# ---- design 1 ----
==> design_1/gates.png <==
Bar = 20 um.
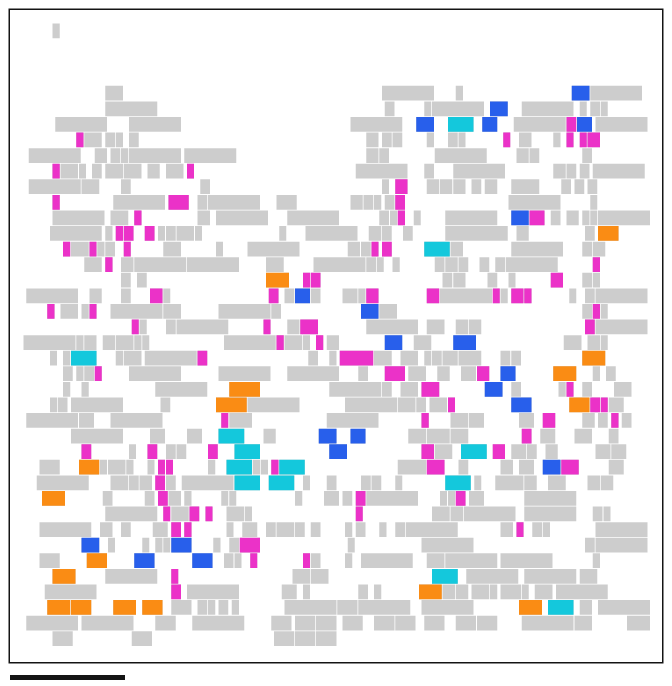

<file path="config.mk">
export PLATFORM = sky130hd
export DESIGN_NAME = lcd_refresh
export DESIGN_NICKNAME = d
export VERILOG_FILES = /design/src/rtl/lcd_refresh.sv
export SDC_FILE = /design/constraint.sdc
export NUM_CORES = 1
export LEC_CHECK = 0
export CAP_MARGIN = 5
export CORE_MARGIN = 2
export CORE_UTILIZATION = 39
export CTS_CLUSTER_SIZE = 10
export DETAILED_ROUTE_END_ITERATION = 16
export PLACE_DENSITY_LB_ADDON = 0.12
export SLEW_MARGIN = 20
export SYNTH_ARGS = -nofsm -noshare
export SYNTH_HDL_FRONTEND = slang
export SYNTH_SLANG_ARGS = --single-unit
</file>
<file path="constraint.sdc">
create_clock -name clk -period 5.2 [get_ports clk]
set_clock_uncertainty 0.1 [all_clocks]
set_input_delay 1.04 -clock clk [delete_from_list [all_inputs] [get_ports clk]]
set_output_delay 1.04 -clock clk [all_outputs]
set_load 0.02 [all_outputs]
</file>
<file path="src/rtl/lcd_refresh.sv">
// HD44780-style 4-bit LCD refresher: power-up, init and config, then an endless
// scan of a 32x8 character RAM onto two 16-character lines.
//
// top state | meaning
// PWRUP     | wait T_PWRUP cycles, all LCD outputs low
// INIT      | four single init nibbles 3,3,3,2 with their own waits
// CFG       | command bytes 0x28, 0x06, 0x0C, 0x01
// ADDR      | DDRAM address command (0x80 line 1, 0xC0 line 2)
// CHAR      | one character byte from RAM[radd], rs=1
//
// nibble state | meaning
// IDLE         | waiting for a job (one cycle between jobs)
// SETUP        | data/rs presented, lcd_e low
// EHI          | lcd_e high for E_CYC cycles
// HOLD         | lcd_e low, data held
// GAP          | post-nibble wait; GAP plus the following IDLE form the wait
module lcd_refresh #(
   parameter int T_PWRUP = 750000,
   parameter int T_LONG  = 205000,
   parameter int T_SHORT = 5000,
   parameter int T_CMD   = 2000,
   parameter int T_CLR   = 82000,
   parameter int E_CYC   = 12
) (
   input  logic       clk,
   input  logic       rst_n,
   output logic [4:0] radd,
   input  logic [7:0] dout,
   output logic [3:0] lcd_d,
   output logic       lcd_e,
   output logic       lcd_rs,
   output logic       lcd_rw,
   output logic       ready,
   output logic       frame
);

   localparam int M1 = (T_PWRUP > T_LONG) ? T_PWRUP : T_LONG;
   localparam int M2 = (M1 > T_SHORT) ? M1 : T_SHORT;
   localparam int M3 = (M2 > T_CMD) ? M2 : T_CMD;
   localparam int M4 = (M3 > T_CLR) ? M3 : T_CLR;
   localparam int M5 = (M4 > E_CYC) ? M4 : E_CYC;
   localparam int CW = $clog2(M5 + 1);

   localparam logic [2:0] S_PWRUP = 3'd0;
   localparam logic [2:0] S_INIT  = 3'd1;
   localparam logic [2:0] S_CFG   = 3'd2;
   localparam logic [2:0] S_ADDR  = 3'd3;
   localparam logic [2:0] S_CHAR  = 3'd4;

   localparam logic [2:0] N_IDLE  = 3'd0;
   localparam logic [2:0] N_SETUP = 3'd1;
   localparam logic [2:0] N_EHI   = 3'd2;
   localparam logic [2:0] N_HOLD  = 3'd3;
   localparam logic [2:0] N_GAP   = 3'd4;

   logic [2:0]    st_q, st_d;
   logic [CW-1:0] pcnt_q, pcnt_d;
   logic [1:0]    idx_q, idx_d;
   logic          lo_q, lo_d;
   logic [7:0]    char_q, char_d;
   logic [4:0]    radd_q, radd_d;
   logic          ready_q, ready_d;
   logic          frame_q, frame_d;

   logic [2:0]    nst_q, nst_d;
   logic [CW-1:0] ncnt_q, ncnt_d;
   logic [CW-1:0] gap_q, gap_d;
   logic [3:0]    d_q, d_d;
   logic          rs_q, rs_d;
   logic          e_q, e_d;

   logic          job_req;
   logic          job_rs;
   logic [3:0]    job_nib;
   logic [CW-1:0] job_gap;
   logic [7:0]    cur_byte;
   logic [7:0]    cfg_byte;
   logic          nib_start;
   logic          nib_done;
   logic [4:0]    radd_inc;

   assign nib_start = (nst_q == N_IDLE) && job_req;
   assign nib_done  = (nst_q == N_GAP) && (ncnt_q == gap_q - CW'(2));
   assign radd_inc  = radd_q + 5'd1;

   always_comb begin
      case (idx_q)
         2'd0:    cfg_byte = 8'h28;
         2'd1:    cfg_byte = 8'h06;
         2'd2:    cfg_byte = 8'h0C;
         default: cfg_byte = 8'h01;
      endcase
   end

   // Upper CHAR nibble comes straight from dout in the same cycle dout is captured.
   always_comb begin
      job_req  = (st_q != S_PWRUP);
      job_rs   = 1'b0;
      cur_byte = 8'h00;
      job_gap  = CW'(T_CMD);
      case (st_q)
         S_CFG:   cur_byte = cfg_byte;
         S_ADDR:  cur_byte = {1'b1, radd_q[4], 6'b000000};
         S_CHAR: begin
            cur_byte = lo_q ? char_q : dout;
            job_rs   = 1'b1;
         end
         default: cur_byte = 8'h00;
      endcase
      job_nib = lo_q ? cur_byte[3:0] : cur_byte[7:4];
      if (st_q == S_INIT) begin
         job_nib = (idx_q == 2'd3) ? 4'h2 : 4'h3;
         case (idx_q)
            2'd0:    job_gap = CW'(T_LONG);
            2'd1:    job_gap = CW'(T_SHORT);
            default: job_gap = CW'(T_CMD);
         endcase
      end else if (!lo_q) begin
         job_gap = CW'(E_CYC);
      end else if (!job_rs && cur_byte == 8'h01) begin
         job_gap = CW'(T_CLR);
      end
   end

   always_comb begin
      nst_d  = nst_q;
      ncnt_d = ncnt_q;
      gap_d  = gap_q;
      d_d    = d_q;
      rs_d   = rs_q;
      e_d    = e_q;
      case (nst_q)
         N_IDLE: begin
            if (job_req) begin
               nst_d  = N_SETUP;
               d_d    = job_nib;
               rs_d   = job_rs;
               gap_d  = job_gap;
               ncnt_d = '0;
            end
         end
         N_SETUP: begin
            nst_d  = N_EHI;
            e_d    = 1'b1;
            ncnt_d = '0;
         end
         N_EHI: begin
            if (ncnt_q == CW'(E_CYC - 1)) begin
               nst_d  = N_HOLD;
               e_d    = 1'b0;
               ncnt_d = '0;
            end else begin
               ncnt_d = ncnt_q + CW'(1);
            end
         end
         N_HOLD: begin
            nst_d  = N_GAP;
            ncnt_d = '0;
         end
         N_GAP: begin
            if (nib_done) begin
               nst_d  = N_IDLE;
               ncnt_d = '0;
            end else begin
               ncnt_d = ncnt_q + CW'(1);
            end
         end
         default: begin
            nst_d = N_IDLE;
            e_d   = 1'b0;
         end
      endcase
   end

   always_comb begin
      st_d    = st_q;
      pcnt_d  = pcnt_q;
      idx_d   = idx_q;
      lo_d    = lo_q;
      char_d  = char_q;
      radd_d  = radd_q;
      ready_d = ready_q;
      frame_d = 1'b0;
      if (st_q == S_PWRUP) begin
         if (pcnt_q == CW'(T_PWRUP - 1)) begin
            st_d   = S_INIT;
            pcnt_d = '0;
         end else begin
            pcnt_d = pcnt_q + CW'(1);
         end
      end
      if (nib_start && st_q == S_CHAR && !lo_q)
         char_d = dout;
      if (nib_done) begin
         case (st_q)
            S_INIT: begin
               if (idx_q == 2'd3) begin
                  st_d  = S_CFG;
                  idx_d = 2'd0;
                  lo_d  = 1'b0;
               end else begin
                  idx_d = idx_q + 2'd1;
               end
            end
            S_CFG: begin
               lo_d = !lo_q;
               if (lo_q) begin
                  if (idx_q == 2'd3) begin
                     st_d    = S_ADDR;
                     idx_d   = 2'd0;
                     ready_d = 1'b1;
                  end else begin
                     idx_d = idx_q + 2'd1;
                  end
               end
            end
            S_ADDR: begin
               lo_d = !lo_q;
               if (lo_q)
                  st_d = S_CHAR;
            end
            S_CHAR: begin
               lo_d = !lo_q;
               if (lo_q) begin
                  radd_d  = radd_inc;
                  frame_d = (radd_q == 5'd31);
                  if (radd_inc[3:0] == 4'd0)
                     st_d = S_ADDR;
               end
            end
            default: st_d = st_q;
         endcase
      end
   end

   always_ff @(posedge clk or negedge rst_n) begin
      if (!rst_n) begin
         st_q    <= S_PWRUP;
         pcnt_q  <= '0;
         idx_q   <= 2'd0;
         lo_q    <= 1'b0;
         char_q  <= 8'h00;
         radd_q  <= 5'd0;
         ready_q <= 1'b0;
         frame_q <= 1'b0;
         nst_q   <= N_IDLE;
         ncnt_q  <= '0;
         gap_q   <= '0;
         d_q     <= 4'h0;
         rs_q    <= 1'b0;
         e_q     <= 1'b0;
      end else begin
         st_q    <= st_d;
         pcnt_q  <= pcnt_d;
         idx_q   <= idx_d;
         lo_q    <= lo_d;
         char_q  <= char_d;
         radd_q  <= radd_d;
         ready_q <= ready_d;
         frame_q <= frame_d;
         nst_q   <= nst_d;
         ncnt_q  <= ncnt_d;
         gap_q   <= gap_d;
         d_q     <= d_d;
         rs_q    <= rs_d;
         e_q     <= e_d;
      end
   end

   assign radd   = radd_q;
   assign lcd_d  = d_q;
   assign lcd_e  = e_q;
   assign lcd_rs = rs_q;
   assign lcd_rw = 1'b0;
   assign ready  = ready_q;
   assign frame  = frame_q;

endmodule

</file>
# ---- design 2 ----
### src/rtl/serial_sub_pkg.sv
// ---------------------------------------------------------------------------
// serial_sub_pkg
//   Shared types and constants for the bit-serial subtractor.
//   - ssub_state_e : controller states (IDLE, RUN, DONE)
//   - DEFAULT_WIDTH: default operand/result width
// ---------------------------------------------------------------------------
`timescale 1ns/1ps

package serial_sub_pkg;

    typedef enum logic [1:0] {
        IDLE = 2'd0,
        RUN  = 2'd1,
        DONE = 2'd2
    } ssub_state_e;

    localparam int DEFAULT_WIDTH = 8;

endpackage : serial_sub_pkg

### src/rtl/serial_subtractor_full_subtractor.sv
// ---------------------------------------------------------------------------
// full_subtractor
//   Combinational 1-bit full-subtractor cell: computes x - y - bin.
//   Ports:
//     x    in  1  minuend bit
//     y    in  1  subtrahend bit
//     bin  in  1  borrow in
//     d    out 1  difference bit
//     bout out 1  borrow out
// ---------------------------------------------------------------------------
`timescale 1ns/1ps

module full_subtractor (
    input  logic x,
    input  logic y,
    input  logic bin,
    output logic d,
    output logic bout
);

    assign d    = x ^ y ^ bin;
    // A borrow is generated when x=0,y=1, and propagated when x==y.
    assign bout = (~x & y) | (~(x ^ y) & bin);

endmodule : full_subtractor

### src/rtl/serial_subtractor.sv
// ---------------------------------------------------------------------------
// serial_subtractor
//   Bit-serial WIDTH-bit subtractor, diff = a - b, one bit per clock, LSB
//   first, built from one full_subtractor cell and a registered borrow.
//
//   Optional feature macro: SERIAL_SUB_OVF_EN
//     defined   -> adds the 'overflow' output (signed overflow, registered
//                  with diff) and the operand sign-capture flops.
//     undefined -> no overflow port, no sign flops; otherwise identical.
//
//   Ports:
//     clk        in   1      system clock, rising edge
//     reset_n    in   1      asynchronous active-low reset
//     start      in   1      request; sampled only in IDLE or DONE
//     a          in   WIDTH  minuend, captured on accepted start
//     b          in   WIDTH  subtrahend, captured on accepted start
//     busy       out  1      high during the WIDTH RUN cycles
//     done       out  1      one-cycle pulse, result valid
//     diff       out  WIDTH  a - b mod 2^WIDTH, held until next done
//     borrow_out out  1      1 iff a < b (unsigned), held with diff
//     overflow   out  1      (SERIAL_SUB_OVF_EN only) signed overflow
// ---------------------------------------------------------------------------
`timescale 1ns/1ps

module serial_subtractor
    import serial_sub_pkg::*;
#(
    parameter int WIDTH = DEFAULT_WIDTH
) (
    input  logic             clk,
    input  logic             reset_n,
    input  logic             start,
    input  logic [WIDTH-1:0] a,
    input  logic [WIDTH-1:0] b,
    output logic             busy,
    output logic             done,
    output logic [WIDTH-1:0] diff,
    output logic             borrow_out
`ifdef SERIAL_SUB_OVF_EN
    ,
    output logic             overflow
`endif
);

    localparam int CW = $clog2(WIDTH) + 1;

    ssub_state_e      state_q, state_d;
    logic [WIDTH-1:0] a_sr_q, a_sr_d;
    logic [WIDTH-1:0] b_sr_q, b_sr_d;
    logic [WIDTH-1:0] r_q, r_d;
    logic             borrow_q, borrow_d;
    logic [CW-1:0]    count_q, count_d;
    logic [WIDTH-1:0] diff_q, diff_d;
    logic             borrow_out_q, borrow_out_d;
`ifdef SERIAL_SUB_OVF_EN
    logic             a_sign_q, a_sign_d;
    logic             b_sign_q, b_sign_d;
    logic             ovf_q, ovf_d;
`endif

    logic fs_d;
    logic fs_bout;
    logic accept;
    logic last_bit;

    full_subtractor u_fs (
        .x    (a_sr_q[0]),
        .y    (b_sr_q[0]),
        .bin  (borrow_q),
        .d    (fs_d),
        .bout (fs_bout)
    );

    // A new operation is only taken when the datapath is idle or just
    // finished; start during RUN is dropped, not queued.
    assign accept   = start && ((state_q == IDLE) || (state_q == DONE));
    assign last_bit = (count_q == CW'(WIDTH - 1));

    // NOTE: combinational logic uses blocking '=' and assigns every *_d a
    // default first, so no path leaves a signal unassigned and no latch is
    // inferred.
    always_comb begin
        state_d      = state_q;
        a_sr_d       = a_sr_q;
        b_sr_d       = b_sr_q;
        r_d          = r_q;
        borrow_d     = borrow_q;
        count_d      = count_q;
        diff_d       = diff_q;
        borrow_out_d = borrow_out_q;
`ifdef SERIAL_SUB_OVF_EN
        a_sign_d     = a_sign_q;
        b_sign_d     = b_sign_q;
        ovf_d        = ovf_q;
`endif

        case (state_q)
            IDLE: begin
                if (start) state_d = RUN;
            end
            RUN: begin
                a_sr_d   = {1'b0, a_sr_q[WIDTH-1:1]};
                b_sr_d   = {1'b0, b_sr_q[WIDTH-1:1]};
                r_d      = {fs_d, r_q[WIDTH-1:1]};
                borrow_d = fs_bout;
                count_d  = count_q + CW'(1);
                if (last_bit) begin
                    state_d      = DONE;
                    // The MSB result bit is still in flight, so publish the
                    // shifted value rather than r_q.
                    diff_d       = {fs_d, r_q[WIDTH-1:1]};
                    borrow_out_d = fs_bout;
`ifdef SERIAL_SUB_OVF_EN
                    ovf_d        = (a_sign_q != b_sign_q) && (fs_d != a_sign_q);
`endif
                end
            end
            DONE: begin
                state_d = start ? RUN : IDLE;
            end
            default: begin
                state_d = IDLE;
            end
        endcase

        // Operand load overrides the shift; diff/borrow_out keep their old
        // values until the new result completes.
        if (accept) begin
            a_sr_d   = a;
            b_sr_d   = b;
            borrow_d = 1'b0;
            count_d  = '0;
`ifdef SERIAL_SUB_OVF_EN
            a_sign_d = a[WIDTH-1];
            b_sign_d = b[WIDTH-1];
`endif
        end
    end

    // NOTE: state registers use non-blocking '<=' so every flop samples the
    // pre-edge values regardless of statement order.
    always_ff @(posedge clk or negedge reset_n) begin
        if (!reset_n) begin
            state_q      <= IDLE;
            a_sr_q       <= '0;
            b_sr_q       <= '0;
            r_q          <= '0;
            borrow_q     <= 1'b0;
            count_q      <= '0;
            diff_q       <= '0;
            borrow_out_q <= 1'b0;
`ifdef SERIAL_SUB_OVF_EN
            a_sign_q     <= 1'b0;
            b_sign_q     <= 1'b0;
            ovf_q        <= 1'b0;
`endif
        end else begin
            state_q      <= state_d;
            a_sr_q       <= a_sr_d;
            b_sr_q       <= b_sr_d;
            r_q          <= r_d;
            borrow_q     <= borrow_d;
            count_q      <= count_d;
            diff_q       <= diff_d;
            borrow_out_q <= borrow_out_d;
`ifdef SERIAL_SUB_OVF_EN
            a_sign_q     <= a_sign_d;
            b_sign_q     <= b_sign_d;
            ovf_q        <= ovf_d;
`endif
        end
    end

    // DONE always lasts exactly one cycle, so its decode is the done pulse.
    assign busy       = (state_q == RUN);
    assign done       = (state_q == DONE);
    assign diff       = diff_q;
    assign borrow_out = borrow_out_q;
`ifdef SERIAL_SUB_OVF_EN
    assign overflow   = ovf_q;
`endif

endmodule : serial_subtractor

### config.mk
export PLATFORM = sky130hd
export DESIGN_NAME = serial_subtractor
export DESIGN_NICKNAME = d
export VERILOG_FILES = /design/src/rtl/serial_sub_pkg.sv /design/src/rtl/serial_subtractor_full_subtractor.sv /design/src/rtl/serial_subtractor.sv
export SDC_FILE = /design/constraint.sdc
export NUM_CORES = 1
export LEC_CHECK = 0
export ABC_AREA = 1
export CAP_MARGIN = 25
export CORE_UTILIZATION = 55
export CTS_CLUSTER_SIZE = 40
export DETAILED_ROUTE_END_ITERATION = 16
export GPL_TIMING_DRIVEN = 0
export PLACE_DENSITY = 0.92
export SLEW_MARGIN = 20
export SYNTH_ARGS = -nofsm -noshare
export SYNTH_HDL_FRONTEND = slang
export SYNTH_HIERARCHICAL = 1
export SYNTH_SLANG_ARGS = --single-unit
### constraint.sdc
create_clock -name clk -period 3.05 [get_ports clk]
set_input_delay 0.4575 -clock clk [delete_from_list [all_inputs] [get_ports clk]]
set_output_delay 0.4575 -clock clk [all_outputs]
set_load 0.02 [all_outputs]
# ---- design 3 ----
### src/rtl/mystic_pkg.sv
`default_nettype none
// ============================================================================
// Module      : mystic_pkg
// Description : Shared definitions for the instruction realigner: RV64I major
//               opcodes, RVC quadrant / funct3 codes, the halfword type and
//               the compressed-register to full-register mapping.
// Ports       : none (package)
// Revision    : 1.0 - initial release
// ============================================================================
package mystic_pkg;

  localparam int unsigned HW_W = 16;
  typedef logic [HW_W-1:0] halfword_t;

  // RV64I major opcodes
  localparam logic [6:0] OP_LOAD   = 7'b0000011;
  localparam logic [6:0] OP_STORE  = 7'b0100011;
  localparam logic [6:0] OP_IMM    = 7'b0010011;
  localparam logic [6:0] OP_IMM32  = 7'b0011011;
  localparam logic [6:0] OP_OP     = 7'b0110011;
  localparam logic [6:0] OP_OP32   = 7'b0111011;
  localparam logic [6:0] OP_LUI    = 7'b0110111;
  localparam logic [6:0] OP_JAL    = 7'b1101111;
  localparam logic [6:0] OP_JALR   = 7'b1100111;
  localparam logic [6:0] OP_BRANCH = 7'b1100011;
  localparam logic [6:0] OP_SYSTEM = 7'b1110011;

  // RVC quadrants (instr[1:0]); Q3 means a 32-bit instruction
  localparam logic [1:0] RVC_Q0 = 2'b00;
  localparam logic [1:0] RVC_Q1 = 2'b01;
  localparam logic [1:0] RVC_Q2 = 2'b10;
  localparam logic [1:0] RVC_Q3 = 2'b11;

  // Quadrant 0 funct3
  localparam logic [2:0] C0_ADDI4SPN = 3'b000;
  localparam logic [2:0] C0_FLD      = 3'b001;
  localparam logic [2:0] C0_LW       = 3'b010;
  localparam logic [2:0] C0_LD       = 3'b011;
  localparam logic [2:0] C0_RSV      = 3'b100;
  localparam logic [2:0] C0_FSD      = 3'b101;
  localparam logic [2:0] C0_SW       = 3'b110;
  localparam logic [2:0] C0_SD       = 3'b111;

  // Quadrant 1 funct3
  localparam logic [2:0] C1_ADDI  = 3'b000;
  localparam logic [2:0] C1_ADDIW = 3'b001;
  localparam logic [2:0] C1_LI    = 3'b010;
  localparam logic [2:0] C1_LUI   = 3'b011;
  localparam logic [2:0] C1_MISC  = 3'b100;
  localparam logic [2:0] C1_J     = 3'b101;
  localparam logic [2:0] C1_BEQZ  = 3'b110;
  localparam logic [2:0] C1_BNEZ  = 3'b111;

  // Quadrant 2 funct3
  localparam logic [2:0] C2_SLLI  = 3'b000;
  localparam logic [2:0] C2_FLDSP = 3'b001;
  localparam logic [2:0] C2_LWSP  = 3'b010;
  localparam logic [2:0] C2_LDSP  = 3'b011;
  localparam logic [2:0] C2_JMV   = 3'b100;
  localparam logic [2:0] C2_FSDSP = 3'b101;
  localparam logic [2:0] C2_SWSP  = 3'b110;
  localparam logic [2:0] C2_SDSP  = 3'b111;

  // 3-bit compressed register field selects x8..x15
  function automatic logic [4:0] creg2xreg(input logic [2:0] creg);
    return {2'b01, creg};
  endfunction

endpackage
`default_nettype wire

### src/rtl/mystic_rvc_expander.sv
`default_nettype none
// ============================================================================
// Module      : mystic_rvc_expander
// Description : Combinational RV64C -> RV64I expander.
// Ports       : instr_i   [15:0] compressed instruction (quadrants 0-2)
//               instr_o   [31:0] expanded instruction; {16'h0, instr_i} when
//                                illegal or for quadrant 3
//               illegal_o        reserved / unsupported (FP) encoding
// Revision    : 1.0 - initial release
// ============================================================================
module mystic_rvc_expander
  import mystic_pkg::*;
(
  input  logic [15:0] instr_i,
  output logic [31:0] instr_o,
  output logic        illegal_o
);

  logic [4:0]  rd, rs2, rdp, rs1p;
  logic [5:0]  imm6;
  logic [11:0] imm6_sx;
  logic [11:0] a4spn_imm, lw_imm, ld_imm, a16sp_imm;
  logic [11:0] lwsp_imm, ldsp_imm, swsp_imm, sdsp_imm;
  logic [19:0] lui_imm;
  logic [11:1] j_off;
  logic [12:1] b_off;

  assign rd   = instr_i[11:7];
  assign rs2  = instr_i[6:2];
  assign rdp  = creg2xreg(instr_i[4:2]);
  assign rs1p = creg2xreg(instr_i[9:7]);
  assign imm6 = {instr_i[12], instr_i[6:2]};
  assign imm6_sx = {{6{instr_i[12]}}, imm6};

  // Immediate scrambles of the individual RVC formats, zero/sign extended
  assign a4spn_imm = {2'b00, instr_i[10:7], instr_i[12:11], instr_i[5], instr_i[6], 2'b00};
  assign lw_imm    = {5'b0, instr_i[5], instr_i[12:10], instr_i[6], 2'b00};
  assign ld_imm    = {4'b0, instr_i[6:5], instr_i[12:10], 3'b000};
  assign a16sp_imm = {{3{instr_i[12]}}, instr_i[4:3], instr_i[5], instr_i[2], instr_i[6], 4'b0000};
  assign lui_imm   = {{14{instr_i[12]}}, instr_i[12], instr_i[6:2]};
  assign lwsp_imm  = {4'b0, instr_i[3:2], instr_i[12], instr_i[6:4], 2'b00};
  assign ldsp_imm  = {3'b0, instr_i[4:2], instr_i[12], instr_i[6:5], 3'b000};
  assign swsp_imm  = {4'b0, instr_i[8:7], instr_i[12:9], 2'b00};
  assign sdsp_imm  = {3'b0, instr_i[9:7], instr_i[12:10], 3'b000};
  assign j_off     = {instr_i[12], instr_i[8], instr_i[10:9], instr_i[6], instr_i[7],
                      instr_i[2], instr_i[11], instr_i[5:3]};
  assign b_off     = {{4{instr_i[12]}}, instr_i[12], instr_i[6:5], instr_i[2],
                      instr_i[11:10], instr_i[4:3]};

  always_comb begin
    instr_o   = {16'h0000, instr_i};
    illegal_o = 1'b0;
    case (instr_i[1:0])
      RVC_Q0: begin
        case (instr_i[15:13])
          C0_ADDI4SPN: begin
            // imm==0 also catches the all-zero halfword
            if (a4spn_imm == 12'd0) illegal_o = 1'b1;
            else instr_o = {a4spn_imm, 5'd2, 3'b000, rdp, OP_IMM};
          end
          C0_LW:  instr_o = {lw_imm, rs1p, 3'b010, rdp, OP_LOAD};
          C0_LD:  instr_o = {ld_imm, rs1p, 3'b011, rdp, OP_LOAD};
          C0_SW:  instr_o = {lw_imm[11:5], rdp, rs1p, 3'b010, lw_imm[4:0], OP_STORE};
          C0_SD:  instr_o = {ld_imm[11:5], rdp, rs1p, 3'b011, ld_imm[4:0], OP_STORE};
          C0_FLD, C0_RSV, C0_FSD: illegal_o = 1'b1;
          default: illegal_o = 1'b1;
        endcase
      end
      RVC_Q1: begin
        case (instr_i[15:13])
          C1_ADDI:  instr_o = {imm6_sx, rd, 3'b000, rd, OP_IMM};
          C1_ADDIW: instr_o = {imm6_sx, rd, 3'b000, rd, OP_IMM32};
          C1_LI:    instr_o = {imm6_sx, 5'd0, 3'b000, rd, OP_IMM};
          C1_LUI: begin
            if (imm6 == 6'd0) illegal_o = 1'b1;
            else if (rd == 5'd2) instr_o = {a16sp_imm, 5'd2, 3'b000, 5'd2, OP_IMM};
            else instr_o = {lui_imm, rd, OP_LUI};
          end
          C1_MISC: begin
            case (instr_i[11:10])
              2'b00: instr_o = {6'b000000, imm6, rs1p, 3'b101, rs1p, OP_IMM};
              2'b01: instr_o = {6'b010000, imm6, rs1p, 3'b101, rs1p, OP_IMM};
              2'b10: instr_o = {imm6_sx, rs1p, 3'b111, rs1p, OP_IMM};
              default: begin
                case ({instr_i[12], instr_i[6:5]})
                  3'b000: instr_o = {7'b0100000, rdp, rs1p, 3'b000, rs1p, OP_OP};
                  3'b001: instr_o = {7'b0000000, rdp, rs1p, 3'b100, rs1p, OP_OP};
                  3'b010: instr_o = {7'b0000000, rdp, rs1p, 3'b110, rs1p, OP_OP};
                  3'b011: instr_o = {7'b0000000, rdp, rs1p, 3'b111, rs1p, OP_OP};
                  3'b100: instr_o = {7'b0100000, rdp, rs1p, 3'b000, rs1p, OP_OP32};
                  3'b101: instr_o = {7'b0000000, rdp, rs1p, 3'b000, rs1p, OP_OP32};
                  default: illegal_o = 1'b1;
                endcase
              end
            endcase
          end
          C1_J: instr_o = {j_off[11], j_off[10:1], j_off[11], {8{j_off[11]}}, 5'd0, OP_JAL};
          C1_BEQZ: instr_o = {b_off[12], b_off[10:5], 5'd0, rs1p, 3'b000,
                              b_off[4:1], b_off[11], OP_BRANCH};
          C1_BNEZ: instr_o = {b_off[12], b_off[10:5], 5'd0, rs1p, 3'b001,
                              b_off[4:1], b_off[11], OP_BRANCH};
          default: illegal_o = 1'b1;
        endcase
      end
      RVC_Q2: begin
        case (instr_i[15:13])
          C2_SLLI: instr_o = {6'b000000, imm6, rd, 3'b001, rd, OP_IMM};
          C2_LWSP: begin
            if (rd == 5'd0) illegal_o = 1'b1;
            else instr_o = {lwsp_imm, 5'd2, 3'b010, rd, OP_LOAD};
          end
          C2_LDSP: begin
            if (rd == 5'd0) illegal_o = 1'b1;
            else instr_o = {ldsp_imm, 5'd2, 3'b011, rd, OP_LOAD};
          end
          C2_JMV: begin
            if (!instr_i[12]) begin
              if (rs2 != 5'd0) instr_o = {7'd0, rs2, 5'd0, 3'b000, rd, OP_OP};      // c.mv
              else if (rd == 5'd0) illegal_o = 1'b1;                              // c.jr x0
              else instr_o = {12'd0, rd, 3'b000, 5'd0, OP_JALR};                  // c.jr
            end else begin
              if (rs2 != 5'd0) instr_o = {7'd0, rs2, rd, 3'b000, rd, OP_OP};        // c.add
              else if (rd == 5'd0) instr_o = {12'd1, 5'd0, 3'b000, 5'd0, OP_SYSTEM}; // c.ebreak
              else instr_o = {12'd0, rd, 3'b000, 5'd1, OP_JALR};                  // c.jalr
            end
          end
          C2_SWSP: instr_o = {swsp_imm[11:5], rs2, 5'd2, 3'b010, swsp_imm[4:0], OP_STORE};
          C2_SDSP: instr_o = {sdsp_imm[11:5], rs2, 5'd2, 3'b011, sdsp_imm[4:0], OP_STORE};
          C2_FLDSP, C2_FSDSP: illegal_o = 1'b1;
          default: illegal_o = 1'b1;
        endcase
      end
      RVC_Q3: begin
        // 32-bit instruction: not expanded here, the top bypasses this output
      end
      default: ;
    endcase
  end

endmodule
`default_nettype wire

### src/rtl/mystic_instr_realigner.sv
`default_nettype none
// ============================================================================
// Module      : mystic_instr_realigner
// Description : Halfword queue between fetch and decode. Accepts fetch words,
//               realigns mixed 16/32-bit instructions (including ones that
//               straddle fetch words), expands RVC and delivers one
//               instruction per cycle with its PC. Supports flush/redirect.
// Ports       : clk_i, rst_i (async, active-high)
//               flush_i / flush_pc_i         redirect
//               fetch_valid_i / fetch_ready_o / fetch_data_i  fetch side
//               instr_valid_o / instr_ready_i / instr_o / instr_pc_o /
//               instr_compressed_o / instr_illegal_o          decode side
// Revision    : 1.0 - initial release
// ============================================================================
module mystic_instr_realigner
  import mystic_pkg::*;
#(
  parameter int unsigned     FETCH_W = 64,
  parameter int unsigned     BUF_HW  = 8,
  parameter int unsigned     XLEN    = 64,
  parameter logic [XLEN-1:0] BOOT_PC = 64'h8000_0000
) (
  input  logic               clk_i,
  input  logic               rst_i,
  input  logic               flush_i,
  input  logic [XLEN-1:0]    flush_pc_i,
  input  logic               fetch_valid_i,
  output logic               fetch_ready_o,
  input  logic [FETCH_W-1:0] fetch_data_i,
  output logic               instr_valid_o,
  input  logic               instr_ready_i,
  output logic [31:0]        instr_o,
  output logic [XLEN-1:0]    instr_pc_o,
  output logic               instr_compressed_o,
  output logic               instr_illegal_o
);

  localparam int unsigned NHW    = FETCH_W / HW_W;
  localparam int unsigned PTR_W  = $clog2(BUF_HW);
  localparam int unsigned CNT_W  = PTR_W + 1;
  localparam int unsigned DROP_W = $clog2(NHW);

  halfword_t         buf_q [BUF_HW];
  halfword_t         buf_d [BUF_HW];
  logic [PTR_W-1:0]  head_q, head_d, tail_q, tail_d;
  logic [CNT_W-1:0]  count_q, count_d;
  logic [XLEN-1:0]   pc_q, pc_d;
  logic [DROP_W-1:0] drop_q, drop_d;

  halfword_t          h0, h1;
  logic               head_is_c, push, pop;
  logic [CNT_W-1:0]   push_cnt, pop_cnt;
  logic [FETCH_W-1:0] fetch_aligned;
  logic [31:0]        exp_instr;
  logic               exp_illegal;

  assign h0        = buf_q[head_q];
  assign h1        = buf_q[head_q + PTR_W'(1)];
  assign head_is_c = (h0[1:0] != 2'b11);

  // Derived from registered count only, so no ready->ready combinational path
  assign fetch_ready_o = (CNT_W'(BUF_HW) - count_q) >= CNT_W'(NHW);
  assign instr_valid_o = head_is_c ? (count_q != '0) : (count_q >= CNT_W'(2));

  assign push     = fetch_valid_i & fetch_ready_o;
  assign pop      = instr_valid_o & instr_ready_i;
  assign push_cnt = push ? (CNT_W'(NHW) - CNT_W'(drop_q)) : '0;
  assign pop_cnt  = pop ? (head_is_c ? CNT_W'(1) : CNT_W'(2)) : '0;

  // Leading halfwords before a redirect target are shifted out, the rest
  // are appended in address order starting at the tail.
  assign fetch_aligned = fetch_data_i >> {drop_q, 4'b0000};

  always_comb begin
    buf_d   = buf_q;
    head_d  = head_q;
    tail_d  = tail_q;
    count_d = count_q;
    pc_d    = pc_q;
    drop_d  = drop_q;
    if (flush_i) begin
      head_d  = '0;
      tail_d  = '0;
      count_d = '0;
      pc_d    = flush_pc_i;
      drop_d  = flush_pc_i[DROP_W:1];
    end else begin
      for (int j = 0; j < NHW; j++) begin
        if (CNT_W'(j) < push_cnt) begin
          buf_d[tail_q + PTR_W'(j)] = fetch_aligned[HW_W*j +: HW_W];
        end
      end
      if (push) drop_d = '0;
      tail_d  = tail_q + PTR_W'(push_cnt);
      head_d  = head_q + PTR_W'(pop_cnt);
      pc_d    = pc_q + XLEN'({pop_cnt, 1'b0});
      count_d = count_q + push_cnt - pop_cnt;
    end
  end

  always_ff @(posedge clk_i or posedge rst_i) begin
    if (rst_i) begin
      for (int i = 0; i < BUF_HW; i++) buf_q[i] <= '0;
      head_q  <= '0;
      tail_q  <= '0;
      count_q <= '0;
      pc_q    <= BOOT_PC;
      drop_q  <= '0;
    end else begin
      buf_q   <= buf_d;
      head_q  <= head_d;
      tail_q  <= tail_d;
      count_q <= count_d;
      pc_q    <= pc_d;
      drop_q  <= drop_d;
    end
  end

  mystic_rvc_expander u_expander (
    .instr_i   (h0),
    .instr_o   (exp_instr),
    .illegal_o (exp_illegal)
  );

  // Outputs are gated by valid so stale queue contents never leak out
  assign instr_o            = !instr_valid_o ? 32'h0 : (head_is_c ? exp_instr : {h1, h0});
  assign instr_compressed_o = instr_valid_o & head_is_c;
  assign instr_illegal_o    = instr_valid_o & head_is_c & exp_illegal;
  assign instr_pc_o         = pc_q;

endmodule
`default_nettype wire

### config.mk
export PLATFORM = sky130hd
export DESIGN_NAME = mystic_instr_realigner
export DESIGN_NICKNAME = d
export VERILOG_FILES = /design/src/rtl/mystic_pkg.sv /design/src/rtl/mystic_rvc_expander.sv /design/src/rtl/mystic_instr_realigner.sv
export SDC_FILE = /design/constraint.sdc
export NUM_CORES = 1
export LEC_CHECK = 0
export CAP_MARGIN = 10
export CORE_MARGIN = 2
export CORE_UTILIZATION = 30
export DETAILED_ROUTE_END_ITERATION = 12
export PLACE_DENSITY = 0.48
export SLEW_MARGIN = 10
export SYNTH_ARGS = -nofsm -noshare
export SYNTH_HDL_FRONTEND = slang
export SYNTH_HIERARCHICAL = 1
export SYNTH_SLANG_ARGS = --single-unit
### constraint.sdc
create_clock -name clk_i -period 9.5 [get_ports clk_i]
set_input_delay 1.9 -clock clk_i [delete_from_list [all_inputs] [get_ports clk_i]]
set_output_delay 1.9 -clock clk_i [all_outputs]
set_load 0.01 [all_outputs]
==> design_1/m1.png <==
Bar = 20 um. Supply wires on this layer in grey.
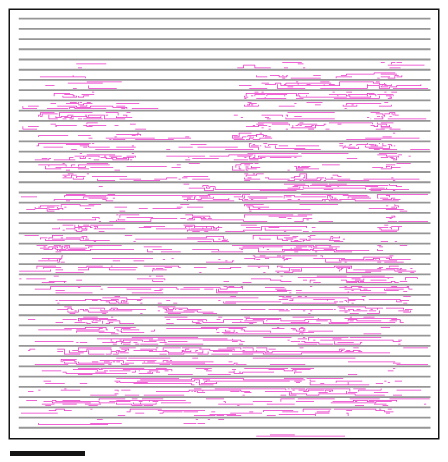
share of all routed wire	50%
wire length on this layer	5530 um

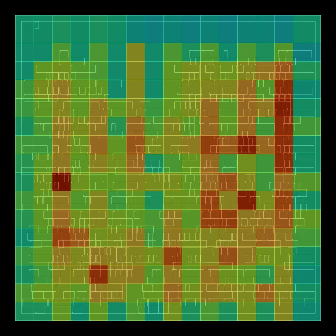
(design_1/congestion_map.png)
DR WL/cell: 16.0 um
Most Crowded Layer GR: met2
met1 usage in global routing: 25.4%
met3 Use GR: 3.51%
Layout Utilization: 44.4%

About design_1/gates.png:
colour	family	cells
cyan	fa/ha/maj cells	13
blue	non-inverting ao/oa cells	21
orange	mux cells	17
magenta	nor cells	85
final std cells w/o fill: 694
Commonest Layout Cell: dfrtp_1

==> metrics.csv, design 1 <==
stage;metric;value;unit
place;portBuffers;22;
global_routing;grtUsageMet2;28.5;%
place;place_hpwl;7.95;mm
synthesis;yosys_area;0.00470;mm2
status;status;finished clean;
min_path;hold_depth;1;
clock_network;clk_pin_slew;0.06;ns
power;comb_power_share;1.6;%
timing;holdWs;0.375;ns
timing;fin_crit;3.98;ns
clock_network;cts_max_level;3;
synthesis;ys_cells;538;
timing;setup_viol;0;
synthesis;yosys.area_share.aoi;15.4;%
synthesis;synth_nets;561;
clock_network;cts-root-buf;clkbuf_16;
final_layout;diodes;0;
critical_path;worst_setup_path_end_kind;flop;
==> design 1: final cells by class <==
type	count	area [um2]	share of cell area (%)
multi-input combinational	410	2550	48.3
sequential	77	1930	36.4
clock buffer	13	270	5.11
timing repair buffer	24	236	4.47
tap	147	184	3.48
inverter	20	75.1	1.42
clock inverter	3	42.5	0.804
==> design 1: synth_stat cells, types with 6 or more instances <==
| master | n | area [um2] |
|---|---|---|
| a21oi_1 | 31 | 155 |
| a22o_1 | 7 | 61.3 |
| a31oi_1 | 9 | 56.3 |
| and3_1 | 7 | 43.8 |
| clkbuf_1 | 23 | 86.3 |
| dfrtp_1 | 77 | 1930 |
| ha_1 | 13 | 163 |
| inv_1 | 19 | 71.3 |
| mux2_2 | 9 | 101 |
| mux2i_1 | 6 | 60.1 |
| nand2_1 | 66 | 248 |
| nand2b_1 | 10 | 62.6 |
| nand3_1 | 28 | 140 |
| nand4_1 | 8 | 50.1 |
| nor2_1 | 44 | 165 |
| nor3_1 | 21 | 105 |
| nor4_1 | 9 | 56.3 |
| o21ai_0 | 34 | 170 |
| or3_1 | 8 | 50.1 |
| xnor2_1 | 25 | 219 |
| xor2_1 | 12 | 105 |
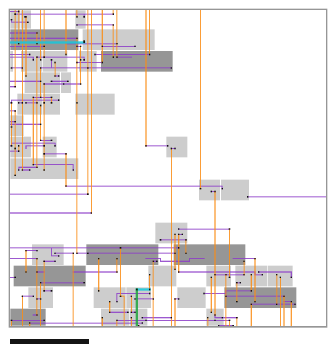
(design_3/closeup.png)
Bar = 10 um. Window x 173 to 213, y 44 to 84 um. Cells in grey, sequential cells in the stronger grey; small squares are vias.
colour	layer
green	M4
cyan	M3
purple	M1
orange	M2
sequential cells in the window	6
cells with their middle in the window	35
netlist names of flops here include	`instr_pc_o` (4), `count_q` (2)
most frequent	dfrtp_1 (6)

==> metrics.csv, design 3 <==
stage;metric;value;unit
floorplan;die_w;257;um
floorplan;fp_util;30.4;%
global_routing;grt_pass1_vias;20000;
synthesis;yosysSeqAreaShare;26.6;%
critical_path;start_kind;flop;
final_layout;layout_top_cell;nor2_1;
detailed_routing;viasPerCell;6.33;
power;comb_power_share;64.2;%
global_routing;grt_pass1_wl;133;mm
place;placed_area;0.0222;mm2
synthesis;ys_warn_count;6;
final_layout;layout.nets;2590;
synthesis;synth.most_common_cell;nor2_1;
timing;worst_pin_slew;1.32;ns
floorplan;rows;92;
timing;drv_slew;0;
critical_path;critPathArrivalTime;5.78;ns
detailed_routing;first_iter_violations;2722;
floorplan;coreArea;0.0632;mm2
power;power.share.clock;14.0;%
power;sw_frac_of_total;49.4;%
clock_network;postCtsResizedCells;0;
timing;finalClockSkew;0.0151;ns
timing;period_used_share;80.8;%
clock_network;cts_max_level;1;
detailed_routing;topRoutingLayerUsed;met4;
place;portBuffers;232;
clock_network;cts.sinks;204;
detailed_routing;drt-met1-wl;37.2;mm
global_routing;antenna_found_initial;0;
floorplan;dieHeight;257;um
final_layout;drive_gt1_share;10.4;%
global_routing;grtUsageMet2;41.4;%
power;p_int;3720;uW
place;gp_congestion;0.953;
synthesis;yosys.area.top_type;dfrtp_1;
synthesis;logic_family;AND-OR/OR-AND gates;
power;sequentialPowerShare;21.8;%
status;status;finished clean;
timing;hold_viol;0;
## design 3: stage by stage
stage / util, % / worst slack, ns
CTS: 36.5 / 1.79
global placement: 35.1 / 2.39
detailed placement: 35.1 / 2.39
global route: 36.5 / 1.53
floorplan: - / 2.03
finish: 36.5 / 1.82
## design 3: worst paths after layout
kind	start	end	slack (ns)	depth (start not counted)
max reg2reg	head_q[1]	instr_pc_o[34]	4.61	13
min in group asynchronous	rst_i	count_q[0]	1.83	2
max	head_q[0]	instr_o[16]	1.82	12
min	instr_pc_o[0]	instr_pc_o[0]	0.51	1
max in group asynchronous	rst_i	drop_q[1]	6.21	3
min reg2reg	instr_pc_o[0]	instr_pc_o[0]	0.51	1
## design 3: cell type report
type | instances | area [um2]
fill | 6487 | 40100
multi-input combinational | 1887 | 13200
sequential | 204 | 5110
timing repair buffer | 285 | 2720
tap | 846 | 1060
clock buffer | 42 | 792
inverter | 35 | 141
clock inverter | 6 | 58.8
## design 3: flip-flops by register name, summed over array words and instances (netlist names)
| name | flops |
|---|---|
| buf_q | 128 |
| instr_pc_o | 64 |
| count_q | 4 |
| head_q | 3 |
| tail_q | 3 |
| drop_q | 2 |
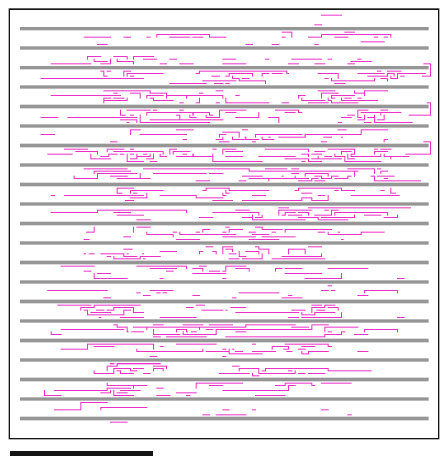
(design_2/m1.png)
Bar = 20 um. Supply wires on this layer in grey.
longest straight run	15.6 um
main direction	horizontal
nets with wire on the layer	252
wire length on this layer	1500 um
met1 usage in global routing: 28.3%
via count: 1417
WL final: 3.32 mm

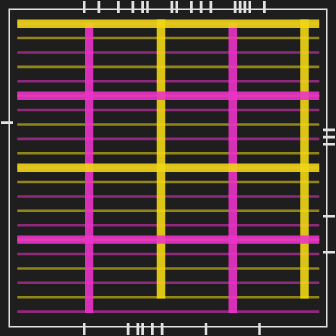
(design_2/floorplan.png)
Pins as bars on the die edge.
colour	net
magenta	VSS
yellow	VDD
signal pins	30
met4 straps	4
rows	20
met1 rails	21
met5 straps	4

==> metrics.csv, design 2 <==
stage;metric;value;unit
clock_network;cts_hold_buf;1;
final_layout;layout.nets;275;
final_layout;fillers;250;
min_path;hold_depth;2;
global_routing;antenna_found_initial;0;
status;status;finished clean;
place;place_hpwl;2.37;mm
synthesis;ys_warn_count;6;
floorplan;die_w;59.7;um
clock_network;post_cts_buffers;0;
global_routing;grt_max_degree;32;
synthesis;synth_cell_types;21;
clock_network;cts.sinks;39;
final_layout;area_delta_synth_final;24.0;%
floorplan;fp_util;59.0;%
power;power.share.clock;13.2;%
min_path;holdCritPathClass;flop to flop;
floorplan;fp.dieArea;0.00357;mm2
synthesis;yosys.area.top_type;dfrtp_1;
synthesis;syn-cell-area;0.00183;mm2
synthesis;syn_inst;216;
final_layout;inverters;29;
detailed_routing;viasPerCell;4.74;
timing;slew_headroom;77.2;%
clock_network;clk_pin_slew;0.11;ns
timing;hold_viol;0;
synthesis;ys_ff;39;
final_layout;clkbuf_count;8;
final_layout;buffers;39;
timing;fin_tns_setup;0;ns
synthesis;synth-edff-count;0;
timing;setup_viol;0;
synthesis;synth.top_cell.area_share;53.3;%
clock_network;cts_buffers;5;
timing;worst_slack;0.851;ns
critical_path;critPathLaunch;state_q[1];
final_layout;diodes;0;
timing;period_used_share;72.1;%
final_layout;layout.area.comb;673;um2
final_layout;drive_gt1_share;14.5;%
synthesis;ys_cells;216;
power;pg_comb;1060;uW
-- design 2: cell families after synthesis --
family	after synthesis	share of synthesized area, %
adder cells (fa/ha/maj)	2	1.78
flip-flops	39	53.3
AND/OR/NAND/NOR	110	25.5
buffers and inverters	37	9.97
AND-OR/OR-AND	28	9.49
-- design 2: metal layers --
metal / part of all wire, % / wire, um / track usage, % / vias to the layer above
li1: - / - / - / 734
met4: 0.75 / 25 / 4.98 / 0
met3: 2.8 / 94 / 6.71 / 3
met2: 51 / 1700 / 34.8 / 18
met5: 0 / 0 / 0 / -
met1: 45 / 1500 / 28.3 / 662
-- design 2: state kept, by name, summed over array words and instances (netlist names) --
register and count:
state_q 2, borrow_out 1, count_q 4, diff 8, borrow_q 1, r_q 7
b_sr_q 8, a_sr_q 8
-- design 2: stage by stage --
step / instances / power, uW / instance area, um2
after floorplan: 216 / 1610 / 1830
after global routing: 299 / 2410 / 2270
final: 299 / 2210 / 2270
after global placement: 289 / 1880 / 2180
after CTS: 299 / 2220 / 2270
after detailed placement: 290 / 1930 / 2190
-- design 2: worst max-delay path: stages, from the launching register on --
cell             delay (ns)
dfrtp_1                0.42
nor2_2                 0.18
buf_4                  0.20
clkdlybuf4s50_1        0.61

# ---- design 4 ----
==> design_4/m1.png <==
Bar = 20 um. Supply wires on this layer in grey.
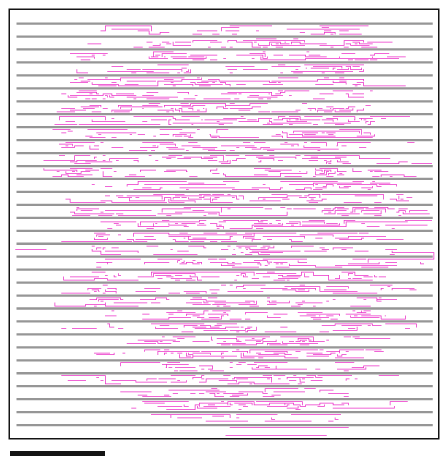

`config.mk`:
```
export PLATFORM = sky130hd
export DESIGN_NAME = rgb_pwm_fader
export DESIGN_NICKNAME = d
export VERILOG_FILES = /design/src/rtl/led_pkg.sv /design/src/rtl/pwm_channel.sv /design/src/rtl/rgb_pwm_fader.sv
export SDC_FILE = /design/constraint.sdc
export NUM_CORES = 1
export LEC_CHECK = 0
export CAP_MARGIN = 40
export CORE_UTILIZATION = 58
export CTS_CLUSTER_DIAMETER = 120
export DETAILED_ROUTE_END_ITERATION = 10
export GPL_ROUTABILITY_DRIVEN = 0
export PLACE_DENSITY = 0.9
export SLEW_MARGIN = 20
export SYNTH_ARGS = -nofsm -noshare
export SYNTH_HDL_FRONTEND = slang
export SYNTH_SLANG_ARGS = --single-unit
export TNS_END_PERCENT = 50
```
`constraint.sdc`:
```
create_clock -name i_clk -period 4.9 [get_ports i_clk]
set_clock_uncertainty 0.05 [all_clocks]
set_input_delay 0.49 -clock i_clk [delete_from_list [all_inputs] [get_ports i_clk]]
set_output_delay 0.49 -clock i_clk [all_outputs]
set_load 0.02 [all_outputs]
```
`src/rtl/led_pkg.sv`:
```
// Shared types and constants for the RGB PWM fader: duty width, PWM wrap value,
// fader FSM states and the packed colour struct.
package led_pkg;

    localparam int DUTY_W = 8;
    localparam logic [DUTY_W-1:0] PWM_MAX = 8'd255;

    typedef enum logic {
        IDLE   = 1'b0,
        FADING = 1'b1
    } state_t;

    typedef struct packed {
        logic [DUTY_W-1:0] r;
        logic [DUTY_W-1:0] g;
        logic [DUTY_W-1:0] b;
    } rgb_t;

endpackage

```
`src/rtl/pwm_channel.sv`:
```
// One colour channel: target/duty registers, single-LSB stepping toward the
// target on a shared strobe, and the registered PWM compare output.
module pwm_channel
    import led_pkg::*;
#(
    parameter bit ACTIVE_LOW = 1'b0
) (
    input  logic              i_clk,
    input  logic              i_rst_n,
    input  logic              i_load,
    input  logic [DUTY_W-1:0] i_target,
    input  logic              i_step,
    input  logic [DUTY_W-1:0] i_pwm_cnt,
    output logic              o_at_target,
    output logic              o_led
);

    logic [DUTY_W-1:0] duty_q, duty_d;
    logic [DUTY_W-1:0] tgt_q, tgt_d;
    logic              led_q, led_d;

    assign o_at_target = (duty_q == tgt_q);
    assign o_led       = led_q;

    always_comb begin
        tgt_d  = tgt_q;
        duty_d = duty_q;
        if (i_load) begin
            tgt_d = i_target;
        end
        // The target bounds every step, so neither direction can wrap.
        if (i_step && (duty_q != tgt_q)) begin
            duty_d = (duty_q < tgt_q) ? duty_q + DUTY_W'(1) : duty_q - DUTY_W'(1);
        end
        led_d = (i_pwm_cnt < duty_q) ^ ACTIVE_LOW;
    end

    always_ff @(posedge i_clk or negedge i_rst_n) begin
        if (!i_rst_n) begin
            tgt_q  <= '0;
            duty_q <= '0;
            led_q  <= ACTIVE_LOW;
        end else begin
            tgt_q  <= tgt_d;
            duty_q <= duty_d;
            led_q  <= led_d;
        end
    end

endmodule

```
`src/rtl/rgb_pwm_fader.sv`:
```
// Three-channel 8-bit PWM driver that fades linearly to a colour accepted over
// valid/ready; duty changes only at PWM period boundaries.
module rgb_pwm_fader
    import led_pkg::*;
#(
    parameter int PRESC_DIV    = 48,
    parameter int FADE_PERIODS = 4,
    parameter bit ACTIVE_LOW   = 1'b0
) (
    input  logic        i_clk,
    input  logic        i_rst_n,
    input  logic [23:0] i_rgb,
    input  logic        i_valid,
    output logic        o_ready,
    output logic        o_busy,
    output logic        o_done,
    output logic        o_led_r,
    output logic        o_led_g,
    output logic        o_led_b
);

    localparam int PRESC_W = (PRESC_DIV > 1) ? $clog2(PRESC_DIV) : 1;
    localparam int FADE_W  = (FADE_PERIODS > 1) ? $clog2(FADE_PERIODS) : 1;
    localparam logic [PRESC_W-1:0] PRESC_LAST = PRESC_W'(PRESC_DIV - 1);
    localparam logic [FADE_W-1:0]  FADE_LAST  = FADE_W'(FADE_PERIODS - 1);

    logic [PRESC_W-1:0] presc_q, presc_d;
    logic [DUTY_W-1:0]  pwm_cnt_q, pwm_cnt_d;
    logic [FADE_W-1:0]  fade_cnt_q, fade_cnt_d;
    state_t             state_q, state_d;
    logic               done_q, done_d;

    logic tick, period_end, load, step, all_at;
    logic at_r, at_g, at_b;
    rgb_t tgt_in;

    assign tgt_in     = rgb_t'(i_rgb);
    assign tick       = (presc_q == PRESC_LAST);
    assign period_end = tick && (pwm_cnt_q == PWM_MAX);
    assign all_at     = at_r && at_g && at_b;

    assign o_ready = (state_q == IDLE);
    assign o_busy  = (state_q == FADING);
    assign o_done  = done_q;

    always_comb begin
        presc_d   = tick ? '0 : presc_q + PRESC_W'(1);
        pwm_cnt_d = tick ? pwm_cnt_q + DUTY_W'(1) : pwm_cnt_q;
    end

    always_comb begin
        state_d    = state_q;
        fade_cnt_d = fade_cnt_q;
        done_d     = 1'b0;
        load       = 1'b0;
        step       = 1'b0;
        unique case (state_q)
            IDLE: begin
                if (i_valid) begin
                    load       = 1'b1;
                    fade_cnt_d = '0;
                    state_d    = FADING;
                end
            end
            FADING: begin
                // Completion is tested before stepping, so IDLE follows one period after the last step.
                if (period_end) begin
                    if (all_at) begin
                        state_d = IDLE;
                        done_d  = 1'b1;
                    end else if (fade_cnt_q == FADE_LAST) begin
                        fade_cnt_d = '0;
                        step       = 1'b1;
                    end else begin
                        fade_cnt_d = fade_cnt_q + FADE_W'(1);
                    end
                end
            end
            default: state_d = IDLE;
        endcase
    end

    always_ff @(posedge i_clk or negedge i_rst_n) begin
        if (!i_rst_n) begin
            presc_q    <= '0;
            pwm_cnt_q  <= '0;
            fade_cnt_q <= '0;
            state_q    <= IDLE;
            done_q     <= 1'b0;
        end else begin
            presc_q    <= presc_d;
            pwm_cnt_q  <= pwm_cnt_d;
            fade_cnt_q <= fade_cnt_d;
            state_q    <= state_d;
            done_q     <= done_d;
        end
    end

    pwm_channel #(.ACTIVE_LOW(ACTIVE_LOW)) u_ch_r (
        .i_clk      (i_clk),
        .i_rst_n    (i_rst_n),
        .i_load     (load),
        .i_target   (tgt_in.r),
        .i_step     (step),
        .i_pwm_cnt  (pwm_cnt_q),
        .o_at_target(at_r),
        .o_led      (o_led_r)
    );

    pwm_channel #(.ACTIVE_LOW(ACTIVE_LOW)) u_ch_g (
        .i_clk      (i_clk),
        .i_rst_n    (i_rst_n),
        .i_load     (load),
        .i_target   (tgt_in.g),
        .i_step     (step),
        .i_pwm_cnt  (pwm_cnt_q),
        .o_at_target(at_g),
        .o_led      (o_led_g)
    );

    pwm_channel #(.ACTIVE_LOW(ACTIVE_LOW)) u_ch_b (
        .i_clk      (i_clk),
        .i_rst_n    (i_rst_n),
        .i_load     (load),
        .i_target   (tgt_in.b),
        .i_step     (step),
        .i_pwm_cnt  (pwm_cnt_q),
        .o_at_target(at_b),
        .o_led      (o_led_b)
    );

endmodule

```
# ---- design 5 ----
==> src/rtl/tinker_fetch_queue.sv <==
// Instruction prefetch queue: in-order 32-bit fetches, PC-tagged FIFO, valid/ready to decode.
// Define TINKER_FETCH_PERF_EN to add the perf_fetched/perf_dropped counters.
module tinker_fetch_queue #(
    parameter int unsigned DEPTH           = 4,
    parameter logic [63:0] RESET_PC        = 64'h2000,
    parameter int unsigned MAX_OUTSTANDING = 2
) (
    input  logic                     clk,
    input  logic                     reset,
    output logic                     mem_req_valid,
    input  logic                     mem_req_ready,
    output logic [63:0]              mem_req_addr,
    input  logic                     mem_rsp_valid,
    input  logic [31:0]              mem_rsp_data,
    output logic                     dec_valid,
    input  logic                     dec_ready,
    output logic [31:0]              dec_inst,
    output logic [63:0]              dec_pc,
    input  logic                     redirect_valid,
    input  logic [63:0]              redirect_pc,
    output logic [$clog2(DEPTH):0]   q_count
`ifdef TINKER_FETCH_PERF_EN
    ,
    output logic [31:0]              perf_fetched,
    output logic [31:0]              perf_dropped
`endif
);

    localparam int AW = $clog2(DEPTH);
    localparam int CW = AW + 1;
    localparam logic [CW:0]   DEPTH_L = DEPTH[CW:0];
    localparam logic [CW-1:0] MAXO_L  = MAX_OUTSTANDING[CW-1:0];

    typedef enum logic [1:0] {
        ST_IDLE  = 2'd0,
        ST_RUN   = 2'd1,
        ST_DRAIN = 2'd2
    } state_e;

    state_e         state_r;
    logic [63:0]    fetch_pc_r;
    logic [63:0]    rsp_pc_r;
    logic [CW-1:0]  out_r;
    logic [CW-1:0]  drop_r;
    logic [CW-1:0]  count_r;
    logic [AW-1:0]  wr_ptr_r;
    logic [AW-1:0]  rd_ptr_r;
    logic           req_valid_r;
    logic           dec_valid_r;
    logic [31:0]    dec_inst_r;
    logic [63:0]    dec_pc_r;
    logic [31:0]    mem_inst_r [DEPTH];
    logic [63:0]    mem_pc_r   [DEPTH];

    state_e         state_next_s;
    logic           req_hs_s;
    logic           rsp_hs_s;
    logic           pop_s;
    logic           push_s;
    logic           drop_rsp_s;
    logic [63:0]    redir_pc_s;
    logic [63:0]    fetch_next_s;
    logic [63:0]    rsp_pc_next_s;
    logic [CW-1:0]  out_next_s;
    logic [CW-1:0]  drop_next_s;
    logic [CW-1:0]  count_next_s;
    logic [AW-1:0]  wr_next_s;
    logic [AW-1:0]  rd_next_s;
    logic           req_valid_next_s;
    logic [31:0]    head_inst_s;
    logic [63:0]    head_pc_s;

    // Next-state computation; outputs are registered from these next values.
    always_comb begin
        req_hs_s      = req_valid_r & mem_req_ready;
        rsp_hs_s      = mem_rsp_valid & (out_r != {CW{1'b0}});
        pop_s         = dec_valid_r & dec_ready;
        drop_rsp_s    = rsp_hs_s & (redirect_valid | (drop_r != {CW{1'b0}}));
        push_s        = rsp_hs_s & ~drop_rsp_s;
        out_next_s    = out_r + CW'(req_hs_s) - CW'(rsp_hs_s);
        redir_pc_s    = redirect_pc & ~64'h3;
        drop_next_s   = drop_r;
        count_next_s  = count_r;
        wr_next_s     = wr_ptr_r;
        rd_next_s     = rd_ptr_r;
        fetch_next_s  = fetch_pc_r;
        rsp_pc_next_s = rsp_pc_r;
        state_next_s  = state_r;

        if (redirect_valid) begin
            // Everything in flight, including this cycle's accepted request, gets dropped.
            drop_next_s   = out_next_s;
            count_next_s  = {CW{1'b0}};
            wr_next_s     = {AW{1'b0}};
            rd_next_s     = {AW{1'b0}};
            fetch_next_s  = redir_pc_s;
            rsp_pc_next_s = redir_pc_s;
            state_next_s  = (out_next_s != {CW{1'b0}}) ? ST_DRAIN : ST_RUN;
        end else begin
            drop_next_s   = drop_r - CW'(drop_rsp_s);
            count_next_s  = count_r + CW'(push_s) - CW'(pop_s);
            wr_next_s     = wr_ptr_r + AW'(push_s);
            rd_next_s     = rd_ptr_r + AW'(pop_s);
            fetch_next_s  = req_hs_s ? (fetch_pc_r + 64'd4) : fetch_pc_r;
            rsp_pc_next_s = push_s ? (rsp_pc_r + 64'd4) : rsp_pc_r;
            case (state_r)
                ST_IDLE:  state_next_s = ST_RUN;
                ST_RUN:   state_next_s = ST_RUN;
                ST_DRAIN: state_next_s = (drop_r == {CW{1'b0}}) ? ST_RUN : ST_DRAIN;
                default:  state_next_s = ST_IDLE;
            endcase
        end

        req_valid_next_s = (state_next_s == ST_RUN) &&
                           (({1'b0, out_next_s} + {1'b0, count_next_s}) < DEPTH_L) &&
                           (out_next_s < MAXO_L);

        head_inst_s = dec_inst_r;
        head_pc_s   = dec_pc_r;
        if (redirect_valid || (count_next_s == {CW{1'b0}})) begin
            head_inst_s = dec_inst_r;
            head_pc_s   = dec_pc_r;
        end else if (count_r == CW'(pop_s)) begin
            // Queue would be empty after the pop, so the new head is the word being pushed.
            head_inst_s = mem_rsp_data;
            head_pc_s   = rsp_pc_r;
        end else begin
            head_inst_s = mem_inst_r[rd_next_s];
            head_pc_s   = mem_pc_r[rd_next_s];
        end
    end

    // Control state, pointers and registered outputs.
    always_ff @(posedge clk or negedge reset) begin
        if (!reset) begin
            state_r     <= ST_IDLE;
            fetch_pc_r  <= RESET_PC;
            rsp_pc_r    <= RESET_PC;
            out_r       <= {CW{1'b0}};
            drop_r      <= {CW{1'b0}};
            count_r     <= {CW{1'b0}};
            wr_ptr_r    <= {AW{1'b0}};
            rd_ptr_r    <= {AW{1'b0}};
            req_valid_r <= 1'b0;
            dec_valid_r <= 1'b0;
            dec_inst_r  <= 32'h0;
            dec_pc_r    <= 64'h0;
        end else begin
            state_r     <= state_next_s;
            fetch_pc_r  <= fetch_next_s;
            rsp_pc_r    <= rsp_pc_next_s;
            out_r       <= out_next_s;
            drop_r      <= drop_next_s;
            count_r     <= count_next_s;
            wr_ptr_r    <= wr_next_s;
            rd_ptr_r    <= rd_next_s;
            req_valid_r <= req_valid_next_s;
            dec_valid_r <= (count_next_s != {CW{1'b0}});
            dec_inst_r  <= head_inst_s;
            dec_pc_r    <= head_pc_s;
        end
    end

    // FIFO storage of instruction words and their PC tags.
    always_ff @(posedge clk or negedge reset) begin
        if (!reset) begin
            for (int i = 0; i < DEPTH; i++) begin
                mem_inst_r[i] <= 32'h0;
                mem_pc_r[i]   <= 64'h0;
            end
        end else if (push_s) begin
            mem_inst_r[wr_ptr_r] <= mem_rsp_data;
            mem_pc_r[wr_ptr_r]   <= rsp_pc_r;
        end else begin
            mem_inst_r[wr_ptr_r] <= mem_inst_r[wr_ptr_r];
            mem_pc_r[wr_ptr_r]   <= mem_pc_r[wr_ptr_r];
        end
    end

    assign mem_req_valid = req_valid_r;
    assign mem_req_addr  = fetch_pc_r;
    assign dec_valid     = dec_valid_r;
    assign dec_inst      = dec_inst_r;
    assign dec_pc        = dec_pc_r;
    assign q_count       = count_r;

`ifdef TINKER_FETCH_PERF_EN
    logic [31:0]   perf_fetched_r;
    logic [31:0]   perf_dropped_r;
    logic [CW-1:0] flush_cnt_s;
    logic [32:0]   fetched_sum_s;
    logic [32:0]   dropped_sum_s;

    // Flushed entries exclude a same-cycle pop, which decode has consumed.
    always_comb begin
        if (redirect_valid) begin
            flush_cnt_s = count_r - CW'(pop_s);
        end else begin
            flush_cnt_s = {CW{1'b0}};
        end
        fetched_sum_s = {1'b0, perf_fetched_r} + 33'(push_s);
        dropped_sum_s = {1'b0, perf_dropped_r} + 33'(flush_cnt_s) + 33'(drop_rsp_s);
    end

    // Saturating performance counters.
    always_ff @(posedge clk or negedge reset) begin
        if (!reset) begin
            perf_fetched_r <= 32'h0;
            perf_dropped_r <= 32'h0;
        end else begin
            perf_fetched_r <= fetched_sum_s[32] ? 32'hFFFF_FFFF : fetched_sum_s[31:0];
            perf_dropped_r <= dropped_sum_s[32] ? 32'hFFFF_FFFF : dropped_sum_s[31:0];
        end
    end

    assign perf_fetched = perf_fetched_r;
    assign perf_dropped = perf_dropped_r;
`endif

endmodule

==> config.mk <==
export PLATFORM = sky130hd
export DESIGN_NAME = tinker_fetch_queue
export DESIGN_NICKNAME = d
export VERILOG_FILES = /design/src/rtl/tinker_fetch_queue.sv
export SDC_FILE = /design/constraint.sdc
export NUM_CORES = 2
export LEC_CHECK = 0
export CORE_MARGIN = 2
export CORE_UTILIZATION = 53
export CTS_CLUSTER_DIAMETER = 50
export DETAILED_ROUTE_END_ITERATION = 10
export HOLD_SLACK_MARGIN = 0.08
export PLACE_DENSITY = 0.74
export SYNTH_ARGS = -nofsm -noshare
export SYNTH_HDL_FRONTEND = slang
export SYNTH_SLANG_ARGS = --single-unit
==> constraint.sdc <==
create_clock -name clk -period 3.7 [get_ports clk]
set_input_delay 0.925 -clock clk [delete_from_list [all_inputs] [get_ports clk]]
set_output_delay 0.925 -clock clk [all_outputs]
set_load 0.005 [all_outputs]
# ---- design 6 ----
[src/rtl/dm_arbiter.sv]
// -----------------------------------------------------------------------------
// dm_arbiter
//
// Two-master arbiter for the single-port data memory. Requester A is the CPU
// memory stage. Requester B is the DMA/debug bridge.
//
// Each cycle at most one request is granted. The grant is combinational. The
// granted request is registered into a command stage, and that stage drives
// the memory port in the following cycle. The memory reads combinationally
// and writes at posedge, so a write issued in cycle N+1 commits at the edge
// that ends N+1. Read data is captured into a response register, which gives
// a grant-to-rvalid latency of two cycles.
//
// Ports
//   clk, reset           clock; synchronous active-high reset
//   req_a/we_a/addr_a/   requester A request, direction, byte address,
//   wdata_a/be_a/pc_a    lane-aligned write data, byte enables, PC for the log
//   gnt_a                A accepted this cycle (combinational)
//   req_b/we_b/addr_b/   requester B, same meaning (no PC)
//   wdata_b/be_b
//   gnt_b                B accepted this cycle (combinational)
//   rdata                read data, valid with rvalid_a / rvalid_b
//   rvalid_a, rvalid_b   one-cycle read-data pulses per requester
//   err_a, err_b         one-cycle out-of-range pulses per requester
//   mem_we/mem_addr/     memory write strobe, address, write data,
//   mem_din/mem_be       byte enables
//   mem_pc               PC for the memory write log (0 for B accesses)
//   mem_dout             memory combinational read data
// -----------------------------------------------------------------------------
module dm_arbiter #(
   parameter logic [31:0] ADDR_LIMIT = 32'h0000_3000,
   parameter logic        RESET_PRIO = 1'b0
) (
   input  logic        clk,
   input  logic        reset,
   input  logic        req_a,
   input  logic        we_a,
   input  logic [31:0] addr_a,
   input  logic [31:0] wdata_a,
   input  logic [3:0]  be_a,
   input  logic [31:0] pc_a,
   output logic        gnt_a,
   input  logic        req_b,
   input  logic        we_b,
   input  logic [31:0] addr_b,
   input  logic [31:0] wdata_b,
   input  logic [3:0]  be_b,
   output logic        gnt_b,
   output logic [31:0] rdata,
   output logic        rvalid_a,
   output logic        rvalid_b,
   output logic        err_a,
   output logic        err_b,
   output logic        mem_we,
   output logic [31:0] mem_addr,
   output logic [31:0] mem_din,
   output logic [3:0]  mem_be,
   output logic [31:0] mem_pc,
   input  logic [31:0] mem_dout
);

   localparam logic SRC_A = 1'b0;
   localparam logic SRC_B = 1'b1;

   // Address lies at or beyond the end of the data memory window.
   function automatic logic out_of_range(input logic [31:0] addr);
      return (addr >= ADDR_LIMIT);
   endfunction

   // At least one byte lane is enabled.
   function automatic logic lanes_active(input logic [3:0] be);
      return (be != 4'b0000);
   endfunction

   // Arbitration
   logic        prio_r;        // requester favoured on the next conflict
   logic        gnt_a_s;
   logic        gnt_b_s;
   logic        grant_s;

   // Granted request, muxed from the winning requester
   logic        sel_src_s;
   logic        sel_we_s;
   logic [31:0] sel_addr_s;
   logic [31:0] sel_wdata_s;
   logic [3:0]  sel_be_s;
   logic [31:0] sel_pc_s;
   logic        sel_oor_s;

   // Command stage; the mem_* registers double as the command fields
   logic        cmd_valid_r;
   logic        cmd_src_r;
   logic        cmd_we_r;
   logic        cmd_oor_r;
   logic        mem_we_r;
   logic [31:0] mem_addr_r;
   logic [31:0] mem_din_r;
   logic [3:0]  mem_be_r;
   logic [31:0] mem_pc_r;

   // Response stage
   logic        rd_done_s;
   logic        err_done_s;
   logic [31:0] rdata_r;
   logic        rvalid_a_r;
   logic        rvalid_b_r;
   logic        err_a_r;
   logic        err_b_r;

   // Grant logic: a lone requester wins; on a conflict the pointer decides.
   always_comb begin
      gnt_a_s = 1'b0;
      gnt_b_s = 1'b0;
      if (reset) begin
         gnt_a_s = 1'b0;
         gnt_b_s = 1'b0;
      end else if (req_a && req_b) begin
         if (prio_r == SRC_B) begin
            gnt_b_s = 1'b1;
         end else begin
            gnt_a_s = 1'b1;
         end
      end else if (req_a) begin
         gnt_a_s = 1'b1;
      end else if (req_b) begin
         gnt_b_s = 1'b1;
      end else begin
         gnt_a_s = 1'b0;
         gnt_b_s = 1'b0;
      end
   end

   assign grant_s = gnt_a_s | gnt_b_s;

   // Request mux: select the fields of whichever requester was granted.
   always_comb begin
      sel_src_s   = SRC_A;
      sel_we_s    = 1'b0;
      sel_addr_s  = 32'h0000_0000;
      sel_wdata_s = 32'h0000_0000;
      sel_be_s    = 4'b0000;
      sel_pc_s    = 32'h0000_0000;
      case ({gnt_b_s, gnt_a_s})
         2'b01: begin
            sel_src_s   = SRC_A;
            sel_we_s    = we_a;
            sel_addr_s  = addr_a;
            sel_wdata_s = wdata_a;
            sel_be_s    = be_a;
            sel_pc_s    = pc_a;
         end
         2'b10: begin
            sel_src_s   = SRC_B;
            sel_we_s    = we_b;
            sel_addr_s  = addr_b;
            sel_wdata_s = wdata_b;
            sel_be_s    = be_b;
            // The bridge has no PC, so its writes are logged with PC 0.
            sel_pc_s    = 32'h0000_0000;
         end
         default: begin
            sel_src_s   = SRC_A;
            sel_we_s    = 1'b0;
            sel_addr_s  = 32'h0000_0000;
            sel_wdata_s = 32'h0000_0000;
            sel_be_s    = 4'b0000;
            sel_pc_s    = 32'h0000_0000;
         end
      endcase
      sel_oor_s = out_of_range(sel_addr_s);
   end

   // Round-robin pointer: after any grant it points at the other requester.
   always_ff @(posedge clk) begin
      if (reset) begin
         prio_r <= RESET_PRIO;
      end else if (gnt_a_s) begin
         prio_r <= SRC_B;
      end else if (gnt_b_s) begin
         prio_r <= SRC_A;
      end else begin
         prio_r <= prio_r;
      end
   end

   // Command stage: capture the granted request. The write strobe is
   // precomputed here so that the memory port is driven purely from flops.
   // With no grant, address/data/PC keep their last values.
   always_ff @(posedge clk) begin
      if (reset) begin
         cmd_valid_r <= 1'b0;
         cmd_src_r   <= SRC_A;
         cmd_we_r    <= 1'b0;
         cmd_oor_r   <= 1'b0;
         mem_we_r    <= 1'b0;
         mem_addr_r  <= 32'h0000_0000;
         mem_din_r   <= 32'h0000_0000;
         mem_be_r    <= 4'b0000;
         mem_pc_r    <= 32'h0000_0000;
      end else if (grant_s) begin
         cmd_valid_r <= 1'b1;
         cmd_src_r   <= sel_src_s;
         cmd_we_r    <= sel_we_s;
         cmd_oor_r   <= sel_oor_s;
         mem_we_r    <= sel_we_s & ~sel_oor_s & lanes_active(sel_be_s);
         mem_addr_r  <= sel_addr_s;
         mem_din_r   <= sel_wdata_s;
         mem_be_r    <= sel_be_s;
         mem_pc_r    <= sel_pc_s;
      end else begin
         cmd_valid_r <= 1'b0;
         cmd_src_r   <= cmd_src_r;
         cmd_we_r    <= cmd_we_r;
         cmd_oor_r   <= cmd_oor_r;
         mem_we_r    <= 1'b0;
         mem_addr_r  <= mem_addr_r;
         mem_din_r   <= mem_din_r;
         mem_be_r    <= 4'b0000;
         mem_pc_r    <= mem_pc_r;
      end
   end

   // Classify the access currently issued to memory.
   assign rd_done_s  = cmd_valid_r & ~cmd_we_r & ~cmd_oor_r;
   assign err_done_s = cmd_valid_r & cmd_oor_r;

   // Response stage: capture read data and raise the per-source pulses.
   // In-range writes produce no response; rdata holds between reads.
   always_ff @(posedge clk) begin
      if (reset) begin
         rdata_r    <= 32'h0000_0000;
         rvalid_a_r <= 1'b0;
         rvalid_b_r <= 1'b0;
         err_a_r    <= 1'b0;
         err_b_r    <= 1'b0;
      end else begin
         rvalid_a_r <= rd_done_s  & (cmd_src_r == SRC_A);
         rvalid_b_r <= rd_done_s  & (cmd_src_r == SRC_B);
         err_a_r    <= err_done_s & (cmd_src_r == SRC_A);
         err_b_r    <= err_done_s & (cmd_src_r == SRC_B);
         if (rd_done_s) begin
            rdata_r <= mem_dout;
         end else begin
            rdata_r <= rdata_r;
         end
      end
   end

   assign gnt_a    = gnt_a_s;
   assign gnt_b    = gnt_b_s;
   assign mem_we   = mem_we_r;
   assign mem_addr = mem_addr_r;
   assign mem_din  = mem_din_r;
   assign mem_be   = mem_be_r;
   assign mem_pc   = mem_pc_r;
   assign rdata    = rdata_r;
   assign rvalid_a = rvalid_a_r;
   assign rvalid_b = rvalid_b_r;
   assign err_a    = err_a_r;
   assign err_b    = err_b_r;

endmodule

[config.mk]
export PLATFORM = sky130hd
export DESIGN_NAME = dm_arbiter
export DESIGN_NICKNAME = d
export VERILOG_FILES = /design/src/rtl/dm_arbiter.sv
export SDC_FILE = /design/constraint.sdc
export NUM_CORES = 1
export LEC_CHECK = 0
export ABC_AREA = 1
export CAP_MARGIN = 40
export CORE_AREA = 4 4 131 133
export DETAILED_ROUTE_END_ITERATION = 16
export DIE_AREA = 0 0 135 137
export PLACE_DENSITY = 0.77
export RECOVER_POWER = 50
export SYNTH_ARGS = -nofsm -noshare
export SYNTH_HDL_FRONTEND = slang
export SYNTH_SLANG_ARGS = --single-unit
[constraint.sdc]
create_clock -name clk -period 2.3 [get_ports clk]
set_input_delay 0.345 -clock clk [delete_from_list [all_inputs] [get_ports clk]]
set_output_delay 0.345 -clock clk [all_outputs]
set_load 0.01 [all_outputs]
# ---- design 7 ----
**config.mk**
```make
export PLATFORM = sky130hd
export DESIGN_NAME = alu_arbiter
export DESIGN_NICKNAME = d
export VERILOG_FILES = /design/src/rtl/alu_arbiter.sv
export SDC_FILE = /design/constraint.sdc
export NUM_CORES = 1
export LEC_CHECK = 0
export CAP_MARGIN = 30
export CORE_AREA = 2 2 226 228
export CTS_BUF_LIST = sky130_fd_sc_hd__clkbuf_2 sky130_fd_sc_hd__clkbuf_4 sky130_fd_sc_hd__clkbuf_8
export CTS_CLUSTER_DIAMETER = 100
export DETAILED_ROUTE_END_ITERATION = 7
export DIE_AREA = 0 0 228 230
export PLACE_DENSITY_LB_ADDON = 0.2
export SYNTH_ARGS = -nofsm -noshare
export SYNTH_HDL_FRONTEND = slang
export SYNTH_SLANG_ARGS = --single-unit
```
**constraint.sdc**
```tcl
create_clock -name clk -period 1.91 [get_ports clk]
set_input_delay 0.191 -clock clk [delete_from_list [all_inputs] [get_ports clk]]
set_output_delay 0.191 -clock clk [all_outputs]
set_load 0.1 [all_outputs]
```
**src/rtl/alu_arbiter.sv**
```systemverilog
// Two-requester round-robin front end for a shared 64-bit ALU.
// One operation is in flight at a time: accept in IDLE, capture in EXEC, hold in RESP.
module alu_arbiter (
    input  logic                clk,
    input  logic                reset,
    input  logic [1:0]          req_valid,
    output logic [1:0]          req_ready,
    input  logic [1:0][2:0]     req_funct,
    input  logic [1:0][63:0]    req_a,
    input  logic [1:0][63:0]    req_b,
    output logic                rsp_valid,
    input  logic                rsp_ready,
    output logic                rsp_id,
    output logic [63:0]         rsp_result,
    output logic [5:0]          rsp_flags,
    output logic [2:0]          alu_funct,
    output logic signed [63:0]  alu_a,
    output logic signed [63:0]  alu_b,
    input  logic [63:0]         alu_result,
    input  logic [5:0]          alu_flags,
    output logic                busy,
    output logic [31:0]         ops_done
);

    localparam int DATA_W = 64;

    typedef enum logic [1:0] {IDLE, EXEC, RESP} state_t;

    state_t                    state;
    logic                      last_id;
    logic [1:0]                grant;
    logic                      sel;
    logic [2:0]                op_funct_p0;
    logic signed [DATA_W-1:0]  op_a_p0;
    logic signed [DATA_W-1:0]  op_b_p0;
    logic                      op_id_p0;
    logic                      rsp_vld_p1;

    // Round-robin: on contention the requester that did not finish last wins.
    always_comb begin
        grant = 2'b00;
        unique case (req_valid)
            2'b01:   grant = 2'b01;
            2'b10:   grant = 2'b10;
            2'b11:   grant = last_id ? 2'b01 : 2'b10;
            default: grant = 2'b00;
        endcase
    end

    assign sel       = grant[1];
    assign req_ready = (state == IDLE && !reset) ? grant : 2'b00;
    assign rsp_valid = rsp_vld_p1 & ~reset;
    assign busy      = (state != IDLE);
    assign alu_funct = op_funct_p0;
    assign alu_a     = op_a_p0;
    assign alu_b     = op_b_p0;

    always_ff @(posedge clk) begin
        if (reset) begin
            state       <= IDLE;
            last_id     <= 1'b1;
            rsp_vld_p1  <= 1'b0;
            rsp_result  <= '0;
            rsp_flags   <= '0;
            rsp_id      <= 1'b0;
            op_funct_p0 <= '0;
            op_a_p0     <= '0;
            op_b_p0     <= '0;
            op_id_p0    <= 1'b0;
            ops_done    <= '0;
        end else begin
            unique case (state)
                // p0: operation registers feed the ALU until the next accept
                IDLE: begin
                    if (|(req_valid & req_ready)) begin
                        op_funct_p0 <= req_funct[sel];
                        op_a_p0     <= $signed(req_a[sel]);
                        op_b_p0     <= $signed(req_b[sel]);
                        op_id_p0    <= sel;
                        state       <= EXEC;
                    end
                end
                // p1: ALU output captured and held for the consumer
                EXEC: begin
                    rsp_result <= alu_result;
                    rsp_flags  <= alu_flags;
                    rsp_id     <= op_id_p0;
                    rsp_vld_p1 <= 1'b1;
                    state      <= RESP;
                end
                RESP: begin
                    if (rsp_ready) begin
                        rsp_vld_p1 <= 1'b0;
                        last_id    <= rsp_id;
                        ops_done   <= ops_done + 32'd1;
                        state      <= IDLE;
                    end
                end
                default: state <= IDLE;
            endcase
        end
    end

endmodule

```
==> design_6/m1.png <==
Bar = 50 um. Supply wires on this layer in grey.
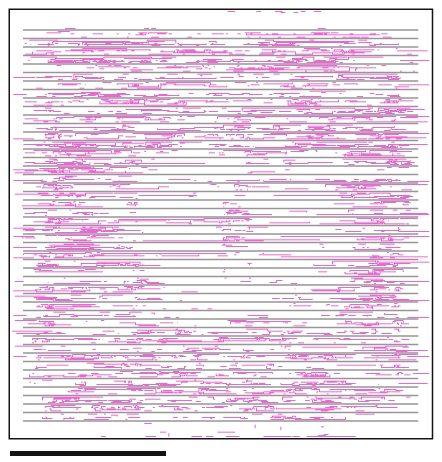
share of all routed wire	41%
main direction	horizontal
wire length on this layer	8310 um
WL final: 20.4 mm
met1 usage in global routing: 25.7%
via count: 5778

==> metrics.csv, design 6 <==
stage;metric;value;unit
status;status;finished clean;
detailed_routing;wl_per_cell;16.7;um
clock_network;cts-root-buf;clkbuf_16;
floorplan;die_w;135;um
detailed_routing;drt_drc_violations_left;0;
clock_network;clock.latency.late_pin;0.41;ns
place;placed_area;0.00933;mm2
synthesis;syn_inst;637;
timing;fin_crit;2.19;ns
clock_network;clk_pin_slew;0.06;ns
synthesis;synth.most_common_cell;dfxtp_1;
timing;holdWs;0.450;ns
run;warning_count;28;
detailed_routing;antenna_left;0;
global_routing;antenna_found_initial;1;
critical_path;crit_required;1.96;ns
detailed_routing;viasPerCell;4.74;
final_layout;design_area;0.00993;mm2
synthesis;top_cells_by_area;dfxtp_1 (52%), a22o_1 (17%), nand2_1 (9.6%), nor2_1 (6.0%), o21ai_0 (5.6%);
final_layout;area_delta_synth_final;82.3;%
timing;hold_viol;0;
critical_path;critPathLaunch;reset;
design 6: critical path, cell delays in order:
cell             delay [ns]
clkdlybuf4s50_1        0.46
nor3_1                 0.32
buf_4                  0.18
clkdlybuf4s50_1        0.54
design 6: area by class of cell:
cell class,instances,area [um2]
fillers,1386,5890
clock inverters,14,168
flip-flops and latches,142,2840
diodes,1,2.50
repair buffers,379,3800
inverters,30,113
multi-input cells,419,2300
well taps,216,270
clock buffers,18,439
design 6: path summary, 6_finish.rpt:
path / to / slack (ns) / cells past startpoint
worst max-delay path: gnt_b / 0.11 / 4
worst min-delay path: mem_pc[25] / 0.45 / 2
worst max register to register: cmd_oor_r / 0.34 / 14
worst min register to register: mem_pc[25] / 0.45 / 2
design 6: metal layers:
metal  track usage (%)  up-vias
met1              25.7     2649
li1                  -     2882
met4              8.62        0
met2              35.4      217
met5                 0        -
met3              5.96       30
design 6: kinds of logic after synthesis:
kind of cell / synth area share, %
fa+ha+maj: 0.689
buf+inv: 6.08
simple gates: 16.9
compound gates: 24.2
flops: 52.2
design 6: power breakdown:
| part | internal [uW] | switching [uW] |
|---|---|---|
| combinational | 590 | 409 |
| clock | 1730 | 1060 |
| sequential | 2540 | 36.9 |
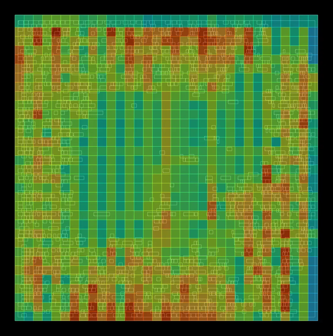
(design_7/congestion_map.png)
DR WL/cell: 17.5 um
met3 Use GR: 5.22%

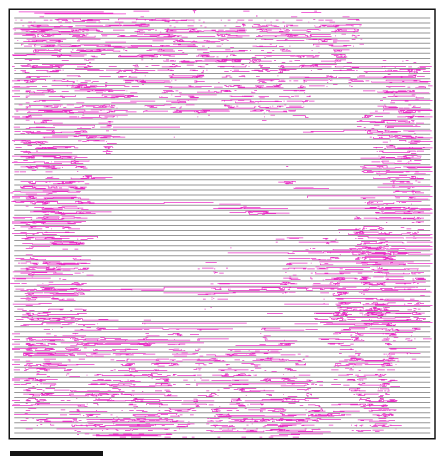
(design_7/m1.png)
Bar = 50 um. Supply wires on this layer in grey.
wire length on this layer	17100 um
nets with wire on the layer	1851
share of all routed wire	40%
main direction	horizontal
met1 usage in global routing: 17.7%
WL final: 42.3 mm
via count: 10600

==> metrics.csv, design 7 <==
stage;metric;value;unit
status;status;finished, violations left;
power;leakage;0.00673;uW
clock_network;cts.path.max_buffers;3;
status;violations;setup timing;
power;p_sw;6620;uW
synthesis;yosys.area_share.simple;21.7;%
final_layout;clkbuf_count;74;
critical_path;crit_chain;buf_4 -> nand4b_4 -> buf_6 -> buf_12 -> or3_4 -> or4_4 -> a21oi_2;
timing;worst_slack;-0.0329;ns
synthesis;logic_family;AND-OR/OR-AND gates;
timing;setup_viol;5;
final_layout;drive_gt1_share;26.9;%
final_layout;flops;239;
clock_network;cts_hold_buf;0;
synthesis;synth_cell_types;44;
detailed_routing;met2WireLength;21.1;mm
-- design 7: worst paths after layout --
kind                                     start              to  slack (ns)
worst max-delay path                  state[0]    ops_done[13]       -0.03
worst min-delay path                     reset     ops_done[6]         0.1
worst max register to register        state[0]    ops_done[13]       -0.03
worst min register to register  rsp_result[18]  rsp_result[18]        0.45
-- design 7: Yosys cell counts, types with 3 or more instances --
library cell | n | area [um2]
nand3_1 | 9 | 45.0
clkbuf_1 | 95 | 357
nand2_1 | 152 | 571
nor3_1 | 3 | 15.0
dfxtp_1 | 239 | 4780
a21oi_1 | 93 | 465
o31ai_1 | 15 | 113
xnor2_1 | 4 | 35.0
nand4_1 | 6 | 37.5
buf_1 | 8 | 30.0
o21ai_0 | 138 | 691
nor2b_1 | 3 | 18.8
nor2_1 | 17 | 63.8
or4_1 | 18 | 135
or3_1 | 5 | 31.3
xor2_1 | 6 | 52.6
o22ai_1 | 131 | 820
inv_1 | 10 | 37.5
nand3b_1 | 132 | 991
-- design 7: registers in the layout (all words and copies together), names as in the netlist --
register    count
rsp_id          1
rsp_vld_p1      1
op_id_p0        1
last_id         1
rsp_result     64
ops_done       32
rsp_flags       6
alu_b          64
alu_funct       3
alu_a          64
state           2
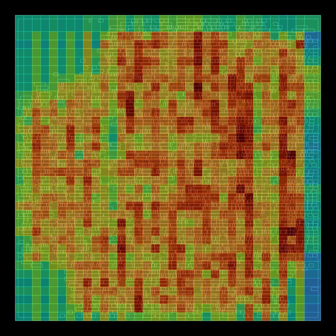
(design_5/congestion_map.png)
Most Crowded Layer GR: met2
met1 usage in global routing: 40.4%

==> metrics.csv, design 5 <==
stage;metric;value;unit
status;status;finished clean;
critical_path;reg2reg_depth;14;
clock_network;cts_max_level;3;
synthesis;ys_ff;621;
floorplan;rows;89;
place;dp.cells;3894;
timing;rsz0062_at_grt;true;
synthesis;synth.top_cell.area_share;49.2;%
timing;holdWs;0.322;ns
critical_path;worstSetupPathType;primary input to flop;
global_routing;grt_overflow;0;
final_layout;fillers;4372;
timing;timing.fmax;0.275;GHz
power;power.share.clock;25.3;%
clock_network;clock.latency.late_pin;0.61;ns
synthesis;synthTopCellsByCount;dfrtp_1 (619), nand2_1 (537), o21ai_0 (310);
design 5: cell type report:
| class | instances | area, um2 | share of cell area [%] |
|---|---|---|---|
| Inverter | 31 | 124 | 0.325 |
| Timing Repair Buffer | 349 | 3810 | 10.0 |
| Tap cell | 773 | 967 | 2.54 |
| Clock inverter | 29 | 428 | 1.12 |
| Sequential cell | 621 | 15500 | 40.8 |
| Clock buffer | 105 | 2180 | 5.73 |
| Multi-Input combinational cell | 2126 | 15000 | 39.4 |
design 5: critical path: stages:
cell             delay (ns)
clkdlybuf4s50_1        0.54
o31ai_1                0.12
nor2_1                 0.15
nand2_1                0.12
ha_1                   0.29
inv_1                  0.05
ha_1                   0.18
fa_1                   0.39
xor3_1                 0.20
nor2_1                 0.06
buf_4                  0.16
or3_4                  0.49
clkbuf_16              0.27
nor2_1                 0.12
a31oi_1                0.05
design 5: path summary, 6_finish.rpt:
path,from,to,slack (ns)
max,mem_rsp_valid,dec_pc[11],0.06
min,reset,mem_req_addr[15],0.32
max reg2reg,drop_r[0],dec_pc[11],0.19
min reg2reg,state_r[0],state_r[1],0.47
max in group asynchronous,reset,dec_inst[22],2.21
min in group clk,state_r[0],state_r[1],0.47
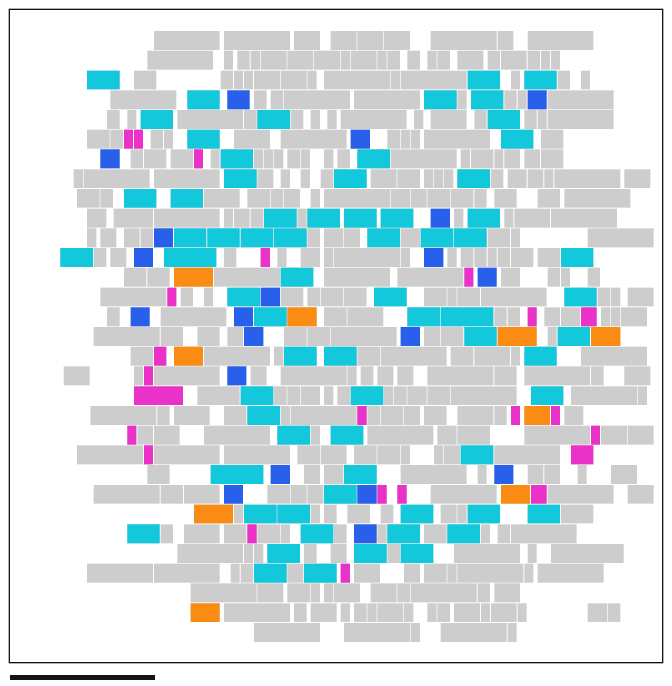
(design_4/gates.png)
Bar = 20 um.
colour	family	cells
magenta	nor cells	23
orange	mux cells	9
cyan	fa/ha/maj cells	69
blue	non-inverting ao/oa cells	20

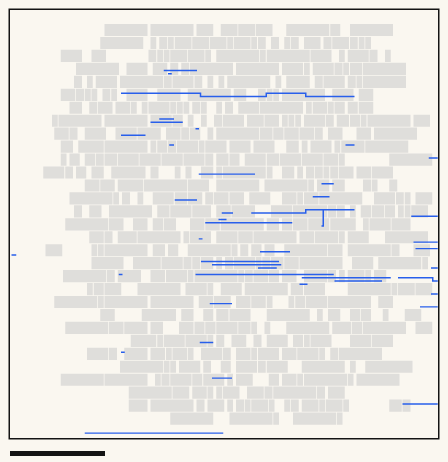
(design_4/m3.png)
Bar = 20 um.
wire length on this layer	320 um
main direction	horizontal
longest straight run	28.7 um
share of all routed wire	3.6%
nets with wire on the layer	30

## Picture notes: design_4/m1.png
share of all routed wire	45%
wire length on this layer	4010 um
nets with wire on the layer	541
met1 usage in global routing: 30.7%
via count: 3295
WL final: 8.96 mm

==> metrics.csv, design 4 <==
stage;metric;value;unit
synthesis;synth_cell_types;50;
final_layout;flops;69;
power;power.total;1110;uW
floorplan;fp.dieArea;0.00808;mm2
floorplan;coreArea;0.00737;mm2
status;status;finished clean;
global_routing;grt_overflow;0;
floorplan;dieHeight;89.9;um
critical_path;crit_required;5.12;ns
final_layout;largest_class;multi-input combinational cells;
timing;drv_slew;0;
power;p_int;839;uW
synthesis;synth.top_cell.area_share;38.5;%
timing;rsz0062_at_grt;false;
final_layout;inverters;51;
run;warning_count;26;
synthesis;ff_type;dfrtp_1;
design 4: cell families (layout without fill, tap and decap cells):
family	count (synthesis)	in the layout	synth area share (%)
AND-OR/OR-AND	101	101	14.7
flip-flops	69	69	38.5
buffers and inverters	59	101	5.45
AND/OR/NAND/NOR	108	108	12.4
multiplexers	9	9	2.49
adder cells (fa/ha/maj)	69	69	19.8
XOR/XNOR	33	33	6.62
design 4: state kept, by name, summed over array words and instances, names as in the netlist, 2 cells and up:
register / flops
u_ch_r.tgt_q: 8
u_ch_b.tgt_q: 8
u_ch_g.tgt_q: 8
u_ch_r.duty_q: 8
pwm_cnt_q: 8
presc_q: 6
fade_cnt_q: 2
u_ch_b.duty_q: 8
u_ch_g.duty_q: 8
design 4: layer usage:
metal	share of wire (%)	wire, um
met1	45	4010
met2	49	4420
met3	3.6	319
met4	2.3	204
met5	0	0
design 4: worst max-delay path: stages, from the launching register on:
cell,delay (ns)
dfrtp_1,0.42
ha_1,0.32
a21oi_1,0.15
nand2_1,0.07
a211o_1,0.42
ha_1,0.39
and3_1,0.19
a2111oi_1,0.58
a21oi_1,0.16
xnor2_1,0.16
nor2_1,0.15
xnor2_1,0.14

# ---- design 8 ----
==> design_8/m1.png <==
Bar = 50 um. Supply wires on this layer in grey.
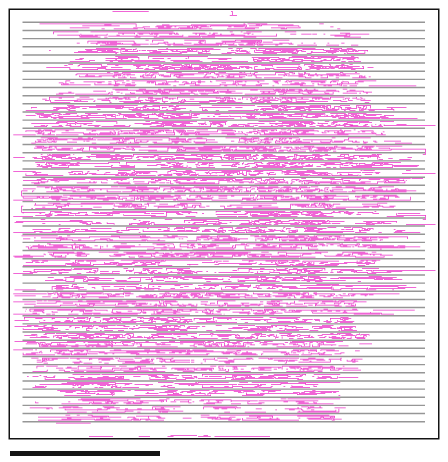

`config.mk`:
```
export PLATFORM = sky130hd
export DESIGN_NAME = risc_pc_unit
export DESIGN_NICKNAME = d
export VERILOG_FILES = /design/src/rtl/risc_pc_unit.sv
export SDC_FILE = /design/constraint.sdc
export NUM_CORES = 1
export LEC_CHECK = 0
export CAP_MARGIN = 20
export CORE_MARGIN = 4
export CORE_UTILIZATION = 41
export DETAILED_ROUTE_END_ITERATION = 8
export PLACE_DENSITY = 0.77
export SETUP_SLACK_MARGIN = 0.5
export SLEW_MARGIN = 25
export SYNTH_ARGS = -nofsm -noshare
export SYNTH_HDL_FRONTEND = slang
export SYNTH_SLANG_ARGS = --single-unit
```
`constraint.sdc`:
```
create_clock -name clk -period 2.95 [get_ports clk]
set_clock_uncertainty 0.2 [all_clocks]
set_input_delay 0.4425 -clock clk [delete_from_list [all_inputs] [get_ports clk]]
set_output_delay 0.4425 -clock clk [all_outputs]
set_load 0.02 [all_outputs]
```
`src/rtl/risc_pc_unit.sv`:
```
// risc_pc_unit
// ------------
// Program-counter unit for the RISC-V core. Holds the fetch address and
// computes the next one for sequential flow, PC-relative branch/JAL and
// register-indirect JALR. Also handles single-level trap entry/return with
// EPC save and MRET, misaligned-target detection, and a HALT state that is
// entered on any fault taken while already in a trap.
//
// Ports
//   clk            in   rising-edge system clock
//   reset          in   asynchronous, active-low reset
//   load           in   advance enable (trap_req is honoured regardless)
//   pcSrc          in   00 pc+STEP, 01 pc+immExt, 10 (rs1+immExt)&~1, 11 as 00
//   immExt         in   sign-extended immediate
//   rs1            in   JALR base register value
//   trap_req       in   external trap request, sampled every cycle
//   mret           in   return-from-trap request, qualified by load
//   pc             out  current fetch address (registered)
//   pc_plus_step   out  pc+STEP, combinational (link value)
//   epc            out  saved exception PC (registered)
//   trap_cause     out  00 none, 01 external, 10 misaligned target
//   in_trap        out  1 while in TRAP
//   halted         out  1 while in HALT
//   misalign_fault out  one-cycle registered pulse on a misaligned target
module risc_pc_unit #(
    parameter int              XLEN         = 32,
    parameter logic [XLEN-1:0] RESET_VECTOR = '0,
    parameter logic [XLEN-1:0] TRAP_VECTOR  = XLEN'(32'h0000_0100),
    parameter int              ALIGN_BITS   = 2,
    parameter int              STEP         = 4
) (
    input  logic            clk,
    input  logic            reset,
    input  logic            load,
    input  logic [1:0]      pcSrc,
    input  logic [XLEN-1:0] immExt,
    input  logic [XLEN-1:0] rs1,
    input  logic            trap_req,
    input  logic            mret,
    output logic [XLEN-1:0] pc,
    output logic [XLEN-1:0] pc_plus_step,
    output logic [XLEN-1:0] epc,
    output logic [1:0]      trap_cause,
    output logic            in_trap,
    output logic            halted,
    output logic            misalign_fault
);

    typedef enum logic [1:0] {
        ST_RUN  = 2'd0,
        ST_TRAP = 2'd1,
        ST_HALT = 2'd2
    } state_t;

    localparam logic [1:0] CAUSE_NONE     = 2'b00;
    localparam logic [1:0] CAUSE_EXTERNAL = 2'b01;
    localparam logic [1:0] CAUSE_MISALIGN = 2'b10;

    // Low PC bits that must be zero for a legal branch/jump target.
    localparam logic [XLEN-1:0] ALIGN_MASK = XLEN'((64'd1 << ALIGN_BITS) - 64'd1);
    localparam logic [XLEN-1:0] STEP_X     = XLEN'(STEP);
    localparam logic [XLEN-1:0] BIT0_CLEAR = ~XLEN'(1);

    state_t          state_q;
    logic [XLEN-1:0] pc_q;
    logic [XLEN-1:0] epc_q;
    logic [1:0]      cause_q;
    logic            fault_q;

    logic [XLEN-1:0] seq_d;
    logic [XLEN-1:0] tgt_d;
    logic            misaligned_d;

    // Next-address selection. Sums wrap modulo 2^XLEN by construction.
    always_comb begin
        seq_d = pc_q + STEP_X;
        tgt_d = seq_d;
        misaligned_d = 1'b0;
        case (pcSrc)
            2'b01: begin
                tgt_d        = pc_q + immExt;
                misaligned_d = |(tgt_d & ALIGN_MASK);
            end
            2'b10: begin
                tgt_d        = (rs1 + immExt) & BIT0_CLEAR;
                misaligned_d = |(tgt_d & ALIGN_MASK);
            end
            default: begin
                tgt_d        = seq_d;
                misaligned_d = 1'b0;
            end
        endcase
    end

    always_ff @(posedge clk or negedge reset) begin
        if (!reset) begin
            state_q <= ST_RUN;
            pc_q    <= RESET_VECTOR;
            epc_q   <= '0;
            cause_q <= CAUSE_NONE;
            fault_q <= 1'b0;
        end else begin
            // The fault flag is a pulse: it is only high for the cycle
            // following the edge that detected the misaligned target.
            fault_q <= 1'b0;
            case (state_q)
                ST_RUN: begin
                    if (trap_req) begin
                        epc_q   <= pc_q;
                        pc_q    <= TRAP_VECTOR;
                        cause_q <= CAUSE_EXTERNAL;
                        state_q <= ST_TRAP;
                    end else if (load) begin
                        if (misaligned_d) begin
                            // The bad target is discarded; the faulting PC is saved.
                            epc_q   <= pc_q;
                            pc_q    <= TRAP_VECTOR;
                            cause_q <= CAUSE_MISALIGN;
                            fault_q <= 1'b1;
                            state_q <= ST_TRAP;
                        end else begin
                            // mret outside a trap is a plain advance.
                            pc_q <= tgt_d;
                        end
                    end
                end
                ST_TRAP: begin
                    if (trap_req) begin
                        // No nesting: a second fault stops the core.
                        state_q <= ST_HALT;
                    end else if (load) begin
                        if (mret) begin
                            // Return uses epc, not the computed target, so the
                            // pcSrc alignment check does not apply here.
                            pc_q    <= epc_q;
                            state_q <= ST_RUN;
                        end else if (misaligned_d) begin
                            fault_q <= 1'b1;
                            state_q <= ST_HALT;
                        end else begin
                            pc_q <= tgt_d;
                        end
                    end
                end
                ST_HALT: begin
                    state_q <= ST_HALT;
                end
                default: begin
                    state_q <= ST_HALT;
                end
            endcase
        end
    end

    assign pc             = pc_q;
    assign pc_plus_step   = seq_d;
    assign epc            = epc_q;
    assign trap_cause     = cause_q;
    assign in_trap        = (state_q == ST_TRAP);
    assign halted         = (state_q == ST_HALT);
    assign misalign_fault = fault_q;

endmodule
```
# ---- design 9 ----
--- config.mk ---
export PLATFORM = sky130hd
export DESIGN_NAME = uart_tx_fifo_baud
export DESIGN_NICKNAME = d
export VERILOG_FILES = /design/src/rtl/uart_tx_fifo_baud.sv
export SDC_FILE = /design/constraint.sdc
export NUM_CORES = 1
export LEC_CHECK = 0
export CORE_MARGIN = 3
export CORE_UTILIZATION = 45
export CTS_CLUSTER_SIZE = 20
export DETAILED_ROUTE_END_ITERATION = 8
export DONT_BUFFER_PORTS = 1
export GPL_TIMING_DRIVEN = 0
export HOLD_SLACK_MARGIN = 0.05
export PLACE_DENSITY = 0.72
export SYNTH_ARGS = -nofsm -noshare
export SYNTH_HDL_FRONTEND = slang
export SYNTH_SLANG_ARGS = --single-unit
--- constraint.sdc ---
create_clock -name clk -period 5.02 [get_ports clk]
set_input_delay 1.004 -clock clk [delete_from_list [all_inputs] [get_ports clk]]
set_output_delay 1.004 -clock clk [all_outputs]
set_load 0.01 [all_outputs]
--- src/rtl/uart_tx_fifo_baud.sv ---
// uart_tx_fifo_baud: UART transmitter with input FIFO, runtime baud divisor, optional parity and 1/2 stop bits
module uart_tx_fifo_baud #(
  parameter int DATA_WIDTH = 8,
  parameter int FIFO_DEPTH = 4,
  parameter int DIV_WIDTH  = 16
) (
  input  logic                               clk,
  input  logic                               reset,
  input  logic [DIV_WIDTH-1:0]               baud_div,
  input  logic                               parity_enable,
  input  logic                               parity_type,
  input  logic                               stop_bits,
  input  logic                               data_valid,
  input  logic [DATA_WIDTH-1:0]              parallel_data,
  output logic                               data_ready,
  output logic                               serial_data_out,
  output logic                               busy,
  output logic                               fifo_full,
  output logic                               fifo_empty,
  output logic [$clog2(FIFO_DEPTH+1)-1:0]    fifo_count
);
  localparam int AW = $clog2(FIFO_DEPTH);
  localparam int CW = $clog2(FIFO_DEPTH+1);
  localparam int BW = $clog2(DATA_WIDTH);
  typedef enum logic [2:0] {IDLE, START, DATA, PARITY, STOP} state_t;
  state_t state_q, state_d;
  logic [DATA_WIDTH-1:0] mem [FIFO_DEPTH];
  logic [AW-1:0] wr_ptr_q, wr_ptr_d, rd_ptr_q, rd_ptr_d;
  logic [CW-1:0] count_q, count_d;
  logic [DIV_WIDTH-1:0] cnt_q, cnt_d, div_q, div_d;
  logic [BW-1:0] bit_q, bit_d;
  logic [DATA_WIDTH-1:0] shift_q, shift_d;
  logic pen_q, pen_d, par_q, par_d, stop2_q, stop2_d, line_q, line_d;
  logic push, pop, tick, last_stop;
  assign fifo_full = count_q == CW'(FIFO_DEPTH);
  assign fifo_empty = count_q == '0;
  assign data_ready = !fifo_full;
  assign fifo_count = count_q;
  assign busy = state_q != IDLE || !fifo_empty;
  assign serial_data_out = line_q;
  assign push = data_valid && !fifo_full;
  assign tick = state_q != IDLE && cnt_q == div_q - DIV_WIDTH'(1);
  assign last_stop = bit_q == BW'(stop2_q);
  assign pop = !fifo_empty && (state_q == IDLE || (state_q == STOP && tick && last_stop));
  // state and datapath registers; reset aborts any frame and forces the line high
  always_ff @(posedge clk or posedge reset) begin
    if (reset) begin
      state_q  <= IDLE;
      wr_ptr_q <= '0;
      rd_ptr_q <= '0;
      count_q  <= '0;
      cnt_q    <= '0;
      div_q    <= DIV_WIDTH'(1);
      bit_q    <= '0;
      shift_q  <= '0;
      pen_q    <= 1'b0;
      par_q    <= 1'b0;
      stop2_q  <= 1'b0;
      line_q   <= 1'b1;
    end else begin
      state_q  <= state_d;
      wr_ptr_q <= wr_ptr_d;
      rd_ptr_q <= rd_ptr_d;
      count_q  <= count_d;
      cnt_q    <= cnt_d;
      div_q    <= div_d;
      bit_q    <= bit_d;
      shift_q  <= shift_d;
      pen_q    <= pen_d;
      par_q    <= par_d;
      stop2_q  <= stop2_d;
      line_q   <= line_d;
    end
  end
  // FIFO storage write port
  always_ff @(posedge clk) begin
    if (push) mem[wr_ptr_q] <= parallel_data;
  end
  // frame sequencing; STOP chains straight into START when another word is queued
  always_comb begin
    state_d = state_q;
    case (state_q)
      IDLE:    state_d = fifo_empty ? IDLE : START;
      START:   state_d = tick ? DATA : START;
      DATA:    state_d = tick && bit_q == BW'(DATA_WIDTH-1) ? (pen_q ? PARITY : STOP) : DATA;
      PARITY:  state_d = tick ? STOP : PARITY;
      STOP:    state_d = tick && last_stop ? (fifo_empty ? IDLE : START) : STOP;
      default: state_d = IDLE;
    endcase
  end
  // FIFO bookkeeping, bit timing, and per-frame config latched at pop
  always_comb begin
    count_d  = count_q + CW'(push) - CW'(pop);
    wr_ptr_d = push ? wr_ptr_q + AW'(1) : wr_ptr_q;
    rd_ptr_d = pop ? rd_ptr_q + AW'(1) : rd_ptr_q;
    cnt_d    = state_q == IDLE || tick ? '0 : cnt_q + DIV_WIDTH'(1);
    bit_d    = state_d != state_q ? '0 : tick ? bit_q + BW'(1) : bit_q;
    shift_d  = pop ? mem[rd_ptr_q] : state_q == DATA && tick ? shift_q >> 1 : shift_q;
    div_d    = pop ? (baud_div == '0 ? DIV_WIDTH'(1) : baud_div) : div_q;
    pen_d    = pop ? parity_enable : pen_q;
    par_d    = pop ? ^mem[rd_ptr_q] ^ parity_type : par_q;
    stop2_d  = pop ? stop_bits : stop2_q;
  end
  // line level for the coming state, registered so the pin never glitches
  always_comb begin
    line_d = state_d == START ? 1'b0 : state_d == DATA ? shift_d[0] : state_d == PARITY ? par_d : 1'b1;
  end
endmodule
==> design_9/congestion_map.png <==
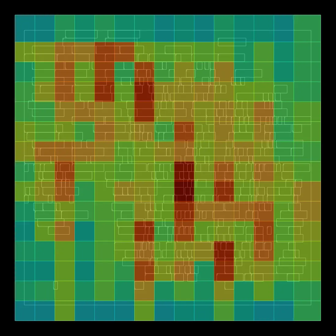
met1 usage in global routing: 22.3%
GR Layer Usage met2: 26.7%
Layout Utilization: 51.5%
DR WL/cell: 16.6 um
Most Crowded Layer GR: met2

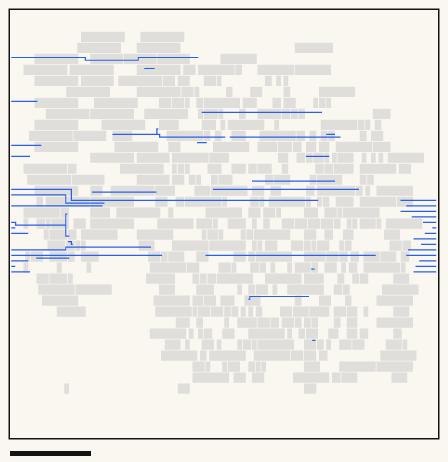
(design_9/m3.png)
Bar = 20 um.
wire length on this layer	606 um
nets with wire on the layer	37
WL final: 8.73 mm
via count: 2940

==> metrics.csv, design 9 <==
stage;metric;value;unit
status;status;finished clean;
critical_path;reg2reg_slack;0.73;ns
timing;period_used_share;85.4;%
power;p_sw;615;uW
critical_path;reg2reg_depth;17;
final_layout;sh_seq_area;49.0;%
detailed_routing;drt-met1-wl;3.95;mm
detailed_routing;drt_drc_violations_left;0;
clock_network;postCtsResizedCells;0;
final_layout;final-clk-cell-share;4.11;%
critical_path;cp_max_fo;10;
detailed_routing;viasPerCell;5.58;
clock_network;cts_max_level;3;
final_layout;sh_comb_area;40.2;%
power;comb_power_share;22.7;%
floorplan;fp.dieArea;0.0112;mm2
synthesis;yosys.area_share.aoi;6.93;%
synthesis;async_flop_share;64.0;%
clock_network;clock.latency.late_pin;0.36;ns
synthesis;ys_cells;381;
min_path;hold_depth;2;
synthesis;synth_nets;422;
global_routing;grt_pass1_vias;3024;
timing;worst_pin_slew;0.913;ns
critical_path;crit_top_cell;ha_1;
power;leakage;0.00192;uW
critical_path;endpoint;fifo_count[1];
min_path;hold_path_end;par_q;
synthesis;top_cells_by_area;dfrtp_1 (31%), edfxtp_1 (21%), xnor2_1 (5.1%), xor2_1 (4.7%), mux4_2 (4.0%);
final_layout;largest_class;sequential cells;
floorplan;rows;35;
clock_network;clk_pin_slew;0.10;ns
detailed_routing;route.met3.wl;606;um
clock_network;cts.path.max_buffers;2;
synthesis;synth-edff-count;32;
synthesis;ys_sh_mux;9.33;%
critical_path;start_kind;flop;
synthesis;synth.avg_cell_area;11.8;um2
final_layout;buffers;15;
final_layout;inverters;16;
==> design 9: cell usage in the layout (no fill, tap or decap), types with 2 or more instances in the layout <==
master     n
a21oi_1    9
a31oi_1    2
a41oi_1    2
and3_1     8
buf_2      3
buf_6      3
clkbuf_1   7
clkbuf_8   9
dfrtp_1   55
dfstp_2    2
edfxtp_1  32
ha_1      10
inv_1     14
inv_6      3
inv_8      3
mux2_1    11
mux2_2     4
mux2i_1    7
mux4_2     8
nand2_1   25
nand2b_1   6
nand3_1   17
nand4_1    3
nor2_1    29
nor3_1    11
nor4_1     6
o211ai_1   2
o21ai_0   12
o21ai_1    6
or2_2      2
or3_1      2
or4_1      3
xnor2_1   26
xor2_1    24
==> design 9: through the flow <==
| stage | setup WS [ns] | hold WS (ns) | cells |
|---|---|---|---|
| global placement | 0.854 | 0.466 | 510 |
| CTS | 0.694 | 0.493 | 527 |
| detailed placement | 0.728 | 0.471 | 511 |
| floorplan | 1.29 | 0.450 | 381 |
| finish | 0.733 | 0.485 | 527 |
| global route | 0.442 | 0.535 | 527 |
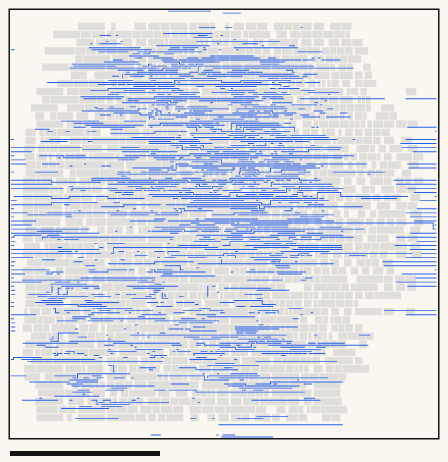
(design_8/m3.png)
Bar = 50 um.
longest straight run	61.0 um
main direction	horizontal
share of all routed wire	15%

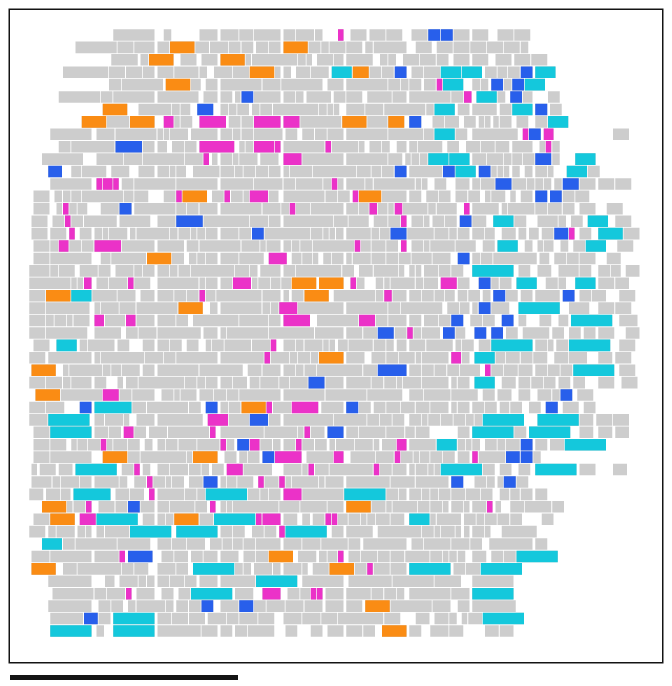
(design_8/gates.png)
Bar = 50 um.
colour	family	cells
cyan	fa/ha/maj cells	66
orange	mux cells	35
magenta	nor cells	96
blue	non-inverting ao/oa cells	61

About design_8/m1.png:
longest straight run	36.8 um
nets with wire on the layer	1443
wire length on this layer	15800 um
share of all routed wire	33%
main direction	horizontal

==> metrics.csv, design 8 <==
stage;metric;value;unit
status;status;finished, violations left;
status;violations;DRC, setup timing;
detailed_routing;via_count;11600;
synthesis;ys_sh_adder;11.3;%
synthesis;synth_nets;1050;
clock_network;cts.path.max_buffers;2;
global_routing;grt.total_usage;37.8;%
power;powerDensity;988;mW/mm2
global_routing;use_met3;11.7;%
synthesis;synth.most_common_cell;nand2_1;
global_routing;grt.busiest_layer;met2;
critical_path;worst_setup_path_end_kind;flop;
place;gp_congestion;0.975;
final_layout;area_delta_synth_final;97.0;%
synthesis;yosys.area_share.aoi;28.4;%
detailed_routing;drt_drc_violations_left;8;
floorplan;die_w;143;um
min_path;min_from;trap_cause[0];
clock_network;clock.latency.late_pin;0.34;ns
timing;worst_slack;-0.337;ns
global_routing;grt_max_degree;38;
timing;setup_viol;59;
critical_path;endpoint;pc[28];
final_layout;seq_area;0.00175;mm2
critical_path;crit_chain;ha_4 -> buf_4 -> o211ai_1 -> a21o_4 -> a211oi_4 -> nand3_2 -> a31o_4 -> a311oi_2 -> nor3_1 -> nand3b_4 -> a221oi_2;
==> design 8: final cells by class <==
cell class / instances / area share (%)
well taps: 229 / 1.95
inverters: 27 / 0.690
repair buffers: 531 / 32.3
clock buffers: 13 / 1.91
multi-input cells: 778 / 50.7
clock inverters: 3 / 0.443
flip-flops and latches: 69 / 11.9
==> design 8: power by group <==
group          total [uW]  internal (uW)  switching [uW]  leakage [uW]
Clock                1310            833             474      0.000172
Combinational       11100           5250            5820       0.00563
Sequential           2150           1390             757      0.000845
Total               14500           7470            7050       0.00665
==> design 8: through the flow <==
step | instances | power, uW | cell area (um2) | setup slack, ns | TNS [ns]
floorplan | 913 | 6110 | 8320 | 0.0308 | 0
global placement | 1523 | 9700 | 12000 | -0.701 | -25.49
detailed placement | 1523 | 9810 | 12000 | -0.690 | -27.68
CTS | 1608 | 12200 | 13900 | -0.108 | -0.210
global route | 1650 | 14700 | 14700 | -0.381 | -10.29
finish | 1650 | 14500 | 14700 | -0.337 | -7.20
==> design 8: state kept, by name, summed over array words and instances (netlist names) <==
signal          count
epc                32
pc                 32
state_q             2
trap_cause          2
misalign_fault      1

## Gallery

Close-up of the layout.
panel A
Bar = 10 um. Window x 87 to 127, y 16 to 56 um. Cells in grey, sequential cells in the stronger grey; small squares are vias.
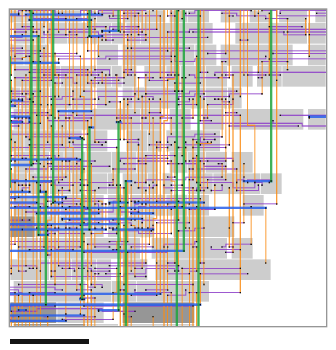
panel B
Bar = 10 um. Window x 59 to 99, y 6 to 46 um. Cells in grey, sequential cells in the stronger grey; small squares are vias.
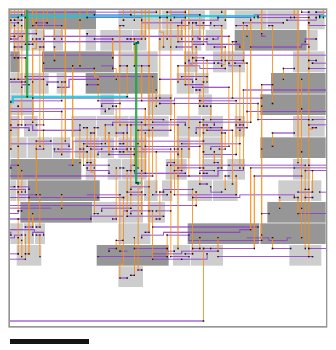
Design 8 is panel A.
Design 9 is panel B.
Of these, largest die: panel A


# ---- design 10 ----
==> design_10/m1.png <==
Bar = 20 um. Supply wires on this layer in grey.
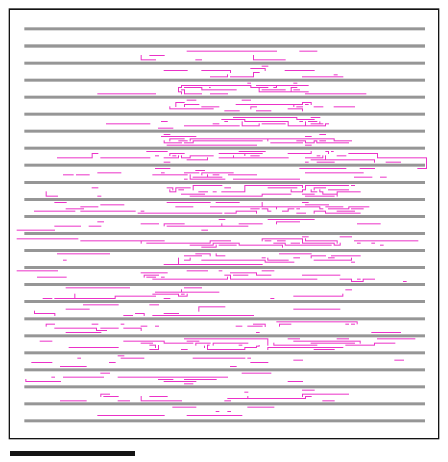

==> src/rtl/uart_pkg.sv <==
// Shared UART constants: default bit period, counter width and receiver state encoding.
// Used by both the receiver and the transmitter.
package uart_pkg;

  localparam int UART_D = 234;  // round(27 MHz / 115200 bit/s)
  localparam int UART_L = 8;    // 2**UART_L must exceed UART_D

  typedef enum logic [2:0] {
    IDLE,
    START,
    DATA,
    STOP,
    BREAK
  } uart_rx_state_t;

endpackage

==> src/rtl/uart_sync2.sv <==
// Two-flop synchronizer for an asynchronous, idle-high serial line.
// Both flops reset to 1 so a reset never looks like a start edge.
module uart_sync2 (
  input  logic clk,
  input  logic rst,
  input  logic d,
  output logic q
);

  logic meta;

  always_ff @(posedge clk or posedge rst) begin
    if (rst) begin
      meta <= 1'b1;
      q    <= 1'b1;
    end else begin
      meta <= d;
      q    <= meta;
    end
  end

endmodule

==> src/rtl/uart_rx.sv <==
// 8N1 UART receiver: mid-bit sampling off a start edge, one-cycle valid/framing-error pulses.
// Stop-bit result is registered at start edge + 2 + D/2 + 9*D cycles; there is no downstream handshake.
module uart_rx
  import uart_pkg::*;
#(
  parameter int D = UART_D,
  parameter int L = UART_L
) (
  input  logic       i_clk,
  input  logic       i_rst,
  input  logic       i_rx,
  output logic [7:0] o_data,
  output logic       o_valid,
  output logic       o_ferr,
  output logic       o_busy
);

  localparam logic [L-1:0] HALF = L'(D / 2 - 1);
  localparam logic [L-1:0] LAST = L'(D - 1);

  uart_rx_state_t state;
  logic [L-1:0]   cnt;
  logic [2:0]     idx;
  logic [7:0]     shreg;
  logic           rx;

  uart_sync2 u_sync (
    .clk (i_clk),
    .rst (i_rst),
    .d   (i_rx),
    .q   (rx)
  );

  assign o_busy = (state != IDLE);

  always_ff @(posedge i_clk or posedge i_rst) begin
    if (i_rst) begin
      state   <= IDLE;
      cnt     <= '0;
      idx     <= '0;
      shreg   <= '0;
      o_data  <= '0;
      o_valid <= 1'b0;
      o_ferr  <= 1'b0;
    end else begin
      o_valid <= 1'b0;
      o_ferr  <= 1'b0;
      case (state)
        IDLE: begin
          cnt <= '0;
          if (!rx) state <= START;
        end
        START: begin
          // A line that is high again at mid start bit was only a glitch.
          if (cnt == HALF) begin
            cnt   <= '0;
            idx   <= '0;
            state <= rx ? IDLE : DATA;
          end else begin
            cnt <= cnt + 1'b1;
          end
        end
        DATA: begin
          if (cnt == LAST) begin
            cnt        <= '0;
            shreg[idx] <= rx;
            idx        <= idx + 1'b1;
            if (idx == 3'd7) state <= STOP;
          end else begin
            cnt <= cnt + 1'b1;
          end
        end
        STOP: begin
          if (cnt == LAST) begin
            cnt <= '0;
            if (rx) begin
              o_data  <= shreg;
              o_valid <= 1'b1;
              state   <= IDLE;
            end else begin
              o_ferr <= 1'b1;
              state  <= BREAK;
            end
          end else begin
            cnt <= cnt + 1'b1;
          end
        end
        BREAK: begin
          // Wait out a held-low line so it cannot be re-read as new frames.
          if (rx) state <= IDLE;
        end
        default: state <= IDLE;
      endcase
    end
  end

endmodule

==> config.mk <==
export PLATFORM = sky130hd
export DESIGN_NAME = uart_rx
export DESIGN_NICKNAME = d
export VERILOG_FILES = /design/src/rtl/uart_pkg.sv /design/src/rtl/uart_sync2.sv /design/src/rtl/uart_rx.sv
export SDC_FILE = /design/constraint.sdc
export NUM_CORES = 1
export LEC_CHECK = 0
export CELL_PAD_IN_SITES_DETAIL_PLACEMENT = 0
export CELL_PAD_IN_SITES_GLOBAL_PLACEMENT = 1
export CORE_MARGIN = 2
export CORE_UTILIZATION = 42
export CTS_CLUSTER_SIZE = 14
export DETAILED_ROUTE_END_ITERATION = 6
export GPL_ROUTABILITY_DRIVEN = 0
export PLACE_DENSITY = 0.69
export SLEW_MARGIN = 10
export SYNTH_ARGS = -nofsm -noshare
export SYNTH_HDL_FRONTEND = slang
export SYNTH_SLANG_ARGS = --single-unit
==> constraint.sdc <==
create_clock -name i_clk -period 4.4 [get_ports i_clk]
set_input_delay 0.44 -clock i_clk [delete_from_list [all_inputs] [get_ports i_clk]]
set_output_delay 0.44 -clock i_clk [all_outputs]
set_load 0.05 [all_outputs]
# ---- design 11 ----
==> src/rtl/pwl_filter_reset_seq.sv <==
// rtl/pwl_filter_reset_seq.sv - reset sequencer with PWL convergence check for the pwl_filter family
//
// Levels are signed fixed point with FRAC fractional bits. A PWL signal is the
// triple (a, b, t0): value(t) = a + b*(t - t0), with b in level units per cycle.
// Time is the sequencer's own cycle count (time_now), restarted by rstb, and is
// exported so the filter and this block share one timebase.
module pwl_filter_reset_seq #(
  parameter int  CNT_W     = 8,
  parameter int  MAX_RETRY = 2,
  parameter real exp_gain  = 1.0,
  parameter real tol       = 0.01,
  parameter real etol      = 0.005,
  parameter int  LVL_W     = 16,
  parameter int  FRAC      = 12,
  parameter int  TIME_W    = 16,
  parameter int  RW        = (MAX_RETRY < 1) ? 1 : $clog2(MAX_RETRY + 1)
) (
  input  logic                     clk,
  input  logic                     rstb,
  input  logic                     start,
  input  logic signed [LVL_W-1:0]  rst_level,
  input  logic [CNT_W-1:0]         hold_cycles,
  input  logic [CNT_W-1:0]         settle_cycles,
  input  logic signed [LVL_W-1:0]  out_a,
  input  logic signed [LVL_W-1:0]  out_b,
  input  logic [TIME_W-1:0]        out_t0,
  output logic                     reset,
  output logic signed [LVL_W-1:0]  in_rst_a,
  output logic signed [LVL_W-1:0]  in_rst_b,
  output logic [TIME_W-1:0]        in_rst_t0,
  output logic                     in_rst_ev,
  output logic [TIME_W-1:0]        time_now,
  output logic [RW-1:0]            retry_cnt,
  output logic                     busy,
  output logic                     done,
  output logic                     err,
  output logic signed [LVL_W-1:0]  sample
);

  localparam int PW     = 2 * LVL_W + TIME_W + 2;
  localparam int GAIN_Q = int'(exp_gain * real'(1 << FRAC));
  localparam int TOL_Q  = int'(tol * real'(1 << FRAC));
  localparam int ETOL_Q = int'(etol * real'(1 << FRAC));

  localparam logic signed [PW-1:0]    GAIN_W = PW'(GAIN_Q);
  localparam logic signed [PW-1:0]    TOL_W  = PW'(TOL_Q);
  localparam logic signed [LVL_W:0]   ETOL_W = (LVL_W + 1)'(ETOL_Q);
  localparam logic signed [PW-1:0]    SAT_HI = {{(PW-LVL_W+1){1'b0}}, {(LVL_W-1){1'b1}}};
  localparam logic signed [PW-1:0]    SAT_LO = {{(PW-LVL_W+1){1'b1}}, {(LVL_W-1){1'b0}}};

  typedef enum logic [2:0] {IDLE, HOLD, CHECK, SETTLE, DONE, ERR} state_t;

  state_t                   state, state_n;
  logic [CNT_W-1:0]         hold_cnt, hold_ld, settle_cnt, hold_eff;
  logic signed [LVL_W-1:0]  lvl_q, eval_s;
  logic [TIME_W-1:0]        dt_u;
  logic signed [PW-1:0]     dt_w, a_w, b_w, eval_w, target_w, diff_w, abs_w;
  logic signed [LVL_W:0]    dl, dl_abs;
  logic                     accept, pass, retry_ok, lvl_far;

  // in_rst is always a constant level
  assign in_rst_b = '0;

  // Evaluate the fed-back PWL output at the current edge and judge convergence
  always_comb begin
    dt_u   = time_now - out_t0;
    dt_w   = {{(PW-TIME_W){dt_u[TIME_W-1]}}, dt_u};
    a_w    = {{(PW-LVL_W){out_a[LVL_W-1]}}, out_a};
    b_w    = {{(PW-LVL_W){out_b[LVL_W-1]}}, out_b};
    eval_w = a_w + b_w * dt_w;
    if (eval_w > SAT_HI) begin
      eval_s = {1'b0, {(LVL_W-1){1'b1}}};
    end else if (eval_w < SAT_LO) begin
      eval_s = {1'b1, {(LVL_W-1){1'b0}}};
    end else begin
      eval_s = eval_w[LVL_W-1:0];
    end
    target_w = (GAIN_W * {{(PW-LVL_W){lvl_q[LVL_W-1]}}, lvl_q}) >>> FRAC;
    diff_w   = {{(PW-LVL_W){eval_s[LVL_W-1]}}, eval_s} - target_w;
    abs_w    = diff_w[PW-1] ? -diff_w : diff_w;
    pass     = (abs_w <= TOL_W);
    retry_ok = (int'(retry_cnt) < MAX_RETRY);
    // Only a level change beyond etol is worth a new PWL event
    dl       = {rst_level[LVL_W-1], rst_level} - {in_rst_a[LVL_W-1], in_rst_a};
    dl_abs   = dl[LVL_W] ? -dl : dl;
    lvl_far  = (dl_abs > ETOL_W);
    hold_eff = (hold_cycles == '0) ? CNT_W'(1) : hold_cycles;
  end

  // State register
  always_ff @(posedge clk or negedge rstb) begin
    if (!rstb) state <= IDLE;
    else       state <= state_n;
  end

  // Next-state and decoded outputs; err is sticky simply because ERR is held
  always_comb begin
    state_n = state;
    accept  = 1'b0;
    reset   = 1'b0;
    busy    = 1'b0;
    done    = 1'b0;
    err     = 1'b0;
    case (state)
      IDLE: begin
        if (start) begin
          accept  = 1'b1;
          state_n = HOLD;
        end
      end
      HOLD: begin
        reset = 1'b1;
        busy  = 1'b1;
        if (hold_cnt <= CNT_W'(1)) state_n = CHECK;
      end
      CHECK: begin
        reset = 1'b1;
        busy  = 1'b1;
        if (pass)          state_n = SETTLE;
        else if (retry_ok) state_n = HOLD;
        else               state_n = ERR;
      end
      SETTLE: begin
        busy = 1'b1;
        if (settle_cnt <= CNT_W'(1)) state_n = DONE;
      end
      DONE: begin
        done = 1'b1;
        if (start) begin
          accept  = 1'b1;
          state_n = HOLD;
        end else begin
          state_n = IDLE;
        end
      end
      ERR: begin
        err = 1'b1;
        if (start) begin
          accept  = 1'b1;
          state_n = HOLD;
        end
      end
      default: state_n = IDLE;
    endcase
  end

  // Datapath: timebase, latched level, counters, sample and the in_rst PWL
  always_ff @(posedge clk or negedge rstb) begin
    if (!rstb) begin
      time_now   <= '0;
      lvl_q      <= '0;
      hold_ld    <= '0;
      hold_cnt   <= '0;
      settle_cnt <= '0;
      retry_cnt  <= '0;
      sample     <= '0;
      in_rst_a   <= '0;
      in_rst_t0  <= '0;
      in_rst_ev  <= 1'b0;
    end else begin
      time_now  <= time_now + 1'b1;
      in_rst_ev <= 1'b0;
      if (accept) begin
        lvl_q     <= rst_level;
        hold_ld   <= hold_eff;
        hold_cnt  <= hold_eff;
        retry_cnt <= '0;
        if (lvl_far) begin
          in_rst_a  <= rst_level;
          in_rst_t0 <= time_now;
          in_rst_ev <= 1'b1;
        end
      end
      case (state)
        HOLD: begin
          if (hold_cnt > CNT_W'(1)) hold_cnt <= hold_cnt - 1'b1;
        end
        CHECK: begin
          sample <= eval_s;
          if (pass) begin
            settle_cnt <= settle_cycles;
          end else if (retry_ok) begin
            retry_cnt <= retry_cnt + 1'b1;
            hold_cnt  <= hold_ld;
          end
        end
        SETTLE: begin
          if (settle_cnt > CNT_W'(1)) settle_cnt <= settle_cnt - 1'b1;
        end
        default: ;
      endcase
    end
  end

endmodule
==> config.mk <==
export PLATFORM = sky130hd
export DESIGN_NAME = pwl_filter_reset_seq
export DESIGN_NICKNAME = d
export VERILOG_FILES = /design/src/rtl/pwl_filter_reset_seq.sv
export SDC_FILE = /design/constraint.sdc
export NUM_CORES = 1
export LEC_CHECK = 0
export ABC_CLOCK_PERIOD_IN_PS = 19400
export CAP_MARGIN = 20
export CORE_MARGIN = 1
export CORE_UTILIZATION = 44
export CTS_CLUSTER_SIZE = 30
export DETAILED_ROUTE_END_ITERATION = 10
export PLACE_DENSITY_LB_ADDON = 0.15
export SLEW_MARGIN = 20
export SYNTH_ARGS = -nofsm -noshare
export SYNTH_HDL_FRONTEND = slang
export SYNTH_SLANG_ARGS = --single-unit
==> constraint.sdc <==
create_clock -name clk -period 19.4 [get_ports clk]
set_input_delay 5.82 -clock clk [delete_from_list [all_inputs] [get_ports clk]]
set_output_delay 5.82 -clock clk [all_outputs]
set_load 0.05 [all_outputs]
# ---- design 12 ----
[src/rtl/pulse_event_arbiter.sv]
// Multi-channel rising-edge collector with round-robin valid/ready drain.
// Optional input debounce filter enabled by defining PULSE_ARB_DEBOUNCE_EN.
module pulse_event_arbiter #(
  parameter int N_CH    = 4,
  parameter int DEB_CYC = 3,
  localparam int CH_W   = (N_CH > 1) ? $clog2(N_CH) : 1
) (
  input  logic              clk,
  input  logic              rst,
  input  logic [N_CH-1:0]   noise,
  input  logic [N_CH-1:0]   ch_en,
  output logic              evt_valid,
  input  logic              evt_ready,
  output logic [CH_W-1:0]   evt_ch,
  output logic [N_CH-1:0]   ovf,
  input  logic              ovf_clr
);

  typedef enum logic {IDLE = 1'b0, OFFER = 1'b1} state_t;

  state_t            state_q, state_d;
  logic              valid_q, valid_d;
  logic [CH_W-1:0]   ch_q, ch_d;
  logic [CH_W-1:0]   ptr_q, ptr_d;
  logic [N_CH-1:0]   pend_q, pend_d;
  logic [N_CH-1:0]   ovf_q, ovf_d;
  logic [N_CH-1:0]   u_q, v_q;
  logic [N_CH-1:0]   edge_w;
  logic [N_CH-1:0]   grant_vec;
  logic [N_CH-1:0]   avail;
  logic [N_CH-1:0]   ovf_set;
  logic              found;
  logic [CH_W-1:0]   sel;
  logic [CH_W:0]     idx_sum;
  logic [CH_W-1:0]   idx;

  // Two-flop synchronizer; the edge detector taps the second stage.
  always_ff @(posedge clk) begin
    if (rst) begin
      u_q <= '0;
      v_q <= '0;
    end else begin
      u_q <= noise;
      v_q <= u_q;
    end
  end

`ifdef PULSE_ARB_DEBOUNCE_EN
  localparam int CNT_W = $clog2(DEB_CYC + 1);

  // A level change is accepted only after DEB_CYC consecutive cycles of disagreement.
  for (genvar gi = 0; gi < N_CH; gi++) begin : g_deb
    logic [CNT_W-1:0] cnt_q;
    logic             f_q;
    logic             f_dly_q;

    always_ff @(posedge clk) begin
      if (rst) begin
        cnt_q   <= '0;
        f_q     <= 1'b0;
        f_dly_q <= 1'b0;
      end else begin
        f_dly_q <= f_q;
        if (v_q[gi] != f_q) begin
          if (cnt_q == CNT_W'(DEB_CYC - 1)) begin
            f_q   <= v_q[gi];
            cnt_q <= '0;
          end else begin
            cnt_q <= cnt_q + 1'b1;
          end
        end else begin
          cnt_q <= '0;
        end
      end
    end

    assign edge_w[gi] = f_q & ~f_dly_q;
  end
`else
  logic [N_CH-1:0] w_q;

  always_ff @(posedge clk) begin
    if (rst) w_q <= '0;
    else     w_q <= v_q;
  end

  assign edge_w = v_q & ~w_q;
`endif

  // Pending bits of disabled channels are about to be dropped, so never grant them.
  assign avail = pend_q & ch_en;

  always_comb begin
    found   = 1'b0;
    sel     = '0;
    idx_sum = '0;
    idx     = '0;
    for (int k = 0; k < N_CH; k++) begin
      idx_sum = {1'b0, ptr_q} + (CH_W + 1)'(k);
      if (idx_sum >= (CH_W + 1)'(N_CH)) idx_sum = idx_sum - (CH_W + 1)'(N_CH);
      idx = idx_sum[CH_W-1:0];
      if (!found && avail[idx]) begin
        found = 1'b1;
        sel   = idx;
      end
    end
  end

  always_comb begin
    state_d   = state_q;
    valid_d   = valid_q;
    ch_d      = ch_q;
    ptr_d     = ptr_q;
    grant_vec = '0;
    case (state_q)
      IDLE: begin
        if (found) begin
          state_d        = OFFER;
          valid_d        = 1'b1;
          ch_d           = sel;
          ptr_d          = (sel == CH_W'(N_CH - 1)) ? '0 : sel + CH_W'(1);
          grant_vec[sel] = 1'b1;
        end
      end
      OFFER: begin
        if (evt_ready) begin
          if (found) begin
            valid_d        = 1'b1;
            ch_d           = sel;
            ptr_d          = (sel == CH_W'(N_CH - 1)) ? '0 : sel + CH_W'(1);
            grant_vec[sel] = 1'b1;
          end else begin
            state_d = IDLE;
            valid_d = 1'b0;
          end
        end
      end
      default: begin
        state_d = IDLE;
        valid_d = 1'b0;
      end
    endcase
  end

  // A fresh edge outranks the grant clear; it is only an overflow if the old event stays queued.
  always_comb begin
    ovf_set = edge_w & ch_en & pend_q & ~grant_vec;
    pend_d  = ((pend_q & ~grant_vec) | (edge_w & ch_en)) & ch_en;
    ovf_d   = (ovf_q & ~{N_CH{ovf_clr}}) | ovf_set;
  end

  always_ff @(posedge clk) begin
    if (rst) begin
      state_q <= IDLE;
      valid_q <= 1'b0;
      ch_q    <= '0;
      ptr_q   <= '0;
      pend_q  <= '0;
      ovf_q   <= '0;
    end else begin
      state_q <= state_d;
      valid_q <= valid_d;
      ch_q    <= ch_d;
      ptr_q   <= ptr_d;
      pend_q  <= pend_d;
      ovf_q   <= ovf_d;
    end
  end

  assign evt_valid = valid_q;
  assign evt_ch    = ch_q;
  assign ovf       = ovf_q;

endmodule
[config.mk]
export PLATFORM = sky130hd
export DESIGN_NAME = pulse_event_arbiter
export DESIGN_NICKNAME = d
export VERILOG_FILES = /design/src/rtl/pulse_event_arbiter.sv
export SDC_FILE = /design/constraint.sdc
export NUM_CORES = 1
export LEC_CHECK = 0
export ABC_CLOCK_PERIOD_IN_PS = 3820
export CORE_ASPECT_RATIO = 1.2
export CORE_MARGIN = 3
export CORE_UTILIZATION = 53
export DETAILED_ROUTE_END_ITERATION = 10
export HOLD_SLACK_MARGIN = 0.05
export PLACE_DENSITY = 0.86
export SLEW_MARGIN = 20
export SYNTH_ARGS = -nofsm -noshare
export SYNTH_HDL_FRONTEND = slang
export SYNTH_SLANG_ARGS = --single-unit
[constraint.sdc]
create_clock -name clk -period 3.82 [get_ports clk]
set_input_delay 1.146 -clock clk [delete_from_list [all_inputs] [get_ports clk]]
set_output_delay 1.146 -clock clk [all_outputs]
set_load 0.03 [all_outputs]
# ---- design 13 ----
**src/rtl/seg_scan_sched_if.sv**
```systemverilog
// Write-request bus between the two digit requesters and the scan scheduler.
// Each requester holds req with digit/value until it sees its one-cycle ack.
interface seg_scan_sched_if;
    logic       req0;
    logic [1:0] wr0_digit;
    logic [4:0] wr0_val;
    logic       ack0;
    logic       req1;
    logic [1:0] wr1_digit;
    logic [4:0] wr1_val;
    logic       ack1;

    modport master (
        output req0, wr0_digit, wr0_val, req1, wr1_digit, wr1_val,
        input  ack0, ack1
    );

    modport slave (
        input  req0, wr0_digit, wr0_val, req1, wr1_digit, wr1_val,
        output ack0, ack1
    );
endinterface

```
**src/rtl/seg_scan_sched.sv**
```systemverilog
// Seven-segment scan scheduler: round-robin write arbiter, 4x5 digit buffer, guarded scan FSM.
// Define SEG_DIM_EN to add the bright[2:0] input and per-slot PWM dimming.
module seg_scan_sched #(
    parameter int unsigned TICK_DIV  = 50000,
    parameter int unsigned GUARD_CYC = 4
) (
    input  logic              clk,
    input  logic              reset,
    input  logic              ce,
    input  logic              lzs_en,
`ifdef SEG_DIM_EN
    input  logic [2:0]        bright,
`endif
    seg_scan_sched_if.slave   wr,
    output logic [1:0]        sel,
    output logic [3:0]        x,
    output logic [3:0]        AN
);

    localparam int unsigned PW = (TICK_DIV > 2) ? $clog2(TICK_DIV) : 1;
    localparam logic [PW-1:0] LastCnt  = PW'(TICK_DIV - 1);
    localparam logic [PW-1:0] GuardEnd = PW'(GUARD_CYC - 1);

    typedef enum logic [1:0] {StIdle, StGuard, StDrive} state_e;

    state_e        state_q, state_d;
    logic [PW-1:0] presc_q, presc_d;
    logic [1:0]    sel_q, sel_d;
    logic [3:0]    x_q, x_d;
    logic          ack0_q, ack0_d;
    logic          ack1_q, ack1_d;
    logic          rr_q, rr_d;
    logic [4:0]    dig_q [4];
    logic [4:0]    dig_d [4];

    logic          vld0, vld1, gnt0, gnt1;
    logic [3:0]    zero, sup, dark;
    logic          pwm_ok;

    // Scan FSM and prescaler
    always_comb begin
        state_d = state_q;
        presc_d = presc_q;
        sel_d   = sel_q;
        if (!ce) begin
            state_d = StIdle;
            presc_d = '0;
        end else begin
            unique case (state_q)
                StIdle: begin
                    state_d = StGuard;
                    presc_d = '0;
                end
                StGuard: begin
                    presc_d = presc_q + 1'b1;
                    if (presc_q == GuardEnd) begin
                        state_d = StDrive;
                    end
                end
                StDrive: begin
                    if (presc_q == LastCnt) begin
                        presc_d = '0;
                        state_d = StGuard;
                        sel_d   = sel_q + 2'd1;
                    end else begin
                        presc_d = presc_q + 1'b1;
                    end
                end
                default: begin
                    state_d = StIdle;
                    presc_d = '0;
                end
            endcase
        end
    end

    // Arbiter: a requester is ignored in the cycle its ack is high, so a held req
    // with fresh data is only sampled again one cycle later.
    always_comb begin
        vld0   = wr.req0 && !ack0_q;
        vld1   = wr.req1 && !ack1_q;
        gnt0   = vld0 && (!vld1 || !rr_q);
        gnt1   = vld1 && (!vld0 || rr_q);
        ack0_d = gnt0;
        ack1_d = gnt1;
        rr_d   = rr_q;
        if (gnt0) begin
            rr_d = 1'b1;
        end else if (gnt1) begin
            rr_d = 1'b0;
        end
        dig_d = dig_q;
        if (gnt0) begin
            dig_d[wr.wr0_digit] = wr.wr0_val;
        end else if (gnt1) begin
            dig_d[wr.wr1_digit] = wr.wr1_val;
        end
        x_d = dig_q[sel_q][3:0];
    end

    // Leading-zero suppression chains from digit 3 downward; digit 0 always shows.
    always_comb begin
        for (int i = 0; i < 4; i++) begin
            zero[i] = dig_q[i][4] || (dig_q[i][3:0] == 4'h0);
        end
        sup[3] = lzs_en && zero[3];
        sup[2] = sup[3] && zero[2];
        sup[1] = sup[2] && zero[1];
        sup[0] = 1'b0;
        for (int i = 0; i < 4; i++) begin
            dark[i] = dig_q[i][4] || sup[i];
        end
    end

`ifdef SEG_DIM_EN
    logic [2:0] pwm_q, pwm_d;

    always_comb begin
        pwm_d = pwm_q;
        if (state_d == StDrive && state_q != StDrive) begin
            pwm_d = '0;
        end else if (state_q == StDrive) begin
            pwm_d = pwm_q + 3'd1;
        end
        pwm_ok = ({1'b0, pwm_q} < ({1'b0, bright} + 4'd1));
    end

    always_ff @(posedge clk) begin
        if (reset) begin
            pwm_q <= '0;
        end else begin
            pwm_q <= pwm_d;
        end
    end
`else
    assign pwm_ok = 1'b1;
`endif

    always_comb begin
        AN = 4'b1111;
        if (state_q == StDrive && !dark[sel_q] && pwm_ok) begin
            AN[sel_q] = 1'b0;
        end
    end

    always_ff @(posedge clk) begin
        if (reset) begin
            state_q <= StIdle;
            presc_q <= '0;
            sel_q   <= '0;
            x_q     <= '0;
            ack0_q  <= 1'b0;
            ack1_q  <= 1'b0;
            rr_q    <= 1'b0;
            for (int i = 0; i < 4; i++) begin
                dig_q[i] <= 5'h10;
            end
        end else begin
            state_q <= state_d;
            presc_q <= presc_d;
            sel_q   <= sel_d;
            x_q     <= x_d;
            ack0_q  <= ack0_d;
            ack1_q  <= ack1_d;
            rr_q    <= rr_d;
            for (int i = 0; i < 4; i++) begin
                dig_q[i] <= dig_d[i];
            end
        end
    end

    assign sel     = sel_q;
    assign x       = x_q;
    assign wr.ack0 = ack0_q;
    assign wr.ack1 = ack1_q;

endmodule
```
**src/flat_wrapper.sv**
```systemverilog
// flat-port wrapper written by rule: the top's interface ports become plain ports
module seg_scan_sched_flat 
#(
    parameter int unsigned TICK_DIV  = 50000,
    parameter int unsigned GUARD_CYC = 4
)
  (clk, reset, ce, lzs_en, sel, x, AN, wr_req0, wr_wr0_digit, wr_wr0_val, wr_req1, wr_wr1_digit, wr_wr1_val, wr_ack0, wr_ack1);
  seg_scan_sched_if wr_i ();
  input  logic clk;
  input  logic reset;
  input  logic ce;
  input  logic lzs_en;
  output logic [1:0] sel;
  output logic [3:0] x;
  output logic [3:0] AN;
  input wire logic [$bits(wr_i.req0)-1:0] wr_req0;
  input wire logic [$bits(wr_i.wr0_digit)-1:0] wr_wr0_digit;
  input wire logic [$bits(wr_i.wr0_val)-1:0] wr_wr0_val;
  input wire logic [$bits(wr_i.req1)-1:0] wr_req1;
  input wire logic [$bits(wr_i.wr1_digit)-1:0] wr_wr1_digit;
  input wire logic [$bits(wr_i.wr1_val)-1:0] wr_wr1_val;
  output wire logic [$bits(wr_i.ack0)-1:0] wr_ack0;
  output wire logic [$bits(wr_i.ack1)-1:0] wr_ack1;
  assign wr_i.req0 = wr_req0;
  assign wr_i.wr0_digit = wr_wr0_digit;
  assign wr_i.wr0_val = wr_wr0_val;
  assign wr_i.req1 = wr_req1;
  assign wr_i.wr1_digit = wr_wr1_digit;
  assign wr_i.wr1_val = wr_wr1_val;
  assign wr_ack0 = wr_i.ack0;
  assign wr_ack1 = wr_i.ack1;
  seg_scan_sched #(.TICK_DIV(TICK_DIV), .GUARD_CYC(GUARD_CYC)) u_core (.clk(clk), .reset(reset), .ce(ce), .lzs_en(lzs_en), .wr(wr_i), .sel(sel), .x(x), .AN(AN));
endmodule
```
**config.mk**
```make
export PLATFORM = sky130hd
export DESIGN_NAME = seg_scan_sched_flat
export DESIGN_NICKNAME = d
export VERILOG_FILES = /design/src/rtl/seg_scan_sched_if.sv /design/src/rtl/seg_scan_sched.sv /design/src/flat_wrapper.sv
export SDC_FILE = /design/constraint.sdc
export NUM_CORES = 1
export LEC_CHECK = 0
export CAP_MARGIN = 20
export CORE_MARGIN = 2
export CORE_UTILIZATION = 30
export DETAILED_ROUTE_END_ITERATION = 10
export MAX_ROUTING_LAYER = met4
export SLEW_MARGIN = 20
export SYNTH_ARGS = -nofsm -noshare
export SYNTH_HDL_FRONTEND = slang
export SYNTH_SLANG_ARGS = --single-unit
export TNS_END_PERCENT = 1
```
**constraint.sdc**
```tcl
create_clock -name clk -period 2.3 [get_ports clk]
set_clock_uncertainty 0.2 [all_clocks]
set_input_delay 0.46 -clock clk [delete_from_list [all_inputs] [get_ports clk]]
set_output_delay 0.46 -clock clk [all_outputs]
set_load 0.01 [all_outputs]
```

==> screenshots <==
Close-up of the layout.
shot_01.png
Bar = 10 um. Window x 140 to 180, y 33 to 73 um. Cells in grey, sequential cells in the stronger grey; small squares are vias.
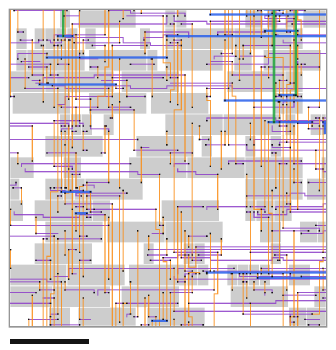
shot_02.png
Bar = 10 um. Window x 28 to 68, y 0 to 40 um. Cells in grey, sequential cells in the stronger grey; small squares are vias.
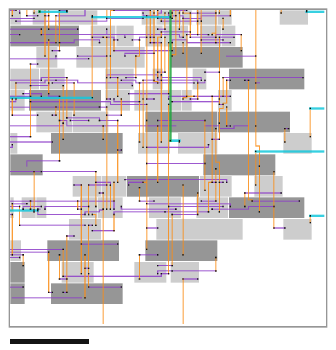
shot_03.png
Bar = 10 um. Window x 50 to 90, y 3 to 43 um. Cells in grey, sequential cells in the stronger grey; small squares are vias.
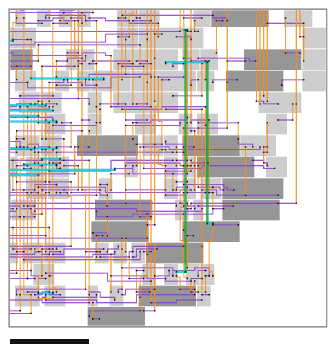
The one with the largest die is shot_01.png.
shot_03.png is design 13.
shot_02.png is design 10.
shot_01.png is design 11.

==> design_13/m3.png <==
Bar = 20 um.
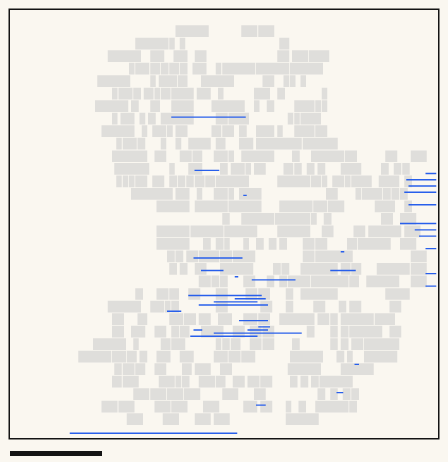
wire length on this layer	235 um
share of all routed wire	3.8%
main direction	horizontal
nets with wire on the layer	27
met3 Use GR: 2.42%
WL final: 6.16 mm

==> metrics.csv, design 13 <==
stage;metric;value;unit
critical_path;crit_buf_inv;0;
timing;hold_viol;0;
synthesis;top_cells_by_area;dfxtp_1 (40%), nand3_1 (7.0%), a22oi_1 (5.1%), ha_1 (4.7%), xnor2_1 (4.1%);
synthesis;yosysSeqAreaShare;39.6;%
floorplan;coreArea;0.00769;mm2
synthesis;syn_inst;268;
final_layout;lay_top_cells;dfxtp_1 (42), buf_4 (36), nand3_1 (33), clkdlybuf4s50_1 (27), nor2_1 (21);
global_routing;grt_max_degree;26;
critical_path;critPathLaunch;u_core.presc_q[1];
detailed_routing;via_count;2227;
critical_path;reg2reg_depth;5;
global_routing;grt.total_usage;15.1;%
synthesis;synth.top_cell.area_share;39.6;%
status;status;finished clean;
synthesis;ff_type;dfxtp_1;
==> design 13: state kept, by name (all words and copies together), names as in the netlist <==
register	cells
u_core.presc_q	16
u_core.state_q	2
u_core.wr.ack0	1
u_core.wr.ack1	1
u_core.dark	1
u_core.rr_q	1
u_core.x	4
u_core.sel	2
u_core.dig_q	19
==> design 13: what timing repair did <==
item                       in CTS  in global routing
gates cloned                    0                  0
pin swaps                       2                  6
gates resized                  23                  7
buffers inserted                0                  1
setup endpoints to repair       5                 18
==> design 13: routing by layer <==
layer  vias up  track usage, %  part of all wire (%)
met3        10            2.42                   3.8
met2        50            23.5                    46
met4         0            5.39                   1.9
met5         -               -                     0
met1      1031            19.9                    48
li1       1136               -                     -
==> design 13: logic make-up after synthesis <==
family | Yosys count | synth area share, %
buf+inv | 17 | 3.06
simple gates | 123 | 28.2
xor+xnor | 14 | 5.16
flops | 47 | 39.6
mux | 6 | 4.64
fa+ha+maj | 9 | 4.74
compound gates | 52 | 14.6
==> design 13: layout make-up <==
class                   count  share of cell area [%]
inverters                  10                    1.16
clock buffers               6                    2.56
well taps                 102                    3.95
repair buffers             68                    18.0
multi-input cells         204                    44.5
flip-flops and latches     47                    29.3
clock inverters             2                   0.504
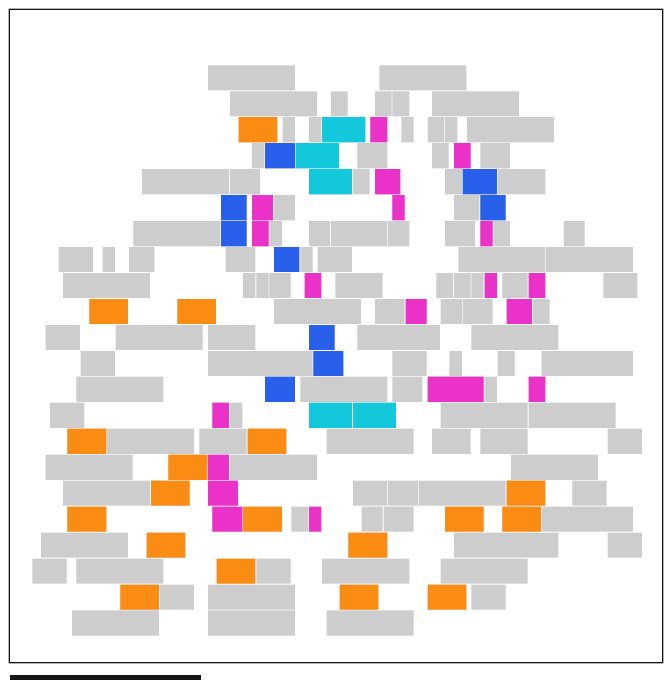
(design_10/gates.png)
Bar = 20 um.
colour	family	cells
blue	non-inverting ao/oa cells	9
magenta	nor cells	19
cyan	fa/ha/maj cells	5
orange	mux cells	18

Notes on design_10/m1.png above:
wire length on this layer	1450 um
main direction	horizontal

==> metrics.csv, design 10 <==
stage;metric;value;unit
clock_network;clock.latency.late_pin;0.29;ns
global_routing;use_met3;4.44;%
timing;timing.fmax;0.418;GHz
final_layout;layout_top_cell;dfrtp_1;
detailed_routing;topRoutingLayerUsed;met4;
synthesis;yosys_area;0.00174;mm2
floorplan;fp_util;43.4;%
critical_path;reg2reg_slack;2.31;ns
timing;fin_tns_setup;0;ns
detailed_routing;first_iter_violations;116;
synthesis;ys_warn_count;0;
synthesis;ys_ff;34;
global_routing;grt.total_usage;15.4;%
critical_path;r2r_start;cnt[1];
min_path;holdCritPathClass;flop to flop;
synthesis;synth-edff-count;0;
critical_path;start_kind;flop;
critical_path;rr_endpoint;o_data[5];
place;portBuffers;13;
place;dp.cells;199;
global_routing;grt.busiest_layer;met2;
synthesis;synthTopCellsByCount;dfrtp_1 (32), mux2_2 (18), nand2_1 (11);
global_routing;antenna_found_initial;0;
global_routing;grt_use_met1;21.0;%
synthesis;synth.most_common_cell;dfrtp_1;
critical_path;critPathLaunch;state[2];
final_layout;top_regs;cnt (8), o_data (8), shreg (8);
final_layout;diodes;0;
floorplan;fp.dieArea;0.00467;mm2
final_layout;layout.area.comb;772;um2
final_layout;fillers;379;
synthesis;yosys.area.top_type;dfrtp_1;
detailed_routing;wirelength;2.92;mm
detailed_routing;dr.pass1.iters;4;
detailed_routing;via_count;1141;
critical_path;reg2reg_depth;6;
status;status;finished clean;
min_path;hold_path_end;u_sync.q;
final_layout;buffers;14;
timing;rsz0062_at_grt;false;
synthesis;syn-cell-area;0.00174;mm2
clock_network;postCtsResizedCells;0;
synthesis;logic_family;simple AND/OR/NAND/NOR gates;
final_layout;largest_class;sequential cells;
final_layout;clkbuf_count;5;
min_path;min_from;u_sync.meta;
timing;period_used_share;54.4;%
[design 10: cells by family (layout without fill, tap and decap cells)]
logic type / Yosys count / in the layout
compound gates: 22 / 22
buf+inv: 15 / 25
flops: 34 / 34
xor+xnor: 2 / 2
mux: 18 / 18
simple gates: 51 / 51
fa+ha+maj: 5 / 5
[design 10: stage by stage]
stage | utilization [%] | hold slack, ns | area, um2
6_report | 49.4 | 0.367 | 1970
5_1_grt | 49.4 | 0.369 | 1970
4_1_cts | 49.4 | 0.370 | 1970
3_5_place_dp | 45.9 | 0.356 | 1840
3_3_place_gp | 45.9 | 0.351 | 1840
2_1_floorplan | - | 0.345 | 1740
[design 10: worst max-delay path, delay by kind of cell (launching register included)]
family,cells,cell delay (ns)
buf+inv,1,0.70
flops,1,0.58
simple gates,1,0.39
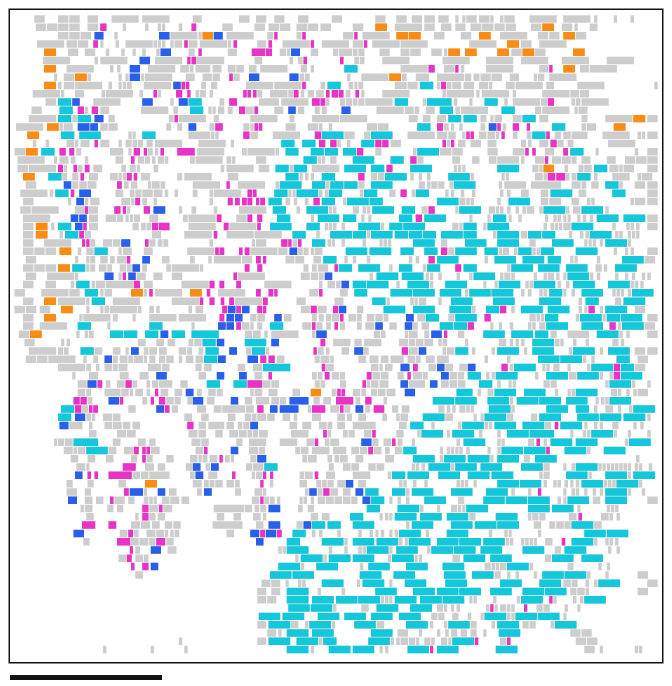
(design_11/gates.png)
Bar = 50 um.
colour	family	cells
orange	mux cells	38
magenta	nor cells	260
cyan	fa/ha/maj cells	431
blue	non-inverting ao/oa cells	106

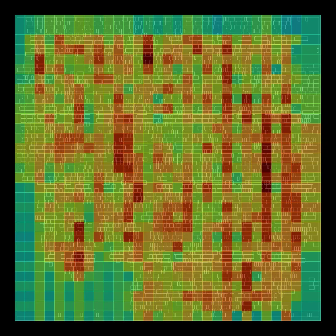
(design_11/congestion_map.png)
Most Crowded Layer GR: met2
GR Layer Usage met2: 40.4%

==> metrics.csv, design 11 <==
stage;metric;value;unit
timing;drv_slew;0;
critical_path;crit_required;19.66;ns
synthesis;syn-cell-area;0.0197;mm2
global_routing;use_met3;3.32;%
critical_path;start_kind;primary input;
synthesis;ff_type;dfrtp_1;
final_layout;final_core_util;53.7;%
clock_network;cts_hold_buf;0;
floorplan;fp_util;44.6;%
synthesis;yosys_area;0.0197;mm2
final_layout;drive_gt1_share;11.7;%
synthesis;ys_ff;110;
critical_path;worstSetupPathType;primary input to flop;
critical_path;r2r_start;time_now[0];
final_layout;design_area;0.0237;mm2
final_layout;lay_top_cells;inv_1 (402), fa_1 (288), nand2_1 (270), buf_4 (190), clkdlybuf4s50_1 (151);
global_routing;grt_max_degree;74;
status;status;finished clean;
global_routing;grt_overflow;0;
synthesis;yosys.area_share.aoi;13.2;%
critical_path;rr_endpoint;settle_cnt[2];
critical_path;worst_setup_path_end_kind;flop;
critical_path;slowest_stage;fa_2;
synthesis;xor_share;4.16;%
global_routing;grt.total_usage;23.8;%
synthesis;yosysSeqAreaShare;13.9;%
detailed_routing;via_count;16700;
critical_path;cpPeakStageDelay;0.59;ns
min_path;hold_depth;2;
floorplan;coreArea;0.0442;mm2
timing;period_used_share;96.9;%
place;place_hpwl;43.8;mm
floorplan;dieHeight;214;um
final_layout;diodes;0;
detailed_routing;first_iter_violations;847;
floorplan;rows;77;
clock_network;postCtsResizedCells;2;
timing;fin_tns_setup;0;ns
[design 11: metrics by stage]
step,std cells,hold WS [ns],worst slack (ns)
2_1_floorplan,2285,0.438,0.732
3_3_place_gp,3128,0.458,-0.353
3_5_place_dp,3128,0.468,-0.584
4_1_cts,3144,0.488,0.0997
5_1_grt,3153,0.516,-0.0792
6_report,3153,0.483,0.608
[design 11: worst max-delay path by stage]
stage                     startpoint             to  slack, ns  cells after the start
after global placement     out_t0[0]  settle_cnt[1]      -0.35                     52
after global routing       out_t0[0]  settle_cnt[2]      -0.08                     56
after floorplan            out_t0[0]    hold_cnt[1]       0.73                     53
after CTS                  out_t0[0]  settle_cnt[1]        0.1                     53
after detailed placement   out_t0[0]    hold_cnt[4]      -0.58                     53
final                      out_t0[0]  settle_cnt[2]       0.61                     56
[design 11: final cells by class]
class,count,area [um2]
well taps,592,741
multi-input cells,1684,15400
clock inverters,6,63.8
inverters,403,1510
clock buffers,10,239
flip-flops and latches,110,2750
fillers,4161,20500
repair buffers,348,3050
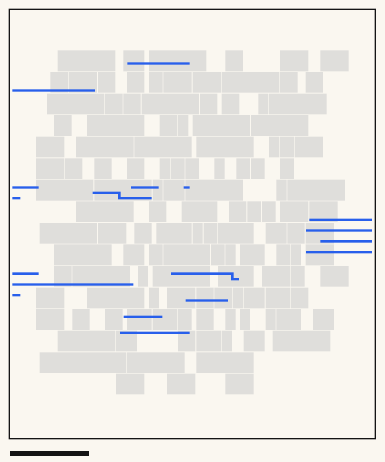
(design_12/m3.png)
Bar = 10 um.
longest straight run	14.9 um
wire length on this layer	108 um
nets with wire on the layer	15
met3 Use GR: 3.68%
WL final: 1.98 mm
via count: 798

==> metrics.csv, design 12 <==
stage;metric;value;unit
status;status;finished clean;
synthesis;ys_sh_mux;0.983;%
synthesis;yosys_area;0.00102;mm2
global_routing;grt_pass1_wl;3.15;mm
floorplan;ioPinCount;19;
timing;period_used_share;70.3;%
synthesis;ys_warn_count;0;
final_layout;fin_cells;144;
clock_network;cts_buffers;3;
synthesis;synth_cell_types;27;
timing;fin_tns_setup;0;ns
critical_path;cpPeakStageDelay;0.47;ns
timing;slew_headroom;69.1;%
timing;holdWs;0.456;ns
synthesis;syn-cell-area;0.00102;mm2
timing;setup_viol;0;
## design 12: layout make-up
class	count	area share, %
inverters	2	0.591
clock inverters	1	2.36
clock buffers	3	1.77
repair buffers	19	14.8
flip-flops and latches	26	41.0
well taps	18	1.77
multi-input cells	75	37.7
## design 12: per-layer routing
metal	GRT usage (%)	vias up	part of all wire (%)	wire, um
met1	19.5	366	44	871
met3	3.68	5	5.4	108
met2	30.5	21	48	957
met5	0	-	0	0
met4	11.4	0	2.3	46
li1	-	406	-	-
## design 12: cell usage in the layout (no fill, tap or decap)
master,Yosys,final
bufinv_16,0,1
a31oi_1,1,1
o2111ai_1,1,1
a31o_1,1,1
ha_1,4,4
nor2_1,11,11
dfxtp_1,26,26
mux2i_1,1,1
clkdlybuf4s50_1,0,18
o32ai_1,1,1
o31a_1,1,1
nor2b_1,21,21
nand2b_1,2,2
and3_1,1,1
a22o_2,1,1
clkbuf_4,0,3
nand3b_1,2,2
or3b_2,1,1
a311o_1,1,1
and2_1,2,2
a311oi_1,1,1
o21ai_0,1,1
a22oi_1,1,1
nand2_1,4,4
a211oi_1,1,1
buf_4,0,1
inv_1,2,2
o41ai_2,1,1
a21oi_1,14,14

# ---- design 14 ----
$ cat config.mk
export PLATFORM = sky130hd
export DESIGN_NAME = uart_16550_rx
export DESIGN_NICKNAME = d
export VERILOG_FILES = /design/src/rtl/uart_16550_rx.sv
export SDC_FILE = /design/constraint.sdc
export NUM_CORES = 1
export LEC_CHECK = 0
export CORE_MARGIN = 5
export CORE_UTILIZATION = 50
export CTS_CLUSTER_DIAMETER = 120
export DETAILED_ROUTE_END_ITERATION = 7
export GPL_TIMING_DRIVEN = 0
export PLACE_DENSITY_LB_ADDON = 0.1
export SLEW_MARGIN = 25
export SYNTH_ARGS = -nofsm -noshare
export SYNTH_HDL_FRONTEND = slang
export SYNTH_SLANG_ARGS = --single-unit
$ cat constraint.sdc
create_clock -name clk -period 1.7 [get_ports clk]
set_input_delay 0.34 -clock clk [delete_from_list [all_inputs] [get_ports clk]]
set_output_delay 0.34 -clock clk [all_outputs]
set_load 0.02 [all_outputs]
$ cat src/rtl/uart_16550_rx.sv
// uart_16550 receive front end: rxd synchroniser, 16x oversampled start detect,
// 5-8 bit deserialiser with parity/framing/break checks and a valid/ready output.
module uart_16550_rx #(
  parameter int SYNC_STAGES = 2,
  parameter int OVERSAMPLE  = 16
) (
  input  logic       clk,
  input  logic       rst,
  input  logic       baud_tick,
  input  logic       rxd,
  input  logic [1:0] wls,
  input  logic       pen,
  input  logic       eps,
  input  logic       sp,
  output logic [7:0] rx_data,
  output logic       rx_pe,
  output logic       rx_fe,
  output logic       rx_bi,
  output logic       rx_valid,
  input  logic       rx_ready,
  output logic       rx_overrun,
  output logic       rx_busy
);

  localparam int CW = $clog2(OVERSAMPLE);
  localparam logic [CW-1:0] MID  = CW'(OVERSAMPLE / 2 - 1);
  localparam logic [CW-1:0] LAST = CW'(OVERSAMPLE - 1);

  typedef enum logic [2:0] {
    IDLE,
    START,
    DATA,
    PARITY,
    STOP,
    BRKWAIT
  } state_t;

  state_t                 state;
  logic [SYNC_STAGES-1:0] sync_q;
  logic                   rxd_s;
  logic [CW-1:0]          cnt;
  logic [CW-1:0]          cnt_nxt;
  logic [2:0]             bitn;
  logic [2:0]             last_bit;
  logic [7:0]             shreg;
  logic                   par_q;
  logic                   exp_par;
  logic                   brk;

  always_ff @(posedge clk) begin
    if (!rst) sync_q <= '1;
    else      sync_q <= {sync_q[SYNC_STAGES-2:0], rxd};
  end

  assign rxd_s = sync_q[SYNC_STAGES-1];

  // Bits above the word length stay 0 in shreg, so a full-width XOR is the data parity.
  always_comb begin
    cnt_nxt  = (cnt == LAST) ? '0 : cnt + 1'b1;
    last_bit = {1'b1, wls};
    exp_par  = sp ? ~eps : (^shreg) ^ ~eps;
    brk      = (shreg == '0) && !(pen && par_q) && !rxd_s;
  end

  always_ff @(posedge clk) begin
    if (!rst) begin
      state      <= IDLE;
      cnt        <= '0;
      bitn       <= '0;
      shreg      <= '0;
      par_q      <= 1'b0;
      rx_data    <= '0;
      rx_pe      <= 1'b0;
      rx_fe      <= 1'b0;
      rx_bi      <= 1'b0;
      rx_valid   <= 1'b0;
      rx_overrun <= 1'b0;
      rx_busy    <= 1'b0;
    end else begin
      rx_overrun <= 1'b0;
      if (rx_ready) rx_valid <= 1'b0;
      if (baud_tick) begin
        case (state)
          IDLE: begin
            if (!rxd_s) begin
              state   <= START;
              cnt     <= '0;
              rx_busy <= 1'b1;
            end
          end
          START: begin
            if (cnt == MID) begin
              if (rxd_s) begin
                state   <= IDLE;
                rx_busy <= 1'b0;
              end else begin
                state <= DATA;
                cnt   <= '0;
                bitn  <= '0;
                shreg <= '0;
                par_q <= 1'b0;
              end
            end else begin
              cnt <= cnt + 1'b1;
            end
          end
          DATA: begin
            cnt <= cnt_nxt;
            if (cnt == LAST) begin
              shreg[bitn] <= rxd_s;
              bitn        <= bitn + 3'd1;
              if (bitn == last_bit) state <= pen ? PARITY : STOP;
            end
          end
          PARITY: begin
            cnt <= cnt_nxt;
            if (cnt == LAST) begin
              par_q <= rxd_s;
              state <= STOP;
            end
          end
          STOP: begin
            cnt <= cnt_nxt;
            if (cnt == LAST) begin
              state   <= brk ? BRKWAIT : IDLE;
              rx_busy <= brk;
              if (!rx_valid || rx_ready) begin
                rx_valid <= 1'b1;
                rx_data  <= brk ? '0 : shreg;
                rx_pe    <= !brk && pen && (par_q != exp_par);
                rx_fe    <= !rxd_s;
                rx_bi    <= brk;
              end else begin
                rx_overrun <= 1'b1;
              end
            end
          end
          BRKWAIT: begin
            if (rxd_s) begin
              state   <= IDLE;
              rx_busy <= 1'b0;
            end
          end
          default: begin
            state   <= IDLE;
            rx_busy <= 1'b0;
          end
        endcase
      end
    end
  end

endmodule

# ---- design 15 ----
--- src/rtl/dptr_seq_pkg.sv ---
// Shared types and constants for the R-type datapath sequencer:
// FSM state encoding, funct codes, ALU op codes and instruction field positions.
package dptr_pkg;

  typedef enum logic [2:0] {IDLE, DECODE, EXEC, WB, ERR} state_t;

  localparam logic [5:0] F_ADD = 6'b100000;
  localparam logic [5:0] F_SUB = 6'b100010;
  localparam logic [5:0] F_AND = 6'b100100;
  localparam logic [5:0] F_OR  = 6'b100101;
  localparam logic [5:0] F_SLT = 6'b101010;

  localparam logic [2:0] ALU_AND = 3'b000;
  localparam logic [2:0] ALU_OR  = 3'b001;
  localparam logic [2:0] ALU_ADD = 3'b010;
  localparam logic [2:0] ALU_SUB = 3'b110;
  localparam logic [2:0] ALU_SLT = 3'b111;

  localparam int OP_HI = 31;
  localparam int OP_LO = 26;
  localparam int RD_HI = 15;
  localparam int RD_LO = 11;
  localparam int SH_HI = 10;
  localparam int SH_LO = 6;
  localparam int FN_HI = 5;
  localparam int FN_LO = 0;

endpackage

--- src/rtl/dptr_seq_if.sv ---
// Bundle between the instruction source / datapath and the sequencer.
// master = source and datapath side, slave = sequencer side.
interface dptr_seq_if #(parameter int CNT_W = 16) ();
  logic             instr_valid;
  logic             instr_ready;
  logic [31:0]      instruccion_in;
  logic [31:0]      dp_instruccion;
  logic [2:0]       alu_op;
  logic             rf_we;
  logic [4:0]       rf_wa;
  logic             dp_trzf;
  logic             zf;
  logic             busy;
  logic             done;
  logic             illegal;
  logic [CNT_W-1:0] retired;

  modport master (
    output instr_valid, instruccion_in, dp_trzf,
    input  instr_ready, dp_instruccion, alu_op, rf_we, rf_wa, zf, busy, done, illegal, retired
  );

  modport slave (
    input  instr_valid, instruccion_in, dp_trzf,
    output instr_ready, dp_instruccion, alu_op, rf_we, rf_wa, zf, busy, done, illegal, retired
  );
endinterface

--- src/rtl/dptr_decode.sv ---
// Combinational R-type legality check and funct-to-ALU-op mapping.
// Zero latency; no handshake of its own.
module dptr_decode
  import dptr_pkg::*;
(
  input  logic [5:0] op,
  input  logic [4:0] shamt,
  input  logic [5:0] funct,
  output logic       legal,
  output logic [2:0] alu_op
);

  logic funct_ok;

  always_comb begin
    funct_ok = 1'b1;
    alu_op   = ALU_AND;
    case (funct)
      F_ADD:   alu_op = ALU_ADD;
      F_SUB:   alu_op = ALU_SUB;
      F_AND:   alu_op = ALU_AND;
      F_OR:    alu_op = ALU_OR;
      F_SLT:   alu_op = ALU_SLT;
      default: funct_ok = 1'b0;
    endcase
    legal = funct_ok && (op == 6'd0) && (shamt == 5'd0);
  end

endmodule

--- src/rtl/dptr_seq.sv ---
// Multicycle DECODE/EXEC/WB sequencer for the R-type datapath; accept-to-done is 2+EXEC_CYCLES
// cycles, one instruction per 3+EXEC_CYCLES; instr_ready is high only in IDLE.
module dptr_seq
  import dptr_pkg::*;
#(
  parameter int EXEC_CYCLES = 1,
  parameter int CNT_W       = 16
) (
  input logic       clk,
  input logic       rst,
  dptr_seq_if.slave bus
);

  state_t           state;
  logic [31:0]      ir;
  logic [3:0]       ex_cnt;
  logic             ready;
  logic             busy;
  logic [31:0]      dp_instr;
  logic [2:0]       alu_op;
  logic             rf_we;
  logic [4:0]       rf_wa;
  logic             zf;
  logic             done;
  logic             illegal;
  logic [CNT_W-1:0] retired;

  logic             dec_legal;
  logic [2:0]       dec_op;
  logic [4:0]       rd;

  assign rd = ir[RD_HI:RD_LO];

  dptr_decode u_decode (
    .op     (ir[OP_HI:OP_LO]),
    .shamt  (ir[SH_HI:SH_LO]),
    .funct  (ir[FN_HI:FN_LO]),
    .legal  (dec_legal),
    .alu_op (dec_op)
  );

  always_ff @(posedge clk) begin
    if (rst) begin
      state    <= IDLE;
      ir       <= '0;
      ex_cnt   <= '0;
      ready    <= 1'b1;
      busy     <= 1'b0;
      dp_instr <= '0;
      alu_op   <= ALU_AND;
      rf_we    <= 1'b0;
      rf_wa    <= '0;
      zf       <= 1'b0;
      done     <= 1'b0;
      illegal  <= 1'b0;
      retired  <= '0;
    end else begin
      rf_we   <= 1'b0;
      done    <= 1'b0;
      illegal <= 1'b0;
      case (state)
        IDLE: begin
          if (bus.instr_valid) begin
            ir    <= bus.instruccion_in;
            ready <= 1'b0;
            busy  <= 1'b1;
            state <= DECODE;
          end
        end
        DECODE: begin
          if (dec_legal) begin
            dp_instr <= ir;
            alu_op   <= dec_op;
            ex_cnt   <= 4'(EXEC_CYCLES - 1);
            state    <= EXEC;
          end else begin
            state <= ERR;
          end
        end
        EXEC: begin
          if (ex_cnt == 4'd0) state <= WB;
          else                ex_cnt <= ex_cnt - 4'd1;
        end
        WB: begin
          // Writes to register 0 are dropped; rf_wa keeps its last real target.
          if (rd != 5'd0) begin
            rf_we <= 1'b1;
            rf_wa <= rd;
          end
          zf    <= bus.dp_trzf;
          done  <= 1'b1;
          if (retired != '1) retired <= retired + 1'b1;
          ready <= 1'b1;
          busy  <= 1'b0;
          state <= IDLE;
        end
        ERR: begin
          illegal <= 1'b1;
          ready   <= 1'b1;
          busy    <= 1'b0;
          state   <= IDLE;
        end
        default: begin
          ready <= 1'b1;
          busy  <= 1'b0;
          state <= IDLE;
        end
      endcase
    end
  end

  assign bus.instr_ready    = ready;
  assign bus.busy           = busy;
  assign bus.dp_instruccion = dp_instr;
  assign bus.alu_op         = alu_op;
  assign bus.rf_we          = rf_we;
  assign bus.rf_wa          = rf_wa;
  assign bus.zf             = zf;
  assign bus.done           = done;
  assign bus.illegal        = illegal;
  assign bus.retired        = retired;

endmodule

--- src/flat_wrapper.sv ---
// flat-port wrapper written by rule: the top's interface ports become plain ports
module dptr_seq_flat import dptr_pkg::*;
#(
  parameter int EXEC_CYCLES = 1,
  parameter int CNT_W       = 16
)
  (clk, rst, bus_instr_valid, bus_instruccion_in, bus_dp_trzf, bus_instr_ready, bus_dp_instruccion, bus_alu_op, bus_rf_we, bus_rf_wa, bus_zf, bus_busy, bus_done, bus_illegal, bus_retired);
  dptr_seq_if #(.CNT_W(CNT_W)) bus_i ();
  input logic clk;
  input logic rst;
  input wire logic [$bits(bus_i.instr_valid)-1:0] bus_instr_valid;
  input wire logic [$bits(bus_i.instruccion_in)-1:0] bus_instruccion_in;
  input wire logic [$bits(bus_i.dp_trzf)-1:0] bus_dp_trzf;
  output wire logic [$bits(bus_i.instr_ready)-1:0] bus_instr_ready;
  output wire logic [$bits(bus_i.dp_instruccion)-1:0] bus_dp_instruccion;
  output wire logic [$bits(bus_i.alu_op)-1:0] bus_alu_op;
  output wire logic [$bits(bus_i.rf_we)-1:0] bus_rf_we;
  output wire logic [$bits(bus_i.rf_wa)-1:0] bus_rf_wa;
  output wire logic [$bits(bus_i.zf)-1:0] bus_zf;
  output wire logic [$bits(bus_i.busy)-1:0] bus_busy;
  output wire logic [$bits(bus_i.done)-1:0] bus_done;
  output wire logic [$bits(bus_i.illegal)-1:0] bus_illegal;
  output wire logic [$bits(bus_i.retired)-1:0] bus_retired;
  assign bus_i.instr_valid = bus_instr_valid;
  assign bus_i.instruccion_in = bus_instruccion_in;
  assign bus_i.dp_trzf = bus_dp_trzf;
  assign bus_instr_ready = bus_i.instr_ready;
  assign bus_dp_instruccion = bus_i.dp_instruccion;
  assign bus_alu_op = bus_i.alu_op;
  assign bus_rf_we = bus_i.rf_we;
  assign bus_rf_wa = bus_i.rf_wa;
  assign bus_zf = bus_i.zf;
  assign bus_busy = bus_i.busy;
  assign bus_done = bus_i.done;
  assign bus_illegal = bus_i.illegal;
  assign bus_retired = bus_i.retired;
  dptr_seq #(.EXEC_CYCLES(EXEC_CYCLES), .CNT_W(CNT_W)) u_core (.clk(clk), .rst(rst), .bus(bus_i));
endmodule
--- config.mk ---
export PLATFORM = sky130hd
export DESIGN_NAME = dptr_seq_flat
export DESIGN_NICKNAME = d
export VERILOG_FILES = /design/src/rtl/dptr_seq_pkg.sv /design/src/rtl/dptr_seq_if.sv /design/src/rtl/dptr_decode.sv /design/src/rtl/dptr_seq.sv /design/src/flat_wrapper.sv
export SDC_FILE = /design/constraint.sdc
export NUM_CORES = 1
export LEC_CHECK = 0
export CORE_ASPECT_RATIO = 0.8
export CORE_MARGIN = 3
export CORE_UTILIZATION = 44
export CTS_CLUSTER_DIAMETER = 30
export DETAILED_ROUTE_END_ITERATION = 10
export MAX_ROUTING_LAYER = met4
export PLACE_DENSITY_LB_ADDON = 0.15
export SLEW_MARGIN = 5
export SYNTH_ARGS = -nofsm -noshare
export SYNTH_HDL_FRONTEND = slang
export SYNTH_HIERARCHICAL = 1
export SYNTH_SLANG_ARGS = --single-unit
--- constraint.sdc ---
create_clock -name clk -period 1.6 [get_ports clk]
set_input_delay 0.32 -clock clk [delete_from_list [all_inputs] [get_ports clk]]
set_output_delay 0.32 -clock clk [all_outputs]
set_load 0.02 [all_outputs]
# ---- design 16 ----
**src/rtl/cskip_sub_pkg.sv**
```systemverilog
// Shared constants and FSM state type for the 10-bit carry-skip subtractor.
// The 4/4/2 block partition matches the companion carry-skip adder.
package cskip_sub_pkg;

    localparam int unsigned WIDTH = 10;
    localparam int unsigned BLK_W = 4;

    // Bit ranges of the three skip blocks
    localparam int unsigned BLK0_LO = 0;
    localparam int unsigned BLK0_HI = 3;
    localparam int unsigned BLK1_LO = 4;
    localparam int unsigned BLK1_HI = 7;
    localparam int unsigned BLK2_LO = 8;
    localparam int unsigned BLK2_HI = 9;

    // Unused upper bits when the narrow last block runs through the BLK_W-wide slice
    localparam int unsigned BLK2_PAD_W = BLK_W - (BLK2_HI - BLK2_LO + 1);

    typedef enum logic [2:0] {
        StIdle,
        StBlk0,
        StBlk1,
        StBlk2,
        StDone
    } cskip_sub_state_t;

endpackage

```
**src/rtl/cskip_sub_blk.sv**
```systemverilog
// One combinational carry-skip block computing a + ~b + cin over W bits.
// Carry-out bypasses the ripple when every bit propagates.
module cskip_sub_blk #(
    parameter int unsigned W = 4
) (
    input  logic [W-1:0] i_a,
    input  logic [W-1:0] i_b,
    input  logic         i_cin,
    output logic [W-1:0] o_diff,
    output logic         o_cout,
    output logic         o_skip
);

    logic [W-1:0] w_p;
    logic [W-1:0] w_g;
    logic         w_carry;
    logic         w_ripple_cout;

    assign w_p = i_a ^ ~i_b;
    assign w_g = i_a & ~i_b;

    // Ripple the block bits to form the per-bit difference and ripple carry-out
    always_comb begin
        o_diff  = '0;
        w_carry = i_cin;
        for (int i = 0; i < int'(W); i++) begin
            o_diff[i] = w_p[i] ^ w_carry;
            w_carry   = w_g[i] | (w_p[i] & w_carry);
        end
        w_ripple_cout = w_carry;
    end

    assign o_skip = &w_p;
    assign o_cout = o_skip ? i_cin : w_ripple_cout;

endmodule

```
**src/rtl/cskip_sub_10bit_seq.sv**
```systemverilog
// Multi-cycle 10-bit carry-skip subtractor, one skip block per clock.
// Optional feature macro: CSKIP_SUB_SKIP_CNT_EN adds the skip_cnt port/register.
module cskip_sub_10bit_seq #(
    parameter int unsigned WIDTH = cskip_sub_pkg::WIDTH,
    parameter int unsigned BLK_W = cskip_sub_pkg::BLK_W
) (
    input  logic             clk,
    input  logic             rst,
    input  logic             in_valid,
    output logic             in_ready,
    input  logic [WIDTH-1:0] minuend,
    input  logic [WIDTH-1:0] subtrahend,
    output logic             out_valid,
    input  logic             out_ready,
    output logic [WIDTH-1:0] diff,
`ifdef CSKIP_SUB_SKIP_CNT_EN
    output logic [1:0]       skip_cnt,
`endif
    output logic             bout
);

    import cskip_sub_pkg::*;

    cskip_sub_state_t r_state;
    logic [WIDTH-1:0] r_a;
    logic [WIDTH-1:0] r_b;
    logic             r_carry;
    logic [WIDTH-1:0] r_diff;
    logic             r_bout;

    logic [BLK_W-1:0] w_blk_a;
    logic [BLK_W-1:0] w_blk_b;
    logic [BLK_W-1:0] w_blk_diff;
    logic             w_blk_cout;
    logic             w_blk_skip;
    logic             w_accept;

    assign in_ready  = (r_state == StIdle) && !rst;
    assign out_valid = (r_state == StDone);
    assign diff      = r_diff;
    assign bout      = r_bout;
    assign w_accept  = in_valid && in_ready;

    // Route the operand slice of the active block into the shared skip block.
    // The last block is padded with a=1/b=1 bits, which propagate without generating.
    always_comb begin
        w_blk_a = r_a[BLK0_HI:BLK0_LO];
        w_blk_b = r_b[BLK0_HI:BLK0_LO];
        unique case (r_state)
            StBlk1: begin
                w_blk_a = r_a[BLK1_HI:BLK1_LO];
                w_blk_b = r_b[BLK1_HI:BLK1_LO];
            end
            StBlk2: begin
                w_blk_a = {{BLK2_PAD_W{1'b1}}, r_a[BLK2_HI:BLK2_LO]};
                w_blk_b = {{BLK2_PAD_W{1'b1}}, r_b[BLK2_HI:BLK2_LO]};
            end
            default: ;
        endcase
    end

    cskip_sub_blk #(
        .W (BLK_W)
    ) u_blk (
        .i_a    (w_blk_a),
        .i_b    (w_blk_b),
        .i_cin  (r_carry),
        .o_diff (w_blk_diff),
        .o_cout (w_blk_cout),
        .o_skip (w_blk_skip)
    );

    // Sequencer: accept operands, walk the three blocks, hold the result until taken
    always_ff @(posedge clk) begin
        if (rst) begin
            r_state <= StIdle;
            r_a     <= '0;
            r_b     <= '0;
            r_carry <= 1'b0;
            r_diff  <= '0;
            r_bout  <= 1'b0;
        end else begin
            unique case (r_state)
                StIdle: begin
                    if (w_accept) begin
                        r_a     <= minuend;
                        r_b     <= subtrahend;
                        r_carry <= 1'b1;
                        r_state <= StBlk0;
                    end
                end
                StBlk0: begin
                    r_diff[BLK0_HI:BLK0_LO] <= w_blk_diff;
                    r_carry                 <= w_blk_cout;
                    r_state                 <= StBlk1;
                end
                StBlk1: begin
                    r_diff[BLK1_HI:BLK1_LO] <= w_blk_diff;
                    r_carry                 <= w_blk_cout;
                    r_state                 <= StBlk2;
                end
                StBlk2: begin
                    r_diff[BLK2_HI:BLK2_LO] <= w_blk_diff[BLK2_HI-BLK2_LO:0];
                    r_carry                 <= w_blk_cout;
                    r_bout                  <= ~w_blk_cout;
                    r_state                 <= StDone;
                end
                StDone: begin
                    if (out_ready) begin
                        r_state <= StIdle;
                    end
                end
                default: r_state <= StIdle;
            endcase
        end
    end

`ifdef CSKIP_SUB_SKIP_CNT_EN
    logic [1:0] r_skip_cnt;

    assign skip_cnt = r_skip_cnt;

    // Count blocks whose carry bypassed the ripple; at most three, so no wrap
    always_ff @(posedge clk) begin
        if (rst) begin
            r_skip_cnt <= '0;
        end else if (w_accept) begin
            r_skip_cnt <= '0;
        end else if ((r_state == StBlk0 || r_state == StBlk1 || r_state == StBlk2)
                     && w_blk_skip) begin
            r_skip_cnt <= r_skip_cnt + 2'd1;
        end
    end
`else
    logic w_unused_skip;
    assign w_unused_skip = w_blk_skip;
`endif

endmodule

```
**config.mk**
```make
export PLATFORM = sky130hd
export DESIGN_NAME = cskip_sub_10bit_seq
export DESIGN_NICKNAME = d
export VERILOG_FILES = /design/src/rtl/cskip_sub_pkg.sv /design/src/rtl/cskip_sub_blk.sv /design/src/rtl/cskip_sub_10bit_seq.sv
export SDC_FILE = /design/constraint.sdc
export NUM_CORES = 1
export LEC_CHECK = 0
export CAP_MARGIN = 10
export CORE_MARGIN = 4
export CORE_UTILIZATION = 40
export CTS_BUF_LIST = sky130_fd_sc_hd__clkbuf_8
export DETAILED_ROUTE_END_ITERATION = 10
export PLACE_DENSITY = 0.76
export SYNTH_ARGS = -nofsm -noshare
export SYNTH_HDL_FRONTEND = slang
export SYNTH_SLANG_ARGS = --single-unit
```
**constraint.sdc**
```tcl
create_clock -name clk -period 5.5 [get_ports clk]
set_input_delay 1.1 -clock clk [delete_from_list [all_inputs] [get_ports clk]]
set_output_delay 1.1 -clock clk [all_outputs]
set_load 0.005 [all_outputs]
```
# ---- design 17 ----
File: config.mk
export PLATFORM = sky130hd
export DESIGN_NAME = operand_loader
export DESIGN_NICKNAME = d
export VERILOG_FILES = /design/src/rtl/alu_pkg.sv /design/src/rtl/btn_debounce.sv /design/src/rtl/operand_loader.sv
export SDC_FILE = /design/constraint.sdc
export NUM_CORES = 1
export LEC_CHECK = 0
export ABC_CLOCK_PERIOD_IN_PS = 3300
export CAP_MARGIN = 5
export CORE_MARGIN = 10
export CORE_UTILIZATION = 47
export DETAILED_ROUTE_END_ITERATION = 6
export GPL_ROUTABILITY_DRIVEN = 0
export MAX_ROUTING_LAYER = met4
export PLACE_DENSITY = 0.85
export SETUP_SLACK_MARGIN = 0.2
export SYNTH_ARGS = -nofsm -noshare
export SYNTH_HDL_FRONTEND = slang
export SYNTH_SLANG_ARGS = --single-unit
File: constraint.sdc
create_clock -name clk -period 3.3 [get_ports clk]
set_input_delay 0.33 -clock clk [delete_from_list [all_inputs] [get_ports clk]]
set_output_delay 0.33 -clock clk [all_outputs]
set_load 0.01 [all_outputs]
File: src/rtl/alu_pkg.sv
// Types and widths shared by the ALU operand front-end and its consumers.
package alu_pkg;

    localparam int OPERAND_W = 8;

    typedef enum logic [1:0] {
        WAIT_A = 2'd0,
        WAIT_B = 2'd1,
        READY  = 2'd2
    } loader_state_t;

endpackage

File: src/rtl/btn_debounce.sv
// Two-flop synchroniser, tick-based debounce and registered rising-edge strobe for a raw button.
// Latency: 2 sync cycles + DEBOUNCE_TICKS ticks + 1 cycle to rise_pulse; no backpressure.
module btn_debounce #(
    parameter int DEBOUNCE_TICKS = 4
) (
    input  logic clk,
    input  logic rst_n,
    input  logic tick,
    input  logic btn_raw,
    output logic btn_level,
    output logic rise_pulse
);

    localparam int CNT_W = (DEBOUNCE_TICKS > 2) ? $clog2(DEBOUNCE_TICKS) : 1;
    localparam logic [CNT_W-1:0] CNT_MAX = CNT_W'(DEBOUNCE_TICKS - 1);

    logic             sync1_q, sync1_d;
    logic             btn_s_q, btn_s_d;
    logic             btn_db_q, btn_db_d;
    logic             db_prev_q, db_prev_d;
    logic             rise_q, rise_d;
    logic [CNT_W-1:0] cnt_q, cnt_d;

    always_comb begin
        sync1_d  = btn_raw;
        btn_s_d  = sync1_q;
        btn_db_d = btn_db_q;
        cnt_d    = cnt_q;
        // Any agreement restarts the stability window; disagreement advances only on ticks.
        if (btn_s_q == btn_db_q) begin
            cnt_d = '0;
        end else if (tick) begin
            if (cnt_q == CNT_MAX) begin
                btn_db_d = btn_s_q;
                cnt_d    = '0;
            end else begin
                cnt_d = cnt_q + CNT_W'(1);
            end
        end
        db_prev_d = btn_db_q;
        rise_d    = btn_db_q & ~db_prev_q;
    end

    always_ff @(posedge clk or negedge rst_n) begin
        if (!rst_n) begin
            sync1_q   <= 1'b0;
            btn_s_q   <= 1'b0;
            btn_db_q  <= 1'b0;
            db_prev_q <= 1'b0;
            rise_q    <= 1'b0;
            cnt_q     <= '0;
        end else begin
            sync1_q   <= sync1_d;
            btn_s_q   <= btn_s_d;
            btn_db_q  <= btn_db_d;
            db_prev_q <= db_prev_d;
            rise_q    <= rise_d;
            cnt_q     <= cnt_d;
        end
    end

    assign btn_level  = btn_db_q;
    assign rise_pulse = rise_q;

endmodule

File: src/rtl/operand_loader.sv
// Captures two successive bus words into ALU operands A and B on debounced button presses.
// Latency: press to register update is 2 + DEBOUNCE_TICKS ticks + 2 cycles; no backpressure.
module operand_loader
    import alu_pkg::*;
#(
    parameter int DEBOUNCE_TICKS = 4
) (
    input  logic                 clk,
    input  logic                 rst_n,
    input  logic                 tick,
    input  logic                 btn_load,
    input  logic                 clear,
    input  logic [OPERAND_W-1:0] data_in,
    output logic [OPERAND_W-1:0] reg_a,
    output logic [OPERAND_W-1:0] reg_b,
    output logic                 operands_valid,
    output logic                 load_pulse,
    output logic [1:0]           state
);

    logic                 btn_level;
    logic                 rise_pulse;
    loader_state_t        state_q, state_d;
    logic [OPERAND_W-1:0] reg_a_q, reg_a_d;
    logic [OPERAND_W-1:0] reg_b_q, reg_b_d;
    logic                 valid_q, valid_d;

    btn_debounce #(
        .DEBOUNCE_TICKS (DEBOUNCE_TICKS)
    ) u_btn_debounce (
        .clk        (clk),
        .rst_n      (rst_n),
        .tick       (tick),
        .btn_raw    (btn_load),
        .btn_level  (btn_level),
        .rise_pulse (rise_pulse)
    );

    // The debounced level cannot drop within one cycle of rising, so this only guards against misuse.
    assign load_pulse = rise_pulse & btn_level;

    always_comb begin
        state_d = state_q;
        reg_a_d = reg_a_q;
        reg_b_d = reg_b_q;
        valid_d = valid_q;
        if (clear) begin
            state_d = WAIT_A;
            valid_d = 1'b0;
        end else begin
            case (state_q)
                WAIT_A: begin
                    if (load_pulse) begin
                        reg_a_d = data_in;
                        state_d = WAIT_B;
                    end
                end
                WAIT_B: begin
                    if (load_pulse) begin
                        reg_b_d = data_in;
                        valid_d = 1'b1;
                        state_d = READY;
                    end
                end
                READY: begin
                    // A new A invalidates the pair; the stale B is kept until overwritten.
                    if (load_pulse) begin
                        reg_a_d = data_in;
                        valid_d = 1'b0;
                        state_d = WAIT_B;
                    end
                end
                default: begin
                    state_d = WAIT_A;
                    valid_d = 1'b0;
                end
            endcase
        end
    end

    always_ff @(posedge clk or negedge rst_n) begin
        if (!rst_n) begin
            state_q <= WAIT_A;
            reg_a_q <= '0;
            reg_b_q <= '0;
            valid_q <= 1'b0;
        end else begin
            state_q <= state_d;
            reg_a_q <= reg_a_d;
            reg_b_q <= reg_b_d;
            valid_q <= valid_d;
        end
    end

    assign reg_a          = reg_a_q;
    assign reg_b          = reg_b_q;
    assign operands_valid = valid_q;
    assign state          = state_q;

endmodule

==> design_15/closeup.png <==
Bar = 10 um. Window x 65 to 105, y 3 to 43 um. Cells in grey, sequential cells in the stronger grey; small squares are vias.
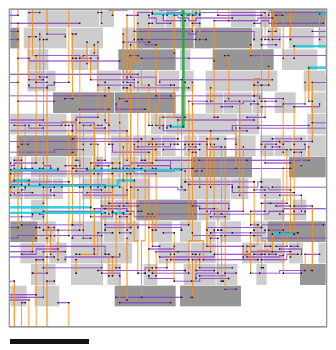
colour	layer
cyan	M3
orange	M2
green	M4
purple	M1
most frequent	buf_4 (13), a21oi_1 (11)
netlist names of flops here include	`u_core/bus.retired` (10), `u_core/bus.rf_wa` (2)
cells with their middle in the window	116
sequential cells in the window	14

==> metrics.csv, design 15 <==
stage;metric;value;unit
timing;setup_viol;40;
final_layout;fillers;630;
timing;rsz0062_at_grt;true;
status;violations;setup timing;
global_routing;grt_max_degree;41;
critical_path;r2r_start;u_core/ir[2];
timing;finalClockSkew;0.00520;ns
synthesis;xor_share;0;%
final_layout;layout.nets;688;
final_layout;flops;101;
final_layout;fin_cells;766;
critical_path;crit_family;simple AND/OR/NAND/NOR gates;
place;place_hpwl;7.21;mm
synthesis;synth_cell_types;46;
floorplan;ioPinCount;98;
min_path;hold_depth;2;
synthesis;synth-edff-count;0;
final_layout;buffer_area_share;26.2;%
detailed_routing;viasPerCell;5.39;
global_routing;use_met3;4.93;%
global_routing;antenna_found_initial;0;
timing;worst_slack;-0.271;ns
synthesis;yosys_area;0.00402;mm2
min_path;holdCritPathClass;primary input to flop;
critical_path;path_depth;9;
status;status;finished, violations left;
design 15: cell usage in the layout, fill, tap and decap left out, types with 5 or more instances in the layout:
cell type and instances:
clkbuf_16 15, nand2_4 15, nand2_1 125, dfxtp_2 18
buf_4 55, clkdlybuf4s50_1 34, o31ai_1 6, o21ai_0 6
or4_1 5, inv_1 7, dlygate4sd2_1 59, nor2_1 17
buf_6 5, a21oi_1 60, dfxtp_1 81, nand2_2 13
nor4_1 5, a21oi_2 26, nor3_1 9, buf_12 6
design 15: sequential cells by signal, indices dropped and copies added, names as in the netlist:
name and cells:
u_core/state 3, u_core/ex_cnt 4, u_core/bus.zf 1, u_core/bus.dp_instruccion 32, u_core/bus.alu_op 3, u_core/bus.illegal 1, u_core/ir 32, u_core/bus.instr_ready 1
u_core/bus.rf_wa 5, u_core/bus.rf_we 1, u_core/bus.retired 16, u_core/bus.done 1, u_core/bus.busy 1
design 15: power by group:
| group | internal (uW) | leakage (uW) | switching (uW) | total, uW |
|---|---|---|---|---|
| Combinational | 275 | 0.00183 | 265 | 539 |
| Sequential | 2580 | 0.000829 | 50.9 | 2630 |
| Clock | 1060 | 0.000116 | 915 | 1970 |
| Total | 3910 | 0.00278 | 1230 | 5140 |
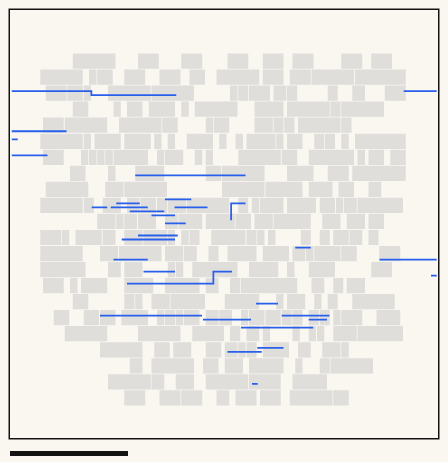
(design_14/m3.png)
Bar = 20 um.
share of all routed wire	4.7%
wire length on this layer	225 um

==> metrics.csv, design 14 <==
stage;metric;value;unit
final_layout;fillers;308;
synthesis;synth_nets;234;
place;dpl_worst_slack;-0.495;ns
critical_path;endpoint;rx_pe;
timing;hold_viol;0;
clock_network;cts.path.max_buffers;2;
status;status;finished clean;
critical_path;start_kind;flop;
min_path;hold_path_end;sync_q[1];
timing;finalClockSkew;0.00970;ns
power;power.total;1590;uW
timing;drv_slew;0;
clock_network;cts_buffers;5;
critical_path;critPathLaunch;shreg[1];
timing;fin_crit;1.66;ns
critical_path;r2r_start;shreg[1];
floorplan;fp_util;52.7;%
detailed_routing;drt_drc_violations_left;0;
timing;holdWs;0.406;ns
synthesis;syn_inst;218;
place;gp_congestion;0.910;
power;ir_drop;352;uV
[design 14: cell type report]
| type | instances | area, um2 | share of cell area (%) |
|---|---|---|---|
| timing repair buffer | 30 | 299 | 11.7 |
| clock buffer | 6 | 72.6 | 2.84 |
| clock inverter | 2 | 12.5 | 0.490 |
| sequential | 35 | 713 | 28.0 |
| buffer | 12 | 91.3 | 3.58 |
| multi-input combinational | 159 | 1250 | 49.1 |
| tap | 48 | 60.1 | 2.35 |
| inverter | 13 | 48.8 | 1.91 |
[design 14: flip-flops by register name, indices dropped and copies added, names as in the netlist, 2 cells and up]
signal / cells
bitn: 3
cnt: 4
rx_data: 8
shreg: 8
state: 3
sync_q: 2
[design 14: layer usage]
layer	part of all wire [%]	up-vias	track usage [%]
met5	0	-	0
met4	0.66	0	6.35
met3	4.7	4	4.27
met2	49	56	30.0
met1	45	839	25.7
li1	-	878	-
[design 14: where the power goes]
part           switching [uW]  total, uW  leakage, uW  internal, uW
combinational            93.3        159     0.000537          66.1
sequential               3.10        827     0.000286           824
clock                     314        601    0.0000412           287
total                     411       1590     0.000864          1180
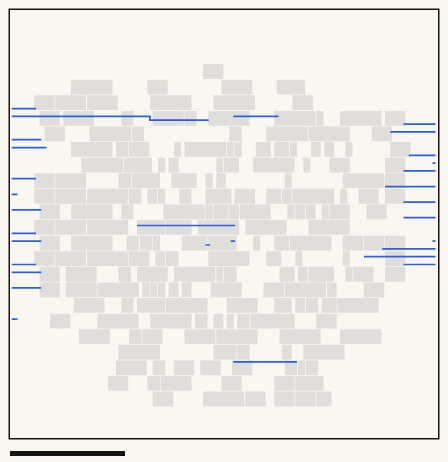
(design_16/m3.png)
Bar = 20 um.
main direction	horizontal
share of all routed wire	5.6%
longest straight run	23.9 um
nets with wire on the layer	26
wire length on this layer	186 um

==> metrics.csv, design 16 <==
stage;metric;value;unit
place;dp.cells;242;
critical_path;reg2reg_depth;8;
critical_path;endpoint;in_ready;
synthesis;ys_ff;35;
global_routing;antenna_found_initial;0;
final_layout;seq_area;701;um2
synthesis;synth_cell_types;33;
critical_path;crit_chain;clkdlybuf4s50_1 -> buf_4 -> nor4_4 -> clkdlybuf4s50_1;
clock_network;postCtsResizedCells;0;
timing;fin_tns_setup;0;ns
timing;period_used_share;65.5;%
timing;finalClockSkew;0.00594;ns
detailed_routing;via_count;1209;
global_routing;grtUsageMet2;22.1;%
timing;rsz0062_at_grt;false;
timing;worst_slack;1.90;ns
clock_network;cts_tree;built;
floorplan;die_w;74.6;um
floorplan;fp.dieArea;0.00557;mm2
clock_network;cts_buffers;5;
global_routing;grt_pass1_vias;1246;
min_path;hold_depth;2;
clock_network;clock.latency.late_pin;0.29;ns
global_routing;use_met3;4.14;%
synthesis;yosysSeqAreaShare;39.4;%
final_layout;fin_cells;250;
detailed_routing;route.met3.wl;185;um
timing;hold_viol;0;
min_path;hold_path_end;diff[6];
global_routing;grt_max_degree;37;
place;gp_congestion;0.807;
synthesis;async_flop_share;0;%
floorplan;rows;23;
status;status;finished clean;
critical_path;path_depth;4;
power;ir_drop;194;uV
clock_network;cts-root-buf;clkbuf_8;
final_layout;drive_gt1_share;17.0;%
## design 16: logic make-up (layout without fill, tap and decap cells)
group | count (synthesis) | count (layout) | synth area share, %
buffers and inverters | 15 | 48 | 4.86
AND/OR/NAND/NOR | 55 | 55 | 17.5
multiplexers | 30 | 30 | 22.3
XOR/XNOR | 1 | 1 | 0.493
adder cells (fa/ha/maj) | 8 | 8 | 7.32
AND-OR/OR-AND | 23 | 23 | 8.03
flip-flops | 35 | 35 | 39.4
## design 16: flip-flops by register name, summed over array words and instances (netlist names)
signal   count
r_b         10
r_a         10
diff        10
r_state      3
r_carry      1
bout         1
## design 16: power breakdown
| part | switching [uW] | internal [uW] |
|---|---|---|
| Combinational | 83.3 | 108 |
| Sequential | 21.6 | 281 |
| Clock | 92.1 | 114 |
| Total | 197 | 503 |
## design 16: worst reg2reg max path: cells and delay by family, from the launching register on
family                   cells  cell delay (ns)
AND-OR/OR-AND                2             0.53
adder cells (fa/ha/maj)      4             1.72
buffers and inverters        1             0.08
flip-flops                   1             0.53
AND/OR/NAND/NOR              1             0.59
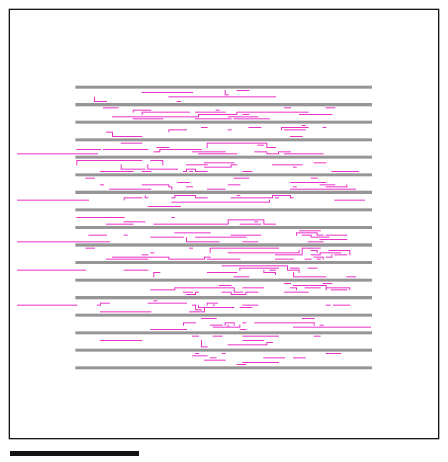
(design_17/m1.png)
Bar = 20 um. Supply wires on this layer in grey.
longest straight run	16.6 um
share of all routed wire	41%
nets with wire on the layer	99
via count: 627
WL final: 1.96 mm

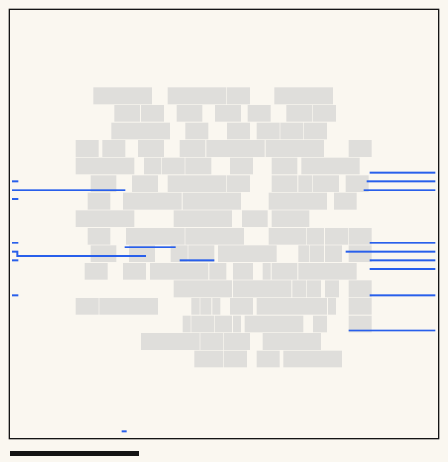
(design_17/m3.png)
Bar = 20 um.
main direction	horizontal
wire length on this layer	152 um
nets with wire on the layer	18
longest straight run	19.8 um
met3 Use GR: 2.37%

==> metrics.csv, design 17 <==
stage;metric;value;unit
final_layout;area_delta_synth_final;40.3;%
floorplan;rows;16;
synthesis;yosys_area;0.00101;mm2
synthesis;synth_cell_types;17;
critical_path;crit_buf_inv;2;
power;leakage;0.000625;uW
critical_path;slowest_stage;clkdlybuf4s50_1;
final_layout;fin_cells;129;
synthesis;ys_cells;66;
place;portBuffers;32;
status;status;finished clean;
power;sequentialPowerShare;47.3;%
critical_path;reg2reg_slack;1.80;ns
clock_network;cts-root-buf;clkbuf_4;
clock_network;postCtsResizedCells;0;
timing;period_used_share;56.7;%
final_layout;diodes;0;
critical_path;worstSetupPathType;flop to output pin;
synthesis;yosysSeqAreaShare;64.4;%
global_routing;grt_pass1_wl;3.13;mm
clock_network;cts_max_level;1;
power;power.share.clock;22.3;%
detailed_routing;dr.pass1.iters;3;
timing;hold_viol;0;
critical_path;worst_setup_path_end_kind;output pin;
global_routing;grt_pass1_vias;642;
final_layout;layout.nets;117;
floorplan;die_w;66.4;um
place;dpl_worst_slack;1.41;ns
detailed_routing;viasPerCell;4.86;
clock_network;cts_hold_buf;0;
clock_network;post_cts_buffers;0;
min_path;min_from;u_btn_debounce.btn_s_d;
timing;timing.fmax;0.534;GHz
clock_network;cts.sinks;26;
global_routing;antenna_found_initial;0;
power;power_leader;sequential cells;
synthesis;ys_warn_count;0;
clock_network;cts_tree;built;
global_routing;grt_overflow;0;
power;powerDensity;681;mW/mm2
timing;drv_slew;0;
timing;holdWs;0.370;ns
synthesis;yosys.area_share.aoi;1.61;%
critical_path;cpPeakStageDelay;0.53;ns
critical_path;path_depth;3;
final_layout;drive_gt1_share;25.5;%
-- design 17: layer usage --
metal,global-route usage (%),routed length [um]
met5,-,0
met4,5.50,28
met3,2.37,152
met2,14.7,979
met1,10.6,802
-- design 17: layout make-up --
type / instances / area (um2)
Multi-Input combinational cell: 38 / 352
Sequential cell: 26 / 651
Clock buffer: 3 / 22.5
Tap cell: 27 / 33.8
Fill cell: 149 / 586
Inverter: 2 / 7.51
Timing Repair Buffer: 32 / 320
Clock inverter: 1 / 30.0
-- design 17: Yosys cell counts --
library cell | number | area [um2]
or2_2 | 1 | 6.26
ha_1 | 1 | 12.5
inv_1 | 2 | 7.51
xnor2_1 | 1 | 8.76
nor2b_1 | 1 | 6.26
nand2_1 | 1 | 3.75
mux2_2 | 18 | 203
nor3b_1 | 1 | 7.51
dfrtp_1 | 26 | 651
nand3b_1 | 2 | 15.0
nor3_4 | 2 | 32.5
a21oi_1 | 2 | 10.0
mux2i_1 | 1 | 10.0
a31oi_1 | 1 | 6.26
nand2b_1 | 2 | 12.5
nand2_2 | 1 | 6.26
nor2_1 | 3 | 11.3


==> screenshots <==
Close-up of the layout.
image #1
Bar = 10 um. Window x 151 to 191, y 38 to 78 um. Cells in grey, sequential cells in the stronger grey; small squares are vias.
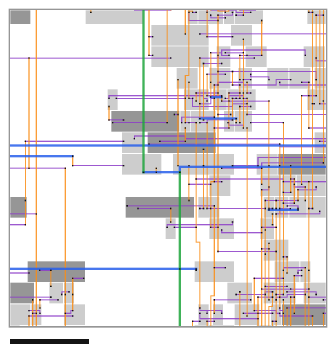
image #2
Bar = 10 um. Window x 166 to 206, y 42 to 82 um. Cells in grey, sequential cells in the stronger grey; small squares are vias.
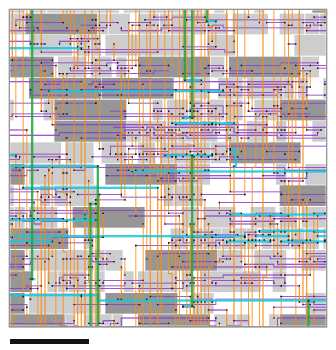
image #3
Bar = 10 um. Window x 33 to 73, y 0 to 40 um. Cells in grey, sequential cells in the stronger grey; small squares are vias.
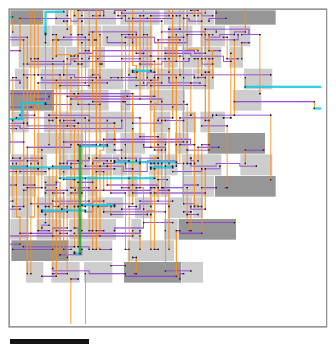
image #4
Bar = 10 um. Window x 65 to 105, y 8 to 48 um. Cells in grey, sequential cells in the stronger grey; small squares are vias.
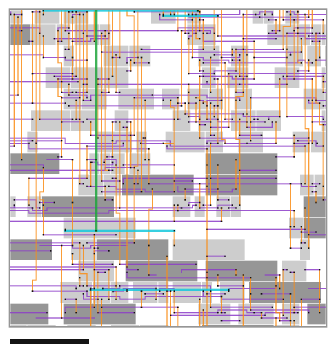
image #5
Bar = 10 um. Window x 81 to 121, y 14 to 54 um. Cells in grey, sequential cells in the stronger grey; small squares are vias.
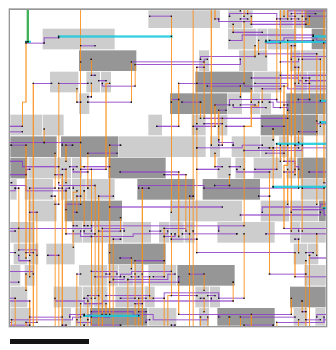
image #6
Bar = 10 um. Window x 35 to 75, y 0 to 40 um. Cells in grey, sequential cells in the stronger grey; small squares are vias.
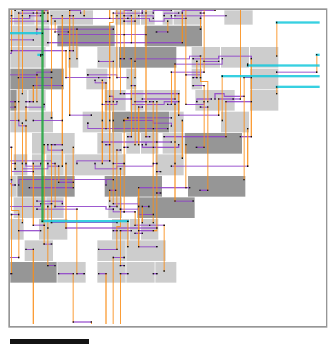
design 16: image #6
design 5: image #2
design 1: image #4
design 6: image #5
design 7: image #1
design 14: image #3

Key to image #6:
colour	layer
green	M4
orange	M2
cyan	M3
purple	M1
most frequent	dfxtp_1 (11), clkdlybuf4s50_1 (11), nor2_1 (6)
netlist names of flops here include	`diff` (4), `r_b` (3), `r_state` (3)
sequential cells in the window	11
cells with their middle in the window	67


==> gallery <==
Gate families picked out.
Plate I
Bar = 20 um.
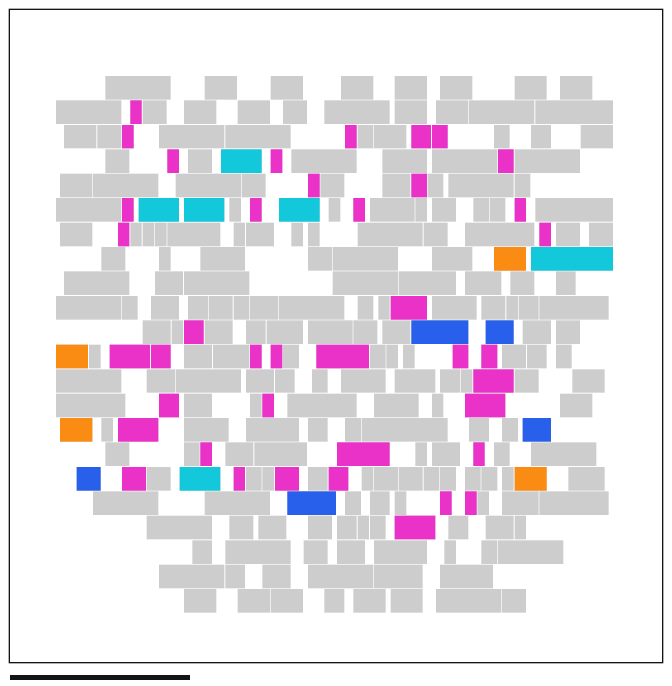
Plate II
Bar = 50 um.
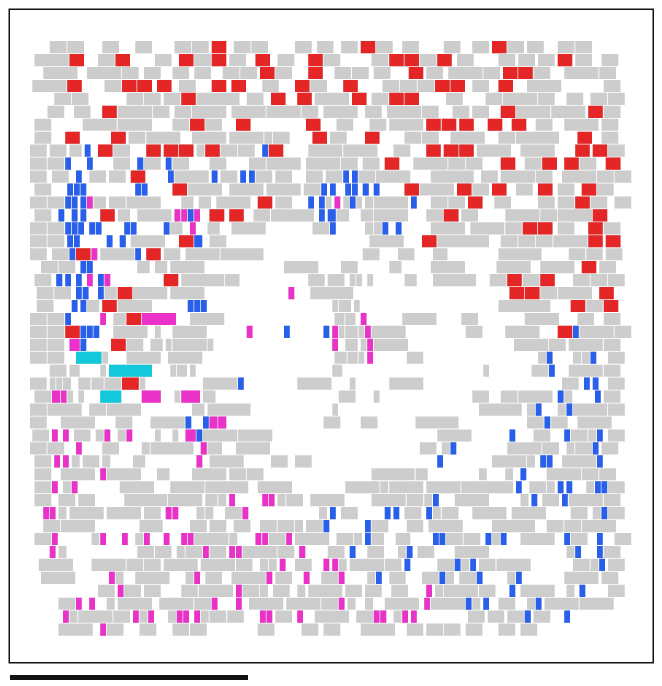
Plate III
Bar = 100 um.
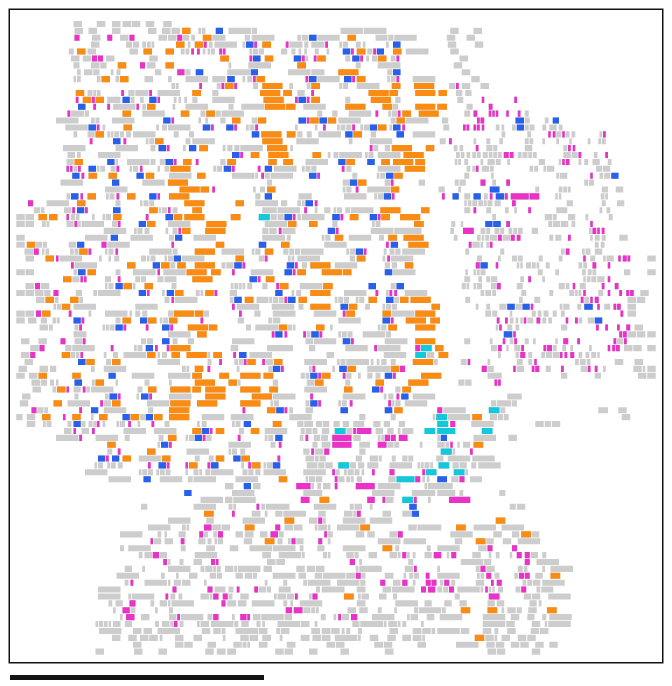
Plate IV
Bar = 50 um.
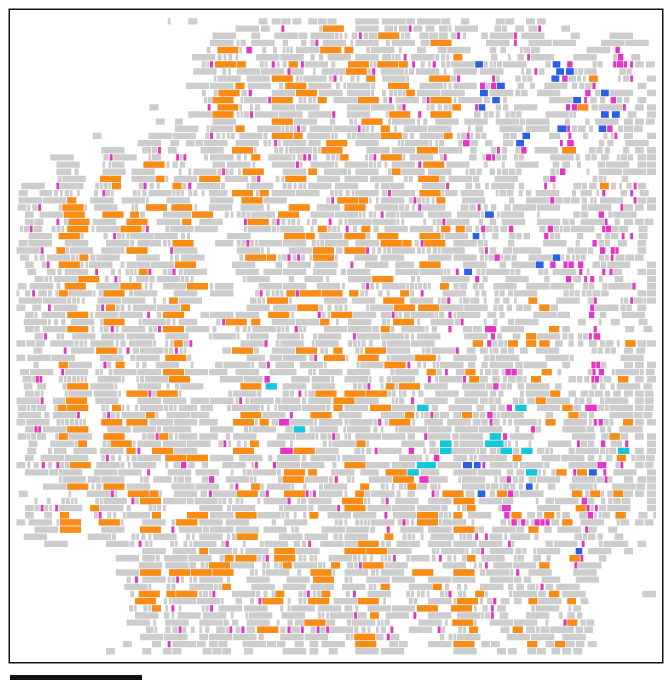
Plate V
Bar = 10 um.
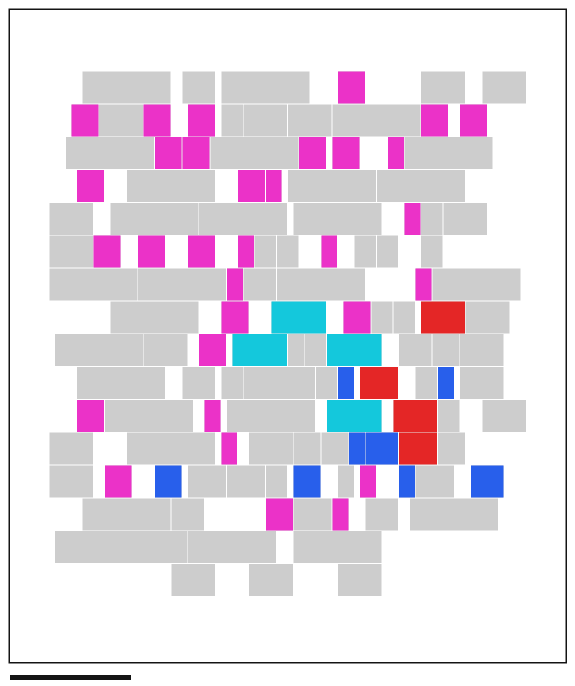
Plate VI
Bar = 20 um.
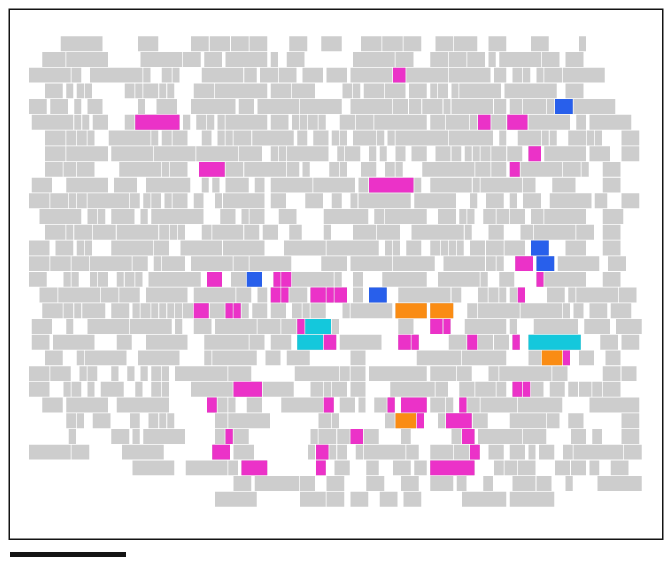
Of these, smallest die: Plate V
Of these, fewest cells: Plate V
- design 5 = Plate IV
- design 14 = Plate I
- design 3 = Plate III
- design 15 = Plate VI
- design 6 = Plate II
- design 12 = Plate V

Power and IR drop assume default switching activity.
